==================== mem_access_ctrl
--- src/rtl/mem_access_ctrl.sv ---
// MEM-stage data-memory sequencer: dcache request/hit handshake, load-data hold, halt-time flush.
// Optional access watchdog enabled by defining MEM_TIMEOUT_EN.
module mem_access_ctrl #(
  parameter int TIMEOUT_CYCLES = 255
) (
  input  logic        CLK,
  input  logic        RST,
  input  logic        valid_in,
  input  logic        memRead_in,
  input  logic        memWrite_in,
  input  logic        halt_in,
  input  logic [31:0] aluOut_in,
  input  logic [31:0] dmemstore_in,
  input  logic        ext_stall_in,
  input  logic        dhit,
  input  logic [31:0] dmemload,
  input  logic        flushed,
  output logic        dREN,
  output logic        dWEN,
  output logic [31:0] dmemaddr_out,
  output logic [31:0] dmemstore_out,
  output logic [31:0] dmemload_out,
  output logic        mem_stall,
  output logic        dflush_req,
  output logic        halt_out,
  output logic        timeout_err
);

  typedef enum logic [2:0] {IDLE, WAIT, HOLD, FLUSH, HALTED} state_t;

  state_t      state, next;
  logic [31:0] held;
  logic        acc, to_hit;

  assign dmemaddr_out  = aluOut_in;
  assign dmemstore_out = dmemstore_in;

`ifdef MEM_TIMEOUT_EN
  localparam int CW = ($clog2(TIMEOUT_CYCLES + 1) < 8) ? 8 : $clog2(TIMEOUT_CYCLES + 1);
  logic [CW-1:0] cnt;
  logic          to_err;

  // Fires on the last allowed WAIT cycle; a dhit in that cycle still wins.
  assign to_hit = (state == WAIT) && !dhit && (cnt == CW'(TIMEOUT_CYCLES - 1));
  // A timed-out block stops issuing until reset so the dead access is not retried.
  assign acc = valid_in & (memRead_in | memWrite_in) & ~to_err;
  assign timeout_err = to_err;

  always_ff @(posedge CLK or posedge RST) begin
    if (RST) begin
      cnt    <= '0;
      to_err <= 1'b0;
    end else begin
      cnt <= (state == WAIT) ? cnt + 1'b1 : '0;
      if (to_hit) to_err <= 1'b1;
    end
  end
`else
  logic unused_cfg;
  assign unused_cfg  = ^TIMEOUT_CYCLES;
  assign to_hit      = 1'b0;
  assign acc         = valid_in & (memRead_in | memWrite_in);
  assign timeout_err = 1'b0;
`endif

  always_ff @(posedge CLK or posedge RST) begin
    if (RST) state <= IDLE;
    else     state <= next;
  end

  always_ff @(posedge CLK or posedge RST) begin
    if (RST)                                        held <= '0;
    else if (state == WAIT && dhit && ext_stall_in) held <= dmemload;
  end

  always_comb begin
    next = state;
    case (state)
      IDLE:   if (acc && !dhit)                   next = WAIT;
              else if (valid_in && halt_in && !acc) next = FLUSH;
      WAIT:   if (dhit)        next = ext_stall_in ? HOLD : IDLE;
              else if (to_hit) next = IDLE;
      HOLD:   if (!ext_stall_in) next = IDLE;
      FLUSH:  if (flushed)       next = HALTED;
      HALTED: next = HALTED;
      default: next = IDLE;
    endcase
  end

  always_comb begin
    dREN         = 1'b0;
    dWEN         = 1'b0;
    mem_stall    = 1'b0;
    dflush_req   = 1'b0;
    halt_out     = 1'b0;
    dmemload_out = dmemload;
    case (state)
      IDLE, WAIT: begin
        dREN      = acc & memRead_in;
        dWEN      = acc & memWrite_in & ~memRead_in;
        mem_stall = acc & ~dhit;
      end
      HOLD:   dmemload_out = held;
      FLUSH:  begin dflush_req = 1'b1; mem_stall = 1'b1; end
      HALTED: begin halt_out = 1'b1; mem_stall = 1'b1; end
      default: ;
    endcase
    // Reset drops requests immediately, even while the latch still presents an access.
    if (RST) begin
      dREN       = 1'b0;
      dWEN       = 1'b0;
      mem_stall  = 1'b0;
      dflush_req = 1'b0;
      halt_out   = 1'b0;
    end
  end

endmodule

--- config.mk ---
export PLATFORM = sky130hd
export DESIGN_NAME = mem_access_ctrl
export DESIGN_NICKNAME = d
export VERILOG_FILES = /design/src/rtl/mem_access_ctrl.sv
export SDC_FILE = /design/constraint.sdc
export NUM_CORES = 1
export LEC_CHECK = 0
export CORE_MARGIN = 2
export CORE_UTILIZATION = 35
export CTS_CLUSTER_SIZE = 12
export DETAILED_ROUTE_END_ITERATION = 10
export HOLD_SLACK_MARGIN = 0.08
export PLACE_DENSITY_LB_ADDON = 0.25
export SLEW_MARGIN = 15
export SYNTH_ARGS = -nofsm -noshare
export SYNTH_HDL_FRONTEND = slang
export SYNTH_SLANG_ARGS = --single-unit
--- constraint.sdc ---
create_clock -name CLK -period 6.6 [get_ports CLK]
set_input_delay 1.98 -clock CLK [delete_from_list [all_inputs] [get_ports CLK]]
set_output_delay 1.98 -clock CLK [all_outputs]
set_load 0.03 [all_outputs]
==================== op_sequencer_flat
File: src/rtl/op_sequencer_pkg.sv
// Shared constants and types for the register-bank operation sequencer:
// bank address map, instruction field positions and FSM state encoding.
package op_sequencer_pkg;

  localparam int N_INSTR_DEF = 10;
  localparam int N_OPND_DEF  = 10;

  localparam logic [15:0] ADDR_R0        = 16'h0000;
  localparam logic [15:0] ADDR_I0        = 16'h000A;
  localparam logic [15:0] ADDR_OP_START  = 16'h0014;
  localparam logic [15:0] ADDR_INT_MASK  = 16'h0015;
  localparam logic [15:0] ADDR_INTERRUPT = 16'h0016;

  localparam int OPC_LSB  = 60;
  localparam int DST_LSB  = 8;
  localparam int SRC1_LSB = 4;
  localparam int SRC2_LSB = 0;

  localparam logic [3:0] OPC_END = 4'h0;

  typedef enum logic [2:0] {
    ST_IDLE  = 3'd0,
    ST_FETCH = 3'd1,
    ST_RDA   = 3'd2,
    ST_RDB   = 3'd3,
    ST_EXEC  = 3'd4,
    ST_WB    = 3'd5,
    ST_DONE  = 3'd6,
    ST_CLR   = 3'd7
  } state_e;

  // Word posted to INTERRUPT at the end of a run: bit0 = done, bit1 = error.
  function automatic logic [63:0] status_word(input logic err);
    return {62'b0, err, 1'b1};
  endfunction

endpackage

File: src/rtl/op_sequencer_if.sv
// Bank and execution-unit signals of the sequencer; master = sequencer side.
// ex_req rises with ex_op/ex_a/ex_b stable and holds them until a cycle where
// ex_ack is high; ex_result is taken in that cycle and ex_req drops on the next.
interface op_sequencer_if;
  import op_sequencer_pkg::*;

  logic        op_start;
  logic        int_mask;
  logic [15:0] rd_addr;
  logic [63:0] rd_data;
  logic        wr_en;
  logic [15:0] wr_addr;
  logic [63:0] wr_data;
  logic        ex_req;
  logic [3:0]  ex_op;
  logic [63:0] ex_a;
  logic [63:0] ex_b;
  logic        ex_ack;
  logic [63:0] ex_result;
  logic        busy;
  logic        interrupt;
  state_e      dbg_state;

  modport master (
    input  op_start, int_mask, rd_data, ex_ack, ex_result,
    output rd_addr, wr_en, wr_addr, wr_data, ex_req, ex_op, ex_a, ex_b,
           busy, interrupt, dbg_state
  );

  modport slave (
    output op_start, int_mask, rd_data, ex_ack, ex_result,
    input  rd_addr, wr_en, wr_addr, wr_data, ex_req, ex_op, ex_a, ex_b,
           busy, interrupt, dbg_state
  );

endinterface

File: src/rtl/op_sequencer_instr_decode.sv
// Splits an instruction word into opcode/dst/src1/src2 and flags any register
// index outside R0..R(N_OPND-1).
module instr_decode
  import op_sequencer_pkg::*;
#(
  parameter int N_OPND = N_OPND_DEF
) (
  input  logic [63:0] instr_i,
  output logic [3:0]  opcode_o,
  output logic [3:0]  dst_o,
  output logic [3:0]  src1_o,
  output logic [3:0]  src2_o,
  output logic        bad_idx_o
);

  localparam logic [3:0] IDX_LIMIT = 4'(N_OPND);

  logic unused_reserved;

  assign opcode_o = instr_i[OPC_LSB  +: 4];
  assign dst_o    = instr_i[DST_LSB  +: 4];
  assign src1_o   = instr_i[SRC1_LSB +: 4];
  assign src2_o   = instr_i[SRC2_LSB +: 4];

  assign bad_idx_o = (dst_o >= IDX_LIMIT) || (src1_o >= IDX_LIMIT) ||
                     (src2_o >= IDX_LIMIT);

  assign unused_reserved = ^instr_i[59:12];

endmodule

File: src/rtl/op_sequencer.sv
// Control FSM that runs the I0..I9 instruction list against R0..R9 through the
// bank read mux and an external execution unit, then posts status and interrupts.
module op_sequencer
  import op_sequencer_pkg::*;
#(
  parameter int N_INSTR = N_INSTR_DEF,
  parameter int N_OPND  = N_OPND_DEF
) (
  input  logic           clk,
  input  logic           reset_n,
  op_sequencer_if.master bus
);

  localparam logic [3:0] PC_LAST = 4'(N_INSTR - 1);

  state_e      state_q;
  logic [3:0]  pc_q;
  logic        done_flag_q, done_flag_d;
  logic        err_q;
  logic        op_start_q;
  logic [3:0]  dst_q, src1_q, src2_q;
  logic        ex_req_q;
  logic [3:0]  ex_op_q;
  logic [63:0] ex_a_q, ex_b_q;
  logic        wr_en_q;
  logic [15:0] wr_addr_q;
  logic [63:0] wr_data_q;
  logic        busy_q;
  logic        interrupt_q;

  logic        start_rise;
  logic [15:0] rd_mux_addr;
  logic [3:0]  dec_opc, dec_dst, dec_src1, dec_src2;
  logic        dec_bad;

  instr_decode #(.N_OPND(N_OPND)) u_decode (
    .instr_i   (bus.rd_data),
    .opcode_o  (dec_opc),
    .dst_o     (dec_dst),
    .src1_o    (dec_src1),
    .src2_o    (dec_src2),
    .bad_idx_o (dec_bad)
  );

  assign start_rise = bus.op_start & ~op_start_q;

  // Read address is a pure function of state so rd_data is usable the same cycle.
  always_comb begin
    rd_mux_addr = '0;
    case (state_q)
      ST_FETCH: rd_mux_addr = ADDR_I0 + {12'b0, pc_q};
      ST_RDA:   rd_mux_addr = ADDR_R0 + {12'b0, src1_q};
      ST_RDB:   rd_mux_addr = ADDR_R0 + {12'b0, src2_q};
      default:  rd_mux_addr = '0;
    endcase
  end

  always_comb begin
    done_flag_d = done_flag_q;
    if (state_q == ST_IDLE && start_rise) done_flag_d = 1'b0;
    else if (state_q == ST_DONE)          done_flag_d = 1'b1;
  end

  always_ff @(posedge clk or negedge reset_n) begin
    if (!reset_n) begin
      state_q     <= ST_IDLE;
      pc_q        <= '0;
      done_flag_q <= 1'b0;
      err_q       <= 1'b0;
      op_start_q  <= 1'b0;
      dst_q       <= '0;
      src1_q      <= '0;
      src2_q      <= '0;
      ex_req_q    <= 1'b0;
      ex_op_q     <= '0;
      ex_a_q      <= '0;
      ex_b_q      <= '0;
      wr_en_q     <= 1'b0;
      wr_addr_q   <= '0;
      wr_data_q   <= '0;
      busy_q      <= 1'b0;
      interrupt_q <= 1'b0;
    end else begin
      op_start_q  <= bus.op_start;
      done_flag_q <= done_flag_d;
      // Using the next-state flag makes interrupt rise in the cycle after DONE.
      interrupt_q <= done_flag_d & bus.int_mask;
      wr_en_q     <= 1'b0;
      wr_addr_q   <= '0;
      wr_data_q   <= '0;

      case (state_q)
        ST_IDLE: begin
          if (start_rise) begin
            pc_q    <= '0;
            err_q   <= 1'b0;
            busy_q  <= 1'b1;
            state_q <= ST_FETCH;
          end
        end

        ST_FETCH: begin
          ex_op_q <= dec_opc;
          dst_q   <= dec_dst;
          src1_q  <= dec_src1;
          src2_q  <= dec_src2;
          if (dec_opc == OPC_END) begin
            wr_en_q   <= 1'b1;
            wr_addr_q <= ADDR_INTERRUPT;
            wr_data_q <= status_word(err_q);
            state_q   <= ST_DONE;
          end else if (dec_bad) begin
            err_q     <= 1'b1;
            wr_en_q   <= 1'b1;
            wr_addr_q <= ADDR_INTERRUPT;
            wr_data_q <= status_word(1'b1);
            state_q   <= ST_DONE;
          end else begin
            state_q <= ST_RDA;
          end
        end

        ST_RDA: begin
          ex_a_q  <= bus.rd_data;
          state_q <= ST_RDB;
        end

        ST_RDB: begin
          ex_b_q   <= bus.rd_data;
          ex_req_q <= 1'b1;
          state_q  <= ST_EXEC;
        end

        ST_EXEC: begin
          if (bus.ex_ack) begin
            ex_req_q  <= 1'b0;
            wr_en_q   <= 1'b1;
            wr_addr_q <= ADDR_R0 + {12'b0, dst_q};
            wr_data_q <= bus.ex_result;
            state_q   <= ST_WB;
          end
        end

        ST_WB: begin
          if (pc_q == PC_LAST) begin
            wr_en_q   <= 1'b1;
            wr_addr_q <= ADDR_INTERRUPT;
            wr_data_q <= status_word(err_q);
            state_q   <= ST_DONE;
          end else begin
            pc_q    <= pc_q + 4'd1;
            state_q <= ST_FETCH;
          end
        end

        ST_DONE: begin
          wr_en_q   <= 1'b1;
          wr_addr_q <= ADDR_OP_START;
          wr_data_q <= '0;
          state_q   <= ST_CLR;
        end

        ST_CLR: begin
          busy_q  <= 1'b0;
          state_q <= ST_IDLE;
        end

        default: state_q <= ST_IDLE;
      endcase
    end
  end

  assign bus.rd_addr   = rd_mux_addr;
  assign bus.wr_en     = wr_en_q;
  assign bus.wr_addr   = wr_addr_q;
  assign bus.wr_data   = wr_data_q;
  assign bus.ex_req    = ex_req_q;
  assign bus.ex_op     = ex_op_q;
  assign bus.ex_a      = ex_a_q;
  assign bus.ex_b      = ex_b_q;
  assign bus.busy      = busy_q;
  assign bus.interrupt = interrupt_q;
  assign bus.dbg_state = state_q;

endmodule

File: src/flat_wrapper.sv
// flat-port wrapper written by rule: the top's interface ports become plain ports
module op_sequencer_flat import op_sequencer_pkg::*;
#(
  parameter int N_INSTR = N_INSTR_DEF,
  parameter int N_OPND  = N_OPND_DEF
)
  (clk, reset_n, bus_op_start, bus_int_mask, bus_rd_data, bus_ex_ack, bus_ex_result, bus_rd_addr, bus_wr_en, bus_wr_addr, bus_wr_data, bus_ex_req, bus_ex_op, bus_ex_a, bus_ex_b, bus_busy, bus_interrupt, bus_dbg_state);
  op_sequencer_if bus_i ();
  input  logic clk;
  input  logic reset_n;
  input wire logic [$bits(bus_i.op_start)-1:0] bus_op_start;
  input wire logic [$bits(bus_i.int_mask)-1:0] bus_int_mask;
  input wire logic [$bits(bus_i.rd_data)-1:0] bus_rd_data;
  input wire logic [$bits(bus_i.ex_ack)-1:0] bus_ex_ack;
  input wire logic [$bits(bus_i.ex_result)-1:0] bus_ex_result;
  output wire logic [$bits(bus_i.rd_addr)-1:0] bus_rd_addr;
  output wire logic [$bits(bus_i.wr_en)-1:0] bus_wr_en;
  output wire logic [$bits(bus_i.wr_addr)-1:0] bus_wr_addr;
  output wire logic [$bits(bus_i.wr_data)-1:0] bus_wr_data;
  output wire logic [$bits(bus_i.ex_req)-1:0] bus_ex_req;
  output wire logic [$bits(bus_i.ex_op)-1:0] bus_ex_op;
  output wire logic [$bits(bus_i.ex_a)-1:0] bus_ex_a;
  output wire logic [$bits(bus_i.ex_b)-1:0] bus_ex_b;
  output wire logic [$bits(bus_i.busy)-1:0] bus_busy;
  output wire logic [$bits(bus_i.interrupt)-1:0] bus_interrupt;
  output wire logic [$bits(bus_i.dbg_state)-1:0] bus_dbg_state;
  assign bus_i.op_start = bus_op_start;
  assign bus_i.int_mask = bus_int_mask;
  assign bus_i.rd_data = bus_rd_data;
  assign bus_i.ex_ack = bus_ex_ack;
  assign bus_i.ex_result = bus_ex_result;
  assign bus_rd_addr = bus_i.rd_addr;
  assign bus_wr_en = bus_i.wr_en;
  assign bus_wr_addr = bus_i.wr_addr;
  assign bus_wr_data = bus_i.wr_data;
  assign bus_ex_req = bus_i.ex_req;
  assign bus_ex_op = bus_i.ex_op;
  assign bus_ex_a = bus_i.ex_a;
  assign bus_ex_b = bus_i.ex_b;
  assign bus_busy = bus_i.busy;
  assign bus_interrupt = bus_i.interrupt;
  assign bus_dbg_state = bus_i.dbg_state;
  op_sequencer #(.N_INSTR(N_INSTR), .N_OPND(N_OPND)) u_core (.clk(clk), .reset_n(reset_n), .bus(bus_i));
endmodule
File: config.mk
export PLATFORM = sky130hd
export DESIGN_NAME = op_sequencer_flat
export DESIGN_NICKNAME = d
export VERILOG_FILES = /design/src/rtl/op_sequencer_pkg.sv /design/src/rtl/op_sequencer_if.sv /design/src/rtl/op_sequencer_instr_decode.sv /design/src/rtl/op_sequencer.sv /design/src/flat_wrapper.sv
export SDC_FILE = /design/constraint.sdc
export NUM_CORES = 1
export LEC_CHECK = 0
export ABC_AREA = 1
export CORE_UTILIZATION = 35
export DETAILED_ROUTE_END_ITERATION = 16
export HOLD_SLACK_MARGIN = 0.05
export PLACE_DENSITY_LB_ADDON = 0.08
export SLEW_MARGIN = 20
export SYNTH_ARGS = -nofsm -noshare
export SYNTH_HDL_FRONTEND = slang
export SYNTH_SLANG_ARGS = --single-unit
File: constraint.sdc
create_clock -name clk -period 1.55 [get_ports clk]
set_input_delay 0.31 -clock clk [delete_from_list [all_inputs] [get_ports clk]]
set_output_delay 0.31 -clock clk [all_outputs]
set_load 0.005 [all_outputs]
==================== m1_nibble_driver
$ cat src/rtl/m1_nibble_driver.sv
// Upstream feeder for M1: takes one cfg/data byte pair per handshake and
// drives it out as two acknowledged nibble beats, aborting on a stalled beat.
//
// state | meaning
// IDLE  | ready for a new transfer, x0 low
// LO    | low nibble on x1, waiting for x2
// HI    | high nibble on x1, waiting for x2
module m1_nibble_driver #(
  parameter int TIMEOUT = 15
) (
  input  logic       clk,
  input  logic       rst_n,
  input  logic       in_valid,
  output logic       in_ready,
  input  logic [7:0] in_cfg,
  input  logic [7:0] in_data,
  output logic [7:0] C,
  output logic       x0,
  output logic [3:0] x1,
  input  logic       x2,
  output logic       done,
  output logic       err
);

  localparam int CW = $clog2(TIMEOUT + 1);
  localparam logic [CW-1:0] CNT_TC  = CW'(TIMEOUT - 1);
  localparam logic [CW-1:0] CNT_MAX = '1;

  typedef enum logic [1:0] {IDLE, LO, HI} state_t;

  state_t        state, state_nx;
  logic [CW-1:0] cnt, cnt_nx;
  logic [3:0]    hi_nib, hi_nib_nx;
  logic [7:0]    c_nx;
  logic [3:0]    x1_nx;
  logic          x0_nx, done_nx, err_nx;

  always_ff @(posedge clk or negedge rst_n) begin
    if (!rst_n) begin
      state  <= IDLE;
      cnt    <= '0;
      hi_nib <= 4'h0;
      C      <= 8'h00;
      x0     <= 1'b0;
      x1     <= 4'h0;
      done   <= 1'b0;
      err    <= 1'b0;
    end else begin
      state  <= state_nx;
      cnt    <= cnt_nx;
      hi_nib <= hi_nib_nx;
      C      <= c_nx;
      x0     <= x0_nx;
      x1     <= x1_nx;
      done   <= done_nx;
      err    <= err_nx;
    end
  end

  always_comb begin
    state_nx  = state;
    cnt_nx    = cnt;
    hi_nib_nx = hi_nib;
    c_nx      = C;
    x0_nx     = x0;
    x1_nx     = x1;
    done_nx   = 1'b0;
    err_nx    = 1'b0;
    case (state)
      IDLE: begin
        if (in_valid) begin
          c_nx      = in_cfg;
          x1_nx     = in_data[3:0];
          hi_nib_nx = in_data[7:4];
          x0_nx     = 1'b1;
          cnt_nx    = '0;
          state_nx  = LO;
        end
      end
      LO, HI: begin
        // An ack on the terminal wait cycle still counts as an ack.
        if (x2) begin
          cnt_nx = '0;
          if (state == LO) begin
            x1_nx    = hi_nib;
            state_nx = HI;
          end else begin
            x0_nx    = 1'b0;
            done_nx  = 1'b1;
            state_nx = IDLE;
          end
        end else if (cnt == CNT_TC) begin
          x0_nx    = 1'b0;
          err_nx   = 1'b1;
          cnt_nx   = '0;
          state_nx = IDLE;
        end else if (cnt != CNT_MAX) begin
          cnt_nx = cnt + CW'(1);
        end
      end
      default: state_nx = IDLE;
    endcase
  end

  assign in_ready = (state == IDLE);

endmodule
$ cat config.mk
export PLATFORM = sky130hd
export DESIGN_NAME = m1_nibble_driver
export DESIGN_NICKNAME = d
export VERILOG_FILES = /design/src/rtl/m1_nibble_driver.sv
export SDC_FILE = /design/constraint.sdc
export NUM_CORES = 1
export LEC_CHECK = 0
export ABC_AREA = 0
export CAP_MARGIN = 10
export CELL_PAD_IN_SITES_DETAIL_PLACEMENT = 1
export CELL_PAD_IN_SITES_GLOBAL_PLACEMENT = 2
export CORE_AREA = 2 2 72 74
export CTS_CLUSTER_SIZE = 12
export DETAILED_ROUTE_END_ITERATION = 10
export DIE_AREA = 0 0 74 76
export PLACE_DENSITY = 0.79
export SYNTH_ARGS = -nofsm -noshare
export SYNTH_HDL_FRONTEND = slang
export SYNTH_SLANG_ARGS = --single-unit
$ cat constraint.sdc
create_clock -name clk -period 2 [get_ports clk]
set_clock_uncertainty 0.15 [all_clocks]
set_input_delay 0.4 -clock clk [delete_from_list [all_inputs] [get_ports clk]]
set_output_delay 0.4 -clock clk [all_outputs]
set_load 0.1 [all_outputs]
==================== sd_bus_arbiter
**src/rtl/sd_bus_arbiter.sv**
```systemverilog
// SD-card SPI bus owner: hands the bus to the init sequencer, then grants queued
// sector read/write jobs one at a time with fair alternation and a per-job watchdog.
module sd_bus_arbiter #(
    parameter logic [31:0] TIMEOUT_MAX = 32'd5_000_000,
    parameter int          ADDR_W      = 32
) (
    input  logic              sys_clk,
    input  logic              sys_rst_n,
    input  logic              init_end,
    input  logic              init_cs_n,
    input  logic              init_mosi,
    input  logic              rd_req,
    input  logic [ADDR_W-1:0] rd_addr,
    input  logic              wr_req,
    input  logic [ADDR_W-1:0] wr_addr,
    input  logic              rd_busy,
    input  logic              rd_cs_n,
    input  logic              rd_mosi,
    input  logic              wr_busy,
    input  logic              wr_cs_n,
    input  logic              wr_mosi,
    output logic              rd_en,
    output logic              wr_en,
    output logic [ADDR_W-1:0] sec_addr,
    output logic              rd_done,
    output logic              wr_done,
    output logic              timeout_err,
    output logic              ready,
    output logic              cs_n,
    output logic              mosi
);

    typedef enum logic [2:0] {
        ST_INIT     = 3'd0,
        ST_IDLE     = 3'd1,
        ST_RD_START = 3'd2,
        ST_RD_RUN   = 3'd3,
        ST_WR_START = 3'd4,
        ST_WR_RUN   = 3'd5
    } state_t;

    localparam logic GRANT_RD = 1'b0;
    localparam logic GRANT_WR = 1'b1;

    state_t            state_reg, state_next;
    logic              rd_pend_reg, wr_pend_reg;
    logic [ADDR_W-1:0] rd_addr_reg, wr_addr_reg, sec_addr_reg;
    logic              last_grant_reg, last_grant_next;
    logic              seen_busy_reg, seen_busy_next;
    logic [31:0]       count_reg, count_next;
    logic              rd_done_reg, rd_done_next;
    logic              wr_done_reg, wr_done_next;
    logic              timeout_reg, timeout_next;
    logic              rd_clr, wr_clr, load_rd, load_wr;

    always_comb begin
        state_next      = state_reg;
        last_grant_next = last_grant_reg;
        seen_busy_next  = seen_busy_reg;
        count_next      = count_reg;
        rd_done_next    = 1'b0;
        wr_done_next    = 1'b0;
        timeout_next    = 1'b0;
        rd_clr          = 1'b0;
        wr_clr          = 1'b0;
        load_rd         = 1'b0;
        load_wr         = 1'b0;
        case (state_reg)
            ST_INIT: begin
                if (init_end) state_next = ST_IDLE;
            end
            ST_IDLE: begin
                // On a tie the side that did not go last is served.
                if (rd_pend_reg && (!wr_pend_reg || last_grant_reg == GRANT_WR)) begin
                    load_rd    = 1'b1;
                    state_next = ST_RD_START;
                end else if (wr_pend_reg) begin
                    load_wr    = 1'b1;
                    state_next = ST_WR_START;
                end
            end
            ST_RD_START: begin
                seen_busy_next = 1'b0;
                count_next     = '0;
                state_next     = ST_RD_RUN;
            end
            ST_RD_RUN: begin
                seen_busy_next = seen_busy_reg | rd_busy;
                count_next     = count_reg + 32'd1;
                if (seen_busy_reg && !rd_busy) begin
                    rd_done_next    = 1'b1;
                    rd_clr          = 1'b1;
                    last_grant_next = GRANT_RD;
                    state_next      = ST_IDLE;
                end else if (count_reg == TIMEOUT_MAX - 32'd1) begin
                    timeout_next    = 1'b1;
                    rd_clr          = 1'b1;
                    last_grant_next = GRANT_RD;
                    state_next      = ST_IDLE;
                end
            end
            ST_WR_START: begin
                seen_busy_next = 1'b0;
                count_next     = '0;
                state_next     = ST_WR_RUN;
            end
            ST_WR_RUN: begin
                seen_busy_next = seen_busy_reg | wr_busy;
                count_next     = count_reg + 32'd1;
                if (seen_busy_reg && !wr_busy) begin
                    wr_done_next    = 1'b1;
                    wr_clr          = 1'b1;
                    last_grant_next = GRANT_WR;
                    state_next      = ST_IDLE;
                end else if (count_reg == TIMEOUT_MAX - 32'd1) begin
                    timeout_next    = 1'b1;
                    wr_clr          = 1'b1;
                    last_grant_next = GRANT_WR;
                    state_next      = ST_IDLE;
                end
            end
            default: state_next = ST_IDLE;
        endcase
    end

    always_ff @(posedge sys_clk) begin
        if (!sys_rst_n) begin
            state_reg      <= ST_INIT;
            rd_pend_reg    <= 1'b0;
            wr_pend_reg    <= 1'b0;
            rd_addr_reg    <= '0;
            wr_addr_reg    <= '0;
            sec_addr_reg   <= '0;
            last_grant_reg <= GRANT_WR;
            seen_busy_reg  <= 1'b0;
            count_reg      <= '0;
            rd_done_reg    <= 1'b0;
            wr_done_reg    <= 1'b0;
            timeout_reg    <= 1'b0;
        end else begin
            state_reg      <= state_next;
            last_grant_reg <= last_grant_next;
            seen_busy_reg  <= seen_busy_next;
            count_reg      <= count_next;
            rd_done_reg    <= rd_done_next;
            wr_done_reg    <= wr_done_next;
            timeout_reg    <= timeout_next;
            // A new request arriving as the old job retires re-arms the flag.
            if (rd_req && (!rd_pend_reg || rd_clr)) begin
                rd_pend_reg <= 1'b1;
                rd_addr_reg <= rd_addr;
            end else if (rd_clr) begin
                rd_pend_reg <= 1'b0;
            end
            if (wr_req && (!wr_pend_reg || wr_clr)) begin
                wr_pend_reg <= 1'b1;
                wr_addr_reg <= wr_addr;
            end else if (wr_clr) begin
                wr_pend_reg <= 1'b0;
            end
            if (load_rd) begin
                sec_addr_reg <= rd_addr_reg;
            end else if (load_wr) begin
                sec_addr_reg <= wr_addr_reg;
            end
        end
    end

    always_comb begin
        cs_n = 1'b1;
        mosi = 1'b1;
        case (state_reg)
            ST_INIT: begin
                cs_n = init_cs_n;
                mosi = init_mosi;
            end
            ST_RD_START, ST_RD_RUN: begin
                cs_n = rd_cs_n;
                mosi = rd_mosi;
            end
            ST_WR_START, ST_WR_RUN: begin
                cs_n = wr_cs_n;
                mosi = wr_mosi;
            end
            default: begin
                cs_n = 1'b1;
                mosi = 1'b1;
            end
        endcase
    end

    assign rd_en       = (state_reg == ST_RD_START);
    assign wr_en       = (state_reg == ST_WR_START);
    assign ready       = (state_reg == ST_IDLE) && !rd_pend_reg && !wr_pend_reg;
    assign sec_addr    = sec_addr_reg;
    assign rd_done     = rd_done_reg;
    assign wr_done     = wr_done_reg;
    assign timeout_err = timeout_reg;

endmodule
```
**config.mk**
```make
export PLATFORM = sky130hd
export DESIGN_NAME = sd_bus_arbiter
export DESIGN_NICKNAME = d
export VERILOG_FILES = /design/src/rtl/sd_bus_arbiter.sv
export SDC_FILE = /design/constraint.sdc
export NUM_CORES = 1
export LEC_CHECK = 0
export CAP_MARGIN = 20
export CORE_MARGIN = 2
export CORE_UTILIZATION = 52
export DETAILED_ROUTE_END_ITERATION = 6
export PLACE_DENSITY_LB_ADDON = 0.2
export SLEW_MARGIN = 20
export SYNTH_ARGS = -nofsm -noshare
export SYNTH_HDL_FRONTEND = slang
export SYNTH_SLANG_ARGS = --single-unit
```
**constraint.sdc**
```tcl
create_clock -name sys_clk -period 2.8 [get_ports sys_clk]
set_input_delay 0.56 -clock sys_clk [delete_from_list [all_inputs] [get_ports sys_clk]]
set_output_delay 0.56 -clock sys_clk [all_outputs]
set_load 0.01 [all_outputs]
```
m1_nibble_driver/m1.png
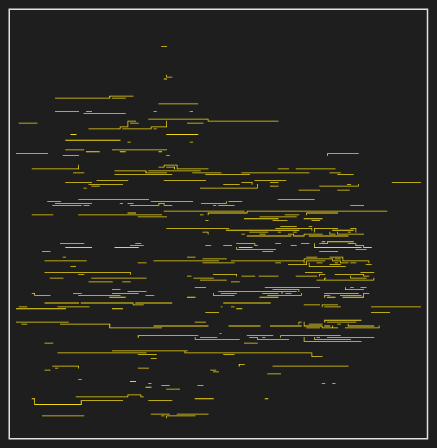
main direction	horizontal
share of all routed wire	43%
longest straight run	24.8 µm
wire length on this layer	1,260 µm
Via Count: 948
GR Layer Usage met1: 15.2%

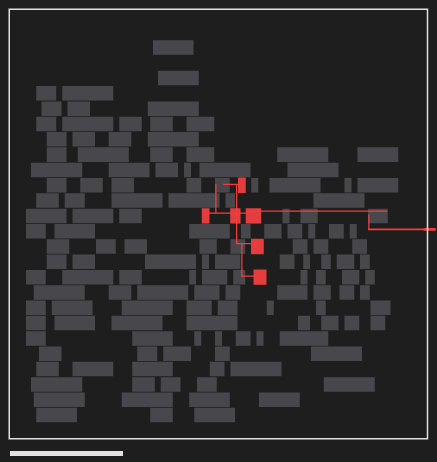
m1_nibble_driver/port_trees.png
Scale bar: 20 µm.
colour	port	bits	direction	edge	end cells	buffers	wire
red	x2	1	input	right	6	2	75.4 µm
# port buffers: 35
Ports: 36

==> summary.txt, m1_nibble_driver <==
yosys + openroad results -> Routed WL=around 3 mm, Top cells by area=dfrtp_1 49%, mux2_2 18%, ha_1 4.9%, nand2_1 2.1%, nand4b_4 1.9%, Congestion Overflow GR=0, Worst Path Required=about 2 ns, yosys aoi share=between 10% and 20%, Routed met1 length=1.26 mm, Fillers=531, Crit. Startpoint=state[1], Net Count, Synth=between 100 and 150, setup violators final=0, biggest area consumer among synthesized cells=dfrtp_1, cells resized by post-CTS repair=0, storage element area=between 600 and 700 µm², CTS Buffer Depth=2, status=finished clean, Clock Latency Late Sink=approximately 0.27 ns, top cells by count=25 x dfrtp_1, 20 x mux2_2, 7 x nand2_1, first-pass GRT wire length=approximately 5.2 mm, worst reg2reg path depth=5, Setup crit end=x1[3]
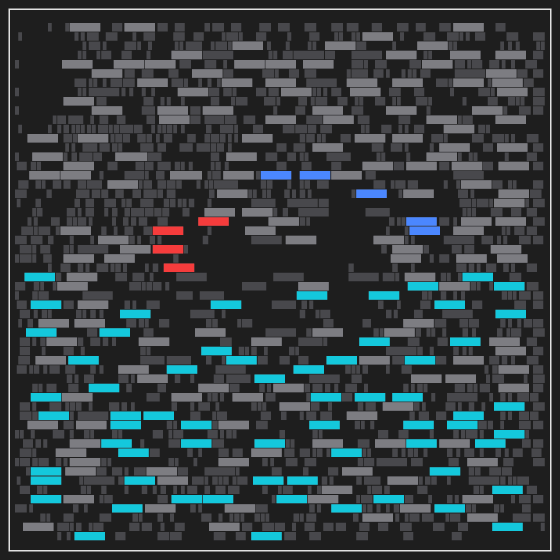
op_sequencer_flat/ff_map.png
Other sequential cells in the stronger grey, the rest of the logic in the fainter grey.
colour	netlist name	flops
blue	u_core.bus.wr_addr	5
cyan	u_core.bus.ex_a	64
red	u_core.src1_q	4
not coloured	154
fin util: 56.6%
storage element area: 5680 µm²

==> summary.txt, op_sequencer_flat <==
yosys + openroad results -> number of buffers created by CTS=24, setup violators final=7, Crit path max-delay family=flip-flops, stage-log warning count=29, Tapcells=319, MaxCap Viol Count=0, fp_density=between 30 and 40%, root buf cell=clkbuf_16, top cells by count=243 x nand2_1, 227 x dfrtp_1, 141 x o21ai_1, Final WS setup=-0.398 ns, setup tns final=-2.15 ns, failing checks=negative setup slack, status=finished, violations left, met2 WL=around 12 mm, first-pass GRT wire length=39.4 mm, met3 Use GR=under 10%
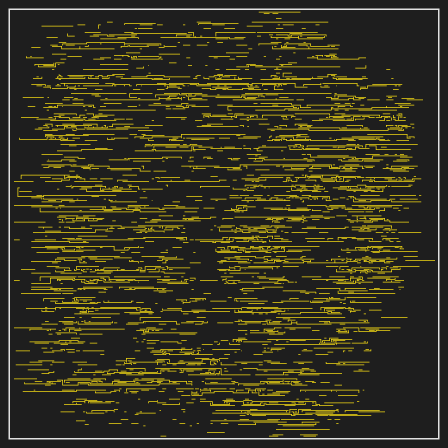
sd_bus_arbiter/m1.png
longest straight run	26.7 µm
main direction	horizontal
nets with wire on the layer	827
Routed WL: 16.7 mm
GR Layer Usage met1: 32.2%
Via Count: 5,745

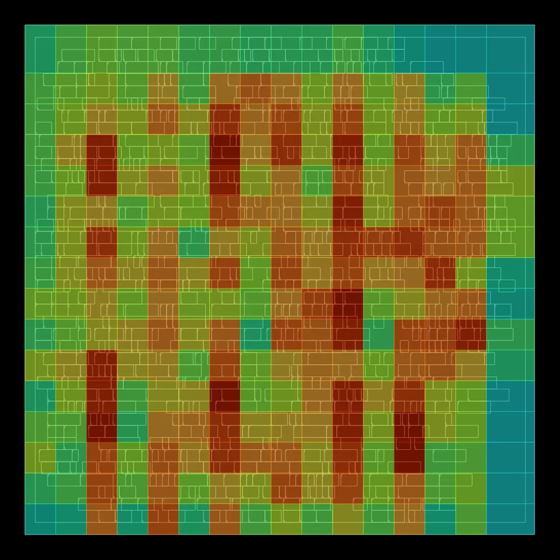
sd_bus_arbiter/congestion_map.png
layer carrying the most global-route usage: met2
GRT Overall Usage: 26.5%
routing usage on met2: 45.1%

==> summary.txt, sd_bus_arbiter <==
yosys + openroad results -> critical path launch point type=flip-flop, status=finished clean, Chip Area, Yosys=~6300 µm², Seq share, synth=around 44%, Yosys warning count=0, CP Class=reg -> out, Top logic family=simple AND/OR/NAND/NOR gates, most frequent logic cell in the layout=nand2_1, number of buffers created by CTS=17, # hold bufs at CTS=0, ys async rst share=0%, Reg clk slew, reported paths=around 0.060 ns, buffering overhead=around 16%, storage element area=approximately 2800 µm², fraction of layout cells with a size suffix above 1=about 7.4%, CTS Sinks=138, Synth top area share=roughly 44%, Seq/total area=33.7%, Hold Path Origin=sec_addr[23], placed insts=around 960, Routed wire per std cell=between 15 and 20 µm, root buf cell=clkbuf_16, antenna violations before repair=0, Final WS setup=between 0.2 and 0.25 ns, vias in the first global route=5,759, slowest CP cell=clkdlybuf4s50_1
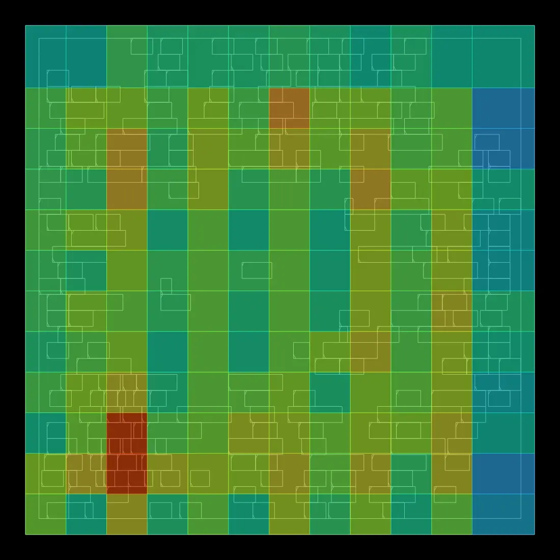
mem_access_ctrl/congestion_map.png
met3 Use GR: 4.38%
GR Layer Usage met1: 13.6%
GRT Overall Usage: 11.4%
Routed wire per std cell: 14.1 µm
layer carrying the most global-route usage: met2

==> summary.txt, mem_access_ctrl <==
yosys + openroad results -> #MultiIn Comb=slightly above 90, setup violators final=0, Std-Cell Rows=30, CTS Sinks=35, fraction of layout cells with a size suffix above 1=28.9%, stage-log warning count=26, Synth Instances=between 200 and 250, CTS tree=yes, Seq share, synth=36.8%, status=finished clean, ant diodes=0, CTS Buffer Depth=2, Comb/total area=approximately 34%, Hold Path Origin=held[12], WP buf/inv=2, fp_density=35.7%, vias in the first global route=1,464, clk cell area share=2.91%, top-count cell post-synth=buf_4, Post-synth top flop=dfrtp_1, fin cells=298, chip area=7480 µm², max FFs per register=32

==================== cache_fill_fsm
cache_fill_fsm/m1.png
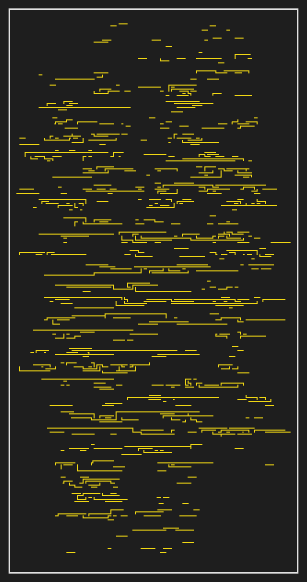

`src/rtl/wisc_cache_pkg.sv`:
```
// Shared types and constants for the WISC cache miss handler.
// Block geometry, FSM state encoding and base-address alignment.
package wisc_cache_pkg;

  localparam int ARCH_WIDTH        = 16;
  localparam int WORDS_PER_BLOCK   = 8;
  localparam int BLOCK_OFFSET_BITS = $clog2(WORDS_PER_BLOCK);
  localparam int CNT_W             = BLOCK_OFFSET_BITS + 1;
  localparam int MEM_LATENCY       = 4;

  typedef enum logic [1:0] {
    IDLE,
    FILL,
    DONE
  } fill_state_e;

  // Word offset plus byte-in-word bit are cleared.
  function automatic logic [ARCH_WIDTH-1:0] block_base(
    input logic [ARCH_WIDTH-1:0] addr
  );
    logic [ARCH_WIDTH-1:0] mask;
    mask = ARCH_WIDTH'((1 << (BLOCK_OFFSET_BITS + 1)) - 1);
    return addr & ~mask;
  endfunction

endpackage

```
`src/rtl/cache_fill_counter.sv`:
```
// Saturating up-counter with enable and synchronous clear.
// Used for both the issue and the receive side of a block fill.
module cache_fill_counter
  import wisc_cache_pkg::*;
#(
  parameter int W   = CNT_W,
  parameter int MAX = WORDS_PER_BLOCK
) (
  input  logic         clk_i,
  input  logic         rst_i,
  input  logic         clr_i,
  input  logic         en_i,
  output logic [W-1:0] cnt_o
);

  logic [W-1:0] cnt_q;
  logic [W-1:0] cnt_d;

  always_comb begin
    cnt_d = cnt_q;
    if (clr_i) begin
      cnt_d = '0;
    end else if (en_i && (cnt_q != W'(MAX))) begin
      cnt_d = cnt_q + 1'b1;
    end
  end

  always_ff @(posedge clk_i or posedge rst_i) begin
    if (rst_i) begin
      cnt_q <= '0;
    end else begin
      cnt_q <= cnt_d;
    end
  end

  assign cnt_o = cnt_q;

endmodule

```
`src/rtl/cache_fill_fsm.sv`:
```
// Cache miss handler: fetches one block from fixed-latency memory,
// drives array write strobes, stalls the pipe, emits stats strobes.
module cache_fill_fsm
  import wisc_cache_pkg::*;
(
  input  logic                         clk,
  input  logic                         rst,
  input  logic                         access_req,
  input  logic                         miss_detected,
  input  logic [ARCH_WIDTH-1:0]        miss_address,
  input  logic                         memory_data_valid,
  output logic                         fsm_busy,
  output logic                         memory_req,
  output logic [ARCH_WIDTH-1:0]        memory_address,
  output logic                         write_data_array,
  output logic [BLOCK_OFFSET_BITS-1:0] fill_word_offset,
  output logic                         write_tag_array,
  output logic                         cache_req,
  output logic                         cache_hit
);

  fill_state_e           state_q, state_d;
  logic [ARCH_WIDTH-1:0] base_q, base_d;
  logic                  replay_q, replay_d;
  logic [CNT_W-1:0]      issue_cnt;
  logic [CNT_W-1:0]      recv_cnt;
  logic                  cnt_clr;

  assign cnt_clr = (state_q == IDLE);

  cache_fill_counter #(
    .W   (CNT_W),
    .MAX (WORDS_PER_BLOCK)
  ) u_issue_cnt (
    .clk_i (clk),
    .rst_i (rst),
    .clr_i (cnt_clr),
    .en_i  (memory_req),
    .cnt_o (issue_cnt)
  );

  cache_fill_counter #(
    .W   (CNT_W),
    .MAX (WORDS_PER_BLOCK)
  ) u_recv_cnt (
    .clk_i (clk),
    .rst_i (rst),
    .clr_i (cnt_clr),
    .en_i  (write_data_array),
    .cnt_o (recv_cnt)
  );

  always_comb begin
    state_d          = state_q;
    base_d           = base_q;
    replay_d         = replay_q;
    memory_req       = 1'b0;
    memory_address   = '0;
    write_data_array = 1'b0;
    fill_word_offset = '0;
    write_tag_array  = 1'b0;
    cache_req        = 1'b0;
    cache_hit        = 1'b0;
    unique case (state_q)
      IDLE: begin
        // The post-fill re-lookup was already counted as the miss.
        cache_req = access_req & ~replay_q;
        cache_hit = access_req & ~miss_detected & ~replay_q;
        replay_d  = 1'b0;
        if (miss_detected) begin
          state_d = FILL;
          base_d  = block_base(miss_address);
        end
      end
      FILL: begin
        memory_req       = issue_cnt < CNT_W'(WORDS_PER_BLOCK);
        memory_address   = base_q
                         + ARCH_WIDTH'({issue_cnt, 1'b0});
        write_data_array = memory_data_valid;
        fill_word_offset = recv_cnt[BLOCK_OFFSET_BITS-1:0];
        if (memory_data_valid
            && recv_cnt == CNT_W'(WORDS_PER_BLOCK - 1)) begin
          state_d = DONE;
        end
      end
      DONE: begin
        write_tag_array = 1'b1;
        replay_d        = 1'b1;
        state_d         = IDLE;
      end
      default: state_d = IDLE;
    endcase
  end

  always_ff @(posedge clk or posedge rst) begin
    if (rst) begin
      state_q  <= IDLE;
      base_q   <= '0;
      replay_q <= 1'b0;
    end else begin
      state_q  <= state_d;
      base_q   <= base_d;
      replay_q <= replay_d;
    end
  end

  assign fsm_busy = (state_q != IDLE);

endmodule
```
`config.mk`:
```
export PLATFORM = sky130hd
export DESIGN_NAME = cache_fill_fsm
export DESIGN_NICKNAME = d
export VERILOG_FILES = /design/src/rtl/wisc_cache_pkg.sv /design/src/rtl/cache_fill_counter.sv /design/src/rtl/cache_fill_fsm.sv
export SDC_FILE = /design/constraint.sdc
export NUM_CORES = 1
export LEC_CHECK = 0
export ABC_AREA = 1
export CAP_MARGIN = 15
export CORE_ASPECT_RATIO = 2
export CORE_UTILIZATION = 37
export DETAILED_ROUTE_END_ITERATION = 8
export GPL_ROUTABILITY_DRIVEN = 0
export PLACE_DENSITY = 0.65
export SLEW_MARGIN = 5
export SYNTH_ARGS = -nofsm -noshare
export SYNTH_HDL_FRONTEND = slang
export SYNTH_HIERARCHICAL = 1
export SYNTH_SLANG_ARGS = --single-unit
```
`constraint.sdc`:
```
create_clock -name clk -period 2 [get_ports clk]
set_clock_uncertainty 0.05 [all_clocks]
set_input_delay 0.2 -clock clk [delete_from_list [all_inputs] [get_ports clk]]
set_output_delay 0.2 -clock clk [all_outputs]
set_load 0.01 [all_outputs]
```
==================== gnrc_stream_wrr_mux
==> src/rtl/gnrc_stream_wrr_mux.sv <==
// rtl/gnrc_stream_wrr_mux.sv - weighted round-robin packet scheduler and stream multiplexer
// Grants whole packets; each source gets up to weight_i[k] packets per turn.
module gnrc_stream_wrr_mux #(
   parameter int  N     = 2,
   parameter type DTYPE = logic,
   parameter int  WW    = 4,
   parameter int  AW    = (N > 1) ? $clog2(N) : 1
) (
   input  logic                 clk_i,
   input  logic                 rst_ni,
   input  logic                 flush_i,
   input  logic [N-1:0][WW-1:0] weight_i,
   input  DTYPE [N-1:0]         data_i,
   input  logic [N-1:0]         valid_i,
   input  logic [N-1:0]         last_i,
   output logic [N-1:0]         ready_o,
   output DTYPE                 data_o,
   output logic                 valid_o,
   output logic                 last_o,
   output logic [AW-1:0]        id_o,
   input  logic                 ready_i
);

   logic [AW-1:0] ptr;
   logic [WW-1:0] rem;
   logic          lock;

   logic [AW-1:0] sel;
   logic [AW-1:0] cand;
   logic          sel_vld;
   logic          new_turn;

   // Selection never looks at ready_i, so valid/data/id have no path from it.
   always_comb begin
      sel      = ptr;
      cand     = ptr;
      sel_vld  = 1'b0;
      new_turn = 1'b0;
      if (lock) begin
         sel_vld = valid_i[ptr];
      end else if (valid_i[ptr] && (rem != '0)) begin
         sel_vld = 1'b1;
      end else begin
         for (int i = 1; i <= N; i++) begin
            cand = AW'((int'(ptr) + i) % N);
            if (!sel_vld && valid_i[cand] && (weight_i[cand] != '0)) begin
               sel      = cand;
               sel_vld  = 1'b1;
               new_turn = 1'b1;
            end
         end
      end
   end

   always_comb begin
      ready_o = '0;
      valid_o = sel_vld;
      data_o  = sel_vld ? data_i[sel] : '0;
      last_o  = sel_vld & last_i[sel];
      id_o    = sel_vld ? sel : '0;
      if (sel_vld) ready_o[sel] = ready_i;
   end

   always_ff @(posedge clk_i or negedge rst_ni) begin
      if (!rst_ni) begin
         ptr  <= AW'(N - 1);
         rem  <= '0;
         lock <= 1'b0;
      end else if (flush_i) begin
         ptr  <= AW'(N - 1);
         rem  <= '0;
         lock <= 1'b0;
      end else if (sel_vld && ready_i) begin
         // Weight is sampled only here, so mid-turn changes wait for the next turn.
         if (new_turn) begin
            ptr <= sel;
            rem <= weight_i[sel] - WW'(last_i[sel]);
         end else if (last_i[sel]) begin
            rem <= rem - 1'b1;
         end
         lock <= ~last_i[sel];
      end
   end

endmodule

==> config.mk <==
export PLATFORM = sky130hd
export DESIGN_NAME = gnrc_stream_wrr_mux
export DESIGN_NICKNAME = d
export VERILOG_FILES = /design/src/rtl/gnrc_stream_wrr_mux.sv
export SDC_FILE = /design/constraint.sdc
export NUM_CORES = 1
export LEC_CHECK = 0
export CORE_MARGIN = 2
export CORE_UTILIZATION = 49
export CTS_BUF_LIST = sky130_fd_sc_hd__clkbuf_8
export DETAILED_ROUTE_END_ITERATION = 7
export GPL_ROUTABILITY_DRIVEN = 0
export HOLD_SLACK_MARGIN = 0.06
export PLACE_DENSITY = 0.87
export RECOVER_POWER = 50
export SLEW_MARGIN = 20
export SYNTH_ARGS = -nofsm -noshare
export SYNTH_HDL_FRONTEND = slang
export SYNTH_SLANG_ARGS = --single-unit
==> constraint.sdc <==
create_clock -name clk_i -period 4.4 [get_ports clk_i]
set_clock_uncertainty 0.15 [all_clocks]
set_input_delay 0.66 -clock clk_i [delete_from_list [all_inputs] [get_ports clk_i]]
set_output_delay 0.66 -clock clk_i [all_outputs]
set_load 0.005 [all_outputs]
==================== cache_bus_axi_bridge
File: config.mk
export PLATFORM = sky130hd
export DESIGN_NAME = cache_bus_axi_bridge
export DESIGN_NICKNAME = d
export VERILOG_FILES = /design/src/rtl/lsu_pkg.sv /design/src/rtl/cache_bus_axi_bridge.sv
export SDC_FILE = /design/constraint.sdc
export NUM_CORES = 1
export LEC_CHECK = 0
export ABC_AREA = 1
export ABC_CLOCK_PERIOD_IN_PS = 3600
export CORE_MARGIN = 8
export CORE_UTILIZATION = 34
export DETAILED_ROUTE_END_ITERATION = 8
export GPL_TIMING_DRIVEN = 0
export PLACE_DENSITY = 0.87
export SYNTH_ARGS = -nofsm -noshare
export SYNTH_HDL_FRONTEND = slang
export SYNTH_SLANG_ARGS = --single-unit
File: constraint.sdc
create_clock -name clk -period 3.6 [get_ports clk]
set_clock_uncertainty 0.2 [all_clocks]
set_input_delay 0.54 -clock clk [delete_from_list [all_inputs] [get_ports clk]]
set_output_delay 0.54 -clock clk [all_outputs]
set_load 0.1 [all_outputs]
File: src/rtl/lsu_pkg.sv
// lsu_pkg: shared types and constants for the LSU memory-bus side and the
// AXI4 bridge that serves it.
//   cache_bus_req_t  : cache -> bridge request and write-data stream
//   cache_bus_resp_t : bridge -> cache accept, read-data stream, completion
//   bridge_state_t   : bridge FSM state encoding
package lsu_pkg;

    localparam logic [1:0] BURST_INCR = 2'b01;
    localparam logic [1:0] RESP_OKAY  = 2'b00;

    typedef struct packed {
        logic        valid;
        logic        write;
        logic        uncached;
        logic [31:0] addr;
        logic [1:0]  size;
        logic [3:0]  strb;
        logic        wvalid;
        logic [31:0] wdata;
    } cache_bus_req_t;

    typedef struct packed {
        logic        ready;
        logic        wready;
        logic        rvalid;
        logic [31:0] rdata;
        logic        rlast;
        logic        wdone;
        logic        err;
    } cache_bus_resp_t;

    typedef enum logic [2:0] {
        S_IDLE = 3'd0,
        S_AR   = 3'd1,
        S_R    = 3'd2,
        S_AW   = 3'd3,
        S_W    = 3'd4,
        S_B    = 3'd5
    } bridge_state_t;

    // Clear the byte-offset-within-line bits of an address.
    function automatic logic [31:0] line_align(input logic [31:0] a, input int off_bits);
        return a & ~((32'd1 << off_bits) - 32'd1);
    endfunction

endpackage

File: src/rtl/cache_bus_axi_bridge.sv
// cache_bus_axi_bridge: turns data-cache bus transactions (line refills,
// dirty-line writebacks, uncached single accesses) into AXI4 master bursts.
// One transaction in flight at a time.
// Ports:
//   clk, rst_n        : clock, asynchronous active-low reset
//   breq_i / bresp_o  : cache-side request / response structs
//   ar*, r*           : AXI read address / read data channels
//   aw*, w*, b*       : AXI write address / write data / write response
//   fsm_state         : current FSM state, for observation only
//
// Handshakes: every channel transfers on a cycle where its valid and ready
// are both high at the rising clock edge; a valid, once raised, holds its
// payload stable until that transfer happens.
module cache_bus_axi_bridge
    import lsu_pkg::*;
#(
    parameter int LINE_WORDS = 4,
    parameter int AXI_ID     = 1
) (
    input  logic            clk,
    input  logic            rst_n,
    input  cache_bus_req_t  breq_i,
    output cache_bus_resp_t bresp_o,
    output logic            arvalid,
    input  logic            arready,
    output logic [31:0]     araddr,
    output logic [7:0]      arlen,
    output logic [2:0]      arsize,
    output logic [1:0]      arburst,
    output logic [3:0]      arid,
    input  logic            rvalid,
    output logic            rready,
    input  logic [31:0]     rdata,
    input  logic [1:0]      rresp,
    input  logic            rlast,
    output logic            awvalid,
    input  logic            awready,
    output logic [31:0]     awaddr,
    output logic [7:0]      awlen,
    output logic [2:0]      awsize,
    output logic [1:0]      awburst,
    output logic [3:0]      awid,
    output logic            wvalid,
    input  logic            wready,
    output logic [31:0]     wdata,
    output logic [3:0]      wstrb,
    output logic            wlast,
    input  logic            bvalid,
    output logic            bready,
    input  logic [1:0]      bresp,
    output bridge_state_t   fsm_state
);

    localparam int CW  = $clog2(LINE_WORDS) + 1;
    localparam int OFF = $clog2(LINE_WORDS) + 2;

    bridge_state_t state;
    logic          ready_q;
    logic          arvalid_q, awvalid_q, rready_q, bready_q;
    logic          wdone_q, berr_q;
    logic          rd_err_q;       // earlier beat of this burst was bad
    logic [31:0]   ax_addr;
    logic [7:0]    ax_len;
    logic [2:0]    ax_size;
    logic [3:0]    ax_strb;
    logic [CW-1:0] cnt;

    logic at_last;
    logic r_beat, w_beat;
    logic rd_err;

    assign at_last = (8'(cnt) == ax_len);
    assign r_beat  = (state == S_R) && rvalid;
    assign w_beat  = (state == S_W) && breq_i.wvalid && wready;
    // Read error reported alongside the final beat: a bad response anywhere
    // in the burst, or rlast arriving on the wrong beat count.
    assign rd_err  = r_beat && rlast && (rd_err_q || (rresp != RESP_OKAY) || !at_last);

    always_ff @(posedge clk or negedge rst_n) begin
        if (!rst_n) begin
            state     <= S_IDLE;
            ready_q   <= 1'b0;
            arvalid_q <= 1'b0;
            awvalid_q <= 1'b0;
            rready_q  <= 1'b0;
            bready_q  <= 1'b0;
            wdone_q   <= 1'b0;
            berr_q    <= 1'b0;
            rd_err_q  <= 1'b0;
            ax_addr   <= '0;
            ax_len    <= '0;
            ax_size   <= '0;
            ax_strb   <= '0;
            cnt       <= '0;
        end else begin
            wdone_q <= 1'b0;
            berr_q  <= 1'b0;
            case (state)
                S_IDLE: begin
                    if (ready_q && breq_i.valid) begin
                        ready_q  <= 1'b0;
                        cnt      <= '0;
                        rd_err_q <= 1'b0;
                        if (breq_i.uncached) begin
                            ax_addr <= breq_i.addr;
                            ax_len  <= 8'd0;
                            ax_size <= {1'b0, breq_i.size};
                            ax_strb <= breq_i.strb;
                        end else begin
                            ax_addr <= line_align(breq_i.addr, OFF);
                            ax_len  <= 8'(LINE_WORDS - 1);
                            ax_size <= 3'd2;
                            ax_strb <= 4'hF;
                        end
                        if (breq_i.write) begin
                            state     <= S_AW;
                            awvalid_q <= 1'b1;
                        end else begin
                            state     <= S_AR;
                            arvalid_q <= 1'b1;
                        end
                    end else begin
                        ready_q <= 1'b1;
                    end
                end
                S_AR: begin
                    if (arready) begin
                        arvalid_q <= 1'b0;
                        rready_q  <= 1'b1;
                        state     <= S_R;
                    end
                end
                S_R: begin
                    if (r_beat) begin
                        cnt <= cnt + CW'(1);
                        // Extra beats past len also count as a length error.
                        if (rresp != RESP_OKAY || (!rlast && at_last))
                            rd_err_q <= 1'b1;
                        if (rlast) begin
                            rready_q <= 1'b0;
                            ready_q  <= 1'b1;
                            state    <= S_IDLE;
                        end
                    end
                end
                S_AW: begin
                    if (awready) begin
                        awvalid_q <= 1'b0;
                        state     <= S_W;
                    end
                end
                S_W: begin
                    if (w_beat) begin
                        cnt <= cnt + CW'(1);
                        if (at_last) begin
                            bready_q <= 1'b1;
                            state    <= S_B;
                        end
                    end
                end
                S_B: begin
                    if (bvalid) begin
                        bready_q <= 1'b0;
                        wdone_q  <= 1'b1;
                        berr_q   <= (bresp != RESP_OKAY);
                        ready_q  <= 1'b1;
                        state    <= S_IDLE;
                    end
                end
                default: state <= S_IDLE;
            endcase
        end
    end

    assign fsm_state = state;

    assign arvalid = arvalid_q;
    assign araddr  = ax_addr;
    assign arlen   = ax_len;
    assign arsize  = ax_size;
    assign arburst = BURST_INCR;
    assign arid    = 4'(AXI_ID);
    assign rready  = rready_q;

    assign awvalid = awvalid_q;
    assign awaddr  = ax_addr;
    assign awlen   = ax_len;
    assign awsize  = ax_size;
    assign awburst = BURST_INCR;
    assign awid    = 4'(AXI_ID);

    // W is gated by state so no beat can leave before AW has been accepted.
    assign wvalid  = (state == S_W) && breq_i.wvalid;
    assign wdata   = breq_i.wdata;
    assign wstrb   = ax_strb;
    assign wlast   = (state == S_W) && at_last;
    assign bready  = bready_q;

    always_comb begin
        bresp_o        = '0;
        bresp_o.ready  = ready_q;
        bresp_o.wready = (state == S_W) && wready;
        bresp_o.rvalid = r_beat;
        bresp_o.rdata  = rdata;
        bresp_o.rlast  = r_beat && rlast;
        bresp_o.wdone  = wdone_q;
        bresp_o.err    = berr_q || rd_err;
    end

endmodule

==================== ram_flat
### config.mk
export PLATFORM = sky130hd
export DESIGN_NAME = ram_flat
export DESIGN_NICKNAME = d
export VERILOG_FILES = /design/src/rtl/ram_if.sv /design/src/rtl/ram.sv /design/src/flat_wrapper.sv
export SDC_FILE = /design/constraint.sdc
export NUM_CORES = 1
export LEC_CHECK = 0
export ABC_AREA = 1
export CORE_UTILIZATION = 44
export DETAILED_ROUTE_END_ITERATION = 6
export PLACE_DENSITY = 0.56
export SLEW_MARGIN = 0
export SYNTH_ARGS = -nofsm -noshare
export SYNTH_HDL_FRONTEND = slang
export SYNTH_SLANG_ARGS = --single-unit
### constraint.sdc
create_clock -name CLK -period 7.25 [get_ports CLK]
set_input_delay 2.175 -clock CLK [delete_from_list [all_inputs] [get_ports CLK]]
set_output_delay 2.175 -clock CLK [all_outputs]
set_load 0.005 [all_outputs]
### src/rtl/ram_if.sv
// EX/MEM -> MEM/WB pipeline bus for the data-memory stage.
// The master drives the EX/MEM fields and the slave returns the MEM/WB fields.
interface ram_if;
    logic        ExMem_Jump;
    logic        ExMem_Branch;
    logic        ExMem_MemRead;
    logic        ExMem_MemtoReg;
    logic        ExMem_MemWrite;
    logic        ExMem_RegWrite;
    logic [4:0]  ExMem_AluOut;
    logic [4:0]  ExMem_AddrRdRt;
    logic [31:0] ExMem_DataRt;
    logic [4:0]  MemWb_AluOut;
    logic [31:0] MemWb_ReadData;
    logic [4:0]  MemWb_AddrRdRt;
    logic        MemWb_MemtoReg;
    logic        MemWb_RegWrite;

    modport master (
        output ExMem_Jump, ExMem_Branch, ExMem_MemRead, ExMem_MemtoReg,
               ExMem_MemWrite, ExMem_RegWrite, ExMem_AluOut, ExMem_AddrRdRt,
               ExMem_DataRt,
        input  MemWb_AluOut, MemWb_ReadData, MemWb_AddrRdRt, MemWb_MemtoReg,
               MemWb_RegWrite
    );

    modport slave (
        input  ExMem_Jump, ExMem_Branch, ExMem_MemRead, ExMem_MemtoReg,
               ExMem_MemWrite, ExMem_RegWrite, ExMem_AluOut, ExMem_AddrRdRt,
               ExMem_DataRt,
        output MemWb_AluOut, MemWb_ReadData, MemWb_AddrRdRt, MemWb_MemtoReg,
               MemWb_RegWrite
    );
endinterface

### src/rtl/ram.sv
// MEM stage: 32 x 32-bit data RAM plus the MEM/WB pipeline register.
// Define RAM_WRITE_BYPASS_EN for write-first data on a same-cycle load+store.
module ram (
    input  logic   CLK,
    input  logic   RST_N,
    ram_if.slave   bus
);
    logic [31:0] mem_r [0:31];
    logic [31:0] read_data_s;
    logic        unused_s;

    // Jump/Branch travel in the EX/MEM register but are consumed by PC logic.
    assign unused_s = bus.ExMem_Jump ^ bus.ExMem_Branch;

    // Load data for this cycle; zero when no load is requested.
    always_comb begin
        read_data_s = 32'd0;
        if (bus.ExMem_MemRead) begin
`ifdef RAM_WRITE_BYPASS_EN
            if (bus.ExMem_MemWrite) begin
                read_data_s = bus.ExMem_DataRt;
            end else begin
                read_data_s = mem_r[bus.ExMem_AluOut];
            end
`else
            read_data_s = mem_r[bus.ExMem_AluOut];
`endif
        end else begin
            read_data_s = 32'd0;
        end
    end

    // Memory array: reset clears every word, otherwise stores update one word.
    always_ff @(posedge CLK) begin
        if (!RST_N) begin
            for (int i = 0; i < 32; i++) begin
                mem_r[i] <= 32'd0;
            end
        end else if (bus.ExMem_MemWrite) begin
            mem_r[bus.ExMem_AluOut] <= bus.ExMem_DataRt;
        end else begin
            mem_r[bus.ExMem_AluOut] <= mem_r[bus.ExMem_AluOut];
        end
    end

    // MEM/WB pipeline register.
    always_ff @(posedge CLK) begin
        if (!RST_N) begin
            bus.MemWb_AluOut   <= 5'd0;
            bus.MemWb_ReadData <= 32'd0;
            bus.MemWb_AddrRdRt <= 5'd0;
            bus.MemWb_MemtoReg <= 1'b0;
            bus.MemWb_RegWrite <= 1'b0;
        end else begin
            bus.MemWb_AluOut   <= bus.ExMem_AluOut;
            bus.MemWb_ReadData <= read_data_s;
            bus.MemWb_AddrRdRt <= bus.ExMem_AddrRdRt;
            bus.MemWb_MemtoReg <= bus.ExMem_MemtoReg;
            bus.MemWb_RegWrite <= bus.ExMem_RegWrite;
        end
    end
endmodule

### src/flat_wrapper.sv
// flat-port wrapper written by rule: the top's interface ports become plain ports
module ram_flat 
  (CLK, RST_N, bus_ExMem_Jump, bus_ExMem_Branch, bus_ExMem_MemRead, bus_ExMem_MemtoReg, bus_ExMem_MemWrite, bus_ExMem_RegWrite, bus_ExMem_AluOut, bus_ExMem_AddrRdRt, bus_ExMem_DataRt, bus_MemWb_AluOut, bus_MemWb_ReadData, bus_MemWb_AddrRdRt, bus_MemWb_MemtoReg, bus_MemWb_RegWrite);
  ram_if bus_i ();
  input  logic CLK;
  input  logic RST_N;
  input wire logic [$bits(bus_i.ExMem_Jump)-1:0] bus_ExMem_Jump;
  input wire logic [$bits(bus_i.ExMem_Branch)-1:0] bus_ExMem_Branch;
  input wire logic [$bits(bus_i.ExMem_MemRead)-1:0] bus_ExMem_MemRead;
  input wire logic [$bits(bus_i.ExMem_MemtoReg)-1:0] bus_ExMem_MemtoReg;
  input wire logic [$bits(bus_i.ExMem_MemWrite)-1:0] bus_ExMem_MemWrite;
  input wire logic [$bits(bus_i.ExMem_RegWrite)-1:0] bus_ExMem_RegWrite;
  input wire logic [$bits(bus_i.ExMem_AluOut)-1:0] bus_ExMem_AluOut;
  input wire logic [$bits(bus_i.ExMem_AddrRdRt)-1:0] bus_ExMem_AddrRdRt;
  input wire logic [$bits(bus_i.ExMem_DataRt)-1:0] bus_ExMem_DataRt;
  output wire logic [$bits(bus_i.MemWb_AluOut)-1:0] bus_MemWb_AluOut;
  output wire logic [$bits(bus_i.MemWb_ReadData)-1:0] bus_MemWb_ReadData;
  output wire logic [$bits(bus_i.MemWb_AddrRdRt)-1:0] bus_MemWb_AddrRdRt;
  output wire logic [$bits(bus_i.MemWb_MemtoReg)-1:0] bus_MemWb_MemtoReg;
  output wire logic [$bits(bus_i.MemWb_RegWrite)-1:0] bus_MemWb_RegWrite;
  assign bus_i.ExMem_Jump = bus_ExMem_Jump;
  assign bus_i.ExMem_Branch = bus_ExMem_Branch;
  assign bus_i.ExMem_MemRead = bus_ExMem_MemRead;
  assign bus_i.ExMem_MemtoReg = bus_ExMem_MemtoReg;
  assign bus_i.ExMem_MemWrite = bus_ExMem_MemWrite;
  assign bus_i.ExMem_RegWrite = bus_ExMem_RegWrite;
  assign bus_i.ExMem_AluOut = bus_ExMem_AluOut;
  assign bus_i.ExMem_AddrRdRt = bus_ExMem_AddrRdRt;
  assign bus_i.ExMem_DataRt = bus_ExMem_DataRt;
  assign bus_MemWb_AluOut = bus_i.MemWb_AluOut;
  assign bus_MemWb_ReadData = bus_i.MemWb_ReadData;
  assign bus_MemWb_AddrRdRt = bus_i.MemWb_AddrRdRt;
  assign bus_MemWb_MemtoReg = bus_i.MemWb_MemtoReg;
  assign bus_MemWb_RegWrite = bus_i.MemWb_RegWrite;
  ram u_core (.CLK(CLK), .RST_N(RST_N), .bus(bus_i));
endmodule
gnrc_stream_wrr_mux/clock_wires.png
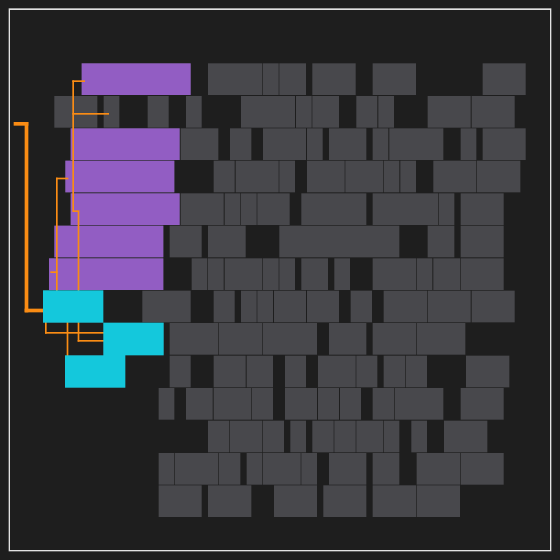
[orange] clock wires | length: 82.3 µm
[purple] flip-flops | count: 6
[cyan] clock-net drivers | count: 3
routed clock nets	4
Clock Latency Late Sink: 0.22 ns

==> summary.txt, gnrc_stream_wrr_mux <==
yosys + openroad results -> Detail Route Antenna Nets=0, most frequent logic cell in the layout=clkdlybuf4s50_1, Reg clk slew, reported paths=around 0.030 ns, cells in synth_stat.txt=104, highest clock rate=~250 MHz, DP Wirelength=approximately 1.8 mm, Tapcells=16, stage-log warning count=27, status=finished clean, CP peak stage delay=~0.54 ns, WP buf/inv=2, XORs/XNORs by Area=under 10%, CP endpoint kind=primary output, Worst Path Required=3.59 ns, CP Depth=7
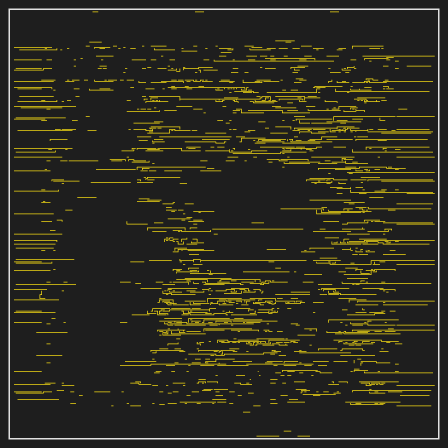
cache_bus_axi_bridge/m1.png
share of all routed wire	35%
longest straight run	32.2 µm
wire length on this layer	4,270 µm
nets with wire on the layer	670
Via Count: 3,335
Routed WL: 12.2 mm
GR Layer Usage met1: 16.5%

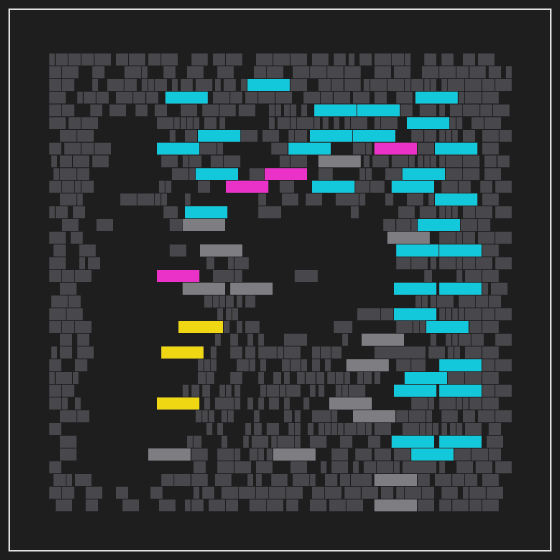
cache_bus_axi_bridge/ff_map.png
Other sequential cells in the stronger grey, the rest of the logic in the fainter grey.
colour	netlist name	flops
magenta	wstrb	4
cyan	araddr	32
yellow	fsm_state	3
not coloured	14
storage element area: 1330 µm²
Seq/total area: 22.7%

==> summary.txt, cache_bus_axi_bridge <==
yosys + openroad results -> DRC=0, CP max FO=8, Post-DP Area=between 5000 and 6000 µm², Register-to-Register Setup Slack=about 1.8 ns, fraction of layout cells with a size suffix above 1=roughly a quarter, WP buf/inv=4, distinct lib cells=30, status=finished clean, Post-synth top flop=dfrtp_1, period utilisation layout=a little over nine tenths, Largest cell class=buffers, largest net degree at the start of global routing=36, chip width=115 µm, Via density=4.25, ant diodes=0, cells in synth_stat.txt=between 400 and 500, Setup crit end=bresp_o[35], CTS H-tree lvls=2, Fin. Hold Viols=0, hold path cells=2, Chip Area, Yosys=about 3400 µm²
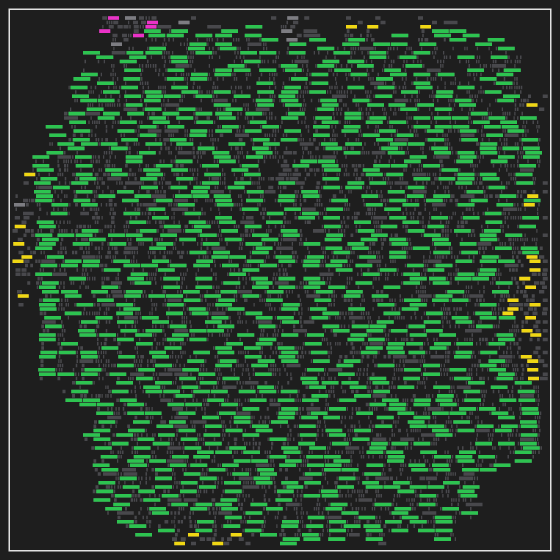
ram_flat/ff_map.png
Other sequential cells in the stronger grey, the rest of the logic in the fainter grey.
colour	netlist name	flops	where
magenta	u_core.bus.MemWb_AddrRdRt	5	upper left
green	u_core.mem_r	1,024	spread over the die
yellow	u_core.bus.MemWb_ReadData	32	spread over the die
not coloured	7
fin util: 49.4%
Seq/total area: 57.5%

==> summary.txt, ram_flat <==
yosys + openroad results -> status=finished clean, layer carrying the most global-route usage=met2, fraction of layout cells with a size suffix above 1=roughly a tenth, # port buffers=between 90 and 100, Crit. Startpoint=bus_ExMem_AluOut[2], clk cell area share=around 6.7%, cells in synth_stat.txt=about 5.4k, Combinational Area=approximately 16,000 µm², cells resized by post-CTS repair=0, Fin. Hold Viols=0, EDFF count, synth=between 1k and 1.5k, GRT Overall Usage=about a quarter, Top cells excl fill/tap=2,596 x nand2_1, 1,024 x edfxtp_1, 915 x nor2_1, top-count cell post-synth=nand2_1, Routed WL=152 mm, hold path cells=6, Placer Congestion=0.804, Register-to-Register Setup Slack=between 4 and 5 ns, Comb/total area=28.6%, Hold Crit Class=reg -> reg, fin cells=6,934, placed insts=6,721
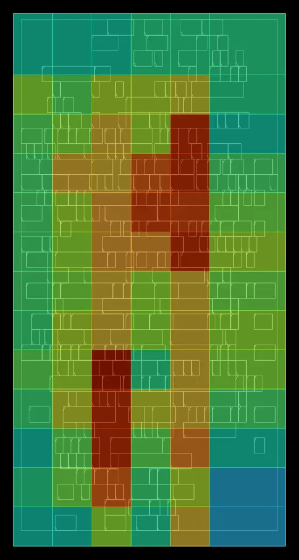
cache_fill_fsm/congestion_map.png
fin util: 53.2%
layer carrying the most global-route usage: met2
GR Layer Usage met1: 18.1%

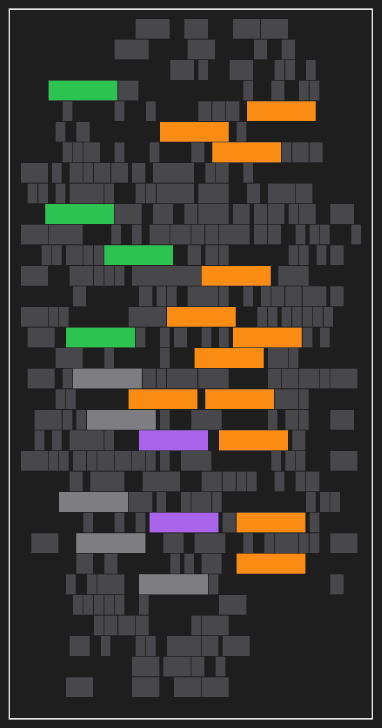
cache_fill_fsm/ff_map.png
Other sequential cells in the stronger grey, the rest of the logic in the fainter grey.
colour	netlist name	flops
green	u_issue_cnt/cnt_o	4
purple	state_q	2
orange	base_q	12
not coloured	5
Seq/total area: 26.7%
storage element area: 576 µm²

About cache_fill_fsm/m1.png:
wire length on this layer	1,410 µm
nets with wire on the layer	254
main direction	horizontal
Via Count: 1,524
Routed WL: 3.77 mm

==> summary.txt, cache_fill_fsm <==
yosys + openroad results -> MUX share of area=0%, Crit. Startpoint=state_q[1], met3 wire length=approximately 88 µm, Post-synth top flop=dfrtp_1, simple-gate share of the synthesized area=between 30% and 40%, CP Depth=5, EDFF count, synth=0, most frequent logic cell in the layout=nand2_1, Synth top area share=37.1%, Chip Area, Yosys=~1600 µm², Tmin final=roughly 1.9 ns, Detail Route Antenna Nets=0, Clock Latency Late Sink=~0.27 ns, Top cells excl fill/tap=48 x nand2_1, 37 x inv_1, 36 x nor2_1, Net Count, Synth=between 200 and 300, Crit path max-delay family=buffers and inverters, met3 Use GR=under 10%, Top logic family=simple AND/OR/NAND/NOR gates, clk cell area share=between 2 and 2.5%, setup tns final=0 ns, yosys adder share=a little under 5%, setup violators final=0, # port buffers=about 40, core region area=around 4000 µm², Comb/total area=between 30% and 40%, cells resized by post-CTS repair=15, Tapcells=between 50 and 60, status=finished clean, post-CTS setup buffers=3, number of buffers created by CTS=3

## Gallery

Port wiring.
(a)
Scale bar: 10 µm.
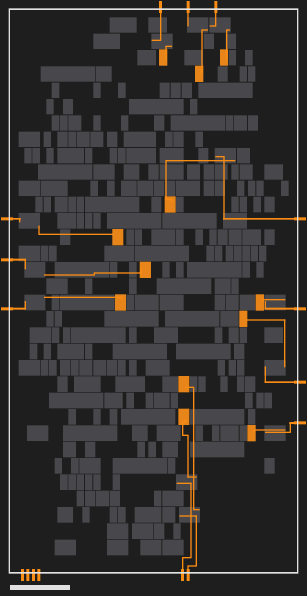
(b)
Scale bar: 20 µm.
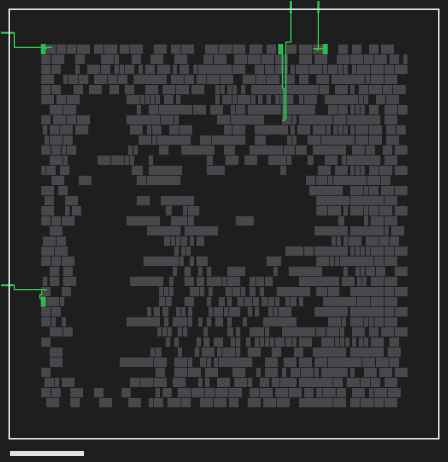
(c)
Scale bar: 100 µm.
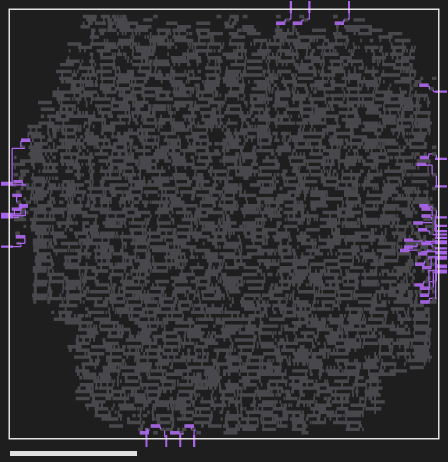
(d)
Scale bar: 10 µm.
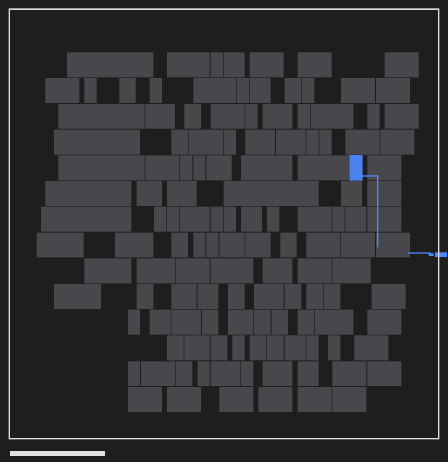
cache_bus_axi_bridge is (b).
gnrc_stream_wrr_mux is (d).
ram_flat is (c).
cache_fill_fsm is (a).


==================== btn_debounce
btn_debounce/port_trees.png
Scale bar: 50 µm.
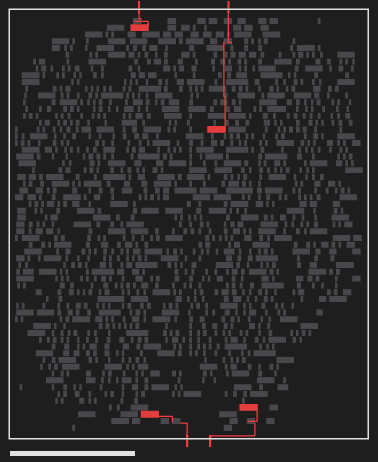

[src/rtl/btn_pkg.sv]
// Shared types and constants for the push-button debouncer.
// Build with BTN_LONG_PRESS_EN defined to enable the long-press detector.
package btn_pkg;

  typedef enum logic [1:0] {
    S_LO,
    S_CHK_HI,
    S_HI,
    S_CHK_LO
  } btn_state_t;

  localparam int PRESS_CNT_W = 8;

endpackage

[src/rtl/btn_debounce_ch.sv]
// One button channel: 2-FF synchroniser, qualify-then-accept debounce FSM,
// registered edge pulses, press counter and (BTN_LONG_PRESS_EN) long-press pulse.
module btn_debounce_ch
  import btn_pkg::*;
#(
  parameter int DEBOUNCE_CYCLES = 1_000_000,
  parameter int LONG_CYCLES     = 100_000_000
) (
  input  logic                   clk,
  input  logic                   rst_n,
  input  logic                   btn_in,
  output logic                   btn_level,
  output logic                   btn_rise,
  output logic                   btn_fall,
  output logic [PRESS_CNT_W-1:0] press_count,
  output logic                   long_press
);

  localparam int CNT_W = $clog2(DEBOUNCE_CYCLES);
  localparam logic [CNT_W-1:0] CNT_LAST = CNT_W'(DEBOUNCE_CYCLES - 1);

  logic                   s1_q, s1_d, s2_q, s2_d;
  btn_state_t             state_q, state_d;
  logic [CNT_W-1:0]       cnt_q, cnt_d;
  logic                   level_q, level_d;
  logic                   rise_q, rise_d;
  logic                   fall_q, fall_d;
  logic [PRESS_CNT_W-1:0] count_q, count_d;

  always_comb begin
    s1_d    = btn_in;
    s2_d    = s1_q;
    state_d = state_q;
    cnt_d   = cnt_q;
    level_d = level_q;
    rise_d  = 1'b0;
    fall_d  = 1'b0;
    count_d = count_q;
    case (state_q)
      S_LO: begin
        if (s2_q) begin
          state_d = S_CHK_HI;
          cnt_d   = '0;
        end
      end
      S_CHK_HI: begin
        if (!s2_q) begin
          state_d = S_LO;
        end else if (cnt_q == CNT_LAST) begin
          state_d = S_HI;
          level_d = 1'b1;
          rise_d  = 1'b1;
          count_d = count_q + 1'b1;
        end else begin
          cnt_d = cnt_q + 1'b1;
        end
      end
      S_HI: begin
        if (!s2_q) begin
          state_d = S_CHK_LO;
          cnt_d   = '0;
        end
      end
      S_CHK_LO: begin
        if (s2_q) begin
          state_d = S_HI;
        end else if (cnt_q == CNT_LAST) begin
          state_d = S_LO;
          level_d = 1'b0;
          fall_d  = 1'b1;
        end else begin
          cnt_d = cnt_q + 1'b1;
        end
      end
      default: state_d = S_LO;
    endcase
  end

  always_ff @(posedge clk) begin
    if (!rst_n) begin
      s1_q    <= 1'b0;
      s2_q    <= 1'b0;
      state_q <= S_LO;
      cnt_q   <= '0;
      level_q <= 1'b0;
      rise_q  <= 1'b0;
      fall_q  <= 1'b0;
      count_q <= '0;
    end else begin
      s1_q    <= s1_d;
      s2_q    <= s2_d;
      state_q <= state_d;
      cnt_q   <= cnt_d;
      level_q <= level_d;
      rise_q  <= rise_d;
      fall_q  <= fall_d;
      count_q <= count_d;
    end
  end

  assign btn_level   = level_q;
  assign btn_rise    = rise_q;
  assign btn_fall    = fall_q;
  assign press_count = count_q;

`ifdef BTN_LONG_PRESS_EN
  // Hold counter saturates one past the threshold so the pulse cannot repeat.
  localparam int HOLD_W = $clog2(LONG_CYCLES + 1);
  localparam logic [HOLD_W-1:0] HOLD_SAT  = HOLD_W'(LONG_CYCLES);
  localparam logic [HOLD_W-1:0] HOLD_LAST = HOLD_W'(LONG_CYCLES - 1);

  logic [HOLD_W-1:0] hold_q, hold_d;
  logic              armed_q, armed_d;
  logic              long_q, long_d;

  always_comb begin
    hold_d  = '0;
    armed_d = armed_q;
    long_d  = 1'b0;
    if (state_q == S_CHK_HI && state_d == S_HI) begin
      armed_d = 1'b1;
    end else if (state_q == S_HI && state_d == S_HI) begin
      hold_d = (hold_q == HOLD_SAT) ? hold_q : hold_q + 1'b1;
      if (hold_q == HOLD_LAST && armed_q) begin
        long_d  = 1'b1;
        armed_d = 1'b0;
      end
    end
  end

  always_ff @(posedge clk) begin
    if (!rst_n) begin
      hold_q  <= '0;
      armed_q <= 1'b0;
      long_q  <= 1'b0;
    end else begin
      hold_q  <= hold_d;
      armed_q <= armed_d;
      long_q  <= long_d;
    end
  end

  assign long_press = long_q;
`else
  // Without the hold counter the threshold has no effect on the output.
  assign long_press = 1'b0 & (LONG_CYCLES > 0);
`endif

endmodule

[src/rtl/btn_debounce.sv]
// Board-level debouncer: N_BTN independent channels with packed outputs.
// Long-press pulses are produced only when BTN_LONG_PRESS_EN is defined.
module btn_debounce
  import btn_pkg::*;
#(
  parameter int N_BTN           = 4,
  parameter int DEBOUNCE_CYCLES = 1_000_000,
  parameter int LONG_CYCLES     = 100_000_000
) (
  input  logic                         clk,
  input  logic                         rst_n,
  input  logic [N_BTN-1:0]             btn_in,
  output logic [N_BTN-1:0]             btn_level,
  output logic [N_BTN-1:0]             btn_rise,
  output logic [N_BTN-1:0]             btn_fall,
  output logic [PRESS_CNT_W*N_BTN-1:0] press_count,
  output logic [N_BTN-1:0]             long_press
);

  for (genvar gi = 0; gi < N_BTN; gi++) begin : g_ch
    btn_debounce_ch #(
      .DEBOUNCE_CYCLES(DEBOUNCE_CYCLES),
      .LONG_CYCLES    (LONG_CYCLES)
    ) u_ch (
      .clk        (clk),
      .rst_n      (rst_n),
      .btn_in     (btn_in[gi]),
      .btn_level  (btn_level[gi]),
      .btn_rise   (btn_rise[gi]),
      .btn_fall   (btn_fall[gi]),
      .press_count(press_count[PRESS_CNT_W*gi +: PRESS_CNT_W]),
      .long_press (long_press[gi])
    );
  end

endmodule

[config.mk]
export PLATFORM = sky130hd
export DESIGN_NAME = btn_debounce
export DESIGN_NICKNAME = d
export VERILOG_FILES = /design/src/rtl/btn_pkg.sv /design/src/rtl/btn_debounce_ch.sv /design/src/rtl/btn_debounce.sv
export SDC_FILE = /design/constraint.sdc
export NUM_CORES = 1
export LEC_CHECK = 0
export ABC_AREA = 1
export CAP_MARGIN = 20
export CELL_PAD_IN_SITES_DETAIL_PLACEMENT = 1
export CELL_PAD_IN_SITES_GLOBAL_PLACEMENT = 2
export CORE_ASPECT_RATIO = 1.2
export CORE_UTILIZATION = 33
export CTS_CLUSTER_DIAMETER = 50
export DETAILED_ROUTE_END_ITERATION = 12
export PLACE_DENSITY = 0.86
export RECOVER_POWER = 100
export SLEW_MARGIN = 20
export SYNTH_ARGS = -nofsm -noshare
export SYNTH_HDL_FRONTEND = slang
export SYNTH_SLANG_ARGS = --single-unit
export TNS_END_PERCENT = 100
[constraint.sdc]
create_clock -name clk -period 2.3 [get_ports clk]
set_input_delay 0.575 -clock clk [delete_from_list [all_inputs] [get_ports clk]]
set_output_delay 0.575 -clock clk [all_outputs]
set_load 0.02 [all_outputs]
==================== tcam_ram_rd_sched
`src/rtl/tcam_sched_pkg.sv`:
```
`default_nettype none
// +--------------------------------------------------------------------------+
// | tcam_sched_pkg                                                           |
// | Shared types and helpers for the TCAM RAM read scheduler.                |
// | Rev 1.0 - initial release                                                |
// +--------------------------------------------------------------------------+
package tcam_sched_pkg;

  localparam int c_ID_W = 3;

  function automatic int calc_addr_w(input int depth);
    return (depth > 1) ? $clog2(depth) : 1;
  endfunction

  typedef enum logic [0:0] {
    ST_INIT = 1'b0,
    ST_RUN  = 1'b1
  } sched_state_t;

  typedef struct packed {
    logic              valid;
    logic [c_ID_W-1:0] id;
    logic              fwd;
  } rsp_tag_t;

endpackage
`default_nettype wire

```
`src/rtl/tcam_rr_pick2.sv`:
```
`default_nettype none
// +--------------------------------------------------------------------------+
// | tcam_rr_pick2                                                            |
// | Two-grant round-robin picker: first eligible at/after the pointer gets   |
// | port B, the next one gets port C.                                        |
// | Rev 1.0 - initial release                                                |
// +--------------------------------------------------------------------------+
module tcam_rr_pick2
  import tcam_sched_pkg::*;
#(
  parameter int NUM_REQ = 4,
  localparam int PTR_W  = calc_addr_w(NUM_REQ)
) (
  input  logic [NUM_REQ-1:0] i_elig,
  input  logic [PTR_W-1:0]   i_ptr,
  output logic [NUM_REQ-1:0] o_gnt_b,
  output logic [NUM_REQ-1:0] o_gnt_c,
  output logic [PTR_W-1:0]   o_next_ptr
);

  logic w_have_b;
  logic w_have_c;

  // Pass 0 scans indices >= pointer, pass 1 wraps around to those below it.
  always_comb begin
    o_gnt_b    = '0;
    o_gnt_c    = '0;
    o_next_ptr = i_ptr;
    w_have_b   = 1'b0;
    w_have_c   = 1'b0;
    for (int pass = 0; pass < 2; pass++) begin
      for (int j = 0; j < NUM_REQ; j++) begin
        if (i_elig[j] && ((pass == 0) == (j >= int'(i_ptr)))) begin
          if (!w_have_b) begin
            o_gnt_b[j] = 1'b1;
            w_have_b   = 1'b1;
            o_next_ptr = PTR_W'((j + 1) % NUM_REQ);
          end else if (!w_have_c) begin
            o_gnt_c[j] = 1'b1;
            w_have_c   = 1'b1;
            o_next_ptr = PTR_W'((j + 1) % NUM_REQ);
          end
        end
      end
    end
  end

endmodule
`default_nettype wire

```
`src/rtl/tcam_ram_rd_sched.sv`:
```
`default_nettype none
// +--------------------------------------------------------------------------+
// | tcam_ram_rd_sched                                                        |
// | Clears the TCAM RAM, passes table writes and shares its two read ports   |
// | among NUM_REQ lookup clients. Optional macro: TCAM_SCHED_FWD_EN          |
// | (forward same-cycle write data instead of stalling the read).            |
// | Rev 1.0 - initial release                                                |
// +--------------------------------------------------------------------------+
module tcam_ram_rd_sched
  import tcam_sched_pkg::*;
#(
  parameter int                   NUM_REQ    = 4,
  parameter int                   RAM_WIDTH  = 32,
  parameter int                   RAM_DEPTH  = 16,
  parameter int                   RD_LATENCY = 1,
  parameter logic [RAM_WIDTH-1:0] INIT_VAL   = '0,
  localparam int                  ADDR_W     = calc_addr_w(RAM_DEPTH)
) (
  input  logic                           clk,
  input  logic                           rst_n,
  input  logic                           clr_req,
  output logic                           init_done,
  input  logic                           wr_valid,
  output logic                           wr_ready,
  input  logic [ADDR_W-1:0]              wr_addr,
  input  logic [RAM_WIDTH-1:0]           wr_data,
  input  logic [NUM_REQ-1:0]             rd_req,
  output logic [NUM_REQ-1:0]             rd_gnt,
  input  logic [NUM_REQ*ADDR_W-1:0]      rd_addr,
  output logic [NUM_REQ-1:0]             rsp_valid,
  output logic [NUM_REQ*RAM_WIDTH-1:0]   rsp_data,
  output logic                           ram_wea,
  output logic [ADDR_W-1:0]              ram_addra,
  output logic [RAM_WIDTH-1:0]           ram_dina,
  output logic                           ram_enb,
  output logic [ADDR_W-1:0]              ram_addrb,
  output logic                           ram_enc,
  output logic [ADDR_W-1:0]              ram_addrc,
  output logic                           ram_regce,
  output logic                           ram_rst,
  input  logic [RAM_WIDTH-1:0]           ram_doutb,
  input  logic [RAM_WIDTH-1:0]           ram_doutc
);

  localparam int                PTR_W  = calc_addr_w(NUM_REQ);
  localparam logic [ADDR_W-1:0] c_LAST = ADDR_W'(RAM_DEPTH - 1);

  sched_state_t           r_state;
  logic                   r_clr_we;
  logic [ADDR_W-1:0]      r_clr_addr;
  logic                   r_run;
  logic [PTR_W-1:0]       r_rr_ptr;
  logic [PTR_W-1:0]       w_next_ptr;
  logic                   w_wr_fire;
  logic [NUM_REQ-1:0]     w_conflict;
  logic [NUM_REQ-1:0]     w_elig;
  logic [NUM_REQ-1:0]     w_gnt_b;
  logic [NUM_REQ-1:0]     w_gnt_c;
  logic                   w_fwd_b;
  logic                   w_fwd_c;
  logic [ADDR_W-1:0]      w_addr_b;
  logic [ADDR_W-1:0]      w_addr_c;
  logic [c_ID_W-1:0]      w_id_b;
  logic [c_ID_W-1:0]      w_id_c;
  rsp_tag_t               w_tag_b;
  rsp_tag_t               w_tag_c;
  rsp_tag_t               r_pipe_b [RD_LATENCY];
  rsp_tag_t               r_pipe_c [RD_LATENCY];
  logic [RAM_WIDTH-1:0]   r_wdat   [RD_LATENCY];
  rsp_tag_t               w_out_b;
  rsp_tag_t               w_out_c;
  logic [RAM_WIDTH-1:0]   w_data_b;
  logic [RAM_WIDTH-1:0]   w_data_c;
  logic [NUM_REQ-1:0]     r_rsp_valid;
  logic [NUM_REQ*RAM_WIDTH-1:0] r_rsp_data;

  // Clear sweep: r_clr_we/r_clr_addr are the registered write-port values,
  // so the first clear write lands one cycle after reset release.
  always_ff @(posedge clk or negedge rst_n) begin
    if (!rst_n) begin
      r_state    <= ST_INIT;
      r_clr_we   <= 1'b0;
      r_clr_addr <= '0;
      r_run      <= 1'b0;
    end else begin
      case (r_state)
        ST_INIT: begin
          if (!r_clr_we || clr_req) begin
            r_clr_we   <= 1'b1;
            r_clr_addr <= '0;
          end else if (r_clr_addr == c_LAST) begin
            r_state  <= ST_RUN;
            r_clr_we <= 1'b0;
            r_run    <= 1'b1;
          end else begin
            r_clr_addr <= r_clr_addr + 1'b1;
          end
        end
        ST_RUN: begin
          if (clr_req) begin
            r_state    <= ST_INIT;
            r_clr_we   <= 1'b1;
            r_clr_addr <= '0;
            r_run      <= 1'b0;
          end
        end
      endcase
    end
  end

  assign init_done = r_run;
  assign wr_ready  = r_run;
  assign w_wr_fire = wr_valid & r_run;

  assign ram_wea   = r_clr_we | w_wr_fire;
  assign ram_addra = r_clr_we ? r_clr_addr : (w_wr_fire ? wr_addr : '0);
  assign ram_dina  = r_clr_we ? INIT_VAL   : (w_wr_fire ? wr_data : '0);
  assign ram_regce = 1'b1;
  assign ram_rst   = 1'b0;

  for (genvar j = 0; j < NUM_REQ; j++) begin : g_conflict
    assign w_conflict[j] = w_wr_fire && (rd_addr[j*ADDR_W +: ADDR_W] == wr_addr);
  end

`ifdef TCAM_SCHED_FWD_EN
  assign w_elig  = rd_req & {NUM_REQ{r_run}};
  assign w_fwd_b = |(w_gnt_b & w_conflict);
  assign w_fwd_c = |(w_gnt_c & w_conflict);
`else
  assign w_elig  = rd_req & {NUM_REQ{r_run}} & ~w_conflict;
  assign w_fwd_b = 1'b0;
  assign w_fwd_c = 1'b0;
`endif

  tcam_rr_pick2 #(
    .NUM_REQ (NUM_REQ)
  ) u_pick (
    .i_elig     (w_elig),
    .i_ptr      (r_rr_ptr),
    .o_gnt_b    (w_gnt_b),
    .o_gnt_c    (w_gnt_c),
    .o_next_ptr (w_next_ptr)
  );

  assign rd_gnt = w_gnt_b | w_gnt_c;

  always_ff @(posedge clk or negedge rst_n) begin
    if (!rst_n) r_rr_ptr <= '0;
    else        r_rr_ptr <= w_next_ptr;
  end

  always_comb begin
    w_addr_b = '0;
    w_addr_c = '0;
    w_id_b   = '0;
    w_id_c   = '0;
    for (int j = 0; j < NUM_REQ; j++) begin
      if (w_gnt_b[j]) begin
        w_addr_b = rd_addr[j*ADDR_W +: ADDR_W];
        w_id_b   = c_ID_W'(j);
      end
      if (w_gnt_c[j]) begin
        w_addr_c = rd_addr[j*ADDR_W +: ADDR_W];
        w_id_c   = c_ID_W'(j);
      end
    end
  end

  assign ram_enb   = |w_gnt_b;
  assign ram_enc   = |w_gnt_c;
  assign ram_addrb = w_addr_b;
  assign ram_addrc = w_addr_c;

  assign w_tag_b = '{valid: ram_enb, id: w_id_b, fwd: w_fwd_b};
  assign w_tag_c = '{valid: ram_enc, id: w_id_c, fwd: w_fwd_c};

  // Tag pipelines track the RAM read latency so the tag exits with its data.
  always_ff @(posedge clk or negedge rst_n) begin
    if (!rst_n) begin
      for (int i = 0; i < RD_LATENCY; i++) begin
        r_pipe_b[i] <= '0;
        r_pipe_c[i] <= '0;
        r_wdat[i]   <= '0;
      end
    end else begin
      r_pipe_b[0] <= w_tag_b;
      r_pipe_c[0] <= w_tag_c;
      r_wdat[0]   <= wr_data;
      for (int i = 1; i < RD_LATENCY; i++) begin
        r_pipe_b[i] <= r_pipe_b[i-1];
        r_pipe_c[i] <= r_pipe_c[i-1];
        r_wdat[i]   <= r_wdat[i-1];
      end
    end
  end

  assign w_out_b  = r_pipe_b[RD_LATENCY-1];
  assign w_out_c  = r_pipe_c[RD_LATENCY-1];
  assign w_data_b = w_out_b.fwd ? r_wdat[RD_LATENCY-1] : ram_doutb;
  assign w_data_c = w_out_c.fwd ? r_wdat[RD_LATENCY-1] : ram_doutc;

  always_ff @(posedge clk or negedge rst_n) begin
    if (!rst_n) begin
      r_rsp_valid <= '0;
      r_rsp_data  <= '0;
    end else begin
      r_rsp_valid <= '0;
      for (int j = 0; j < NUM_REQ; j++) begin
        if (w_out_b.valid && (w_out_b.id == c_ID_W'(j))) begin
          r_rsp_valid[j]                       <= 1'b1;
          r_rsp_data[j*RAM_WIDTH +: RAM_WIDTH] <= w_data_b;
        end
        if (w_out_c.valid && (w_out_c.id == c_ID_W'(j))) begin
          r_rsp_valid[j]                       <= 1'b1;
          r_rsp_data[j*RAM_WIDTH +: RAM_WIDTH] <= w_data_c;
        end
      end
    end
  end

  assign rsp_valid = r_rsp_valid;
  assign rsp_data  = r_rsp_data;

endmodule
`default_nettype wire

```
`config.mk`:
```
export PLATFORM = sky130hd
export DESIGN_NAME = tcam_ram_rd_sched
export DESIGN_NICKNAME = d
export VERILOG_FILES = /design/src/rtl/tcam_sched_pkg.sv /design/src/rtl/tcam_rr_pick2.sv /design/src/rtl/tcam_ram_rd_sched.sv
export SDC_FILE = /design/constraint.sdc
export NUM_CORES = 1
export LEC_CHECK = 0
export ABC_AREA = 1
export CAP_MARGIN = 20
export CORE_AREA = 2 2 165 119
export DETAILED_ROUTE_END_ITERATION = 12
export DIE_AREA = 0 0 167 121
export GPL_ROUTABILITY_DRIVEN = 0
export GPL_TIMING_DRIVEN = 1
export PLACE_DENSITY_LB_ADDON = 0.12
export RECOVER_POWER = 50
export SYNTH_ARGS = -nofsm -noshare
export SYNTH_HDL_FRONTEND = slang
export SYNTH_HIERARCHICAL = 1
export SYNTH_SLANG_ARGS = --single-unit
```
`constraint.sdc`:
```
create_clock -name clk -period 3.9 [get_ports clk]
set_clock_uncertainty 0.2 [all_clocks]
set_input_delay 0.39 -clock clk [delete_from_list [all_inputs] [get_ports clk]]
set_output_delay 0.39 -clock clk [all_outputs]
set_load 0.02 [all_outputs]
```

==> screenshots <==
Where the registers sit.
Other sequential cells in the stronger grey, the rest of the logic in the fainter grey.
image #1
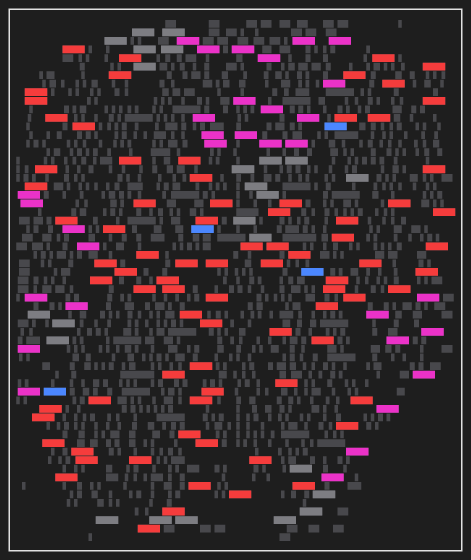
image #2
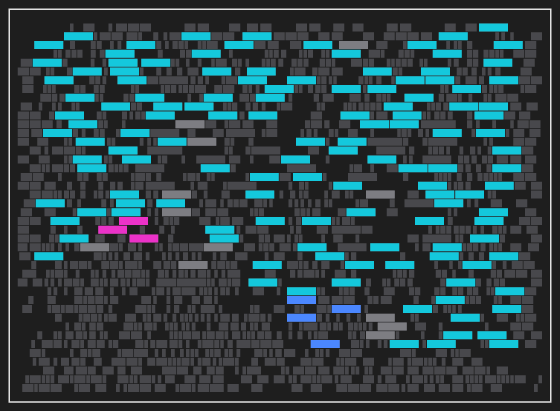
Image #1 comes from btn_debounce.
Image #2 comes from tcam_ram_rd_sched.

Key to image #2:
colour	netlist name	flops
blue	r_clr_addr	4
magenta	r_pipe_b	3
cyan	rsp_data	128
not coloured	12

btn_debounce/congestion_map.png
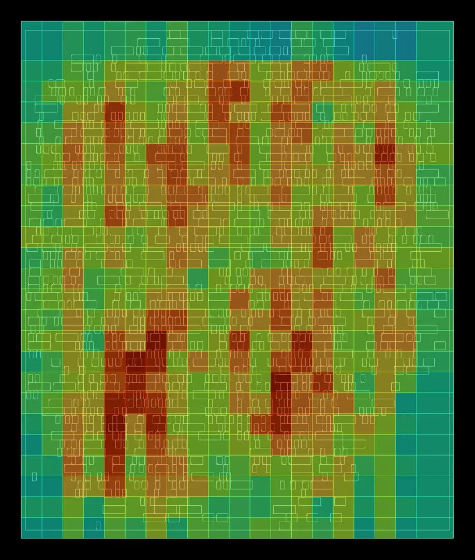
fin util: 39.4%
met3 Use GR: 2.90%
layer carrying the most global-route usage: met2
Routed wire per std cell: 14.4 µm
GRT Overall Usage: 20.0%

About btn_debounce/port_trees.png:
colour	port	bits	direction	edge	end cells	buffers	wire
red	btn_rise	4	output	2 bottom, 2 top	4	4	110 µm
# port buffers: 49
Ports: 54

==> summary.txt, btn_debounce <==
yosys + openroad results -> Synth Instances=roughly 1.2k, fraction of layout cells with a size suffix above 1=~6.3%, fp_density=around 34%, Crit path max-delay family=buffers and inverters, first-pass GRT wire length=roughly 40 mm, Post-DP Area=a little under 9000 µm², CP Depth=1, Arrival @ worst endpoint=approximately 1.6 ns, cells resized by post-CTS repair=0, Registers, synthesis=between 100 and 150, chip width=143 µm, Std-Cell Rows=around 61, worst reg2reg path depth=10, DR top layer=met4, Post-synth top flop=dfxtp_1, simple-gate share of the synthesized area=between 30% and 40%, Hold Path Sink=g_ch[3].u_ch.s2_q, largest net degree at the start of global routing=42, pin slew with the least headroom to its limit=roughly 0.94 ns, CTS H-tree lvls=4, MUX share of area=0%, post-CTS setup buffers=0, Tapcells=between 300 and 400, EDFF count, synth=0, fin cells=approximately 1.6k, Seq/total area=30.5%, reg2reg start=g_ch[1].u_ch.cnt_q[0], storage element area=about 2800 µm², Via density=roughly 4.9, status=finished clean, Power Internal=slightly above 4000 µW, Rel. slew slack=roughly 37%, CP Class=reg -> out, GR Layer Usage met1=23.3%, cells in synth_stat.txt=between 1k and 1.5k, Top cells by area=dfxtp_1 35%, nand2_1 14%, nor2_1 9.8%, nand3_1 7.3%, inv_1 6.6%, Via Count=~7.8k, Setup crit end=press_count[10], Biggest register=g_ch.u_ch.cnt_q, Top logic family=simple AND/OR/NAND/NOR gates, Crit. Startpoint=g_ch[1].u_ch.press_count[2]
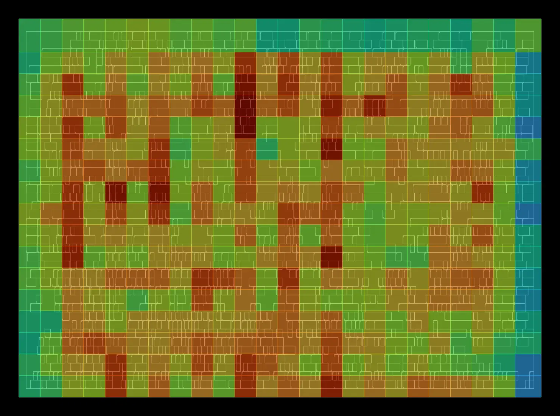
tcam_ram_rd_sched/congestion_map.png
routing usage on met2: 42.6%
met3 Use GR: 5.09%
layer carrying the most global-route usage: met2
fin util: 65.3%
GRT Overall Usage: 28.3%

==> summary.txt, tcam_ram_rd_sched <==
yosys + openroad results -> synthesized area=7850 µm², MaxCap Viol Count=4, First-pass DRT Iterations=5, ant diodes=0, stage-log warning count=29, Setup Slack @ Placement=-0.466 ns, Via density=approximately 5, DR top layer=met4, antenna violations before repair=0, status=finished, violations left, #MultiIn Comb=about 760, max-slew violations=a little over 200, Pwr Total=~4600 µW, hold_ws=0.271 ns, Top logic family=simple AND/OR/NAND/NOR gates, sequential share of power=approximately 40%, Routed wire per std cell=16.9 µm, Setup crit end=ram_addrb[2], fin nets=~1.6k, fin cells=1,687, CP max FO=7, pin slew with the least headroom to its limit=approximately 2.5 ns, CTS H-tree lvls=4, Yosys warning count=6, failing checks=max-capacitance violations, max-slew violations, CP Depth=22, met3 wire length=roughly 2.5 mm, Seq/total area=30.4%, Tapcells=about 240, Std-Cell Rows=roughly 42, Synth Instances=1,091, Register-to-Register Setup Slack=approximately 0.53 ns, storage element area=approximately 3700 µm², GR Layer Usage met1=between 40% and 50%, XORs/XNORs by Area=0.558%, Comb power frac=around a quarter, CP peak stage delay=~0.52 ns

==================== iiitb_wm_timer
iiitb_wm_timer/port_trees.png
Scale bar: 20 µm.
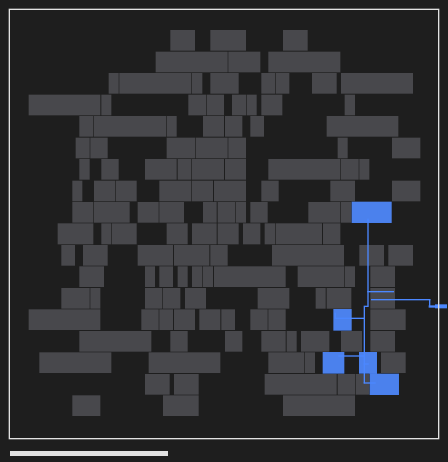

[src/rtl/iiitb_wm_timer.sv]
// Per-phase countdown timer that produces cycle_timeout/spin_timeout for automatic_washing_machine.
// Optional pause freeze is compiled in when WM_TIMER_PAUSE_EN is defined.
module iiitb_wm_timer #(
  parameter int PRESCALE  = 10,
  parameter int WASH_SEC  = 30,
  parameter int RINSE_SEC = 20,
  parameter int SPIN_SEC  = 15,
  parameter int CNT_W     = 8
) (
  input  logic             clk,
  input  logic             reset,
  input  logic             motor_on,
  input  logic             soap_wash,
  input  logic             water_wash,
  input  logic             drain_value_on,
  input  logic             pause,
  output logic             cycle_timeout,
  output logic             spin_timeout,
  output logic [CNT_W-1:0] remaining_sec,
  output logic [1:0]       phase
);

  typedef enum logic [1:0] {
    IDLE  = 2'd0,
    WASH  = 2'd1,
    RINSE = 2'd2,
    SPIN  = 2'd3
  } phase_t;

  localparam int PW = $clog2(PRESCALE);

  // Zero-length durations are stretched to one second so a phase never expires on entry.
  localparam logic [CNT_W-1:0] WASH_N  = CNT_W'((WASH_SEC  < 1) ? 1 : WASH_SEC);
  localparam logic [CNT_W-1:0] RINSE_N = CNT_W'((RINSE_SEC < 1) ? 1 : RINSE_SEC);
  localparam logic [CNT_W-1:0] SPIN_N  = CNT_W'((SPIN_SEC  < 1) ? 1 : SPIN_SEC);
  localparam logic [PW-1:0]    PRE_MAX = PW'(PRESCALE - 1);

  phase_t           state;
  phase_t           dphase;
  logic [PW-1:0]    presc;
  logic             frozen;
  logic             load;
  logic             run;
  logic             tick;
  logic             expire;
  logic [CNT_W-1:0] load_val;

`ifdef WM_TIMER_PAUSE_EN
  assign frozen = pause;
`else
  logic unused_pause;
  assign unused_pause = pause;
  assign frozen       = 1'b0;
`endif

  // State register: the registered phase simply follows the decoded phase.
  always_ff @(posedge clk or negedge reset) begin
    if (!reset) state <= IDLE;
    else        state <= dphase;
  end

  // Next-state decode, drain has priority over soap over water.
  always_comb begin
    dphase = IDLE;
    if (motor_on && drain_value_on)  dphase = SPIN;
    else if (motor_on && soap_wash)  dphase = WASH;
    else if (motor_on && water_wash) dphase = RINSE;
  end

  // Output/control decode for the countdown datapath.
  always_comb begin
    load     = (dphase != state);
    load_val = '0;
    case (dphase)
      WASH:    load_val = WASH_N;
      RINSE:   load_val = RINSE_N;
      SPIN:    load_val = SPIN_N;
      default: load_val = '0;
    endcase
    run    = (state != IDLE) && (remaining_sec != '0) && !frozen;
    tick   = run && (presc == PRE_MAX);
    expire = tick && (remaining_sec == CNT_W'(1));
  end

  // A phase change reloads on the same edge and overrides any coincident tick or pause.
  always_ff @(posedge clk or negedge reset) begin
    if (!reset) begin
      presc         <= '0;
      remaining_sec <= '0;
      cycle_timeout <= 1'b0;
      spin_timeout  <= 1'b0;
    end else if (load) begin
      presc         <= '0;
      remaining_sec <= load_val;
      cycle_timeout <= 1'b0;
      spin_timeout  <= 1'b0;
    end else if (run) begin
      if (tick) begin
        presc         <= '0;
        remaining_sec <= remaining_sec - CNT_W'(1);
      end else begin
        presc <= presc + PW'(1);
      end
      if (expire) begin
        if (state == SPIN) spin_timeout  <= 1'b1;
        else               cycle_timeout <= 1'b1;
      end
    end
  end

  assign phase = state;

endmodule

[config.mk]
export PLATFORM = sky130hd
export DESIGN_NAME = iiitb_wm_timer
export DESIGN_NICKNAME = d
export VERILOG_FILES = /design/src/rtl/iiitb_wm_timer.sv
export SDC_FILE = /design/constraint.sdc
export NUM_CORES = 1
export LEC_CHECK = 0
export CAP_MARGIN = 40
export CORE_MARGIN = 2
export CORE_UTILIZATION = 42
export DETAILED_ROUTE_END_ITERATION = 10
export GPL_TIMING_DRIVEN = 0
export PLACE_DENSITY = 0.66
export SKIP_LAST_GASP = 1
export SYNTH_ARGS = -nofsm -noshare
export SYNTH_HDL_FRONTEND = slang
export SYNTH_SLANG_ARGS = --single-unit
[constraint.sdc]
create_clock -name clk -period 1.92 [get_ports clk]
set_input_delay 0.576 -clock clk [delete_from_list [all_inputs] [get_ports clk]]
set_output_delay 0.576 -clock clk [all_outputs]
set_load 0.02 [all_outputs]
==================== dmac_memory_burst_splitter
[src/rtl/dmac_memory_burst_splitter.sv]
`default_nettype none
// ============================================================================
// Module   : dmac_memory_burst_splitter
// Brief    : Pops DMA commands and splits them into bus bursts that respect the
//            maximum burst length and address-boundary limits.
// Revision : 1.0 - initial release
// ============================================================================
module dmac_memory_burst_splitter #(
  parameter int W_EXT_A    = 32,
  parameter int W_EXT_D    = 32,
  parameter int W_BLEN     = 8,
  parameter int W_BOUNDARY = 12
) (
  input  logic               clk,
  input  logic               rst,
  input  logic [W_EXT_A-1:0] cmd_ext_addr,
  input  logic [W_EXT_A-1:0] cmd_core_addr,
  input  logic               cmd_read_enable,
  input  logic               cmd_write_enable,
  input  logic [W_EXT_A:0]   cmd_word_size,
  input  logic               cmd_empty,
  output logic               cmd_deq,
  output logic [W_EXT_A-1:0] req_addr,
  output logic [W_BLEN-1:0]  req_len,
  output logic               req_write,
  output logic               req_valid,
  input  logic               req_ready,
  output logic [W_EXT_A-1:0] iss_core_addr,
  output logic               iss_read_enable,
  output logic               iss_write_enable,
  output logic               iss_burst_trunc,
  output logic [W_EXT_A:0]   iss_word_size,
  output logic               iss_enq,
  input  logic               iss_full,
  output logic               busy
);

  localparam int                 c_LB          = $clog2(W_EXT_D / 8);
  localparam int                 c_BW          = W_BOUNDARY - c_LB;
  localparam logic [W_EXT_A:0]   c_ONE         = (W_EXT_A + 1)'(1);
  localparam logic [W_EXT_A:0]   c_MAX_BURST   = c_ONE << W_BLEN;
  localparam logic [W_EXT_A:0]   c_BOUND_WORDS = c_ONE << c_BW;
  localparam logic [W_EXT_A-1:0] c_LOW_MASK    = W_EXT_A'((1 << c_LB) - 1);

  localparam logic [1:0] c_IDLE  = 2'd0;
  localparam logic [1:0] c_CALC  = 2'd1;
  localparam logic [1:0] c_ISSUE = 2'd2;
  localparam logic [1:0] c_WAIT  = 2'd3;

  logic [1:0]         r_state;
  logic [1:0]         w_state_nx;
  logic [W_EXT_A-1:0] r_ext_addr;
  logic [W_EXT_A-1:0] r_core_addr;
  logic [W_EXT_A:0]   r_remaining;
  logic [W_EXT_A:0]   r_beats;
  logic               r_is_read;

  logic               w_take;
  logic               w_calc_go;
  logic               w_hs;
  logic               w_cmd_ok;
  logic               w_last;
  logic [W_EXT_A:0]   w_rem_next;
  logic [c_BW-1:0]    w_word_off;
  logic [W_EXT_A:0]   w_to_bound;
  logic [W_EXT_A:0]   w_min_len;
  logic [W_EXT_A:0]   w_beats;

  assign w_cmd_ok   = (cmd_word_size != '0) && (cmd_read_enable || cmd_write_enable);
  assign w_rem_next = r_remaining - r_beats;
  assign w_last     = (w_rem_next == '0);

  // Words left before the next boundary; the address is word aligned so this is >= 1.
  assign w_word_off = r_ext_addr[W_BOUNDARY-1:c_LB];
  assign w_to_bound = c_BOUND_WORDS - {{(W_EXT_A + 1 - c_BW){1'b0}}, w_word_off};
  assign w_min_len  = (r_remaining < c_MAX_BURST) ? r_remaining : c_MAX_BURST;
  assign w_beats    = (w_min_len < w_to_bound) ? w_min_len : w_to_bound;

  always_ff @(posedge clk) begin
    if (rst) begin
      r_state <= c_IDLE;
    end else begin
      r_state <= w_state_nx;
    end
  end

  always_comb begin
    w_state_nx = r_state;
    case (r_state)
      c_IDLE:  if (!cmd_empty) w_state_nx = w_cmd_ok ? c_CALC : c_WAIT;
      c_CALC:  if (!iss_full) w_state_nx = c_ISSUE;
      c_ISSUE: if (req_valid && req_ready) w_state_nx = w_last ? c_IDLE : c_CALC;
      c_WAIT:  w_state_nx = c_IDLE;
      default: w_state_nx = c_IDLE;
    endcase
  end

  always_comb begin
    w_take    = 1'b0;
    w_calc_go = 1'b0;
    w_hs      = 1'b0;
    case (r_state)
      c_IDLE:  w_take    = !cmd_empty;
      c_CALC:  w_calc_go = !iss_full;
      c_ISSUE: w_hs      = req_valid && req_ready;
      default: ;
    endcase
  end

  always_ff @(posedge clk) begin
    if (rst) begin
      cmd_deq          <= 1'b0;
      req_addr         <= '0;
      req_len          <= '0;
      req_write        <= 1'b0;
      req_valid        <= 1'b0;
      iss_core_addr    <= '0;
      iss_read_enable  <= 1'b0;
      iss_write_enable <= 1'b0;
      iss_burst_trunc  <= 1'b0;
      iss_word_size    <= '0;
      iss_enq          <= 1'b0;
      busy             <= 1'b0;
      r_ext_addr       <= '0;
      r_core_addr      <= '0;
      r_remaining      <= '0;
      r_beats          <= '0;
      r_is_read        <= 1'b0;
    end else begin
      cmd_deq <= w_take;
      iss_enq <= w_hs;
      busy    <= (w_state_nx != c_IDLE);

      if (w_take) begin
        r_ext_addr  <= cmd_ext_addr & ~c_LOW_MASK;
        r_core_addr <= cmd_core_addr;
        r_remaining <= cmd_word_size;
        r_is_read   <= cmd_read_enable;
      end

      // Request fields are refreshed while waiting for issued-queue space.
      if (r_state == c_CALC) begin
        r_beats   <= w_beats;
        req_addr  <= r_ext_addr;
        req_len   <= W_BLEN'(w_beats - c_ONE);
        req_write <= !r_is_read;
        req_valid <= w_calc_go;
      end

      if (w_hs) begin
        req_valid        <= 1'b0;
        iss_core_addr    <= r_core_addr;
        iss_read_enable  <= r_is_read;
        iss_write_enable <= !r_is_read;
        iss_burst_trunc  <= !w_last;
        iss_word_size    <= r_beats;
        r_ext_addr       <= r_ext_addr + W_EXT_A'(r_beats << c_LB);
        r_core_addr      <= r_core_addr + W_EXT_A'(r_beats);
        r_remaining      <= w_rem_next;
      end
    end
  end

endmodule
`default_nettype wire

[config.mk]
export PLATFORM = sky130hd
export DESIGN_NAME = dmac_memory_burst_splitter
export DESIGN_NICKNAME = d
export VERILOG_FILES = /design/src/rtl/dmac_memory_burst_splitter.sv
export SDC_FILE = /design/constraint.sdc
export NUM_CORES = 1
export LEC_CHECK = 0
export CORE_MARGIN = 2
export CORE_UTILIZATION = 52
export CTS_CLUSTER_SIZE = 24
export DETAILED_ROUTE_END_ITERATION = 10
export GPL_TIMING_DRIVEN = 0
export PLACE_DENSITY = 0.83
export SLEW_MARGIN = 10
export SYNTH_ARGS = -nofsm -noshare
export SYNTH_HDL_FRONTEND = slang
export SYNTH_SLANG_ARGS = --single-unit
[constraint.sdc]
create_clock -name clk -period 6.6 [get_ports clk]
set_input_delay 1.32 -clock clk [delete_from_list [all_inputs] [get_ports clk]]
set_output_delay 1.32 -clock clk [all_outputs]
set_load 0.03 [all_outputs]
==================== writeback_unit_flat
File: src/rtl/writeback_unit_if.sv
// rtl/writeback_unit_if.sv - write-back stage bus: ALU, long-latency, issue and register-file signals
interface writeback_unit_if #(
   parameter int DEPTH = 4
);
   logic                     alu_valid;
   logic [4:0]               alu_reg_w;
   logic [31:0]              alu_data;
   logic                     lsu_valid;
   logic                     lsu_ready;
   logic [4:0]               lsu_reg_w;
   logic [31:0]              lsu_data;
   logic                     issue_valid;
   logic [4:0]               issue_reg;
   logic                     issue_ready;
   logic [31:0]              busy;
   logic [4:0]               reg_w;
   logic                     reg_write_en;
   logic [31:0]              reg_write_data;
   logic [$clog2(DEPTH):0]   fifo_count;

   modport master (
      output alu_valid, alu_reg_w, alu_data,
      output lsu_valid, lsu_reg_w, lsu_data,
      output issue_valid, issue_reg,
      input  lsu_ready, issue_ready, busy,
      input  reg_w, reg_write_en, reg_write_data, fifo_count
   );

   modport slave (
      input  alu_valid, alu_reg_w, alu_data,
      input  lsu_valid, lsu_reg_w, lsu_data,
      input  issue_valid, issue_reg,
      output lsu_ready, issue_ready, busy,
      output reg_w, reg_write_en, reg_write_data, fifo_count
   );
endinterface

File: src/rtl/writeback_unit.sv
// rtl/writeback_unit.sv - write-back merge of ALU and long-latency results with pending-destination scoreboard
module writeback_unit #(
   parameter int DEPTH = 4
) (
   input  logic             clk,
   input  logic             rst,
   writeback_unit_if.slave  wb
);
   localparam int AW = $clog2(DEPTH);

   logic [4:0]  fifo_reg  [DEPTH];
   logic [31:0] fifo_data [DEPTH];
   logic [AW-1:0] wr_ptr, rd_ptr;
   logic [AW:0]   count;
   logic [31:0]   busy, busy_nxt;
   logic [4:0]    out_reg;
   logic          out_en;
   logic [31:0]   out_data;

   logic push, pop, issue_take;
   logic [4:0]  head_reg;
   logic [31:0] head_data;

   assign head_reg   = fifo_reg[rd_ptr];
   assign head_data  = fifo_data[rd_ptr];
   // Readiness uses the registered count only, so a full FIFO refuses even while popping.
   assign wb.lsu_ready   = (count < (AW+1)'(DEPTH));
   assign wb.issue_ready = ~busy[wb.issue_reg];
   assign push       = wb.lsu_valid && wb.lsu_ready;
   assign pop        = !wb.alu_valid && (count != '0);
   assign issue_take = wb.issue_valid && wb.issue_ready;

   // Set is applied after clear so a same-edge set of the popped register wins.
   always_comb begin
      busy_nxt = busy;
      if (pop)
         busy_nxt[head_reg] = 1'b0;
      if (issue_take && (wb.issue_reg != 5'd0))
         busy_nxt[wb.issue_reg] = 1'b1;
   end

   always_ff @(posedge clk) begin
      if (push) begin
         fifo_reg[wr_ptr]  <= wb.lsu_reg_w;
         fifo_data[wr_ptr] <= wb.lsu_data;
      end
   end

   always_ff @(posedge clk or posedge rst) begin
      if (rst) begin
         wr_ptr <= '0;
         rd_ptr <= '0;
         count  <= '0;
         busy   <= '0;
      end else begin
         busy <= busy_nxt;
         if (push)
            wr_ptr <= wr_ptr + 1'b1;
         if (pop)
            rd_ptr <= rd_ptr + 1'b1;
         case ({push, pop})
            2'b10:   count <= count + 1'b1;
            2'b01:   count <= count - 1'b1;
            default: count <= count;
         endcase
      end
   end

   // Writes to $0 still load the address/data but never assert the enable.
   always_ff @(posedge clk or posedge rst) begin
      if (rst) begin
         out_reg  <= '0;
         out_en   <= 1'b0;
         out_data <= '0;
      end else if (wb.alu_valid) begin
         out_reg  <= wb.alu_reg_w;
         out_en   <= (wb.alu_reg_w != 5'd0);
         out_data <= wb.alu_data;
      end else if (pop) begin
         out_reg  <= head_reg;
         out_en   <= (head_reg != 5'd0);
         out_data <= head_data;
      end else begin
         out_en   <= 1'b0;
      end
   end

   assign wb.busy           = busy;
   assign wb.reg_w          = out_reg;
   assign wb.reg_write_en   = out_en;
   assign wb.reg_write_data = out_data;
   assign wb.fifo_count     = count;
endmodule

File: src/flat_wrapper.sv
// flat-port wrapper written by rule: the top's interface ports become plain ports
module writeback_unit_flat 
#(
   parameter int DEPTH = 4
)
  (clk, rst, wb_alu_valid, wb_alu_reg_w, wb_alu_data, wb_lsu_valid, wb_lsu_reg_w, wb_lsu_data, wb_issue_valid, wb_issue_reg, wb_lsu_ready, wb_issue_ready, wb_busy, wb_reg_w, wb_reg_write_en, wb_reg_write_data, wb_fifo_count);
  writeback_unit_if #(.DEPTH(DEPTH)) wb_i ();
  input  logic clk;
  input  logic rst;
  input wire logic [$bits(wb_i.alu_valid)-1:0] wb_alu_valid;
  input wire logic [$bits(wb_i.alu_reg_w)-1:0] wb_alu_reg_w;
  input wire logic [$bits(wb_i.alu_data)-1:0] wb_alu_data;
  input wire logic [$bits(wb_i.lsu_valid)-1:0] wb_lsu_valid;
  input wire logic [$bits(wb_i.lsu_reg_w)-1:0] wb_lsu_reg_w;
  input wire logic [$bits(wb_i.lsu_data)-1:0] wb_lsu_data;
  input wire logic [$bits(wb_i.issue_valid)-1:0] wb_issue_valid;
  input wire logic [$bits(wb_i.issue_reg)-1:0] wb_issue_reg;
  output wire logic [$bits(wb_i.lsu_ready)-1:0] wb_lsu_ready;
  output wire logic [$bits(wb_i.issue_ready)-1:0] wb_issue_ready;
  output wire logic [$bits(wb_i.busy)-1:0] wb_busy;
  output wire logic [$bits(wb_i.reg_w)-1:0] wb_reg_w;
  output wire logic [$bits(wb_i.reg_write_en)-1:0] wb_reg_write_en;
  output wire logic [$bits(wb_i.reg_write_data)-1:0] wb_reg_write_data;
  output wire logic [$bits(wb_i.fifo_count)-1:0] wb_fifo_count;
  assign wb_i.alu_valid = wb_alu_valid;
  assign wb_i.alu_reg_w = wb_alu_reg_w;
  assign wb_i.alu_data = wb_alu_data;
  assign wb_i.lsu_valid = wb_lsu_valid;
  assign wb_i.lsu_reg_w = wb_lsu_reg_w;
  assign wb_i.lsu_data = wb_lsu_data;
  assign wb_i.issue_valid = wb_issue_valid;
  assign wb_i.issue_reg = wb_issue_reg;
  assign wb_lsu_ready = wb_i.lsu_ready;
  assign wb_issue_ready = wb_i.issue_ready;
  assign wb_busy = wb_i.busy;
  assign wb_reg_w = wb_i.reg_w;
  assign wb_reg_write_en = wb_i.reg_write_en;
  assign wb_reg_write_data = wb_i.reg_write_data;
  assign wb_fifo_count = wb_i.fifo_count;
  writeback_unit #(.DEPTH(DEPTH)) u_core (.clk(clk), .rst(rst), .wb(wb_i));
endmodule
File: config.mk
export PLATFORM = sky130hd
export DESIGN_NAME = writeback_unit_flat
export DESIGN_NICKNAME = d
export VERILOG_FILES = /design/src/rtl/writeback_unit_if.sv /design/src/rtl/writeback_unit.sv /design/src/flat_wrapper.sv
export SDC_FILE = /design/constraint.sdc
export NUM_CORES = 1
export LEC_CHECK = 0
export ABC_AREA = 1
export CORE_ASPECT_RATIO = 2
export CORE_MARGIN = 4
export CORE_UTILIZATION = 45
export DETAILED_ROUTE_END_ITERATION = 12
export HOLD_SLACK_MARGIN = 0.03
export PLACE_DENSITY = 0.72
export SLEW_MARGIN = 5
export SYNTH_ARGS = -nofsm -noshare
export SYNTH_HDL_FRONTEND = slang
export SYNTH_SLANG_ARGS = --single-unit
File: constraint.sdc
create_clock -name clk -period 3.1 [get_ports clk]
set_input_delay 0.465 -clock clk [delete_from_list [all_inputs] [get_ports clk]]
set_output_delay 0.465 -clock clk [all_outputs]
set_load 0.05 [all_outputs]
==================== ifetch_align_flat
[config.mk]
export PLATFORM = sky130hd
export DESIGN_NAME = ifetch_align_flat
export DESIGN_NICKNAME = d
export VERILOG_FILES = /design/src/rtl/ifetch_align_if.sv /design/src/rtl/ifetch_align.sv /design/src/flat_wrapper.sv
export SDC_FILE = /design/constraint.sdc
export NUM_CORES = 1
export LEC_CHECK = 0
export CORE_UTILIZATION = 50
export CTS_BUF_LIST = sky130_fd_sc_hd__clkbuf_8
export CTS_CLUSTER_DIAMETER = 120
export DETAILED_ROUTE_END_ITERATION = 8
export PLACE_DENSITY = 0.77
export SETUP_SLACK_MARGIN = 0.02
export SLEW_MARGIN = 20
export SYNTH_ARGS = -nofsm -noshare
export SYNTH_HDL_FRONTEND = slang
export SYNTH_SLANG_ARGS = --single-unit
[constraint.sdc]
create_clock -name clk -period 6.8 [get_ports clk]
set_clock_uncertainty 0.05 [all_clocks]
set_input_delay 1.7 -clock clk [delete_from_list [all_inputs] [get_ports clk]]
set_output_delay 1.7 -clock clk [all_outputs]
set_load 0.02 [all_outputs]
[src/rtl/ifetch_align_if.sv]
// rtl/ifetch_align_if.sv - instruction memory request/grant/response bus
interface ifetch_align_if #(
    parameter int XLEN = 32
);
    logic            imem_req;
    logic [XLEN-1:0] imem_addr;
    logic            imem_gnt;
    logic            imem_rvalid;
    logic [31:0]     imem_rdata;

    // Fetch unit side: issues word reads, consumes grant and response.
    modport master (
        output imem_req,
        output imem_addr,
        input  imem_gnt,
        input  imem_rvalid,
        input  imem_rdata
    );

    // Memory side: accepts word reads, returns grant and response.
    modport slave (
        input  imem_req,
        input  imem_addr,
        output imem_gnt,
        output imem_rvalid,
        output imem_rdata
    );
endinterface

[src/rtl/ifetch_align.sv]
// rtl/ifetch_align.sv - two-entry fetch buffer aligning 16/32-bit instructions at a halfword pc
module ifetch_align #(
    parameter int XLEN = 32
) (
    input  logic            clk,
    input  logic            reset,
    input  logic [XLEN-1:0] pc,
    input  logic            flush,
    ifetch_align_if.master  imem,
    output logic [31:0]     instr,
    output logic            instr_valid,
    output logic            compressed,
    output logic            stall
);
    localparam int AW = XLEN - 2;

    typedef enum logic [1:0] {
        ST_IDLE = 2'd0,
        ST_REQ  = 2'd1,
        ST_WAIT = 2'd2,
        ST_DROP = 2'd3
    } state_t;

    state_t          state_q, state_d;
    logic            discard_q, discard_d;
    logic [XLEN-1:0] addr_q, addr_d;
    logic            req_c;
    logic            wr_en;

    logic [1:0]      ent_valid_q;
    logic [AW-1:0]   ent_addr_q [0:1];
    logic [31:0]     ent_data_q [0:1];

    logic [AW-1:0]   w_addr;
    logic [AW-1:0]   n_addr;
    logic            w_hit, n_hit;
    logic [31:0]     w_data, n_data;
    logic            need_next;
    logic            valid_raw;
    logic            miss;
    logic [AW-1:0]   miss_addr;
    logic            victim;
    logic            unused_pc0;

    // pc is halfword aligned; bit 0 carries no information.
    assign unused_pc0 = pc[0];

    assign w_addr = pc[XLEN-1:2];
    assign n_addr = w_addr + AW'(1);

    // Look up the word at pc and the following word in the two entries.
    always_comb begin
        w_hit  = 1'b0;
        n_hit  = 1'b0;
        w_data = 32'h0;
        n_data = 32'h0;
        for (int i = 0; i < 2; i++) begin
            if (ent_valid_q[i] && ent_addr_q[i] == w_addr) begin
                w_hit  = 1'b1;
                w_data = ent_data_q[i];
            end
            if (ent_valid_q[i] && ent_addr_q[i] == n_addr) begin
                n_hit  = 1'b1;
                n_data = ent_data_q[i];
            end
        end
    end

    // Extract the instruction at pc; a 32-bit instruction in the upper half spills into the next word.
    always_comb begin
        instr     = 32'h0;
        valid_raw = 1'b0;
        need_next = 1'b0;
        if (!pc[1]) begin
            if (w_data[1:0] == 2'b11) begin
                instr = w_data;
            end else begin
                instr = {16'h0, w_data[15:0]};
            end
            valid_raw = w_hit;
        end else if (w_data[17:16] != 2'b11) begin
            instr     = {16'h0, w_data[31:16]};
            valid_raw = w_hit;
        end else begin
            instr     = {n_data[15:0], w_data[31:16]};
            need_next = 1'b1;
            valid_raw = w_hit && n_hit;
        end
    end

    assign instr_valid = valid_raw && !flush;
    assign compressed  = (instr[1:0] != 2'b11);
    assign stall       = !instr_valid;

    // The missing word: the one at pc first, then the spill word if the instruction straddles.
    always_comb begin
        miss      = 1'b0;
        miss_addr = w_addr;
        if (!w_hit) begin
            miss      = 1'b1;
            miss_addr = w_addr;
        end else if (need_next && !n_hit) begin
            miss      = 1'b1;
            miss_addr = n_addr;
        end
    end

    // Pick the entry to fill: a free one, else one not needed by the current pc, else entry 0.
    always_comb begin
        victim = 1'b0;
        if (!ent_valid_q[0]) begin
            victim = 1'b0;
        end else if (!ent_valid_q[1]) begin
            victim = 1'b1;
        end else if (ent_addr_q[0] != w_addr && ent_addr_q[0] != n_addr) begin
            victim = 1'b0;
        end else if (ent_addr_q[1] != w_addr && ent_addr_q[1] != n_addr) begin
            victim = 1'b1;
        end else begin
            victim = 1'b0;
        end
    end

    // Request FSM next state: one outstanding read, never withdrawn; flushed reads are drained in DROP.
    always_comb begin
        state_d   = state_q;
        discard_d = discard_q;
        addr_d    = addr_q;
        req_c     = 1'b0;
        wr_en     = 1'b0;
        case (state_q)
            ST_IDLE: begin
                if (miss && !flush) begin
                    state_d = ST_REQ;
                    addr_d  = {miss_addr, 2'b00};
                end
            end
            ST_REQ: begin
                req_c = 1'b1;
                if (imem.imem_gnt) begin
                    state_d   = (flush || discard_q) ? ST_DROP : ST_WAIT;
                    discard_d = 1'b0;
                end else if (flush) begin
                    discard_d = 1'b1;
                end
            end
            ST_WAIT: begin
                if (imem.imem_rvalid) begin
                    state_d = ST_IDLE;
                    wr_en   = !flush;
                end else if (flush) begin
                    state_d = ST_DROP;
                end
            end
            ST_DROP: begin
                if (imem.imem_rvalid) begin
                    state_d = ST_IDLE;
                end
            end
            default: begin
                state_d = ST_IDLE;
            end
        endcase
    end

    assign imem.imem_req  = req_c;
    assign imem.imem_addr = addr_q;

    // Request FSM state, discard flag and held request address.
    always_ff @(posedge clk or posedge reset) begin
        if (reset) begin
            state_q   <= ST_IDLE;
            discard_q <= 1'b0;
            addr_q    <= '0;
        end else begin
            state_q   <= state_d;
            discard_q <= discard_d;
            addr_q    <= addr_d;
        end
    end

    // Buffer entries: flush invalidates both and wins over a fill in the same cycle.
    always_ff @(posedge clk or posedge reset) begin
        if (reset) begin
            ent_valid_q   <= 2'b00;
            ent_addr_q[0] <= '0;
            ent_addr_q[1] <= '0;
            ent_data_q[0] <= 32'h0;
            ent_data_q[1] <= 32'h0;
        end else if (flush) begin
            ent_valid_q <= 2'b00;
        end else if (wr_en) begin
            ent_valid_q[victim] <= 1'b1;
            ent_addr_q[victim]  <= addr_q[XLEN-1:2];
            ent_data_q[victim]  <= imem.imem_rdata;
        end
    end
endmodule

[src/flat_wrapper.sv]
// flat-port wrapper written by rule: the top's interface ports become plain ports
module ifetch_align_flat 
#(
    parameter int XLEN = 32
)
  (clk, reset, pc, flush, instr, instr_valid, compressed, stall, imem_imem_req, imem_imem_addr, imem_imem_gnt, imem_imem_rvalid, imem_imem_rdata);
  ifetch_align_if #(.XLEN(XLEN)) imem_i ();
  input  logic clk;
  input  logic reset;
  input  logic [XLEN-1:0] pc;
  input  logic flush;
  output logic [31:0] instr;
  output logic instr_valid;
  output logic compressed;
  output logic stall;
  output wire logic [$bits(imem_i.imem_req)-1:0] imem_imem_req;
  output wire logic [$bits(imem_i.imem_addr)-1:0] imem_imem_addr;
  input wire logic [$bits(imem_i.imem_gnt)-1:0] imem_imem_gnt;
  input wire logic [$bits(imem_i.imem_rvalid)-1:0] imem_imem_rvalid;
  input wire logic [$bits(imem_i.imem_rdata)-1:0] imem_imem_rdata;
  assign imem_imem_req = imem_i.imem_req;
  assign imem_imem_addr = imem_i.imem_addr;
  assign imem_i.imem_gnt = imem_imem_gnt;
  assign imem_i.imem_rvalid = imem_imem_rvalid;
  assign imem_i.imem_rdata = imem_imem_rdata;
  ifetch_align #(.XLEN(XLEN)) u_core (.clk(clk), .reset(reset), .pc(pc), .flush(flush), .imem(imem_i), .instr(instr), .instr_valid(instr_valid), .compressed(compressed), .stall(stall));
endmodule
ifetch_align_flat/m1.png
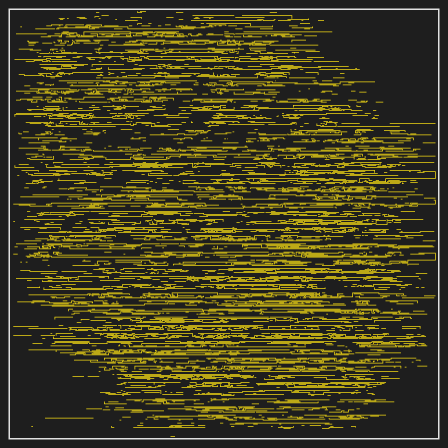
wire length on this layer	14,300 µm
longest straight run	41.9 µm
nets with wire on the layer	1,253
share of all routed wire	44%
main direction	horizontal
Routed WL: 32.1 mm
Via Count: 9,178
GR Layer Usage met1: 45.8%

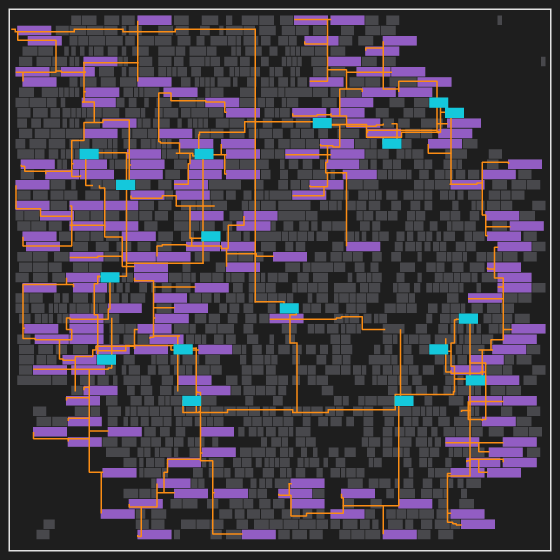
ifetch_align_flat/clock_wires.png
[cyan] clock-net drivers | count: 17
[orange] clock wires | length: 2,120 µm
[purple] flip-flops | count: 159
flops lie	spread over the die
Clk power: 742 µW
Clock Latency Late Sink: 0.50 ns

==> summary.txt, ifetch_align_flat <==
yosys + openroad results -> max-slew violations=0, CTS Buffer Depth=2, Pwr Total=about 4200 µW, Seq/total area=29.6%, placed insts=~1.5k, cells resized by post-CTS repair=159, reg2reg start=u_core.ent_addr_q[12], Signal buffers=roughly 340, Routed met1 length=around 14 mm, Biggest register=u_core.ent_data_q, Congestion Overflow GR=0, clk cell area share=between 3 and 4%, Tmin final=between 6 and 7 ns, Final WS setup=-0.166 ns, Comb/total area=between 40 and 50%, Synth top area share=40.1%, leakage power=around 0.006 µW, met2 WL=14.4 mm, Largest cell class=multi-input combinational cells, setup violators final=18, top-count cell post-synth=dfrtp_1, Max power group=combinational cells, syn avg cell area=9.78 µm², CP Class=in -> out, Combinational Area=roughly 5700 µm², post-CTS setup buffers=5, Worst Path Required=a little over 5 ns, storage element area=3980 µm², status=finished, violations left, met3 wire length=approximately 2.4 mm, buffering overhead=between 20 and 25%, die height=between 100 and 150 µm, critical path launch point type=input pin, failing checks=negative setup slack, distinct lib cells=roughly 76, Top logic family=simple AND/OR/NAND/NOR gates, Fin. Hold Viols=0, Reg clk slew, reported paths=around 0.1 ns, core region area=between 15,000 and 20,000 µm², max FFs per register=64, Register-to-Register Setup Slack=2.58 ns, fp_density=approximately half, Crit path max-delay family=simple AND/OR/NAND/NOR gates, slowest CP cell=or4_4, vias in the first global route=between 8k and 9k
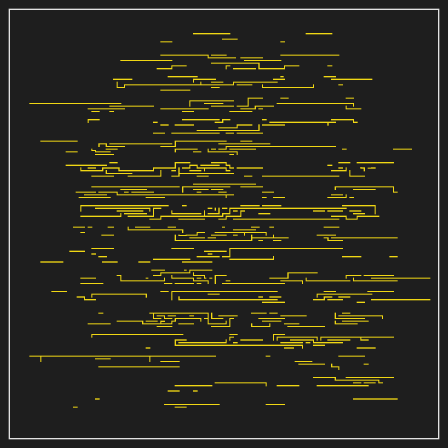
iiitb_wm_timer/m1.png
wire length on this layer	1,140 µm
share of all routed wire	45%
main direction	horizontal
Routed WL: 2.55 mm
Via Count: 991
GR Layer Usage met1: 25.0%

## Picture notes: iiitb_wm_timer/port_trees.png
colour	port	bits	direction	edge	end cells	buffers	wire
blue	soap_wash	1	input	right	5	1	42.7 µm
Ports: 19
# port buffers: 17

==> summary.txt, iiitb_wm_timer <==
yosys + openroad results -> leakage power=approximately 0.0006 µW, Setup Slack @ Placement=-0.529 ns, Fillers=between 200 and 250, max-slew violations=0, Net Sw Power=274 µW, CTS Sinks=16, period utilisation layout=between 90% and 100%, CTS tree=yes, yosys aoi share=between 15 and 20%, Top cells by area=dfrtp_1 38%, ha_1 5.9%, a31oi_1 4.1%, nor2_1 3.6%, or3_1 3.6%, RR Endpoint=remaining_sec[4], Registers, synthesis=16, design area=roughly 1300 µm², Crit path max-delay family=simple AND/OR/NAND/NOR gates, setup violators final=0, post-CTS setup buffers=0, slowest CP cell=dfrtp_1, Arrival @ worst endpoint=2.04 ns, Chip Area, Yosys=~1100 µm², met3 wire length=91 µm, fin util=54.6%, die height=roughly 54 µm, Fin. Hold Viols=0, comb pwr=between 200 and 250 µW, top-count cell post-synth=dfrtp_1, Placer Congestion=0.813, Clk power=177 µW, Yosys warning count=0, Cell Pwr Density=approximately 600 nW/µm², Tapcells=30, yosys adder share=under 10%, max FFs per register=8, Rel. slew slack=around half, syn avg cell area=just over 9 µm², biggest area consumer among synthesized cells=dfrtp_1, XORs/XNORs by Area=less than 1%, Combinational Area=approximately 630 µm², simple-gate share of the synthesized area=approximately a third, MaxCap Viol Count=0, placed insts=roughly 160, status=finished clean
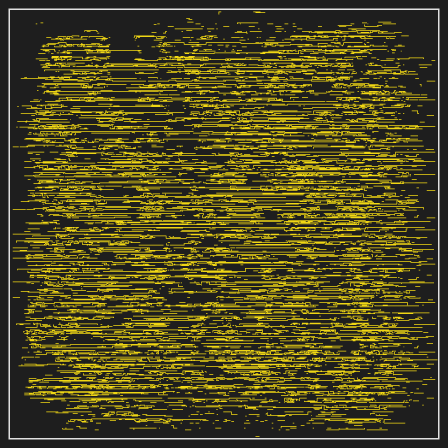
dmac_memory_burst_splitter/m1.png
nets with wire on the layer	2,176
share of all routed wire	41%
wire length on this layer	22.1 mm
longest straight run	52.4 µm
main direction	horizontal
GR Layer Usage met1: 47.1%
Via Count: 15.4k

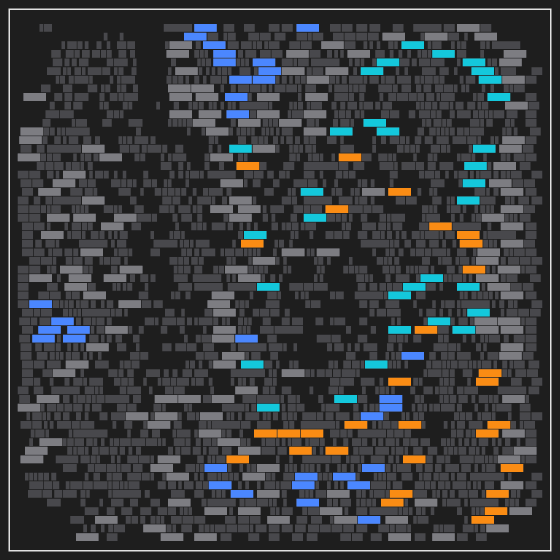
dmac_memory_burst_splitter/ff_map.png
Other sequential cells in the stronger grey, the rest of the logic in the fainter grey.
colour	netlist name	flops
cyan	r_core_addr	32
orange	r_ext_addr	30
blue	iss_word_size	33
Seq/total area: 27.0%
fin util: 66.5%

==> summary.txt, dmac_memory_burst_splitter <==
yosys + openroad results -> status=finished clean, storage element area=approximately 4800 µm², yosys adder share=9.48%, ant diodes=0, critical path launch point type=flip-flop, chip width=around 170 µm, Top logic family=AND-OR/OR-AND gates, synthesized area=around 14,000 µm², met3 wire length=approximately 5.3 mm, Tapcells=between 300 and 400, CP Depth=21, #MultiIn Comb=1,474, slowest CP cell=clkbuf_1, first-pass GRT wire length=about 80 mm, CP endpoint kind=flip-flop, Rel. slew slack=around a third, highest clock rate=a little under 200 MHz, Setup crit end=req_len[4], Register-to-Register Setup Slack=between 1 and 1.5 ns, worst reg2reg path depth=21, Chip Area, Yosys=about 14,000 µm², Hold Crit Class=reg -> reg, EDFF count, synth=0, Comb/total area=49.5%, fin nets=approximately 2.3k, Clock Latency Late Sink=~0.57 ns, Hold Path Sink=req_len[2], top cells by count=389 x nand2_1, 242 x dfxtp_1, 233 x a21oi_1, routing usage on met2=between 50% and 60%, worst path cell trace=nor4_1, nand3_1, nor2_1, clkbuf_1, and2_1, ha_1, a21o_1, a21o_1, a21oi_1, o21ai_1, a2111oi_0, nor3_1, clkbuf_1, clkbuf_1, mux2i_1, ha_1, nand3_1, mux2i_1, xnor2_1, nand2_1, a21oi_1, Worst Skew=~0.026 ns, max-slew violations=0, Seq share, synth=about a third, placed insts=2,437
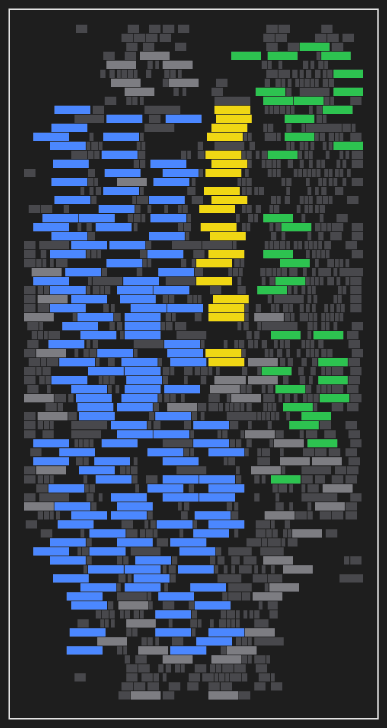
writeback_unit_flat/ff_map.png
Other sequential cells in the stronger grey, the rest of the logic in the fainter grey.
colour	netlist name	flops
green	u_core.wb.busy	32
blue	u_core.fifo_data	128
yellow	u_core.fifo_reg	20
not coloured	45
storage element area: 6370 µm²
Sequential Power: 4480 µW
fin util: 58.4%
Seq/total area: 52.2%

==> summary.txt, writeback_unit_flat <==
yosys + openroad results -> status=finished clean, distinct lib cells=29, Via density=5.42, Clock Latency Late Sink=0.50 ns, EDFF count, synth=148, worst vdd ir=between 0.6 and 0.7 mV, clk cell area share=around 6.2%, first-pass GRT wire length=between 30 and 40 mm, Rel. slew slack=~61%, chip area=approximately 24,000 µm², Tapcells=269, stage-log warning count=30, fp_density=between 40% and 50%, met3 Use GR=~2.4%, Setup crit end=wb_issue_ready, Setup Slack @ Placement=about 0.61 ns, antenna violations before repair=1, number of buffers created by CTS=20, cells in synth_stat.txt=just over 900, XORs/XNORs by Area=less than 1%, Comb/total area=23.0%, Synth Instances=~900, reg2reg start=u_core.rd_ptr[0], core region area=20,900 µm², Power Internal=between 7000 and 8000 µW, Hold Crit Class=in -> async, top-count cell post-synth=nand2_1, syn avg cell area=10.4 µm², CP endpoint kind=primary output, Crit path max-delay family=buffers and inverters, chip width=between 100 and 150 µm, largest net degree at the start of global routing=78, CTS tree=yes, Fillers=about 1.8k, comb pwr=5410 µW, Seq share, synth=about two thirds, Combinational Area=2810 µm²

==================== pattern_gen_shell_flat
pattern_gen_shell_flat/clock_wires.png
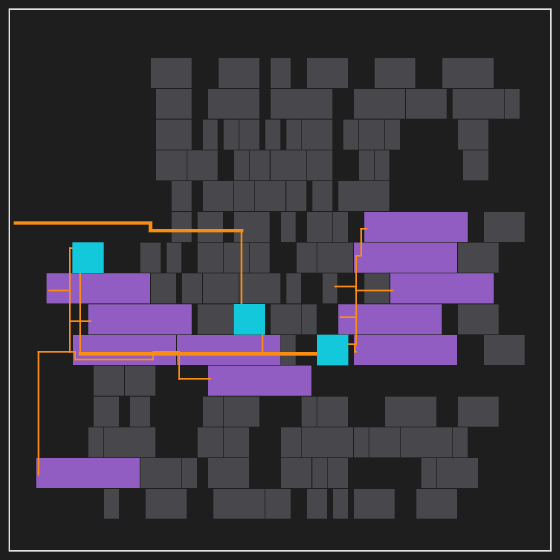

**config.mk**
```make
export PLATFORM = sky130hd
export DESIGN_NAME = pattern_gen_shell_flat
export DESIGN_NICKNAME = d
export VERILOG_FILES = /design/src/rtl/pattern_gen_shell_if.sv /design/src/rtl/pattern_gen_shell.sv /design/src/flat_wrapper.sv
export SDC_FILE = /design/constraint.sdc
export NUM_CORES = 1
export LEC_CHECK = 0
export CORE_MARGIN = 2
export CORE_UTILIZATION = 45
export CTS_CLUSTER_SIZE = 14
export DETAILED_ROUTE_END_ITERATION = 12
export MAX_ROUTING_LAYER = met4
export PLACE_DENSITY = 0.7
export SLEW_MARGIN = 30
export SYNTH_ARGS = -nofsm -noshare
export SYNTH_HDL_FRONTEND = slang
export SYNTH_SLANG_ARGS = --single-unit
```
**constraint.sdc**
```tcl
create_clock -name CLK -period 2.7 [get_ports CLK]
set_clock_uncertainty 0.1 [all_clocks]
set_input_delay 0.81 -clock CLK [delete_from_list [all_inputs] [get_ports CLK]]
set_output_delay 0.81 -clock CLK [all_outputs]
set_load 0.01 [all_outputs]
```
**src/rtl/pattern_gen_shell_if.sv**
```systemverilog
// Control/pattern bundle for pattern_gen_shell: the enable, mode and divider
// inputs plus the registered pattern and tick outputs.
interface pattern_gen_shell_if #(
  parameter int unsigned WIDTH      = 6,
  parameter int unsigned PRESCALE_W = 4
);
  logic                  EN;
  logic [1:0]            MODE;
  logic [PRESCALE_W-1:0] DIV;
  logic [WIDTH-1:0]      O;
  logic                  TICK;

  modport master (output EN, MODE, DIV, input  O, TICK);
  modport slave  (input  EN, MODE, DIV, output O, TICK);
endinterface

```
**src/rtl/pattern_gen_shell.sv**
```systemverilog
// WIDTH-bit pattern generator (binary, Johnson, walking one, LFSR) advanced by a
// programmable prescaler. Define PATGEN_GRAY_EN to make mode 00 emit Gray code.
module pattern_gen_shell #(
  parameter int unsigned      WIDTH      = 6,
  parameter int unsigned      PRESCALE_W = 4,
  parameter logic [WIDTH-1:0] LFSR_TAPS  = WIDTH'(6'b110000)
) (
  input  logic               CLK,
  input  logic               RST,
  pattern_gen_shell_if.slave bus
);

  typedef enum logic [1:0] {
    MODE_BIN  = 2'b00,
    MODE_JOHN = 2'b01,
    MODE_WALK = 2'b10,
    MODE_LFSR = 2'b11
  } mode_e;

  mode_e                 mode;
  logic [PRESCALE_W-1:0] cnt_q;
  logic                  tick_int;
  logic                  tick_q;
  logic [WIDTH-1:0]      o_q;
  logic [WIDTH-1:0]      o_next;
  logic                  one_hot;

  assign mode     = mode_e'(bus.MODE);
  // >= rather than == so lowering DIV mid-count ticks on the next enabled cycle
  assign tick_int = bus.EN && (cnt_q >= bus.DIV);
  assign one_hot  = (o_q != '0) && ((o_q & (o_q - WIDTH'(1))) == '0);

  always_ff @(posedge CLK or negedge RST) begin
    if (!RST) begin
      cnt_q <= '0;
    end else if (tick_int) begin
      cnt_q <= '0;
    end else if (bus.EN) begin
      cnt_q <= cnt_q + PRESCALE_W'(1);
    end
  end

`ifdef PATGEN_GRAY_EN
  logic [WIDTH-1:0] bin_q;
  logic [WIDTH-1:0] bin_inc;

  assign bin_inc = bin_q + WIDTH'(1);

  // bin only advances on binary-mode ticks so counting resumes where it left off
  always_ff @(posedge CLK or negedge RST) begin
    if (!RST) begin
      bin_q <= '0;
    end else if (tick_int && (mode == MODE_BIN)) begin
      bin_q <= bin_inc;
    end
  end
`endif

  always_comb begin
    o_next = o_q;
    unique case (mode)
      MODE_BIN: begin
`ifdef PATGEN_GRAY_EN
        o_next = bin_inc ^ (bin_inc >> 1);
`else
        o_next = o_q + WIDTH'(1);
`endif
      end
      MODE_JOHN: o_next = {o_q[WIDTH-2:0], ~o_q[WIDTH-1]};
      MODE_WALK: begin
        if (one_hot) o_next = {o_q[WIDTH-2:0], o_q[WIDTH-1]};
        else         o_next = WIDTH'(1);
      end
      MODE_LFSR: begin
        if (o_q == '0) o_next = WIDTH'(1);
        else           o_next = {o_q[WIDTH-2:0], ^(o_q & LFSR_TAPS)};
      end
      default: o_next = o_q;
    endcase
  end

  always_ff @(posedge CLK or negedge RST) begin
    if (!RST) begin
      o_q    <= '0;
      tick_q <= 1'b0;
    end else begin
      tick_q <= tick_int;
      if (tick_int) o_q <= o_next;
    end
  end

  assign bus.O    = o_q;
  assign bus.TICK = tick_q;

endmodule
```
**src/flat_wrapper.sv**
```systemverilog
// flat-port wrapper written by rule: the top's interface ports become plain ports
module pattern_gen_shell_flat 
#(
  parameter int unsigned      WIDTH      = 6,
  parameter int unsigned      PRESCALE_W = 4,
  parameter logic [WIDTH-1:0] LFSR_TAPS  = WIDTH'(6'b110000)
)
  (CLK, RST, bus_EN, bus_MODE, bus_DIV, bus_O, bus_TICK);
  pattern_gen_shell_if #(.WIDTH(WIDTH), .PRESCALE_W(PRESCALE_W)) bus_i ();
  input  logic CLK;
  input  logic RST;
  input wire logic [$bits(bus_i.EN)-1:0] bus_EN;
  input wire logic [$bits(bus_i.MODE)-1:0] bus_MODE;
  input wire logic [$bits(bus_i.DIV)-1:0] bus_DIV;
  output wire logic [$bits(bus_i.O)-1:0] bus_O;
  output wire logic [$bits(bus_i.TICK)-1:0] bus_TICK;
  assign bus_i.EN = bus_EN;
  assign bus_i.MODE = bus_MODE;
  assign bus_i.DIV = bus_DIV;
  assign bus_O = bus_i.O;
  assign bus_TICK = bus_i.TICK;
  pattern_gen_shell #(.WIDTH(WIDTH), .PRESCALE_W(PRESCALE_W), .LFSR_TAPS(LFSR_TAPS)) u_core (.CLK(CLK), .RST(RST), .bus(bus_i));
endmodule
```
==================== mem_lsu_flat
**src/rtl/mem_lsu_if.sv**
```systemverilog
// Request/response and BRAM-port bundle for mem_lsu.
// slave is the LSU's view; master is the core-plus-BRAM environment.
interface mem_lsu_if #(
   parameter int ADDR_W = 13
);
   logic              req_valid;
   logic              req_ready;
   logic              req_we;
   logic [ADDR_W-1:0] req_addr;
   logic [1:0]        req_size;
   logic              req_unsigned;
   logic [31:0]       req_wdata;
   logic              resp_valid;
   logic [31:0]       resp_rdata;
   logic              resp_err;
   logic              mem_rd_en;
   logic [ADDR_W-1:0] mem_addr;
   logic [31:0]       mem_rd_data;
   logic              mem_rd_valid;
   logic              mem_wr_en;
   logic [31:0]       mem_wr_data;

   // Handshake: a request transfers on a rising edge where req_valid & req_ready;
   // resp_valid is a single-cycle pulse with no backpressure.
   modport slave (
      input  req_valid, req_we, req_addr, req_size, req_unsigned, req_wdata,
      input  mem_rd_data, mem_rd_valid,
      output req_ready, resp_valid, resp_rdata, resp_err,
      output mem_rd_en, mem_addr, mem_wr_en, mem_wr_data
   );

   modport master (
      output req_valid, req_we, req_addr, req_size, req_unsigned, req_wdata,
      output mem_rd_data, mem_rd_valid,
      input  req_ready, resp_valid, resp_rdata, resp_err,
      input  mem_rd_en, mem_addr, mem_wr_en, mem_wr_data
   );
endinterface

```
**src/rtl/mem_lsu.sv**
```systemverilog
// Load/store unit: byte/half/word requests onto a word-wide BRAM port with RMW sub-word stores.
// Optional LSU_TIMEOUT_EN: abandon RD_WAIT with resp_err after TIMEOUT cycles without mem_rd_valid.
module mem_lsu #(
   parameter int ADDR_W  = 13,
   parameter int TIMEOUT = 15
) (
   input  logic       clk,
   input  logic       rst_n,
   mem_lsu_if.slave   bus,
   output logic [2:0] dbg_state
);

   typedef enum logic [2:0] {
      S_IDLE    = 3'd0,
      S_RD_WAIT = 3'd1,
      S_WRITE   = 3'd2,
      S_RESP    = 3'd3
   } state_t;

   localparam int CNT_W = ($clog2(TIMEOUT + 1) < 4) ? 4 : $clog2(TIMEOUT + 1);
`ifdef LSU_TIMEOUT_EN
   localparam bit TO_EN = 1'b1;
`else
   localparam bit TO_EN = 1'b0;
`endif

   state_t            state, state_n;
   logic              cap_we;
   logic [1:0]        cap_size;
   logic              cap_uns;
   logic [15:0]       cap_wdata;
   logic [1:0]        cap_off;
   logic [CNT_W-1:0]  cnt, cnt_n;
   logic              capture;
   logic              misalign;

   logic              req_ready_r, req_ready_n;
   logic              resp_valid_r, resp_valid_n;
   logic [31:0]       resp_rdata_r, resp_rdata_n;
   logic              resp_err_r, resp_err_n;
   logic              rd_en_r, rd_en_n;
   logic              wr_en_r, wr_en_n;
   logic [31:0]       wr_data_r, wr_data_n;
   logic [ADDR_W-1:0] addr_r;

   logic [7:0]        byte_sel;
   logic [15:0]       half_sel;
   logic [31:0]       load_ext;
   logic [31:0]       merged;

   assign misalign = (bus.req_size == 2'b11) ||
                     (bus.req_size == 2'b01 && bus.req_addr[0]) ||
                     (bus.req_size == 2'b10 && bus.req_addr[1:0] != 2'b00);

   // Lane extraction and merge act on the word returned by the BRAM in RD_WAIT.
   always_comb begin
      byte_sel = bus.mem_rd_data[{cap_off, 3'b000} +: 8];
      half_sel = cap_off[1] ? bus.mem_rd_data[31:16] : bus.mem_rd_data[15:0];
      case (cap_size)
         2'b00:   load_ext = {{24{~cap_uns & byte_sel[7]}}, byte_sel};
         2'b01:   load_ext = {{16{~cap_uns & half_sel[15]}}, half_sel};
         default: load_ext = bus.mem_rd_data;
      endcase
      merged = bus.mem_rd_data;
      if (cap_size == 2'b00) begin
         merged[{cap_off, 3'b000} +: 8] = cap_wdata[7:0];
      end else if (cap_off[1]) begin
         merged[31:16] = cap_wdata;
      end else begin
         merged[15:0] = cap_wdata;
      end
   end

   always_comb begin
      state_n      = state;
      cnt_n        = cnt;
      capture      = 1'b0;
      req_ready_n  = 1'b0;
      resp_valid_n = 1'b0;
      resp_rdata_n = 32'h0;
      resp_err_n   = 1'b0;
      rd_en_n      = 1'b0;
      wr_en_n      = 1'b0;
      wr_data_n    = wr_data_r;
      case (state)
         S_IDLE: begin
            if (bus.req_valid) begin
               capture = 1'b1;
               cnt_n   = '0;
               if (misalign) begin
                  state_n      = S_RESP;
                  resp_valid_n = 1'b1;
                  resp_err_n   = 1'b1;
               end else if (bus.req_we && bus.req_size == 2'b10) begin
                  state_n   = S_WRITE;
                  wr_en_n   = 1'b1;
                  wr_data_n = bus.req_wdata;
               end else begin
                  state_n = S_RD_WAIT;
                  rd_en_n = 1'b1;
               end
            end else begin
               req_ready_n = 1'b1;
            end
         end
         S_RD_WAIT: begin
            cnt_n = cnt + 1'b1;
            if (bus.mem_rd_valid) begin
               if (!cap_we) begin
                  // Loads respond straight from RD_WAIT so the next request can be taken alongside resp_valid.
                  state_n      = S_IDLE;
                  req_ready_n  = 1'b1;
                  resp_valid_n = 1'b1;
                  resp_rdata_n = load_ext;
               end else begin
                  state_n   = S_WRITE;
                  wr_en_n   = 1'b1;
                  wr_data_n = merged;
               end
            end else if (TO_EN && cnt == CNT_W'(TIMEOUT)) begin
               state_n      = S_RESP;
               resp_valid_n = 1'b1;
               resp_err_n   = 1'b1;
            end
         end
         S_WRITE: begin
            state_n      = S_RESP;
            resp_valid_n = 1'b1;
         end
         S_RESP: begin
            state_n     = S_IDLE;
            req_ready_n = 1'b1;
         end
         default: begin
            state_n     = S_IDLE;
            req_ready_n = 1'b1;
         end
      endcase
   end

   always_ff @(posedge clk or negedge rst_n) begin
      if (!rst_n) begin
         state        <= S_IDLE;
         cnt          <= '0;
         cap_we       <= 1'b0;
         cap_size     <= 2'b00;
         cap_uns      <= 1'b0;
         cap_wdata    <= 16'h0;
         cap_off      <= 2'b00;
         addr_r       <= '0;
         req_ready_r  <= 1'b1;
         resp_valid_r <= 1'b0;
         resp_rdata_r <= 32'h0;
         resp_err_r   <= 1'b0;
         rd_en_r      <= 1'b0;
         wr_en_r      <= 1'b0;
         wr_data_r    <= 32'h0;
      end else begin
         state        <= state_n;
         cnt          <= cnt_n;
         req_ready_r  <= req_ready_n;
         resp_valid_r <= resp_valid_n;
         resp_rdata_r <= resp_rdata_n;
         resp_err_r   <= resp_err_n;
         rd_en_r      <= rd_en_n;
         wr_en_r      <= wr_en_n;
         wr_data_r    <= wr_data_n;
         if (capture) begin
            cap_we    <= bus.req_we;
            cap_size  <= bus.req_size;
            cap_uns   <= bus.req_unsigned;
            cap_wdata <= bus.req_wdata[15:0];
            cap_off   <= bus.req_addr[1:0];
            addr_r    <= {bus.req_addr[ADDR_W-1:2], 2'b00};
         end
      end
   end

   assign bus.req_ready   = req_ready_r;
   assign bus.resp_valid  = resp_valid_r;
   assign bus.resp_rdata  = resp_rdata_r;
   assign bus.resp_err    = resp_err_r;
   assign bus.mem_rd_en   = rd_en_r;
   assign bus.mem_wr_en   = wr_en_r;
   assign bus.mem_wr_data = wr_data_r;
   assign bus.mem_addr    = addr_r;
   assign dbg_state       = state;

endmodule

```
**src/flat_wrapper.sv**
```systemverilog
// flat-port wrapper written by rule: the top's interface ports become plain ports
module mem_lsu_flat 
#(
   parameter int ADDR_W  = 13,
   parameter int TIMEOUT = 15
)
  (clk, rst_n, dbg_state, bus_req_valid, bus_req_we, bus_req_addr, bus_req_size, bus_req_unsigned, bus_req_wdata, bus_mem_rd_data, bus_mem_rd_valid, bus_req_ready, bus_resp_valid, bus_resp_rdata, bus_resp_err, bus_mem_rd_en, bus_mem_addr, bus_mem_wr_en, bus_mem_wr_data);
  mem_lsu_if #(.ADDR_W(ADDR_W)) bus_i ();
  input  logic clk;
  input  logic rst_n;
  output logic [2:0] dbg_state;
  input wire logic [$bits(bus_i.req_valid)-1:0] bus_req_valid;
  input wire logic [$bits(bus_i.req_we)-1:0] bus_req_we;
  input wire logic [$bits(bus_i.req_addr)-1:0] bus_req_addr;
  input wire logic [$bits(bus_i.req_size)-1:0] bus_req_size;
  input wire logic [$bits(bus_i.req_unsigned)-1:0] bus_req_unsigned;
  input wire logic [$bits(bus_i.req_wdata)-1:0] bus_req_wdata;
  input wire logic [$bits(bus_i.mem_rd_data)-1:0] bus_mem_rd_data;
  input wire logic [$bits(bus_i.mem_rd_valid)-1:0] bus_mem_rd_valid;
  output wire logic [$bits(bus_i.req_ready)-1:0] bus_req_ready;
  output wire logic [$bits(bus_i.resp_valid)-1:0] bus_resp_valid;
  output wire logic [$bits(bus_i.resp_rdata)-1:0] bus_resp_rdata;
  output wire logic [$bits(bus_i.resp_err)-1:0] bus_resp_err;
  output wire logic [$bits(bus_i.mem_rd_en)-1:0] bus_mem_rd_en;
  output wire logic [$bits(bus_i.mem_addr)-1:0] bus_mem_addr;
  output wire logic [$bits(bus_i.mem_wr_en)-1:0] bus_mem_wr_en;
  output wire logic [$bits(bus_i.mem_wr_data)-1:0] bus_mem_wr_data;
  assign bus_i.req_valid = bus_req_valid;
  assign bus_i.req_we = bus_req_we;
  assign bus_i.req_addr = bus_req_addr;
  assign bus_i.req_size = bus_req_size;
  assign bus_i.req_unsigned = bus_req_unsigned;
  assign bus_i.req_wdata = bus_req_wdata;
  assign bus_i.mem_rd_data = bus_mem_rd_data;
  assign bus_i.mem_rd_valid = bus_mem_rd_valid;
  assign bus_req_ready = bus_i.req_ready;
  assign bus_resp_valid = bus_i.resp_valid;
  assign bus_resp_rdata = bus_i.resp_rdata;
  assign bus_resp_err = bus_i.resp_err;
  assign bus_mem_rd_en = bus_i.mem_rd_en;
  assign bus_mem_addr = bus_i.mem_addr;
  assign bus_mem_wr_en = bus_i.mem_wr_en;
  assign bus_mem_wr_data = bus_i.mem_wr_data;
  mem_lsu #(.ADDR_W(ADDR_W), .TIMEOUT(TIMEOUT)) u_core (.clk(clk), .rst_n(rst_n), .bus(bus_i), .dbg_state(dbg_state));
endmodule
```
**config.mk**
```make
export PLATFORM = sky130hd
export DESIGN_NAME = mem_lsu_flat
export DESIGN_NICKNAME = d
export VERILOG_FILES = /design/src/rtl/mem_lsu_if.sv /design/src/rtl/mem_lsu.sv /design/src/flat_wrapper.sv
export SDC_FILE = /design/constraint.sdc
export NUM_CORES = 1
export LEC_CHECK = 0
export CORE_AREA = 2 2 130 132
export DETAILED_ROUTE_END_ITERATION = 8
export DIE_AREA = 0 0 132 134
export PLACE_DENSITY = 0.75
export SLEW_MARGIN = 20
export SYNTH_ARGS = -nofsm -noshare
export SYNTH_HDL_FRONTEND = slang
export SYNTH_SLANG_ARGS = --single-unit
```
**constraint.sdc**
```tcl
create_clock -name clk -period 2.9 [get_ports clk]
set_clock_uncertainty 0.2 [all_clocks]
set_input_delay 0.435 -clock clk [delete_from_list [all_inputs] [get_ports clk]]
set_output_delay 0.435 -clock clk [all_outputs]
set_load 0.1 [all_outputs]
```
==================== reg_writeback
### src/rtl/reg_writeback_pkg.sv
// Shared processor types: register-file geometry and word/address types.
// Latency: n/a (types and constants only).
// Backpressure: n/a.
package reg_writeback_pkg;

   localparam int REG_W  = 16;
   localparam int REG_AW = 2;
   localparam int NREGS  = 1 << REG_AW;

   typedef logic [REG_AW-1:0] reg_addr_t;
   typedef logic [REG_W-1:0]  word_t;

   // Pending register-file write: destination plus data.
   typedef struct packed {
      reg_addr_t rd;
      word_t     data;
   } wb_entry_t;

endpackage

### src/rtl/reg_writeback_tag_fifo.sv
// In-order FIFO of load destination registers (QDEPTH entries, power of two).
// Latency: a push is visible at head the cycle after it is written.
// Backpressure: push ignored when full, pop ignored when empty; full/empty are registered-state only.
module wb_tag_fifo
   import reg_writeback_pkg::*;
#(
   parameter int QDEPTH = 4
) (
   input  logic      clk,
   input  logic      reset,
   input  logic      push,
   input  reg_addr_t push_reg,
   input  logic      pop,
   output logic      full,
   output logic      empty,
   output reg_addr_t head
);

   localparam int PW = (QDEPTH > 1) ? $clog2(QDEPTH) : 1;
   localparam logic [PW:0] FULL_CNT = (PW+1)'(QDEPTH);

   reg_addr_t     mem [QDEPTH];
   logic [PW-1:0] wr_ptr;
   logic [PW-1:0] rd_ptr;
   logic [PW:0]   count;
   logic          do_push;
   logic          do_pop;

   assign full    = (count == FULL_CNT);
   assign empty   = (count == '0);
   assign do_push = push && !full;
   assign do_pop  = pop && !empty;
   assign head    = mem[rd_ptr];

   // Storage array: no reset needed, occupancy is tracked by count.
   always_ff @(posedge clk) begin
      if (do_push) begin
         mem[wr_ptr] <= push_reg;
      end
   end

   // Pointer and occupancy bookkeeping; pointers wrap naturally at QDEPTH.
   always_ff @(posedge clk) begin
      if (!reset) begin
         wr_ptr <= '0;
         rd_ptr <= '0;
         count  <= '0;
      end else begin
         if (do_push) wr_ptr <= wr_ptr + PW'(1);
         if (do_pop)  rd_ptr <= rd_ptr + PW'(1);
         case ({do_push, do_pop})
            2'b10:   count <= count + (PW+1)'(1);
            2'b01:   count <= count - (PW+1)'(1);
            default: count <= count;
         endcase
      end
   end

endmodule

### src/rtl/reg_writeback.sv
// Register-file write-port arbiter for ALU results and in-order load returns, with load scoreboard.
// Latency: ALU 1 cycle; load 1 cycle plus 1 per consecutive ALU-valid cycle that collides with it.
// Backpressure: ALU never stalled; ld_ready = hold buffer empty; issue_ready = tag queue not full.
// Optional REG_WB_HAZARD_CHK_EN adds a sticky hazard_err output.
module reg_writeback
   import reg_writeback_pkg::*;
#(
   parameter int DW     = REG_W,
   parameter int AW     = REG_AW,
   parameter int QDEPTH = 4
) (
   input  logic            clk,
   input  logic            reset,
   input  logic            alu_valid,
   input  logic [AW-1:0]   alu_reg,
   input  logic [DW-1:0]   alu_data,
   input  logic            ld_issue,
   input  logic [AW-1:0]   ld_reg,
   output logic            issue_ready,
   input  logic            ld_valid,
   input  logic [DW-1:0]   ld_data,
   output logic            ld_ready,
   output logic            wr_en,
   output logic [AW-1:0]   wr_reg,
   output logic [DW-1:0]   wr_data,
   output logic [2**AW-1:0] busy
`ifdef REG_WB_HAZARD_CHK_EN
   ,
   output logic            hazard_err
`endif
);

   localparam int NR = 1 << AW;
   localparam int CW = $clog2(QDEPTH + 1);
   localparam logic [CW-1:0] CNT_MAX = CW'(QDEPTH);

   typedef struct packed {
      logic [AW-1:0] rd;
      logic [DW-1:0] data;
   } entry_t;

   logic      q_full;
   logic      q_empty;
   reg_addr_t q_head;
   logic      push;
   logic      ld_acc;

   entry_t    hold_q, hold_d;
   logic      hold_vld_q, hold_vld_d;
   entry_t    wr_q, wr_d;
   logic      wr_en_q, wr_en_d;
   logic      dec_en;
   logic [AW-1:0] dec_reg;

   logic [CW-1:0] cnt [NR];
   logic [NR-1:0] inc_vec;
   logic [NR-1:0] dec_vec;

   // Only accept a return when the hold slot is free and a tag exists for it.
   assign push        = ld_issue && !q_full;
   assign ld_acc      = ld_valid && !hold_vld_q && !q_empty;
   assign issue_ready = !q_full;
   assign ld_ready    = !hold_vld_q;

   wb_tag_fifo #(
      .QDEPTH (QDEPTH)
   ) u_tag_fifo (
      .clk      (clk),
      .reset    (reset),
      .push     (push),
      .push_reg (ld_reg),
      .pop      (ld_acc),
      .full     (q_full),
      .empty    (q_empty),
      .head     (q_head)
   );

   // Write-port arbitration: ALU first, then the held load, then a bypassing load.
   always_comb begin
      hold_d     = hold_q;
      hold_vld_d = hold_vld_q;
      wr_d       = wr_q;
      wr_en_d    = 1'b0;
      dec_en     = 1'b0;
      dec_reg    = hold_q.rd;
      if (alu_valid) begin
         wr_en_d = 1'b1;
         wr_d    = '{rd: alu_reg, data: alu_data};
         if (ld_acc) begin
            hold_vld_d = 1'b1;
            hold_d     = '{rd: q_head, data: ld_data};
         end
      end else if (hold_vld_q) begin
         wr_en_d    = 1'b1;
         wr_d       = hold_q;
         hold_vld_d = 1'b0;
         dec_en     = 1'b1;
         dec_reg    = hold_q.rd;
      end else if (ld_acc) begin
         wr_en_d = 1'b1;
         wr_d    = '{rd: q_head, data: ld_data};
         dec_en  = 1'b1;
         dec_reg = q_head;
      end
   end

   // Hold buffer and registered write port.
   always_ff @(posedge clk) begin
      if (!reset) begin
         hold_q     <= '0;
         hold_vld_q <= 1'b0;
         wr_q       <= '0;
         wr_en_q    <= 1'b0;
      end else begin
         hold_q     <= hold_d;
         hold_vld_q <= hold_vld_d;
         wr_q       <= wr_d;
         wr_en_q    <= wr_en_d;
      end
   end

   assign wr_en   = wr_en_q;
   assign wr_reg  = wr_q.rd;
   assign wr_data = wr_q.data;

   // Per-register increment/decrement strobes for the scoreboard.
   always_comb begin
      inc_vec = '0;
      dec_vec = '0;
      if (push)   inc_vec[ld_reg]  = 1'b1;
      if (dec_en) dec_vec[dec_reg] = 1'b1;
   end

   // Outstanding-load counters; decrement lands on the same edge as the write, so busy drops with wr_en.
   always_ff @(posedge clk) begin
      if (!reset) begin
         for (int r = 0; r < NR; r++) cnt[r] <= '0;
      end else begin
         for (int r = 0; r < NR; r++) begin
            if (inc_vec[r] && !dec_vec[r] && cnt[r] != CNT_MAX) begin
               cnt[r] <= cnt[r] + CW'(1);
            end else if (dec_vec[r] && !inc_vec[r] && cnt[r] != '0) begin
               cnt[r] <= cnt[r] - CW'(1);
            end
         end
      end
   end

   // A register is busy while any load to it is still outstanding.
   always_comb begin
      busy = '0;
      for (int r = 0; r < NR; r++) busy[r] = (cnt[r] != '0);
   end

`ifdef REG_WB_HAZARD_CHK_EN
   // Sticky flag for WAW-against-load, return with no tag, and issue while full.
   always_ff @(posedge clk) begin
      if (!reset) begin
         hazard_err <= 1'b0;
      end else if ((alu_valid && busy[alu_reg]) || (ld_valid && q_empty) || (ld_issue && q_full)) begin
         hazard_err <= 1'b1;
      end
   end
`endif

endmodule

### config.mk
export PLATFORM = sky130hd
export DESIGN_NAME = reg_writeback
export DESIGN_NICKNAME = d
export VERILOG_FILES = /design/src/rtl/reg_writeback_pkg.sv /design/src/rtl/reg_writeback_tag_fifo.sv /design/src/rtl/reg_writeback.sv
export SDC_FILE = /design/constraint.sdc
export NUM_CORES = 1
export LEC_CHECK = 0
export CAP_MARGIN = 20
export CORE_MARGIN = 1
export CORE_UTILIZATION = 30
export CTS_CLUSTER_DIAMETER = 30
export DETAILED_ROUTE_END_ITERATION = 7
export PLACE_DENSITY = 0.54
export SKIP_LAST_GASP = 1
export SYNTH_ARGS = -nofsm -noshare
export SYNTH_HDL_FRONTEND = slang
export SYNTH_SLANG_ARGS = --single-unit
### constraint.sdc
create_clock -name clk -period 2.8 [get_ports clk]
set_input_delay 0.7 -clock clk [delete_from_list [all_inputs] [get_ports clk]]
set_output_delay 0.7 -clock clk [all_outputs]
set_load 0.05 [all_outputs]
pattern_gen_shell_flat/port_trees.png
Scale bar: 10 µm.
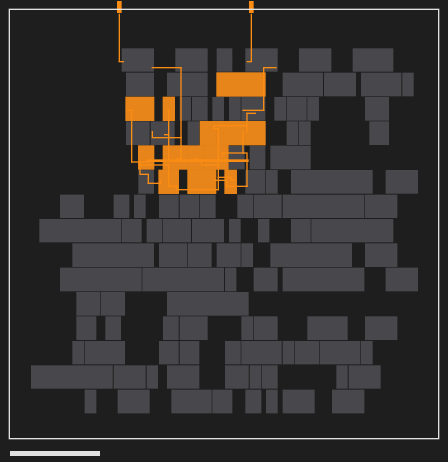
colour	port	bits	direction	edge	end cells	buffers	wire
orange	bus_MODE	2	input	top	13	4	113 µm
# port buffers: 15
Ports: 16

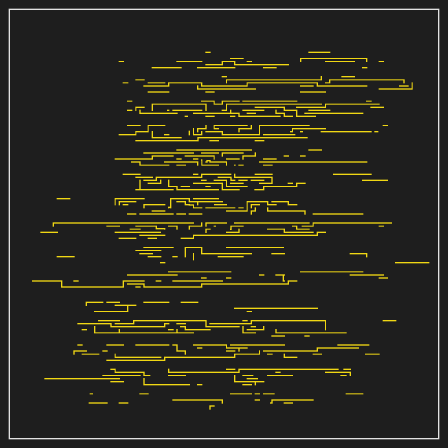
pattern_gen_shell_flat/m1.png
main direction	horizontal
wire length on this layer	907 µm
nets with wire on the layer	124
GR Layer Usage met1: 28.6%
Routed WL: 1.90 mm

## Picture notes: pattern_gen_shell_flat/clock_wires.png
[orange] clock wires | length: 127 µm
[cyan] clock-net drivers | count: 3
[purple] flip-flops | count: 11
routed clock nets	4
Clock Latency Late Sink: 0.26 ns

==> summary.txt, pattern_gen_shell_flat <==
yosys + openroad results -> Seq/total area=around 26%, Seq cells=11, distinct lib cells=36, max-slew violations=0, CP Depth=9, fin cells=around 140, clkbuf count=4, clk cell area share=between 2 and 2.5%, DR top layer=met4, first-pass GRT wire length=slightly below 3 mm, RSZ-0062 raised after global routing=no, Congestion Overflow GR=0, storage element area=roughly 280 µm², die height=around 48 µm, CTS Buffer Depth=2, CP max FO=6, Reg clk slew, reported paths=0.06 ns, Setup crit end=u_core.bus.O[0], Yosys warning count=0, Net Count, Synth=between 100 and 150, Tapcells=25, Placer Congestion=about 0.86, Post-DP Area=~1000 µm², Final WS setup=between 0.15 and 0.2 ns, critical path launch point type=input pin, status=finished clean, most frequent logic cell in the layout=clkdlybuf4s50_1, fin nets=136, fp_density=about half, DR iter-0 viols=38, post-CTS setup buffers=0, largest net degree at the start of global routing=13, Routed met1 length=907 µm, ant diodes=0, vias in the first global route=approximately 640, Comb/total area=48.2%, Tmin final=2.55 ns, RR Endpoint=u_core.bus.O[3], ys async rst share=100%
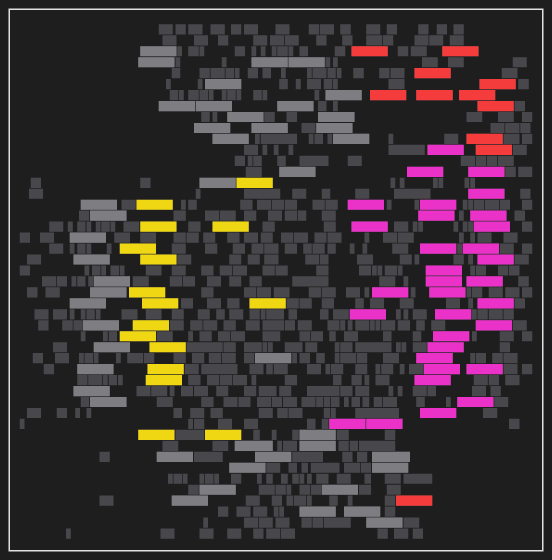
mem_lsu_flat/ff_map.png
Other sequential cells in the stronger grey, the rest of the logic in the fainter grey.
colour	netlist name	flops	where
red	u_core.bus.mem_addr	11	upper right
yellow	u_core.cap_wdata	16	middle left
magenta	u_core.bus.resp_rdata	32	middle right
fin util: 46.4%

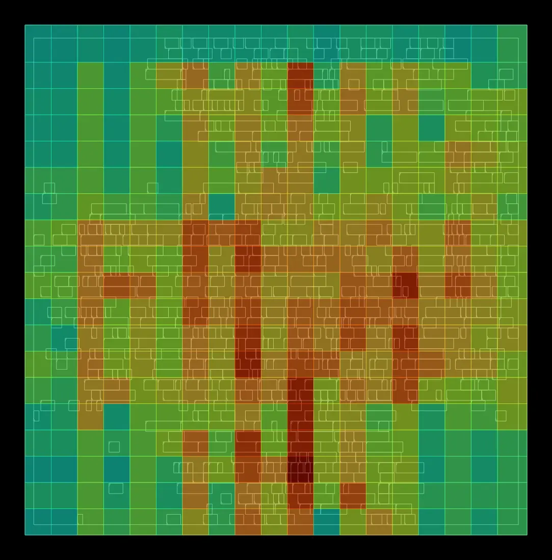
mem_lsu_flat/congestion_map.png
GR Layer Usage met1: 26.5%
layer carrying the most global-route usage: met2
Routed wire per std cell: 18.9 µm
routing usage on met2: 30.2%
GRT Overall Usage: 19.2%

==> summary.txt, mem_lsu_flat <==
yosys + openroad results -> pin slew with the least headroom to its limit=between 0.7 and 0.8 ns, clk cell area share=around 3.9%, Reg clk slew, reported paths=0.07 ns, buffering overhead=22.0%, Top cells by area=dfrtp_1 46%, mux2_2 7.3%, mux2i_1 7.2%, a211o_1 5.0%, a221oi_1 4.9%, chip area=17,700 µm², RSZ-0062 raised after global routing=no, Placer Congestion=approximately 0.86, CP peak stage delay=0.43 ns, die height=roughly 130 µm, storage element area=around 2600 µm², Setup Slack @ Placement=approximately 0.3 ns, Tmin final=roughly 2.5 ns, CTS Buffer Depth=2, met3 wire length=approximately 1.5 mm, clkbuf count=12, status=finished clean, Top cells excl fill/tap=102 x dfrtp_1, 96 x buf_4, 83 x clkdlybuf4s50_1, post-CTS setup buffers=0, CTS tree=yes, Routed met1 length=around 7.6 mm, Post-DP Area=about 7300 µm², synthesized area=between 5000 and 6000 µm², yosys adder share=around 1.1%, first-pass GRT wire length=26.3 mm, largest net degree at the start of global routing=66, Routed WL=17.2 mm, Combinational Area=around 2700 µm², Register-to-Register Setup Slack=approximately 0.44 ns, MUX share of area=between 10 and 15%, antenna violations before repair=0, Hold Crit Class=in -> async, DP Wirelength=12.8 mm
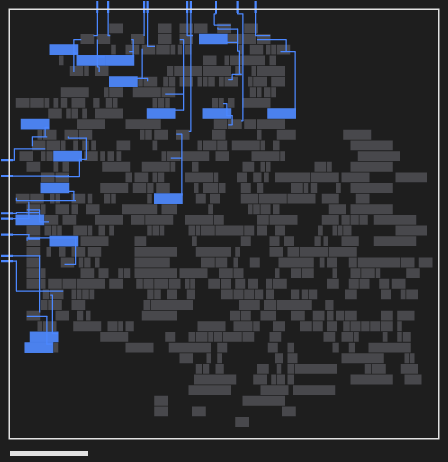
reg_writeback/port_trees.png
Scale bar: 20 µm.
colour	port	bits	direction	edge	end cells	buffers	wire
blue	wr_data	16	output	9 top, 7 left	16	16	466 µm
# port buffers: 65
Ports: 66

==> summary.txt, reg_writeback <==
yosys + openroad results -> Hold Path Origin=wr_data[15], status=finished clean, GR Layer Usage met1=19.6%, #MultiIn Comb=between 200 and 300, syn avg cell area=9.38 µm², synthesized area=around 3500 µm², First-pass DRT Iterations=5, Largest cell class=multi-input combinational cells, Post-synth top flop=dfxtp_1, setup violators final=0, CP Class=in -> reg, Registers, synthesis=about 67, Placer Congestion=0.791, EDFF count, synth=20, Worst Path Required=slightly above 3 ns, Net Count, Synth=around 420, Top cells by area=dfxtp_1 27%, edfxtp_1 17%, mux2i_1 10%, nand2_1 6.2%, a21oi_1 4.6%, XORs/XNORs by Area=under 10%, Combinational Area=between 1500 and 2000 µm², top cells by count=57 x nand2_1, 47 x dfxtp_1, 35 x mux2i_1, Post-DP Area=approximately 4400 µm², Via Count=a little under 3k

==================== alu_seq_exec
alu_seq_exec/m1.png
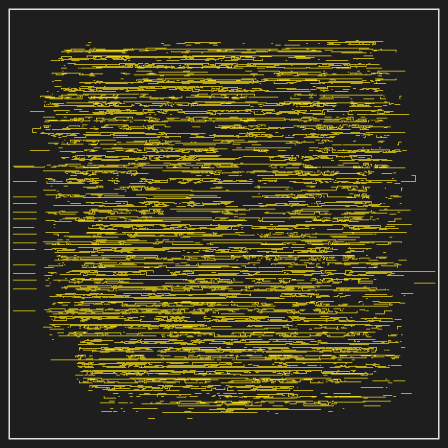

===== src/rtl/alu_seq_exec.sv =====
// alu_seq_exec: sequential ALU execution unit fed by the ALU control decoder.
//
// Accepts {alu_ctl, op_a, op_b} over a valid/ready handshake and returns the
// result over a second valid/ready handshake. Arithmetic and logic ops finish
// one cycle after acceptance; shifts walk one bit position per cycle, so a
// shift by N takes 1+N cycles (N=0 completes like a single-cycle op).
//
// Ports:
//   clk        rising-edge clock
//   rst        synchronous, active-high reset
//   in_valid   request valid
//   in_ready   unit is idle and can accept a request
//   alu_ctl    4-bit operation code (see localparams below)
//   op_a       operand A
//   op_b       operand B; low SHAMT_W bits are the shift amount for shifts
//   out_valid  result valid (held until out_ready)
//   out_ready  consumer accepts the result
//   result     operation result, held from completion to the next completion
//   zero       registered result == 0 flag
//   illegal    alu_ctl of the completed op was not a defined code

module alu_seq_exec #(
    parameter int unsigned WIDTH   = 32,
    parameter int unsigned SHAMT_W = 5
) (
    input  logic             clk,
    input  logic             rst,
    input  logic             in_valid,
    output logic             in_ready,
    input  logic [3:0]       alu_ctl,
    input  logic [WIDTH-1:0] op_a,
    input  logic [WIDTH-1:0] op_b,
    output logic             out_valid,
    input  logic             out_ready,
    output logic [WIDTH-1:0] result,
    output logic             zero,
    output logic             illegal
);

    // ALU control encodings shared with the control decoder.
    localparam logic [3:0] CtlAnd = 4'b0000;
    localparam logic [3:0] CtlOr  = 4'b0001;
    localparam logic [3:0] CtlAdd = 4'b0010;
    localparam logic [3:0] CtlXor = 4'b0011;
    localparam logic [3:0] CtlSll = 4'b0100;
    localparam logic [3:0] CtlSrl = 4'b0101;
    localparam logic [3:0] CtlSub = 4'b0110;
    localparam logic [3:0] CtlSra = 4'b0111;

    typedef enum logic [1:0] {
        StIdle  = 2'd0,
        StShift = 2'd1,
        StDone  = 2'd2
    } state_e;

    state_e             state_q;
    logic [3:0]         ctl_q;
    logic [WIDTH-1:0]   work_q;
    logic [SHAMT_W-1:0] count_q;
    logic [WIDTH-1:0]   result_q;
    logic               zero_q;
    logic               illegal_q;

    // Decode of the incoming request, used only on the accepting edge.
    logic [WIDTH-1:0]   acc_res;
    logic               acc_is_shift;
    logic               acc_legal;
    logic [SHAMT_W-1:0] acc_shamt;

    // Working register after one more single-bit shift.
    logic [WIDTH-1:0]   shift_next;

    assign acc_shamt = op_b[SHAMT_W-1:0];

    always_comb begin
        acc_res      = '0;
        acc_is_shift = 1'b0;
        acc_legal    = 1'b1;
        case (alu_ctl)
            CtlAdd: acc_res = op_a + op_b;
            CtlSub: acc_res = op_a - op_b;
            CtlAnd: acc_res = op_a & op_b;
            CtlOr:  acc_res = op_a | op_b;
            CtlXor: acc_res = op_a ^ op_b;
            CtlSll, CtlSrl, CtlSra: begin
                // Shift by zero completes immediately with op_a unchanged.
                acc_is_shift = 1'b1;
                acc_res      = op_a;
            end
            default: begin
                acc_legal = 1'b0;
                acc_res   = '0;
            end
        endcase
    end

    always_comb begin
        shift_next = work_q;
        case (ctl_q)
            CtlSll:  shift_next = {work_q[WIDTH-2:0], 1'b0};
            CtlSrl:  shift_next = {1'b0, work_q[WIDTH-1:1]};
            CtlSra:  shift_next = {work_q[WIDTH-1], work_q[WIDTH-1:1]};
            default: shift_next = work_q;
        endcase
    end

    always_ff @(posedge clk) begin
        if (rst) begin
            state_q   <= StIdle;
            ctl_q     <= '0;
            work_q    <= '0;
            count_q   <= '0;
            result_q  <= '0;
            zero_q    <= 1'b0;
            illegal_q <= 1'b0;
        end else begin
            case (state_q)
                StIdle: begin
                    if (in_valid) begin
                        ctl_q <= alu_ctl;
                        if (!acc_legal) begin
                            result_q  <= '0;
                            zero_q    <= 1'b1;
                            illegal_q <= 1'b1;
                            state_q   <= StDone;
                        end else if (acc_is_shift && (acc_shamt != '0)) begin
                            work_q  <= op_a;
                            count_q <= acc_shamt;
                            state_q <= StShift;
                        end else begin
                            result_q  <= acc_res;
                            zero_q    <= (acc_res == '0);
                            illegal_q <= 1'b0;
                            state_q   <= StDone;
                        end
                    end
                end

                StShift: begin
                    work_q  <= shift_next;
                    count_q <= count_q - SHAMT_W'(1);
                    // Last step: publish the shifted value directly.
                    if (count_q == SHAMT_W'(1)) begin
                        result_q  <= shift_next;
                        zero_q    <= (shift_next == '0);
                        illegal_q <= 1'b0;
                        state_q   <= StDone;
                    end
                end

                StDone: begin
                    if (out_ready) begin
                        state_q <= StIdle;
                    end
                end

                default: state_q <= StIdle;
            endcase
        end
    end

    assign in_ready  = (state_q == StIdle) && !rst;
    assign out_valid = (state_q == StDone);
    assign result    = result_q;
    assign zero      = zero_q;
    assign illegal   = illegal_q;

endmodule


===== config.mk =====
export PLATFORM = sky130hd
export DESIGN_NAME = alu_seq_exec
export DESIGN_NICKNAME = d
export VERILOG_FILES = /design/src/rtl/alu_seq_exec.sv
export SDC_FILE = /design/constraint.sdc
export NUM_CORES = 1
export LEC_CHECK = 0
export CORE_MARGIN = 8
export CORE_UTILIZATION = 47
export CTS_CLUSTER_SIZE = 14
export DETAILED_ROUTE_END_ITERATION = 8
export PLACE_DENSITY_LB_ADDON = 0.15
export SETUP_SLACK_MARGIN = 0.05
export SYNTH_ARGS = -nofsm -noshare
export SYNTH_HDL_FRONTEND = slang
export SYNTH_SLANG_ARGS = --single-unit

===== constraint.sdc =====
create_clock -name clk -period 6.6 [get_ports clk]
set_clock_uncertainty 0.2 [all_clocks]
set_input_delay 0.99 -clock clk [delete_from_list [all_inputs] [get_ports clk]]
set_output_delay 0.99 -clock clk [all_outputs]
set_load 0.01 [all_outputs]

==================== key_event_ctrl
### src/rtl/key_event_pkg.sv
// Shared definitions for the push-button event controller: channel state
// encoding, millisecond-to-cycle conversion and parameter legality.
package key_event_pkg;

  typedef logic [1:0] state_t;

  localparam state_t ST_IDLE      = 2'd0;
  localparam state_t ST_PRESSED   = 2'd1;
  localparam state_t ST_LONG_HELD = 2'd2;

  function automatic int ms_to_cycles(input int clkFreq, input int ms);
    return clkFreq / 1000 * ms;
  endfunction

  function automatic bit params_legal(input int clkFreq, input int keyNum,
                                      input int debounceMs, input int longMs);
    return (debounceMs >= 1) &&
           (ms_to_cycles(clkFreq, longMs) > ms_to_cycles(clkFreq, debounceMs)) &&
           (keyNum >= 1) && (keyNum <= 16);
  endfunction

endpackage

### src/rtl/key_event_ch.sv
// One key channel: two-flop synchroniser, debounce and hold counters,
// press/long/release classification and the per-key toggle flag.
module key_event_ch
  import key_event_pkg::*;
#(
  parameter int DEB_CYC        = 4,
  parameter int LONG_CYC       = 10,
  parameter int CNT_W          = 4,
  parameter int KEY_ACTIVE_LOW = 1,
  parameter int TOGGLE_SRC     = 0
) (
  input  logic clk_i,
  input  logic rst_ni,
  input  logic key_i,
  output logic level_o,
  output logic pressPulse_o,
  output logic releasePulse_o,
  output logic longPulse_o,
  output logic toggle_o
);

  localparam logic             IDLE_RAW  = (KEY_ACTIVE_LOW != 0);
  localparam logic [CNT_W-1:0] DEB_LAST  = CNT_W'(DEB_CYC - 1);
  localparam logic [CNT_W-1:0] LONG_LAST = CNT_W'(LONG_CYC - 1);

  logic             sync1_q, sync2_q;
  logic             pressedNow;
  logic             accept;
  state_t           state_q, state_d;
  logic [CNT_W-1:0] debCnt_q, debCnt_d;
  logic [CNT_W-1:0] holdCnt_q, holdCnt_d;
  logic             level_q, level_d;
  logic             press_q, press_d;
  logic             release_q, release_d;
  logic             long_q, long_d;
  logic             toggle_q, toggle_d;

  // Synchroniser resets to the released raw level so reset never looks like a press.
  always_ff @(posedge clk_i or negedge rst_ni) begin
    if (!rst_ni) begin
      sync1_q <= IDLE_RAW;
      sync2_q <= IDLE_RAW;
    end else begin
      sync1_q <= key_i;
      sync2_q <= sync1_q;
    end
  end

  assign pressedNow = sync2_q ^ IDLE_RAW;

  always_comb begin
    debCnt_d  = '0;
    accept    = 1'b0;
    state_d   = state_q;
    holdCnt_d = holdCnt_q;
    press_d   = 1'b0;
    release_d = 1'b0;
    long_d    = 1'b0;
    toggle_d  = toggle_q;

    if (pressedNow != level_q) begin
      if (debCnt_q == DEB_LAST) begin
        accept = 1'b1;
      end else begin
        debCnt_d = debCnt_q + CNT_W'(1);
      end
    end
    level_d = accept ? pressedNow : level_q;

    // An accepted release wins over a long press maturing in the same cycle.
    case (state_q)
      ST_IDLE: begin
        if (accept && pressedNow) begin
          state_d   = ST_PRESSED;
          holdCnt_d = '0;
          press_d   = 1'b1;
          if (TOGGLE_SRC == 0) toggle_d = ~toggle_q;
        end
      end
      ST_PRESSED: begin
        if (accept && !pressedNow) begin
          state_d   = ST_IDLE;
          release_d = 1'b1;
          if (TOGGLE_SRC != 0) toggle_d = ~toggle_q;
        end else if (holdCnt_q == LONG_LAST) begin
          state_d = ST_LONG_HELD;
          long_d  = 1'b1;
        end else begin
          holdCnt_d = holdCnt_q + CNT_W'(1);
        end
      end
      ST_LONG_HELD: begin
        if (accept && !pressedNow) begin
          state_d   = ST_IDLE;
          release_d = 1'b1;
        end
      end
      default: state_d = ST_IDLE;
    endcase
  end

  always_ff @(posedge clk_i or negedge rst_ni) begin
    if (!rst_ni) begin
      state_q   <= ST_IDLE;
      debCnt_q  <= '0;
      holdCnt_q <= '0;
      level_q   <= 1'b0;
      press_q   <= 1'b0;
      release_q <= 1'b0;
      long_q    <= 1'b0;
      toggle_q  <= 1'b0;
    end else begin
      state_q   <= state_d;
      debCnt_q  <= debCnt_d;
      holdCnt_q <= holdCnt_d;
      level_q   <= level_d;
      press_q   <= press_d;
      release_q <= release_d;
      long_q    <= long_d;
      toggle_q  <= toggle_d;
    end
  end

  assign level_o        = level_q;
  assign pressPulse_o   = press_q;
  assign releasePulse_o = release_q;
  assign longPulse_o    = long_q;
  assign toggle_o       = toggle_q;

endmodule

### src/rtl/key_event_ctrl.sv
// Multi-key push-button event controller: one independent channel per key,
// outputs gathered onto per-key buses.
module key_event_ctrl
  import key_event_pkg::*;
#(
  parameter int CLK_FREQ       = 27_000_000,
  parameter int KEY_NUM        = 1,
  parameter int DEBOUNCE_MS    = 20,
  parameter int LONG_MS        = 500,
  parameter int KEY_ACTIVE_LOW = 1,
  parameter int TOGGLE_SRC     = 0
) (
  input  logic               I_clk,
  input  logic               I_rst_n,
  input  logic [KEY_NUM-1:0] I_key,
  output logic [KEY_NUM-1:0] O_key_level,
  output logic [KEY_NUM-1:0] O_press_pulse,
  output logic [KEY_NUM-1:0] O_release_pulse,
  output logic [KEY_NUM-1:0] O_long_pulse,
  output logic [KEY_NUM-1:0] O_toggle
);

  localparam int DEB_CYC  = ms_to_cycles(CLK_FREQ, DEBOUNCE_MS);
  localparam int LONG_CYC = ms_to_cycles(CLK_FREQ, LONG_MS);
  localparam int CNT_W    = $clog2(LONG_CYC + 1);

  if (!params_legal(CLK_FREQ, KEY_NUM, DEBOUNCE_MS, LONG_MS)) begin : g_bad_params
    $error("key_event_ctrl: illegal KEY_NUM / DEBOUNCE_MS / LONG_MS combination");
  end

  for (genvar i = 0; i < KEY_NUM; i++) begin : g_ch
    key_event_ch #(
      .DEB_CYC       (DEB_CYC),
      .LONG_CYC      (LONG_CYC),
      .CNT_W         (CNT_W),
      .KEY_ACTIVE_LOW(KEY_ACTIVE_LOW),
      .TOGGLE_SRC    (TOGGLE_SRC)
    ) u_ch (
      .clk_i         (I_clk),
      .rst_ni        (I_rst_n),
      .key_i         (I_key[i]),
      .level_o       (O_key_level[i]),
      .pressPulse_o  (O_press_pulse[i]),
      .releasePulse_o(O_release_pulse[i]),
      .longPulse_o   (O_long_pulse[i]),
      .toggle_o      (O_toggle[i])
    );
  end

endmodule

### config.mk
export PLATFORM = sky130hd
export DESIGN_NAME = key_event_ctrl
export DESIGN_NICKNAME = d
export VERILOG_FILES = /design/src/rtl/key_event_pkg.sv /design/src/rtl/key_event_ch.sv /design/src/rtl/key_event_ctrl.sv
export SDC_FILE = /design/constraint.sdc
export NUM_CORES = 1
export LEC_CHECK = 0
export ABC_AREA = 1
export CAP_MARGIN = 10
export CELL_PAD_IN_SITES_DETAIL_PLACEMENT = 1
export CELL_PAD_IN_SITES_GLOBAL_PLACEMENT = 1
export CORE_MARGIN = 2
export CORE_UTILIZATION = 35
export DETAILED_ROUTE_END_ITERATION = 16
export HOLD_SLACK_MARGIN = 0.06
export PLACE_DENSITY = 0.72
export REMOVE_ABC_BUFFERS = 1
export SYNTH_ARGS = -nofsm -noshare
export SYNTH_HDL_FRONTEND = slang
export SYNTH_SLANG_ARGS = --single-unit
export TNS_END_PERCENT = 100
### constraint.sdc
create_clock -name I_clk -period 3.15 [get_ports I_clk]
set_clock_uncertainty 0.1 [all_clocks]
set_input_delay 0.7875 -clock I_clk [delete_from_list [all_inputs] [get_ports I_clk]]
set_output_delay 0.7875 -clock I_clk [all_outputs]
set_load 0.01 [all_outputs]
key_event_ctrl/clock_wires.png
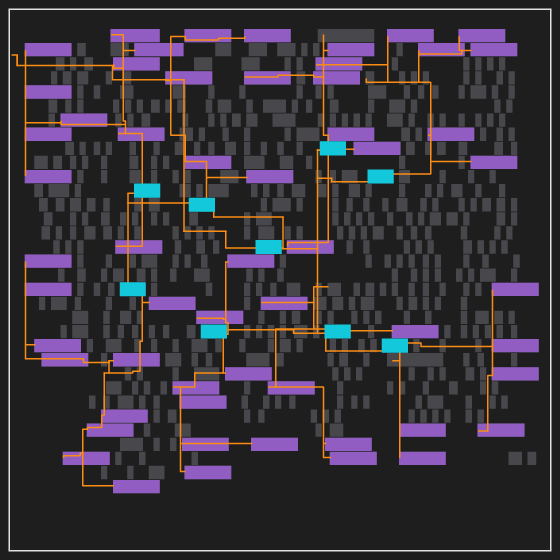
[orange] clock wires | length: 905 µm
[purple] flip-flops | count: 57
[cyan] clock-net drivers | count: 9
flops lie	spread over the die
routed clock nets	10
Clk power: 775 µW
Clock Latency Late Sink: 0.34 ns
clock power share: 50.0%

==> summary.txt, key_event_ctrl <==
yosys + openroad results -> Tapcells=around 130, MaxCap Viol Count=0, hold_ws=between 0.2 and 0.3 ns, stage-log warning count=27, ys async rst share=100%, CP most frequent cell=nand2_1, CP endpoint kind=flip-flop, biggest area consumer among synthesized cells=dfrtp_1, Hold Path Sink=g_ch[0].u_ch.sync2_q, Cell Pwr Density=approximately 390 nW/µm², Sw Share=21.9%, yosys adder share=about 1.8%, Net Sw Power=around 340 µW, Top cells excl fill/tap=185 x nand2_1, 106 x nor2_1, 55 x dfrtp_1, met3 Use GR=roughly 3.6%, max-slew violations=0, yosys aoi share=4.56%, Top logic family=simple AND/OR/NAND/NOR gates, First-pass DRT Iterations=4, CP Depth=10, Worst Path Required=approximately 3.3 ns, DR top layer=met4, clkbuf count=11, Synth Instances=approximately 520, Fillers=about 1.3k, nonclk inv count=~52, # port buffers=7, slowest CP cell=nand2_1, pin slew with the least headroom to its limit=0.763 ns, distinct lib cells=31, reg2reg start=g_ch[0].u_ch.debCnt_q[0], buffering overhead=between 2 and 2.5%, status=finished clean, Yosys warning count=0, placed insts=652, worst reg2reg path depth=10, fraction of layout cells with a size suffix above 1=roughly 6.4%, DRC=0
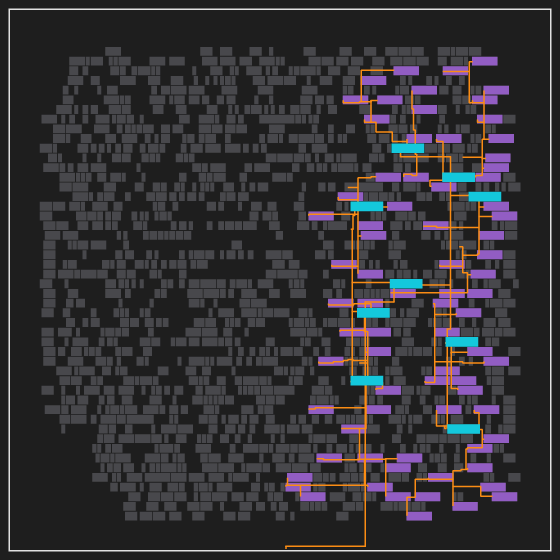
alu_seq_exec/clock_wires.png
[orange] clock wires | length: 980 µm
[purple] flip-flops | count: 77
[cyan] clock-net drivers | count: 9
routed clock nets	10
Clock Latency Late Sink: 0.34 ns
Clk power: 491 µW
clock power share: 27.1%

## Picture notes: alu_seq_exec/m1.png
nets with wire on the layer	1,303
share of all routed wire	46%
longest straight run	55.7 µm
GR Layer Usage met1: 41.0%
Via Count: 9,546
Routed WL: 32.7 mm

==> summary.txt, alu_seq_exec <==
yosys + openroad results -> XORs/XNORs by Area=about 5.3%, routing usage on met2=a little over two fifths, top cells by count=162 x nand2_1, 125 x a21oi_1, 99 x ha_1, cells resized by post-CTS repair=0, Ports=108, status=finished, violations left, top-count cell post-synth=nand2_1, Synth top area share=17.8%, chip area=approximately 23,000 µm², DR top layer=met4, Via density=~6.4, Reg clk slew, reported paths=roughly 0.060 ns, Sequential Power=between 500 and 600 µW, design area=10,200 µm², # port buffers=~110, core region area=about 18,000 µm², Register-to-Register Setup Slack=3.33 ns, period utilisation layout=about nine tenths, Routed wire per std cell=roughly 22 µm, pin slew with the least headroom to its limit=about 1.2 ns, Pwr Total=between 1500 and 2000 µW, CP Class=in -> reg, fin nets=around 1.4k, max-slew violations=0, fraction of layout cells with a size suffix above 1=under 10%, number of buffers created by CTS=9, Sw Share=about two fifths, DRC=14, worst path cell trace=clkdlybuf4s50_1, nor4_2, nand2_1, nor2_1, nand2_1, or4_1, nor2_1, nand3_1, o21ai_0, xnor2_1, ha_1, inv_1, nor2_1, nand4_1, a211oi_1, o32ai_1, xor2_1, o21ai_0, nor4_1, nand4_1, o21ai_1, largest net degree at the start of global routing=between 50 and 60, setup tns final=0 ns, Fin. Hold Viols=0, Seq/total area=between 15 and 20%, storage element area=1540 µm², failing checks=design-rule violations, CP Depth=21, yosys aoi share=32.5%

==> layout pictures side by side <==
Track usage over the die.
panel A
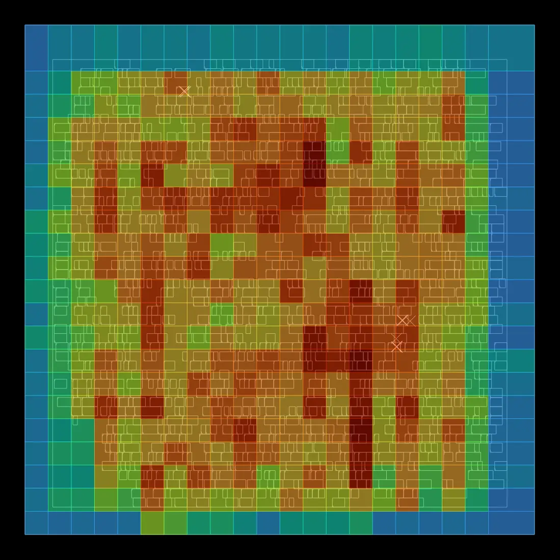
panel B
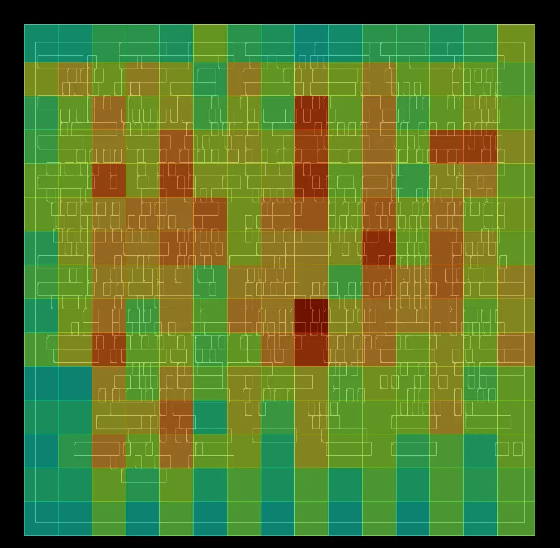
For alu_seq_exec, see panel A.
For key_event_ctrl, see panel B.


==================== fwd_select_ctrl
fwd_select_ctrl/congestion_map.png
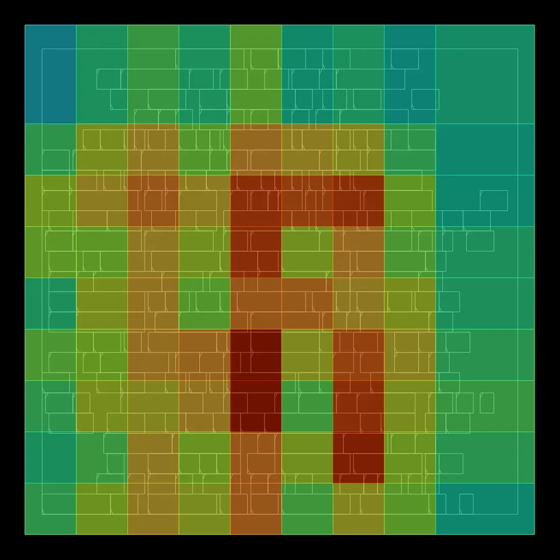

==> src/rtl/fwd_select_ctrl.sv <==
// rtl/fwd_select_ctrl.sv - EX-stage operand forwarding selects and load-use stall control
//
// Ports:
//   clk           rising-edge clock
//   reset         asynchronous, active-high; clears every slot and the stall counter
//   id_rs/id_rt   source register indices of the instruction in ID
//   id_uses_rt    ID instruction reads rt as an operand
//   id_rd         write destination of the ID instruction (already rt/rd muxed)
//   id_reg_write  ID instruction writes the register file
//   id_mem_read   ID instruction is a load
//   flush         taken branch/jump; the ID instruction becomes a bubble
//   fwd_a_sel     operand-A mux select: 00 regfile, 01 WB data, 10 MEM ALU result
//   fwd_b_sel     operand-B mux select, same encoding, forced to 00 when rt is unused
//   stall         load-use hazard: hold PC and IF/ID, bubble into EX
//   stall_cnt     saturating count of stall cycles since reset

module fwd_select_ctrl #(
  parameter int REG_AW = 5,
  parameter int CNT_W  = 16
) (
  input  logic              clk,
  input  logic              reset,
  input  logic [REG_AW-1:0] id_rs,
  input  logic [REG_AW-1:0] id_rt,
  input  logic              id_uses_rt,
  input  logic [REG_AW-1:0] id_rd,
  input  logic              id_reg_write,
  input  logic              id_mem_read,
  input  logic              flush,
  output logic [1:0]        fwd_a_sel,
  output logic [1:0]        fwd_b_sel,
  output logic              stall,
  output logic [CNT_W-1:0]  stall_cnt
);

  localparam logic [1:0] SEL_RF  = 2'b00;
  localparam logic [1:0] SEL_WB  = 2'b01;
  localparam logic [1:0] SEL_MEM = 2'b10;

  localparam logic [CNT_W-1:0] CNT_MAX = {CNT_W{1'b1}};

  // EX slot
  logic [REG_AW-1:0] ex_rs;
  logic [REG_AW-1:0] ex_rt;
  logic              ex_uses_rt;
  logic [REG_AW-1:0] ex_rd;
  logic              ex_rw;
  logic              ex_mr;

  // MEM and WB slots only need the write destination
  logic [REG_AW-1:0] mem_rd;
  logic              mem_rw;
  logic [REG_AW-1:0] wb_rd;
  logic              wb_rw;

  logic [CNT_W-1:0]  cnt_q;
  logic              bubble;

  // A single bubble covers both a stall and a flush landing on the same edge.
  assign bubble = stall | flush;

  always_ff @(posedge clk or posedge reset) begin
    if (reset) begin
      ex_rs      <= '0;
      ex_rt      <= '0;
      ex_uses_rt <= 1'b0;
      ex_rd      <= '0;
      ex_rw      <= 1'b0;
      ex_mr      <= 1'b0;
      mem_rd     <= '0;
      mem_rw     <= 1'b0;
      wb_rd      <= '0;
      wb_rw      <= 1'b0;
      cnt_q      <= '0;
    end else begin
      wb_rd  <= mem_rd;
      wb_rw  <= mem_rw;
      mem_rd <= ex_rd;
      mem_rw <= ex_rw;
      if (bubble) begin
        ex_rs      <= '0;
        ex_rt      <= '0;
        ex_uses_rt <= 1'b0;
        ex_rd      <= '0;
        ex_rw      <= 1'b0;
        ex_mr      <= 1'b0;
      end else begin
        ex_rs      <= id_rs;
        ex_rt      <= id_rt;
        ex_uses_rt <= id_uses_rt;
        ex_rd      <= id_rd;
        ex_rw      <= id_reg_write;
        ex_mr      <= id_mem_read;
      end
      if (stall && (cnt_q != CNT_MAX)) begin
        cnt_q <= cnt_q + CNT_W'(1);
      end
    end
  end

  // Forwarding: MEM result is younger than WB data, so it wins when both match.
  // $0 is hard-wired to zero and is never a forwarding source.
  always_comb begin
    fwd_a_sel = SEL_RF;
    fwd_b_sel = SEL_RF;

    if (mem_rw && (mem_rd != '0) && (mem_rd == ex_rs)) begin
      fwd_a_sel = SEL_MEM;
    end else if (wb_rw && (wb_rd != '0) && (wb_rd == ex_rs)) begin
      fwd_a_sel = SEL_WB;
    end

    if (ex_uses_rt) begin
      if (mem_rw && (mem_rd != '0) && (mem_rd == ex_rt)) begin
        fwd_b_sel = SEL_MEM;
      end else if (wb_rw && (wb_rd != '0) && (wb_rd == ex_rt)) begin
        fwd_b_sel = SEL_WB;
      end
    end
  end

  // Load in EX whose result is needed by ID: the data only exists after MEM,
  // so ID waits one cycle. The bubble clears ex_mr, so this self-terminates.
  always_comb begin
    stall = 1'b0;
    if (ex_mr && (ex_rd != '0)) begin
      if ((ex_rd == id_rs) || (id_uses_rt && (ex_rd == id_rt))) begin
        stall = 1'b1;
      end
    end
  end

  assign stall_cnt = cnt_q;

endmodule

==> config.mk <==
export PLATFORM = sky130hd
export DESIGN_NAME = fwd_select_ctrl
export DESIGN_NICKNAME = d
export VERILOG_FILES = /design/src/rtl/fwd_select_ctrl.sv
export SDC_FILE = /design/constraint.sdc
export NUM_CORES = 1
export LEC_CHECK = 0
export CORE_MARGIN = 2
export CORE_UTILIZATION = 51
export CTS_CLUSTER_SIZE = 30
export DETAILED_ROUTE_END_ITERATION = 8
export PLACE_DENSITY = 0.86
export SLEW_MARGIN = 0
export SYNTH_ARGS = -nofsm -noshare
export SYNTH_HDL_FRONTEND = slang
export SYNTH_SLANG_ARGS = --single-unit
==> constraint.sdc <==
create_clock -name clk -period 2.2 [get_ports clk]
set_input_delay 0.33 -clock clk [delete_from_list [all_inputs] [get_ports clk]]
set_output_delay 0.33 -clock clk [all_outputs]
set_load 0.01 [all_outputs]
==================== local_bias_ctrl
==> config.mk <==
export PLATFORM = sky130hd
export DESIGN_NAME = local_bias_ctrl
export DESIGN_NICKNAME = d
export VERILOG_FILES = /design/src/rtl/local_bias_ctrl.sv
export SDC_FILE = /design/constraint.sdc
export NUM_CORES = 1
export LEC_CHECK = 0
export CAP_MARGIN = 20
export CORE_MARGIN = 3
export CORE_UTILIZATION = 35
export DETAILED_ROUTE_END_ITERATION = 10
export GPL_TIMING_DRIVEN = 1
export PLACE_DENSITY_LB_ADDON = 0.15
export SLEW_MARGIN = 20
export SYNTH_ARGS = -nofsm -noshare
export SYNTH_HDL_FRONTEND = slang
export SYNTH_SLANG_ARGS = --single-unit
==> constraint.sdc <==
create_clock -name clk -period 2 [get_ports clk]
set_input_delay 0.3 -clock clk [delete_from_list [all_inputs] [get_ports clk]]
set_output_delay 0.3 -clock clk [all_outputs]
set_load 0.01 [all_outputs]
==> src/rtl/local_bias_ctrl.sv <==
// Power-up sequencer and analog test bus controller for local_bias (pdb / atb_ena).
// Define LOCAL_BIAS_CTRL_SYNC_EN to pass the supply-good flags through 2-flop synchronizers.
module local_bias_ctrl #(
  parameter int unsigned SETTLE_CYCLES = 64,
  parameter int unsigned ATB_SETTLE    = 8
) (
  input  logic       clk,
  input  logic       rst,
  input  logic       enable,
  input  logic       vdd1p8_ok,
  input  logic       vdd0p8_ok,
  input  logic [1:0] atb_sel,
  input  logic       atb_req,
  input  logic       fault_clr,
  output logic       pdb,
  output logic [1:0] atb_ena,
  output logic       bias_ready,
  output logic       atb_busy,
  output logic       atb_ack,
  output logic       fault
);

  localparam int unsigned SW = $clog2(SETTLE_CYCLES) + 1;
  localparam int unsigned AW = $clog2(ATB_SETTLE) + 1;
  localparam logic [SW-1:0] SETTLE_LOAD = SW'(SETTLE_CYCLES - 1);
  localparam logic [AW-1:0] ATB_LOAD    = AW'(ATB_SETTLE - 1);

  typedef enum logic [2:0] {
    S_OFF      = 3'd0,
    S_WAIT_SUP = 3'd1,
    S_SETTLE   = 3'd2,
    S_READY    = 3'd3,
    S_FAULT    = 3'd4
  } state_t;

  state_t        r_state;
  state_t        w_state_nxt;
  logic [SW-1:0] r_set_cnt;
  logic [SW-1:0] w_set_cnt_nxt;
  logic [AW-1:0] r_atb_cnt;
  logic [AW-1:0] w_atb_cnt_nxt;
  logic [1:0]    r_atb_ena;
  logic [1:0]    w_atb_ena_nxt;
  logic          r_atb_busy;
  logic          w_atb_busy_nxt;
  logic          r_atb_ack;
  logic          w_atb_ack_nxt;
  logic          r_pdb;
  logic          r_bias_ready;
  logic          r_fault;
  logic          w_sup_ok;

`ifdef LOCAL_BIAS_CTRL_SYNC_EN
  logic [1:0] r_sync_1p8;
  logic [1:0] r_sync_0p8;

  // Two-stage synchronizers for the asynchronous comparator flags
  always_ff @(posedge clk or posedge rst) begin
    if (rst) begin
      r_sync_1p8 <= 2'b00;
      r_sync_0p8 <= 2'b00;
    end else begin
      r_sync_1p8 <= {r_sync_1p8[0], vdd1p8_ok};
      r_sync_0p8 <= {r_sync_0p8[0], vdd0p8_ok};
    end
  end

  assign w_sup_ok = r_sync_1p8[1] & r_sync_0p8[1];
`else
  assign w_sup_ok = vdd1p8_ok & vdd0p8_ok;
`endif

  // State, counters and registered outputs
  always_ff @(posedge clk or posedge rst) begin
    if (rst) begin
      r_state      <= S_OFF;
      r_set_cnt    <= '0;
      r_atb_cnt    <= '0;
      r_atb_ena    <= 2'b00;
      r_atb_busy   <= 1'b0;
      r_atb_ack    <= 1'b0;
      r_pdb        <= 1'b0;
      r_bias_ready <= 1'b0;
      r_fault      <= 1'b0;
    end else begin
      r_state      <= w_state_nxt;
      r_set_cnt    <= w_set_cnt_nxt;
      r_atb_cnt    <= w_atb_cnt_nxt;
      r_atb_ena    <= w_atb_ena_nxt;
      r_atb_busy   <= w_atb_busy_nxt;
      r_atb_ack    <= w_atb_ack_nxt;
      r_pdb        <= (w_state_nxt == S_SETTLE) || (w_state_nxt == S_READY);
      r_bias_ready <= (w_state_nxt == S_READY);
      r_fault      <= (w_state_nxt == S_FAULT);
    end
  end

  // Next-state, counter and ATB handshake logic; supply loss outranks enable drop
  always_comb begin
    w_state_nxt    = r_state;
    w_set_cnt_nxt  = '0;
    w_atb_cnt_nxt  = '0;
    w_atb_ena_nxt  = r_atb_ena;
    w_atb_busy_nxt = 1'b0;
    w_atb_ack_nxt  = 1'b0;

    case (r_state)
      S_OFF: begin
        if (enable) w_state_nxt = S_WAIT_SUP;
      end
      S_WAIT_SUP: begin
        if (!w_sup_ok) begin
          w_state_nxt = S_FAULT;
        end else if (!enable) begin
          w_state_nxt = S_OFF;
        end else begin
          w_state_nxt   = S_SETTLE;
          w_set_cnt_nxt = SETTLE_LOAD;
        end
      end
      S_SETTLE: begin
        if (!w_sup_ok) begin
          w_state_nxt = S_FAULT;
        end else if (!enable) begin
          w_state_nxt = S_OFF;
        end else if (r_set_cnt == '0) begin
          w_state_nxt = S_READY;
        end else begin
          w_set_cnt_nxt = r_set_cnt - SW'(1);
        end
      end
      S_READY: begin
        if (!w_sup_ok) begin
          w_state_nxt = S_FAULT;
        end else if (!enable) begin
          w_state_nxt = S_OFF;
        end else if (r_atb_busy) begin
          // Requests arriving while busy are dropped
          if (r_atb_cnt == '0) begin
            w_atb_ack_nxt = 1'b1;
          end else begin
            w_atb_busy_nxt = 1'b1;
            w_atb_cnt_nxt  = r_atb_cnt - AW'(1);
          end
        end else if (atb_req) begin
          w_atb_ena_nxt  = atb_sel;
          w_atb_busy_nxt = 1'b1;
          w_atb_cnt_nxt  = ATB_LOAD;
        end
      end
      S_FAULT: begin
        if (fault_clr) w_state_nxt = S_OFF;
      end
      default: begin
        w_state_nxt = S_OFF;
      end
    endcase

    // Test bus selection only lives while READY
    if (w_state_nxt != S_READY) begin
      w_atb_ena_nxt  = 2'b00;
      w_atb_busy_nxt = 1'b0;
      w_atb_ack_nxt  = 1'b0;
      w_atb_cnt_nxt  = '0;
    end
  end

  assign pdb        = r_pdb;
  assign atb_ena    = r_atb_ena;
  assign bias_ready = r_bias_ready;
  assign atb_busy   = r_atb_busy;
  assign atb_ack    = r_atb_ack;
  assign fault      = r_fault;

endmodule

==================== gardner_ted_pipe
**config.mk**
```make
export PLATFORM = sky130hd
export DESIGN_NAME = gardner_ted_pipe
export DESIGN_NICKNAME = d
export VERILOG_FILES = /design/src/rtl/gardner_pkg.sv /design/src/rtl/ted_delay_line.sv /design/src/rtl/gardner_ted_pipe.sv
export SDC_FILE = /design/constraint.sdc
export NUM_CORES = 2
export LEC_CHECK = 0
export CAP_MARGIN = 15
export CELL_PAD_IN_SITES_DETAIL_PLACEMENT = 1
export CELL_PAD_IN_SITES_GLOBAL_PLACEMENT = 2
export CORE_MARGIN = 2
export CORE_UTILIZATION = 49
export CTS_CLUSTER_DIAMETER = 30
export DETAILED_ROUTE_END_ITERATION = 16
export PLACE_DENSITY_LB_ADDON = 0.2
export SLEW_MARGIN = 20
export SYNTH_ARGS = -nofsm -noshare
export SYNTH_HDL_FRONTEND = slang
export SYNTH_SLANG_ARGS = --single-unit
```
**constraint.sdc**
```tcl
create_clock -name clk -period 19.3 [get_ports clk]
set_input_delay 3.86 -clock clk [delete_from_list [all_inputs] [get_ports clk]]
set_output_delay 3.86 -clock clk [all_outputs]
set_load 0.01 [all_outputs]
```
**src/rtl/gardner_pkg.sv**
```systemverilog
// Shared types and the signed clip helper for the Gardner timing-error detector.
package gardner_pkg;

  typedef enum logic {TED_IQ = 1'b0, TED_I_ONLY = 1'b1} ted_mode_e;
  typedef enum logic {FILL = 1'b0, RUN = 1'b1} ted_state_e;

  // Widest value the clip helper handles; the top checks its own widths against it.
  localparam int unsigned SAT_W = 64;

  function automatic logic signed [SAT_W-1:0] sat_s(input logic signed [SAT_W-1:0] value,
                                                    input int unsigned width);
    logic signed [SAT_W-1:0] hi;
    logic signed [SAT_W-1:0] lo;
    hi = (64'sd1 <<< (width - 1)) - 64'sd1;
    lo = -(64'sd1 <<< (width - 1));
    if (value > hi)      return hi;
    else if (value < lo) return lo;
    else                 return value;
  endfunction

endpackage

```
**src/rtl/ted_delay_line.sv**
```systemverilog
// Circular I/Q sample buffer with three tap-read ports.
// Tap k returns the sample written k valid samples ago; k=0 reads the oldest slot (k=DEPTH).
module ted_delay_line #(
  parameter int unsigned W     = 16,
  parameter int unsigned DEPTH = 21,
  localparam int unsigned AW   = (DEPTH > 1) ? $clog2(DEPTH) : 1
) (
  input  logic                clk,
  input  logic                reset_n,
  input  logic                wr_en,
  input  logic signed [W-1:0] wr_i,
  input  logic signed [W-1:0] wr_q,
  input  logic [AW-1:0]       rd_k [3],
  output logic signed [W-1:0] rd_i [3],
  output logic signed [W-1:0] rd_q [3]
);

  logic signed [W-1:0] mem_i [DEPTH];
  logic signed [W-1:0] mem_q [DEPTH];
  logic [AW-1:0]       wp;

  always_ff @(posedge clk) begin
    if (!reset_n) begin
      wp <= '0;
      for (int unsigned n = 0; n < DEPTH; n++) begin
        mem_i[n] <= '0;
        mem_q[n] <= '0;
      end
    end else if (wr_en) begin
      mem_i[wp] <= wr_i;
      mem_q[wp] <= wr_q;
      wp        <= (wp == AW'(DEPTH - 1)) ? '0 : wp + 1'b1;
    end
  end

  for (genvar r = 0; r < 3; r++) begin : g_rd
    logic [AW:0] sum;
    logic [AW:0] idx;
    always_comb begin
      sum = {1'b0, wp} + (AW+1)'(DEPTH) - {1'b0, rd_k[r]};
      idx = (sum >= (AW+1)'(DEPTH)) ? sum - (AW+1)'(DEPTH) : sum;
    end
    assign rd_i[r] = mem_i[idx[AW-1:0]];
    assign rd_q[r] = mem_q[idx[AW-1:0]];
  end

endmodule

```
**src/rtl/gardner_ted_pipe.sv**
```systemverilog
// Pipelined Gardner timing-error detector with saturated output and raw-delayed I/Q taps.
// Optional macro TED_AVG_EN adds a stage-3 average over 2^AVG_LOG2 errors.
module gardner_ted_pipe
  import gardner_pkg::*;
#(
  parameter int unsigned OSF      = 20,
  parameter int unsigned WI       = 16,
  parameter int unsigned WO       = 18,
  parameter int unsigned ESHIFT   = 14,
  parameter int unsigned RAW_DLY  = 20,
  parameter int unsigned AVG_LOG2 = 2
) (
  input  logic                 clk,
  input  logic                 reset_n,
  input  logic signed [WI-1:0] i_in,
  input  logic signed [WI-1:0] q_in,
  input  logic                 iq_val,
  input  logic                 sym_valid_i,
  input  logic                 mode_i,
  output logic signed [WO-1:0] e_out_o,
  output logic                 e_valid_o,
  output logic                 sat_o,
  output logic signed [WI-1:0] i_raw_delay_o,
  output logic signed [WI-1:0] q_raw_delay_o
);

  localparam int unsigned D  = OSF + 1;
  localparam int unsigned AW = $clog2(D);
  localparam int unsigned PW = 2 * WI + 1;
  localparam int unsigned SW = 2 * WI + 3;
  localparam logic [AW-1:0] K_HALF = AW'(OSF / 2);
  localparam logic [AW-1:0] K_PREV = AW'(OSF);
  localparam logic [AW-1:0] K_RAW  = AW'((RAW_DLY + 1) % D);

  if (OSF < 4 || (OSF % 2) != 0) begin : g_bad_osf
    $error("gardner_ted_pipe: OSF must be even and >= 4");
  end
  if (RAW_DLY > OSF) begin : g_bad_raw
    $error("gardner_ted_pipe: RAW_DLY must be in 0..OSF");
  end
  if (SW > SAT_W || WO > SAT_W || AVG_LOG2 > 16) begin : g_bad_width
    $error("gardner_ted_pipe: width parameters out of range");
  end

  logic [AW-1:0]        rd_k  [3];
  logic signed [WI-1:0] tap_i [3];
  logic signed [WI-1:0] tap_q [3];

  assign rd_k[0] = K_HALF;
  assign rd_k[1] = K_PREV;
  assign rd_k[2] = K_RAW;

  ted_delay_line #(.W(WI), .DEPTH(D)) u_dly (
    .clk     (clk),
    .reset_n (reset_n),
    .wr_en   (iq_val),
    .wr_i    (i_in),
    .wr_q    (q_in),
    .rd_k    (rd_k),
    .rd_i    (tap_i),
    .rd_q    (tap_q)
  );

  assign i_raw_delay_o = tap_i[2];
  assign q_raw_delay_o = tap_q[2];

  ted_state_e    state;
  logic [AW-1:0] fill_cnt;

  always_ff @(posedge clk) begin
    if (!reset_n) begin
      state    <= FILL;
      fill_cnt <= '0;
    end else if (iq_val) begin
      if (fill_cnt != K_PREV) fill_cnt <= fill_cnt + 1'b1;
      case (state)
        FILL:    if (fill_cnt == AW'(OSF - 1)) state <= RUN;
        RUN:     state <= RUN;
        default: state <= FILL;
      endcase
    end
  end

  logic              strobe;
  logic signed [WI:0] d_i;
  logic signed [WI:0] d_q;

  assign strobe = iq_val && sym_valid_i && (state == RUN);
  assign d_i    = (WI+1)'(i_in) - (WI+1)'(tap_i[1]);
  assign d_q    = (WI+1)'(q_in) - (WI+1)'(tap_q[1]);

  logic                 s1_valid;
  logic signed [PW-1:0] p_i;
  logic signed [PW-1:0] p_q;

  always_ff @(posedge clk) begin
    if (!reset_n) begin
      s1_valid <= 1'b0;
      p_i      <= '0;
      p_q      <= '0;
    end else begin
      s1_valid <= strobe;
      if (strobe) begin
        p_i <= PW'(tap_i[0]) * PW'(d_i);
        p_q <= (ted_mode_e'(mode_i) == TED_I_ONLY) ? '0 : PW'(tap_q[0]) * PW'(d_q);
      end
    end
  end

  logic signed [SW-1:0]    sum;
  logic signed [SW-1:0]    shifted;
  logic signed [SAT_W-1:0] wide;
  logic signed [SAT_W-1:0] clipped;

  always_comb begin
    sum     = SW'(p_i) + SW'(p_q);
    shifted = sum >>> ESHIFT;
    wide    = SAT_W'(shifted);
    clipped = sat_s(wide, WO);
  end

  logic                 s2_valid;
  logic signed [WO-1:0] s2_err;
  logic                 s2_sat;

  always_ff @(posedge clk) begin
    if (!reset_n) begin
      s2_valid <= 1'b0;
      s2_err   <= '0;
      s2_sat   <= 1'b0;
    end else begin
      s2_valid <= s1_valid;
      s2_sat   <= s1_valid && (clipped != wide);
      if (s1_valid) s2_err <= WO'(clipped);
    end
  end

`ifdef TED_AVG_EN
  localparam int unsigned ACW = WO + AVG_LOG2;
  localparam int unsigned CW  = (AVG_LOG2 > 0) ? AVG_LOG2 : 1;
  localparam logic [CW-1:0] LAST = CW'((1 << AVG_LOG2) - 1);

  logic signed [ACW-1:0] acc;
  logic signed [ACW-1:0] acc_nxt;
  logic [CW-1:0]         cnt;
  logic                  sat_acc;

  assign acc_nxt = acc + ACW'(s2_err);

  always_ff @(posedge clk) begin
    if (!reset_n) begin
      acc       <= '0;
      cnt       <= '0;
      sat_acc   <= 1'b0;
      e_out_o   <= '0;
      e_valid_o <= 1'b0;
      sat_o     <= 1'b0;
    end else begin
      e_valid_o <= 1'b0;
      sat_o     <= 1'b0;
      if (s2_valid) begin
        if (cnt == LAST) begin
          e_out_o   <= WO'(acc_nxt >>> AVG_LOG2);
          e_valid_o <= 1'b1;
          sat_o     <= sat_acc | s2_sat;
          acc       <= '0;
          cnt       <= '0;
          sat_acc   <= 1'b0;
        end else begin
          acc     <= acc_nxt;
          cnt     <= cnt + 1'b1;
          sat_acc <= sat_acc | s2_sat;
        end
      end
    end
  end
`else
  assign e_out_o   = s2_err;
  assign e_valid_o = s2_valid;
  assign sat_o     = s2_sat;
`endif

endmodule

```
==================== window_shade_motor
==> src/rtl/window_shade_motor.sv <==
// window_shade_motor
//  Steps the shade motor one level at a time until the tracked position equals
//  the filtered requested level. A glitch filter accepts wshade only after it
//  has been steady for SETTLE_CYCLES samples. Each step drives the motor for
//  STEP_CYCLES cycles. A direction reversal passes through a motor-off dead
//  time of DEAD_CYCLES cycles.
// Ports
//  clk        in   1  system clock, rising edge
//  rst_n      in   1  asynchronous active-low reset
//  enable     in   1  1 = movement allowed; 0 = stop at the next step boundary
//  wshade     in   4  requested shade level (0 open .. 15 closed)
//  motor_up   out  1  drive motor toward level 15
//  motor_down out  1  drive motor toward level 0
//  position   out  4  tracked shade level
//  target     out  4  accepted (filtered) requested level
//  busy       out  1  1 whenever the FSM is not IDLE
//  dbg_state  out  4  one-hot FSM state {DEAD, DOWN, UP, IDLE}
module window_shade_motor #(
  parameter int STEP_CYCLES   = 16,
  parameter int SETTLE_CYCLES = 4,
  parameter int DEAD_CYCLES   = 2
) (
  input  logic       clk,
  input  logic       rst_n,
  input  logic       enable,
  input  logic [3:0] wshade,
  output logic       motor_up,
  output logic       motor_down,
  output logic [3:0] position,
  output logic [3:0] target,
  output logic       busy,
  output logic [3:0] dbg_state
);

  localparam int STEP_W = (STEP_CYCLES > 1) ? $clog2(STEP_CYCLES) : 1;
  localparam int STAB_W = $clog2(SETTLE_CYCLES + 1);
  localparam int DEAD_W = $clog2(DEAD_CYCLES + 1);

  localparam logic [STEP_W-1:0] STEP_LAST = STEP_W'(STEP_CYCLES - 1);
  localparam logic [STAB_W-1:0] STAB_MAX  = STAB_W'(SETTLE_CYCLES - 1);
  localparam logic [DEAD_W-1:0] DEAD_LAST = DEAD_W'(DEAD_CYCLES - 1);

  // One-hot so each motor output is a single flop bit and cannot glitch.
  typedef enum logic [3:0] {
    S_IDLE = 4'b0001,
    S_UP   = 4'b0010,
    S_DOWN = 4'b0100,
    S_DEAD = 4'b1000
  } state_e;

  state_e            state_q, state_d;
  logic [3:0]        w_prev_q, w_prev_d;
  logic [STAB_W-1:0] stab_cnt_q, stab_cnt_d;
  logic [3:0]        target_q, target_d;
  logic [3:0]        position_q, position_d;
  logic [STEP_W-1:0] step_cnt_q, step_cnt_d;
  logic [DEAD_W-1:0] dead_cnt_q, dead_cnt_d;
  logic [3:0]        pos_new;

  // Input filter: runs in every state. Target loads on the edge where the
  // stability counter reaches its limit, i.e. after SETTLE_CYCLES equal samples.
  always_comb begin
    w_prev_d   = wshade;
    stab_cnt_d = stab_cnt_q;
    target_d   = target_q;
    if (wshade != w_prev_q) begin
      stab_cnt_d = '0;
    end else begin
      if (stab_cnt_q != STAB_MAX) stab_cnt_d = stab_cnt_q + 1'b1;
      if (stab_cnt_d == STAB_MAX) target_d = wshade;
    end
  end

  // Position after the step that is completing now (saturating guard).
  always_comb begin
    pos_new = position_q;
    if (state_q == S_UP && position_q != 4'hF) pos_new = position_q + 4'd1;
    if (state_q == S_DOWN && position_q != 4'h0) pos_new = position_q - 4'd1;
  end

  // Next-state logic.
  always_comb begin
    state_d    = state_q;
    position_d = position_q;
    step_cnt_d = step_cnt_q;
    dead_cnt_d = dead_cnt_q;
    case (state_q)
      S_IDLE: begin
        step_cnt_d = '0;
        dead_cnt_d = '0;
        if (enable && target_q > position_q)      state_d = S_UP;
        else if (enable && target_q < position_q) state_d = S_DOWN;
      end
      S_UP, S_DOWN: begin
        if (step_cnt_q == STEP_LAST) begin
          // Step boundary: the only point where target/enable are acted on.
          step_cnt_d = '0;
          position_d = pos_new;
          if (!enable || target_q == pos_new)             state_d = S_IDLE;
          else if ((target_q > pos_new) == (state_q == S_UP)) state_d = state_q;
          else                                            state_d = S_DEAD;
        end else begin
          step_cnt_d = step_cnt_q + 1'b1;
        end
      end
      S_DEAD: begin
        if (dead_cnt_q == DEAD_LAST) begin
          dead_cnt_d = '0;
          state_d    = S_IDLE;
        end else begin
          dead_cnt_d = dead_cnt_q + 1'b1;
        end
      end
      default: begin
        state_d    = S_IDLE;
        step_cnt_d = '0;
        dead_cnt_d = '0;
      end
    endcase
  end

  // State and datapath registers.
  always_ff @(posedge clk or negedge rst_n) begin
    if (!rst_n) begin
      state_q    <= S_IDLE;
      w_prev_q   <= '0;
      stab_cnt_q <= '0;
      target_q   <= '0;
      position_q <= '0;
      step_cnt_q <= '0;
      dead_cnt_q <= '0;
    end else begin
      state_q    <= state_d;
      w_prev_q   <= w_prev_d;
      stab_cnt_q <= stab_cnt_d;
      target_q   <= target_d;
      position_q <= position_d;
      step_cnt_q <= step_cnt_d;
      dead_cnt_q <= dead_cnt_d;
    end
  end

  // Outputs decoded straight from single one-hot state bits.
  always_comb begin
    motor_up   = state_q[1];
    motor_down = state_q[2];
    busy       = ~state_q[0];
    dbg_state  = state_q;
    position   = position_q;
    target     = target_q;
  end

endmodule

==> config.mk <==
export PLATFORM = sky130hd
export DESIGN_NAME = window_shade_motor
export DESIGN_NICKNAME = d
export VERILOG_FILES = /design/src/rtl/window_shade_motor.sv
export SDC_FILE = /design/constraint.sdc
export NUM_CORES = 1
export LEC_CHECK = 0
export ABC_CLOCK_PERIOD_IN_PS = 3300
export CORE_ASPECT_RATIO = 1.75
export CORE_MARGIN = 2
export CORE_UTILIZATION = 54
export CTS_CLUSTER_SIZE = 25
export DETAILED_ROUTE_END_ITERATION = 12
export GPL_TIMING_DRIVEN = 0
export PLACE_DENSITY = 0.79
export SYNTH_ARGS = -nofsm -noshare
export SYNTH_HDL_FRONTEND = slang
export SYNTH_SLANG_ARGS = --single-unit
export TNS_END_PERCENT = 50
==> constraint.sdc <==
create_clock -name clk -period 3.3 [get_ports clk]
set_clock_uncertainty 0.15 [all_clocks]
set_input_delay 0.66 -clock clk [delete_from_list [all_inputs] [get_ports clk]]
set_output_delay 0.66 -clock clk [all_outputs]
set_load 0.05 [all_outputs]

==> notes/layouts.md <==
Pictures saved along the way, in no particular order.

Track usage over the die.
shot_01.png
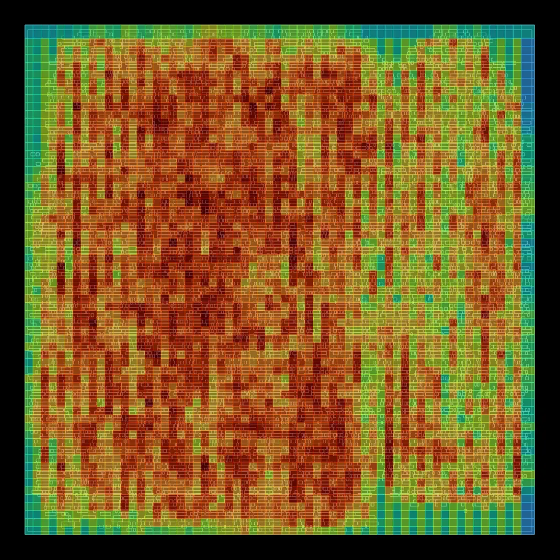
shot_02.png
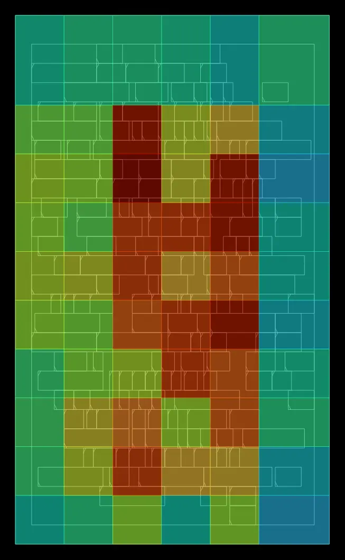
shot_03.png
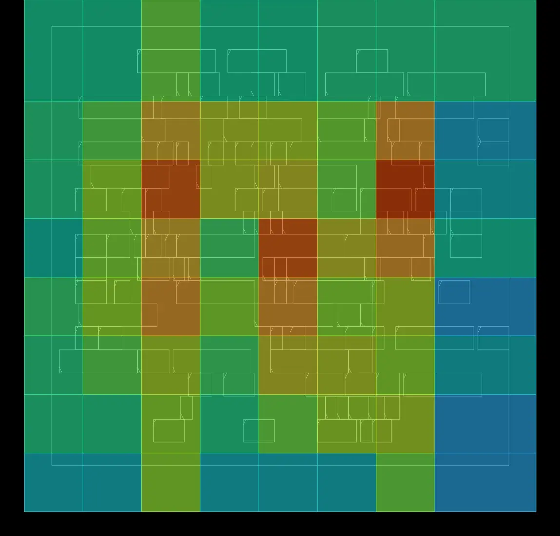
shot_01.png: gardner_ted_pipe
shot_02.png: window_shade_motor
shot_03.png: local_bias_ctrl
- lowest track usage: shot_03.png

fwd_select_ctrl/port_trees.png
Scale bar: 20 µm.
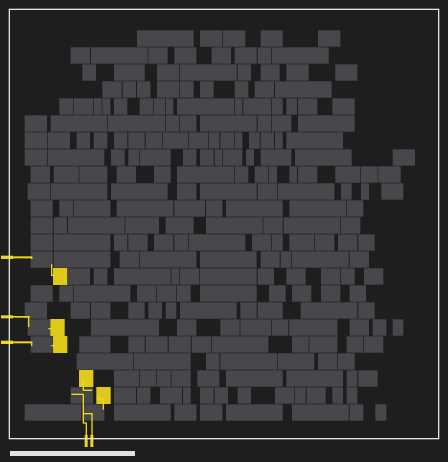
colour	port	bits	direction	edge	end cells	buffers	wire
yellow	id_rd	5	input	3 left, 2 bottom	5	5	33.7 µm
# port buffers: 41
Ports: 42

Notes on fwd_select_ctrl/congestion_map.png above:
met3 Use GR: 4.11%
routing usage on met2: 32.7%
Routed wire per std cell: 14.6 µm

==> summary.txt, fwd_select_ctrl <==
yosys + openroad results -> status=finished clean, hold_ws=approximately 0.37 ns, CP Depth=6, worst reg2reg path depth=6, cells resized by post-CTS repair=22, Clock Latency Late Sink=a little under 0.3 ns, critical path launch point type=flip-flop, Synth top area share=between 50% and 60%, distinct lib cells=27, yosys adder share=0.590%, EDFF count, synth=0, CP Class=reg -> out, Top logic family=simple AND/OR/NAND/NOR gates, period utilisation layout=99.9%, chip area=between 4000 and 5000 µm², Arrival @ worst endpoint=1.87 ns, Tmin final=between 2 and 2.5 ns, die height=approximately 68 µm, Yosys warning count=0, vias in the first global route=between 1.5k and 2k, DR top layer=met4, Routed met1 length=around 1.9 mm, Setup crit end=fwd_b_sel[0], MaxCap Viol Count=0, Seq cells=46, design area=roughly 2800 µm², simple-gate share of the synthesized area=between 20% and 30%, number of buffers created by CTS=5, slowest CP cell=or4_4, clk cell area share=~4.0%, fin nets=between 200 and 300, Post-synth top flop=dfrtp_1, cells in synth_stat.txt=roughly 180, first-pass GRT wire length=about 7 mm, Placer Congestion=around 0.86, max-slew violations=0, Post-DP Area=2690 µm², Chip Area, Yosys=roughly 2100 µm², Registers, synthesis=approximately 46, Crit. Startpoint=mem_rd[1]
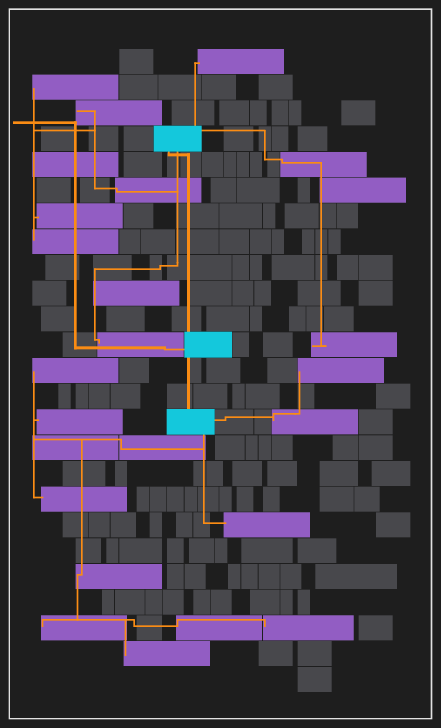
window_shade_motor/clock_wires.png
[purple] flip-flops | count: 25
[orange] clock wires | length: 315 µm
[cyan] clock-net drivers | count: 3
flops lie	spread over the die
Clock Latency Late Sink: 0.27 ns

==> summary.txt, window_shade_motor <==
yosys + openroad results -> status=finished clean, Yosys warning count=0, storage element area=between 600 and 700 µm², hold path cells=1, cells resized by post-CTS repair=0, syn avg cell area=between 9 and 10 µm², nonclk inv count=10, chip area=between 3000 and 4000 µm², Post-synth top flop=dfrtp_1, Reg clk slew, reported paths=~0.080 ns, CP Depth=10, # hold bufs at CTS=0, Top logic family=simple AND/OR/NAND/NOR gates, CTS tree=yes, Rel. slew slack=between 20% and 30%, top cells by count=24 x dfrtp_1, 13 x nand2_1, 12 x ha_1, XORs/XNORs by Area=under 10%, fp_density=between 50% and 60%, Arrival @ worst endpoint=~3.2 ns, GR Layer Usage met1=approximately 22%, Combinational Area=between 800 and 900 µm², routing usage on met2=~40%, # port buffers=21, Via Count=1,280, WP buf/inv=0, RSZ-0062 raised after global routing=no, First-pass DRT Iterations=4, met2 WL=between 1.5 and 2 mm, stage-log warning count=27, fin util=between 60% and 70%, Crit. Startpoint=dbg_state[3], Seq cells=25, fin nets=200, Routed WL=around 3.2 mm
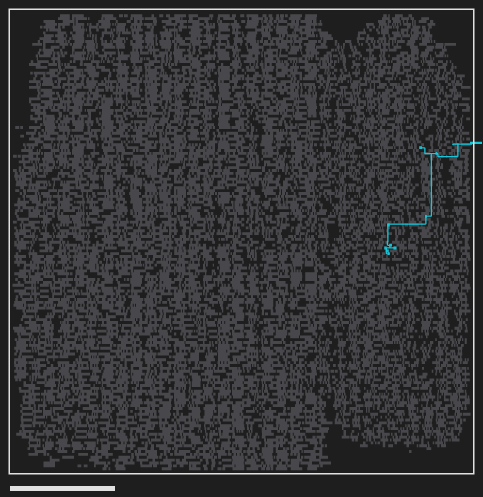
gardner_ted_pipe/port_trees.png
Scale bar: 100 µm.
colour	port	bits	direction	edge	end cells	buffers	wire
cyan	mode_i	1	input	right	9	1	227 µm
# port buffers: 88
Ports: 89

==> summary.txt, gardner_ted_pipe <==
yosys + openroad results -> clk cell area share=9.77%, Seq/total area=30.6%, MUX share of area=a little under a fifth, vias in the first global route=79.7k, Top logic family=multiplexers, Yosys warning count=0, MaxCap Viol Count=0, yosys adder share=between 15 and 20%, max-slew violations=0, status=finished clean, critical path launch point type=flip-flop, largest registers=u_dly.mem_i (512), u_dly.mem_q (512), fin nets=8,945, WP buf/inv=8, RSZ-0062 raised after global routing=no, core region area=between 150,000 and 200,000 µm², Congestion Overflow GR=0
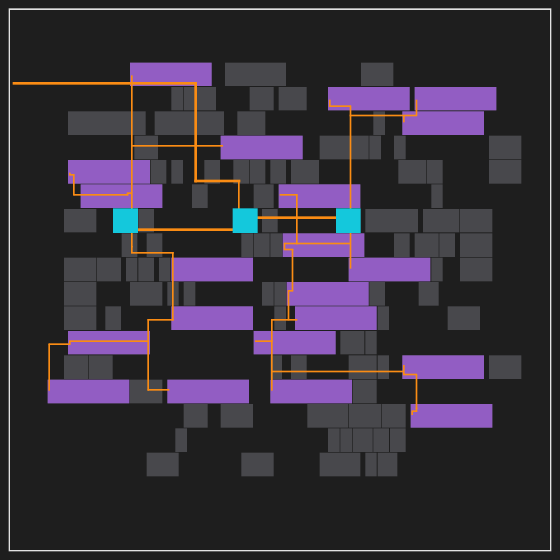
local_bias_ctrl/clock_wires.png
[orange] clock wires | length: 239 µm
[cyan] clock-net drivers | count: 3
[purple] flip-flops | count: 21
routed clock nets	4
Worst Skew: 0.00428 ns
Clock Latency Late Sink: 0.30 ns

==> summary.txt, local_bias_ctrl <==
yosys + openroad results -> status=finished clean, top-count cell post-synth=dfrtp_1, Std-Cell Rows=19, syn avg cell area=between 10 and 15 µm², Setup Slack @ Placement=roughly 0.35 ns, setup tns final=0 ns, CP max FO=8, CP endpoint kind=primary output, Via density=5.13, yosys aoi share=11.9%, DR top layer=met4, RSZ-0062 raised after global routing=no, EDFF count, synth=0, CP Class=reg -> out, chip width=60.2 µm, Detail Route Antenna Nets=0, reg2reg start=r_set_cnt[0], simple-gate share of the synthesized area=23.6%, design area=~1200 µm², ys async rst share=100%, top cells by count=21 x dfrtp_1, 10 x a21oi_1, 9 x inv_1, 9 x nor2_1, Top logic family=simple AND/OR/NAND/NOR gates, GR Layer Usage met1=about 13%, pin slew with the least headroom to its limit=0.432 ns, Seq cells=21, die height=~60 µm, Seq share, synth=51.1%, Fillers=280, Largest cell class=flip-flops and latches, met3 wire length=118 µm, number of buffers created by CTS=3, placed insts=between 100 and 150, MaxCap Viol Count=0, Net Count, Synth=about 110, CP Depth=1, yosys adder share=3.65%, Comb/total area=a little under two fifths, Via Count=749, # port buffers=15, CTS H-tree lvls=1, MUX share of area=under 10%


## Gallery

Where the registers sit.
picture 1
Other sequential cells in the stronger grey, the rest of the logic in the fainter grey.
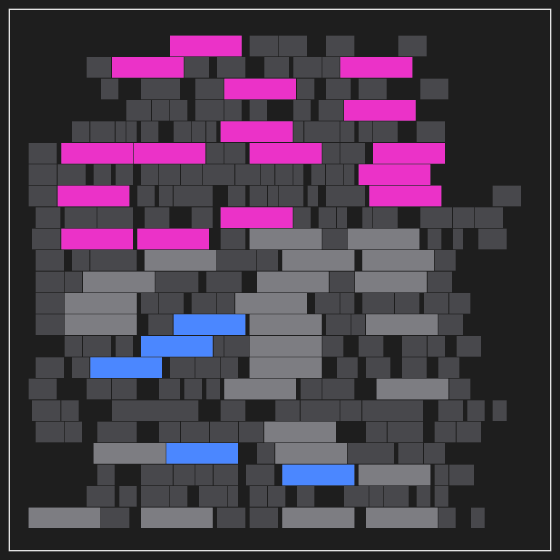
picture 2
Other sequential cells in the stronger grey, the rest of the logic in the fainter grey.
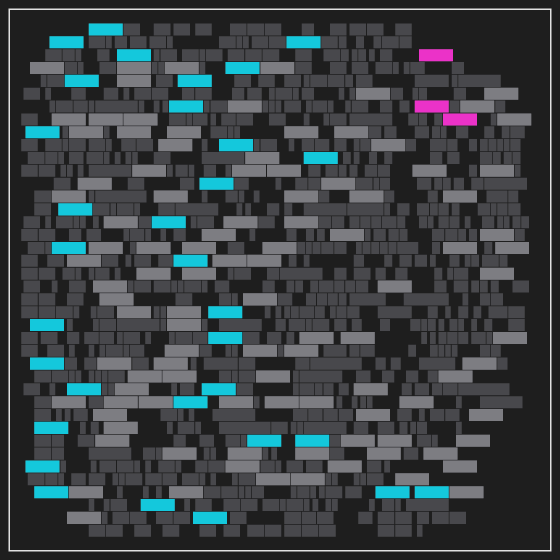
picture 3
Other cells in grey.
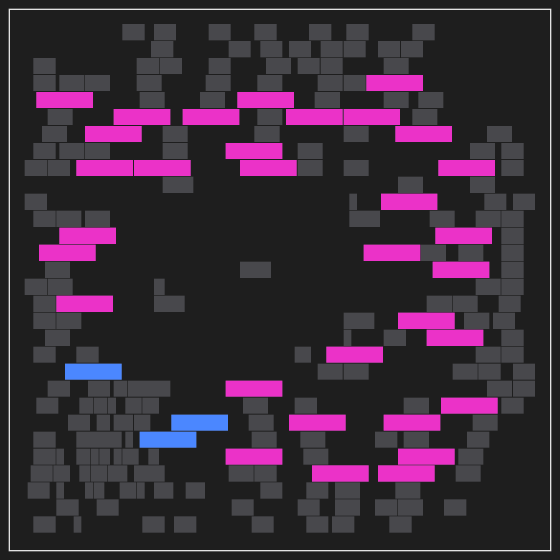
picture 4
Other sequential cells in the stronger grey, the rest of the logic in the fainter grey.
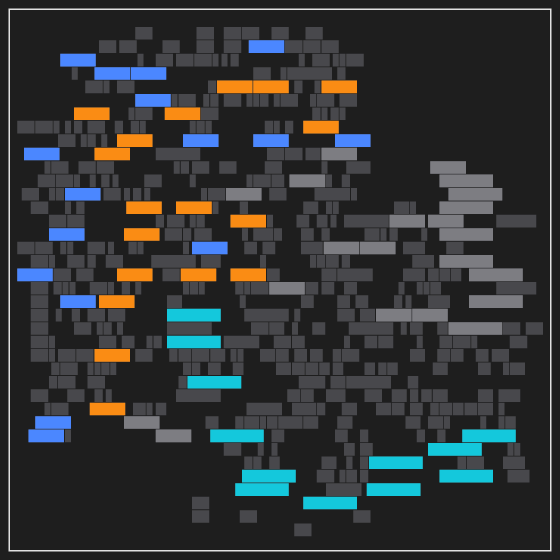
picture 5
Other sequential cells in the stronger grey, the rest of the logic in the fainter grey.
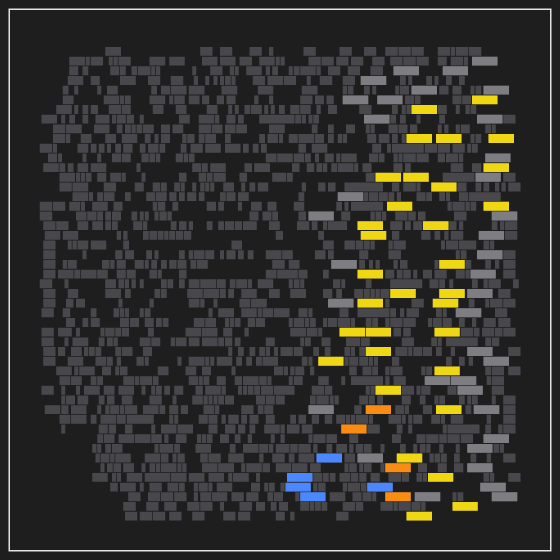
picture 6
Other sequential cells in the stronger grey, the rest of the logic in the fainter grey.
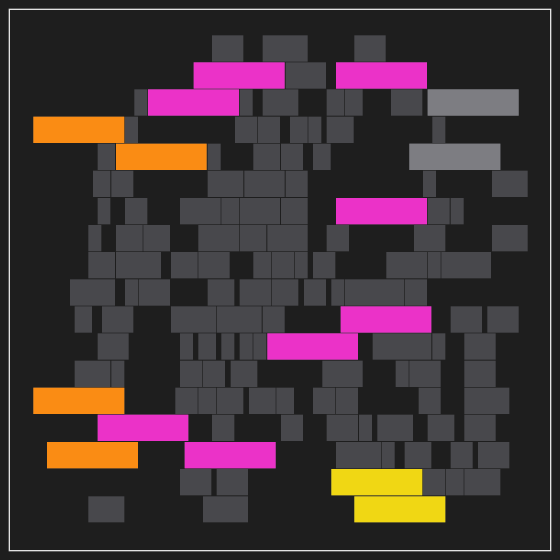
The one with the most sequential cells is picture 2.
The one with the fewest sequential cells is picture 6.
| from | picture |
|---|---|
| reg_writeback | picture 4 |
| fwd_select_ctrl | picture 1 |
| sd_bus_arbiter | picture 2 |
| mem_access_ctrl | picture 3 |
| iiitb_wm_timer | picture 6 |
| alu_seq_exec | picture 5 |


==> screenshots <==
Track usage over the die.
Plate I
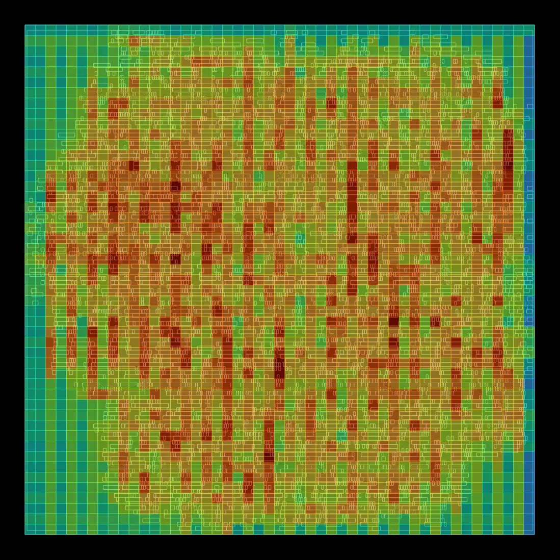
Plate II
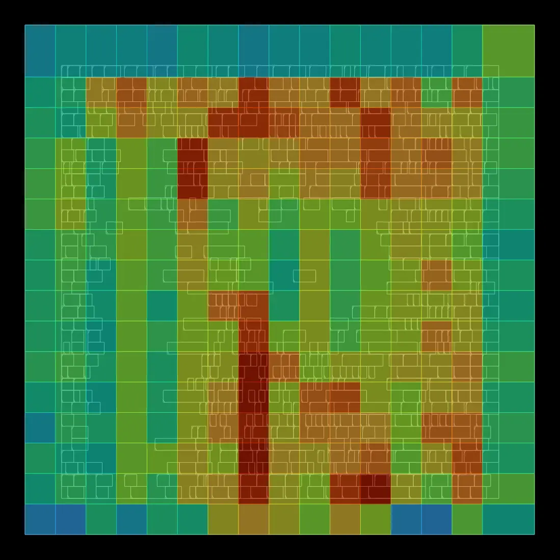
Plate III
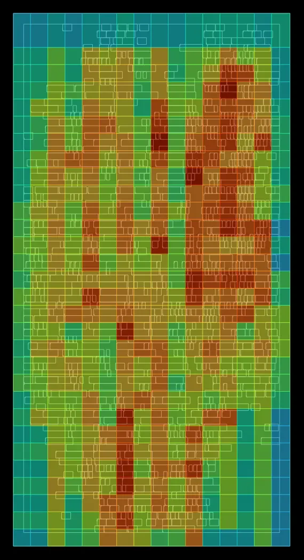
Plate IV
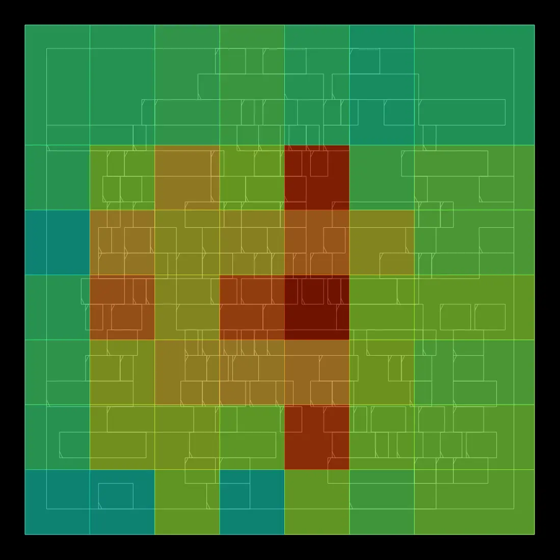
Plate V
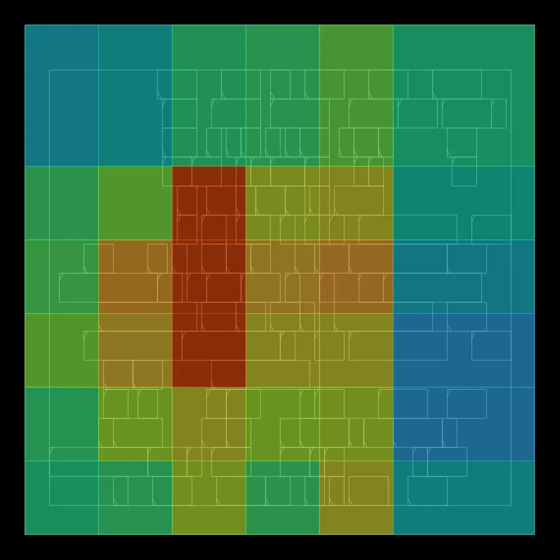
Plate VI
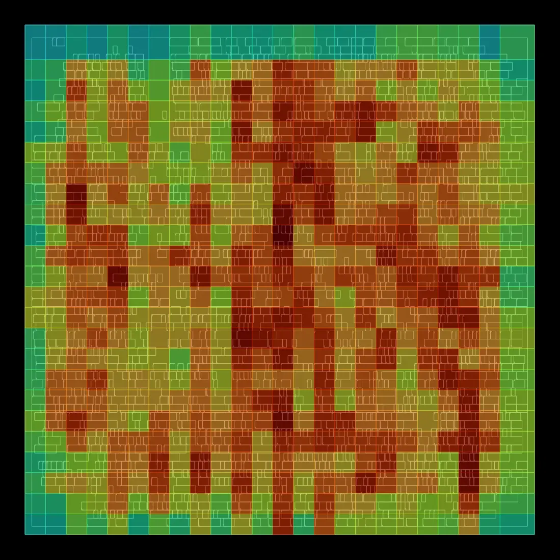
For pattern_gen_shell_flat, see Plate V.
For writeback_unit_flat, see Plate III.
For iiitb_wm_timer, see Plate IV.
For ram_flat, see Plate I.
For dmac_memory_burst_splitter, see Plate VI.
For cache_bus_axi_bridge, see Plate II.
Of these, highest track usage: Plate VI
Of these, least wire per cell: Plate V

Power is estimated from default activity; no workload was simulated.
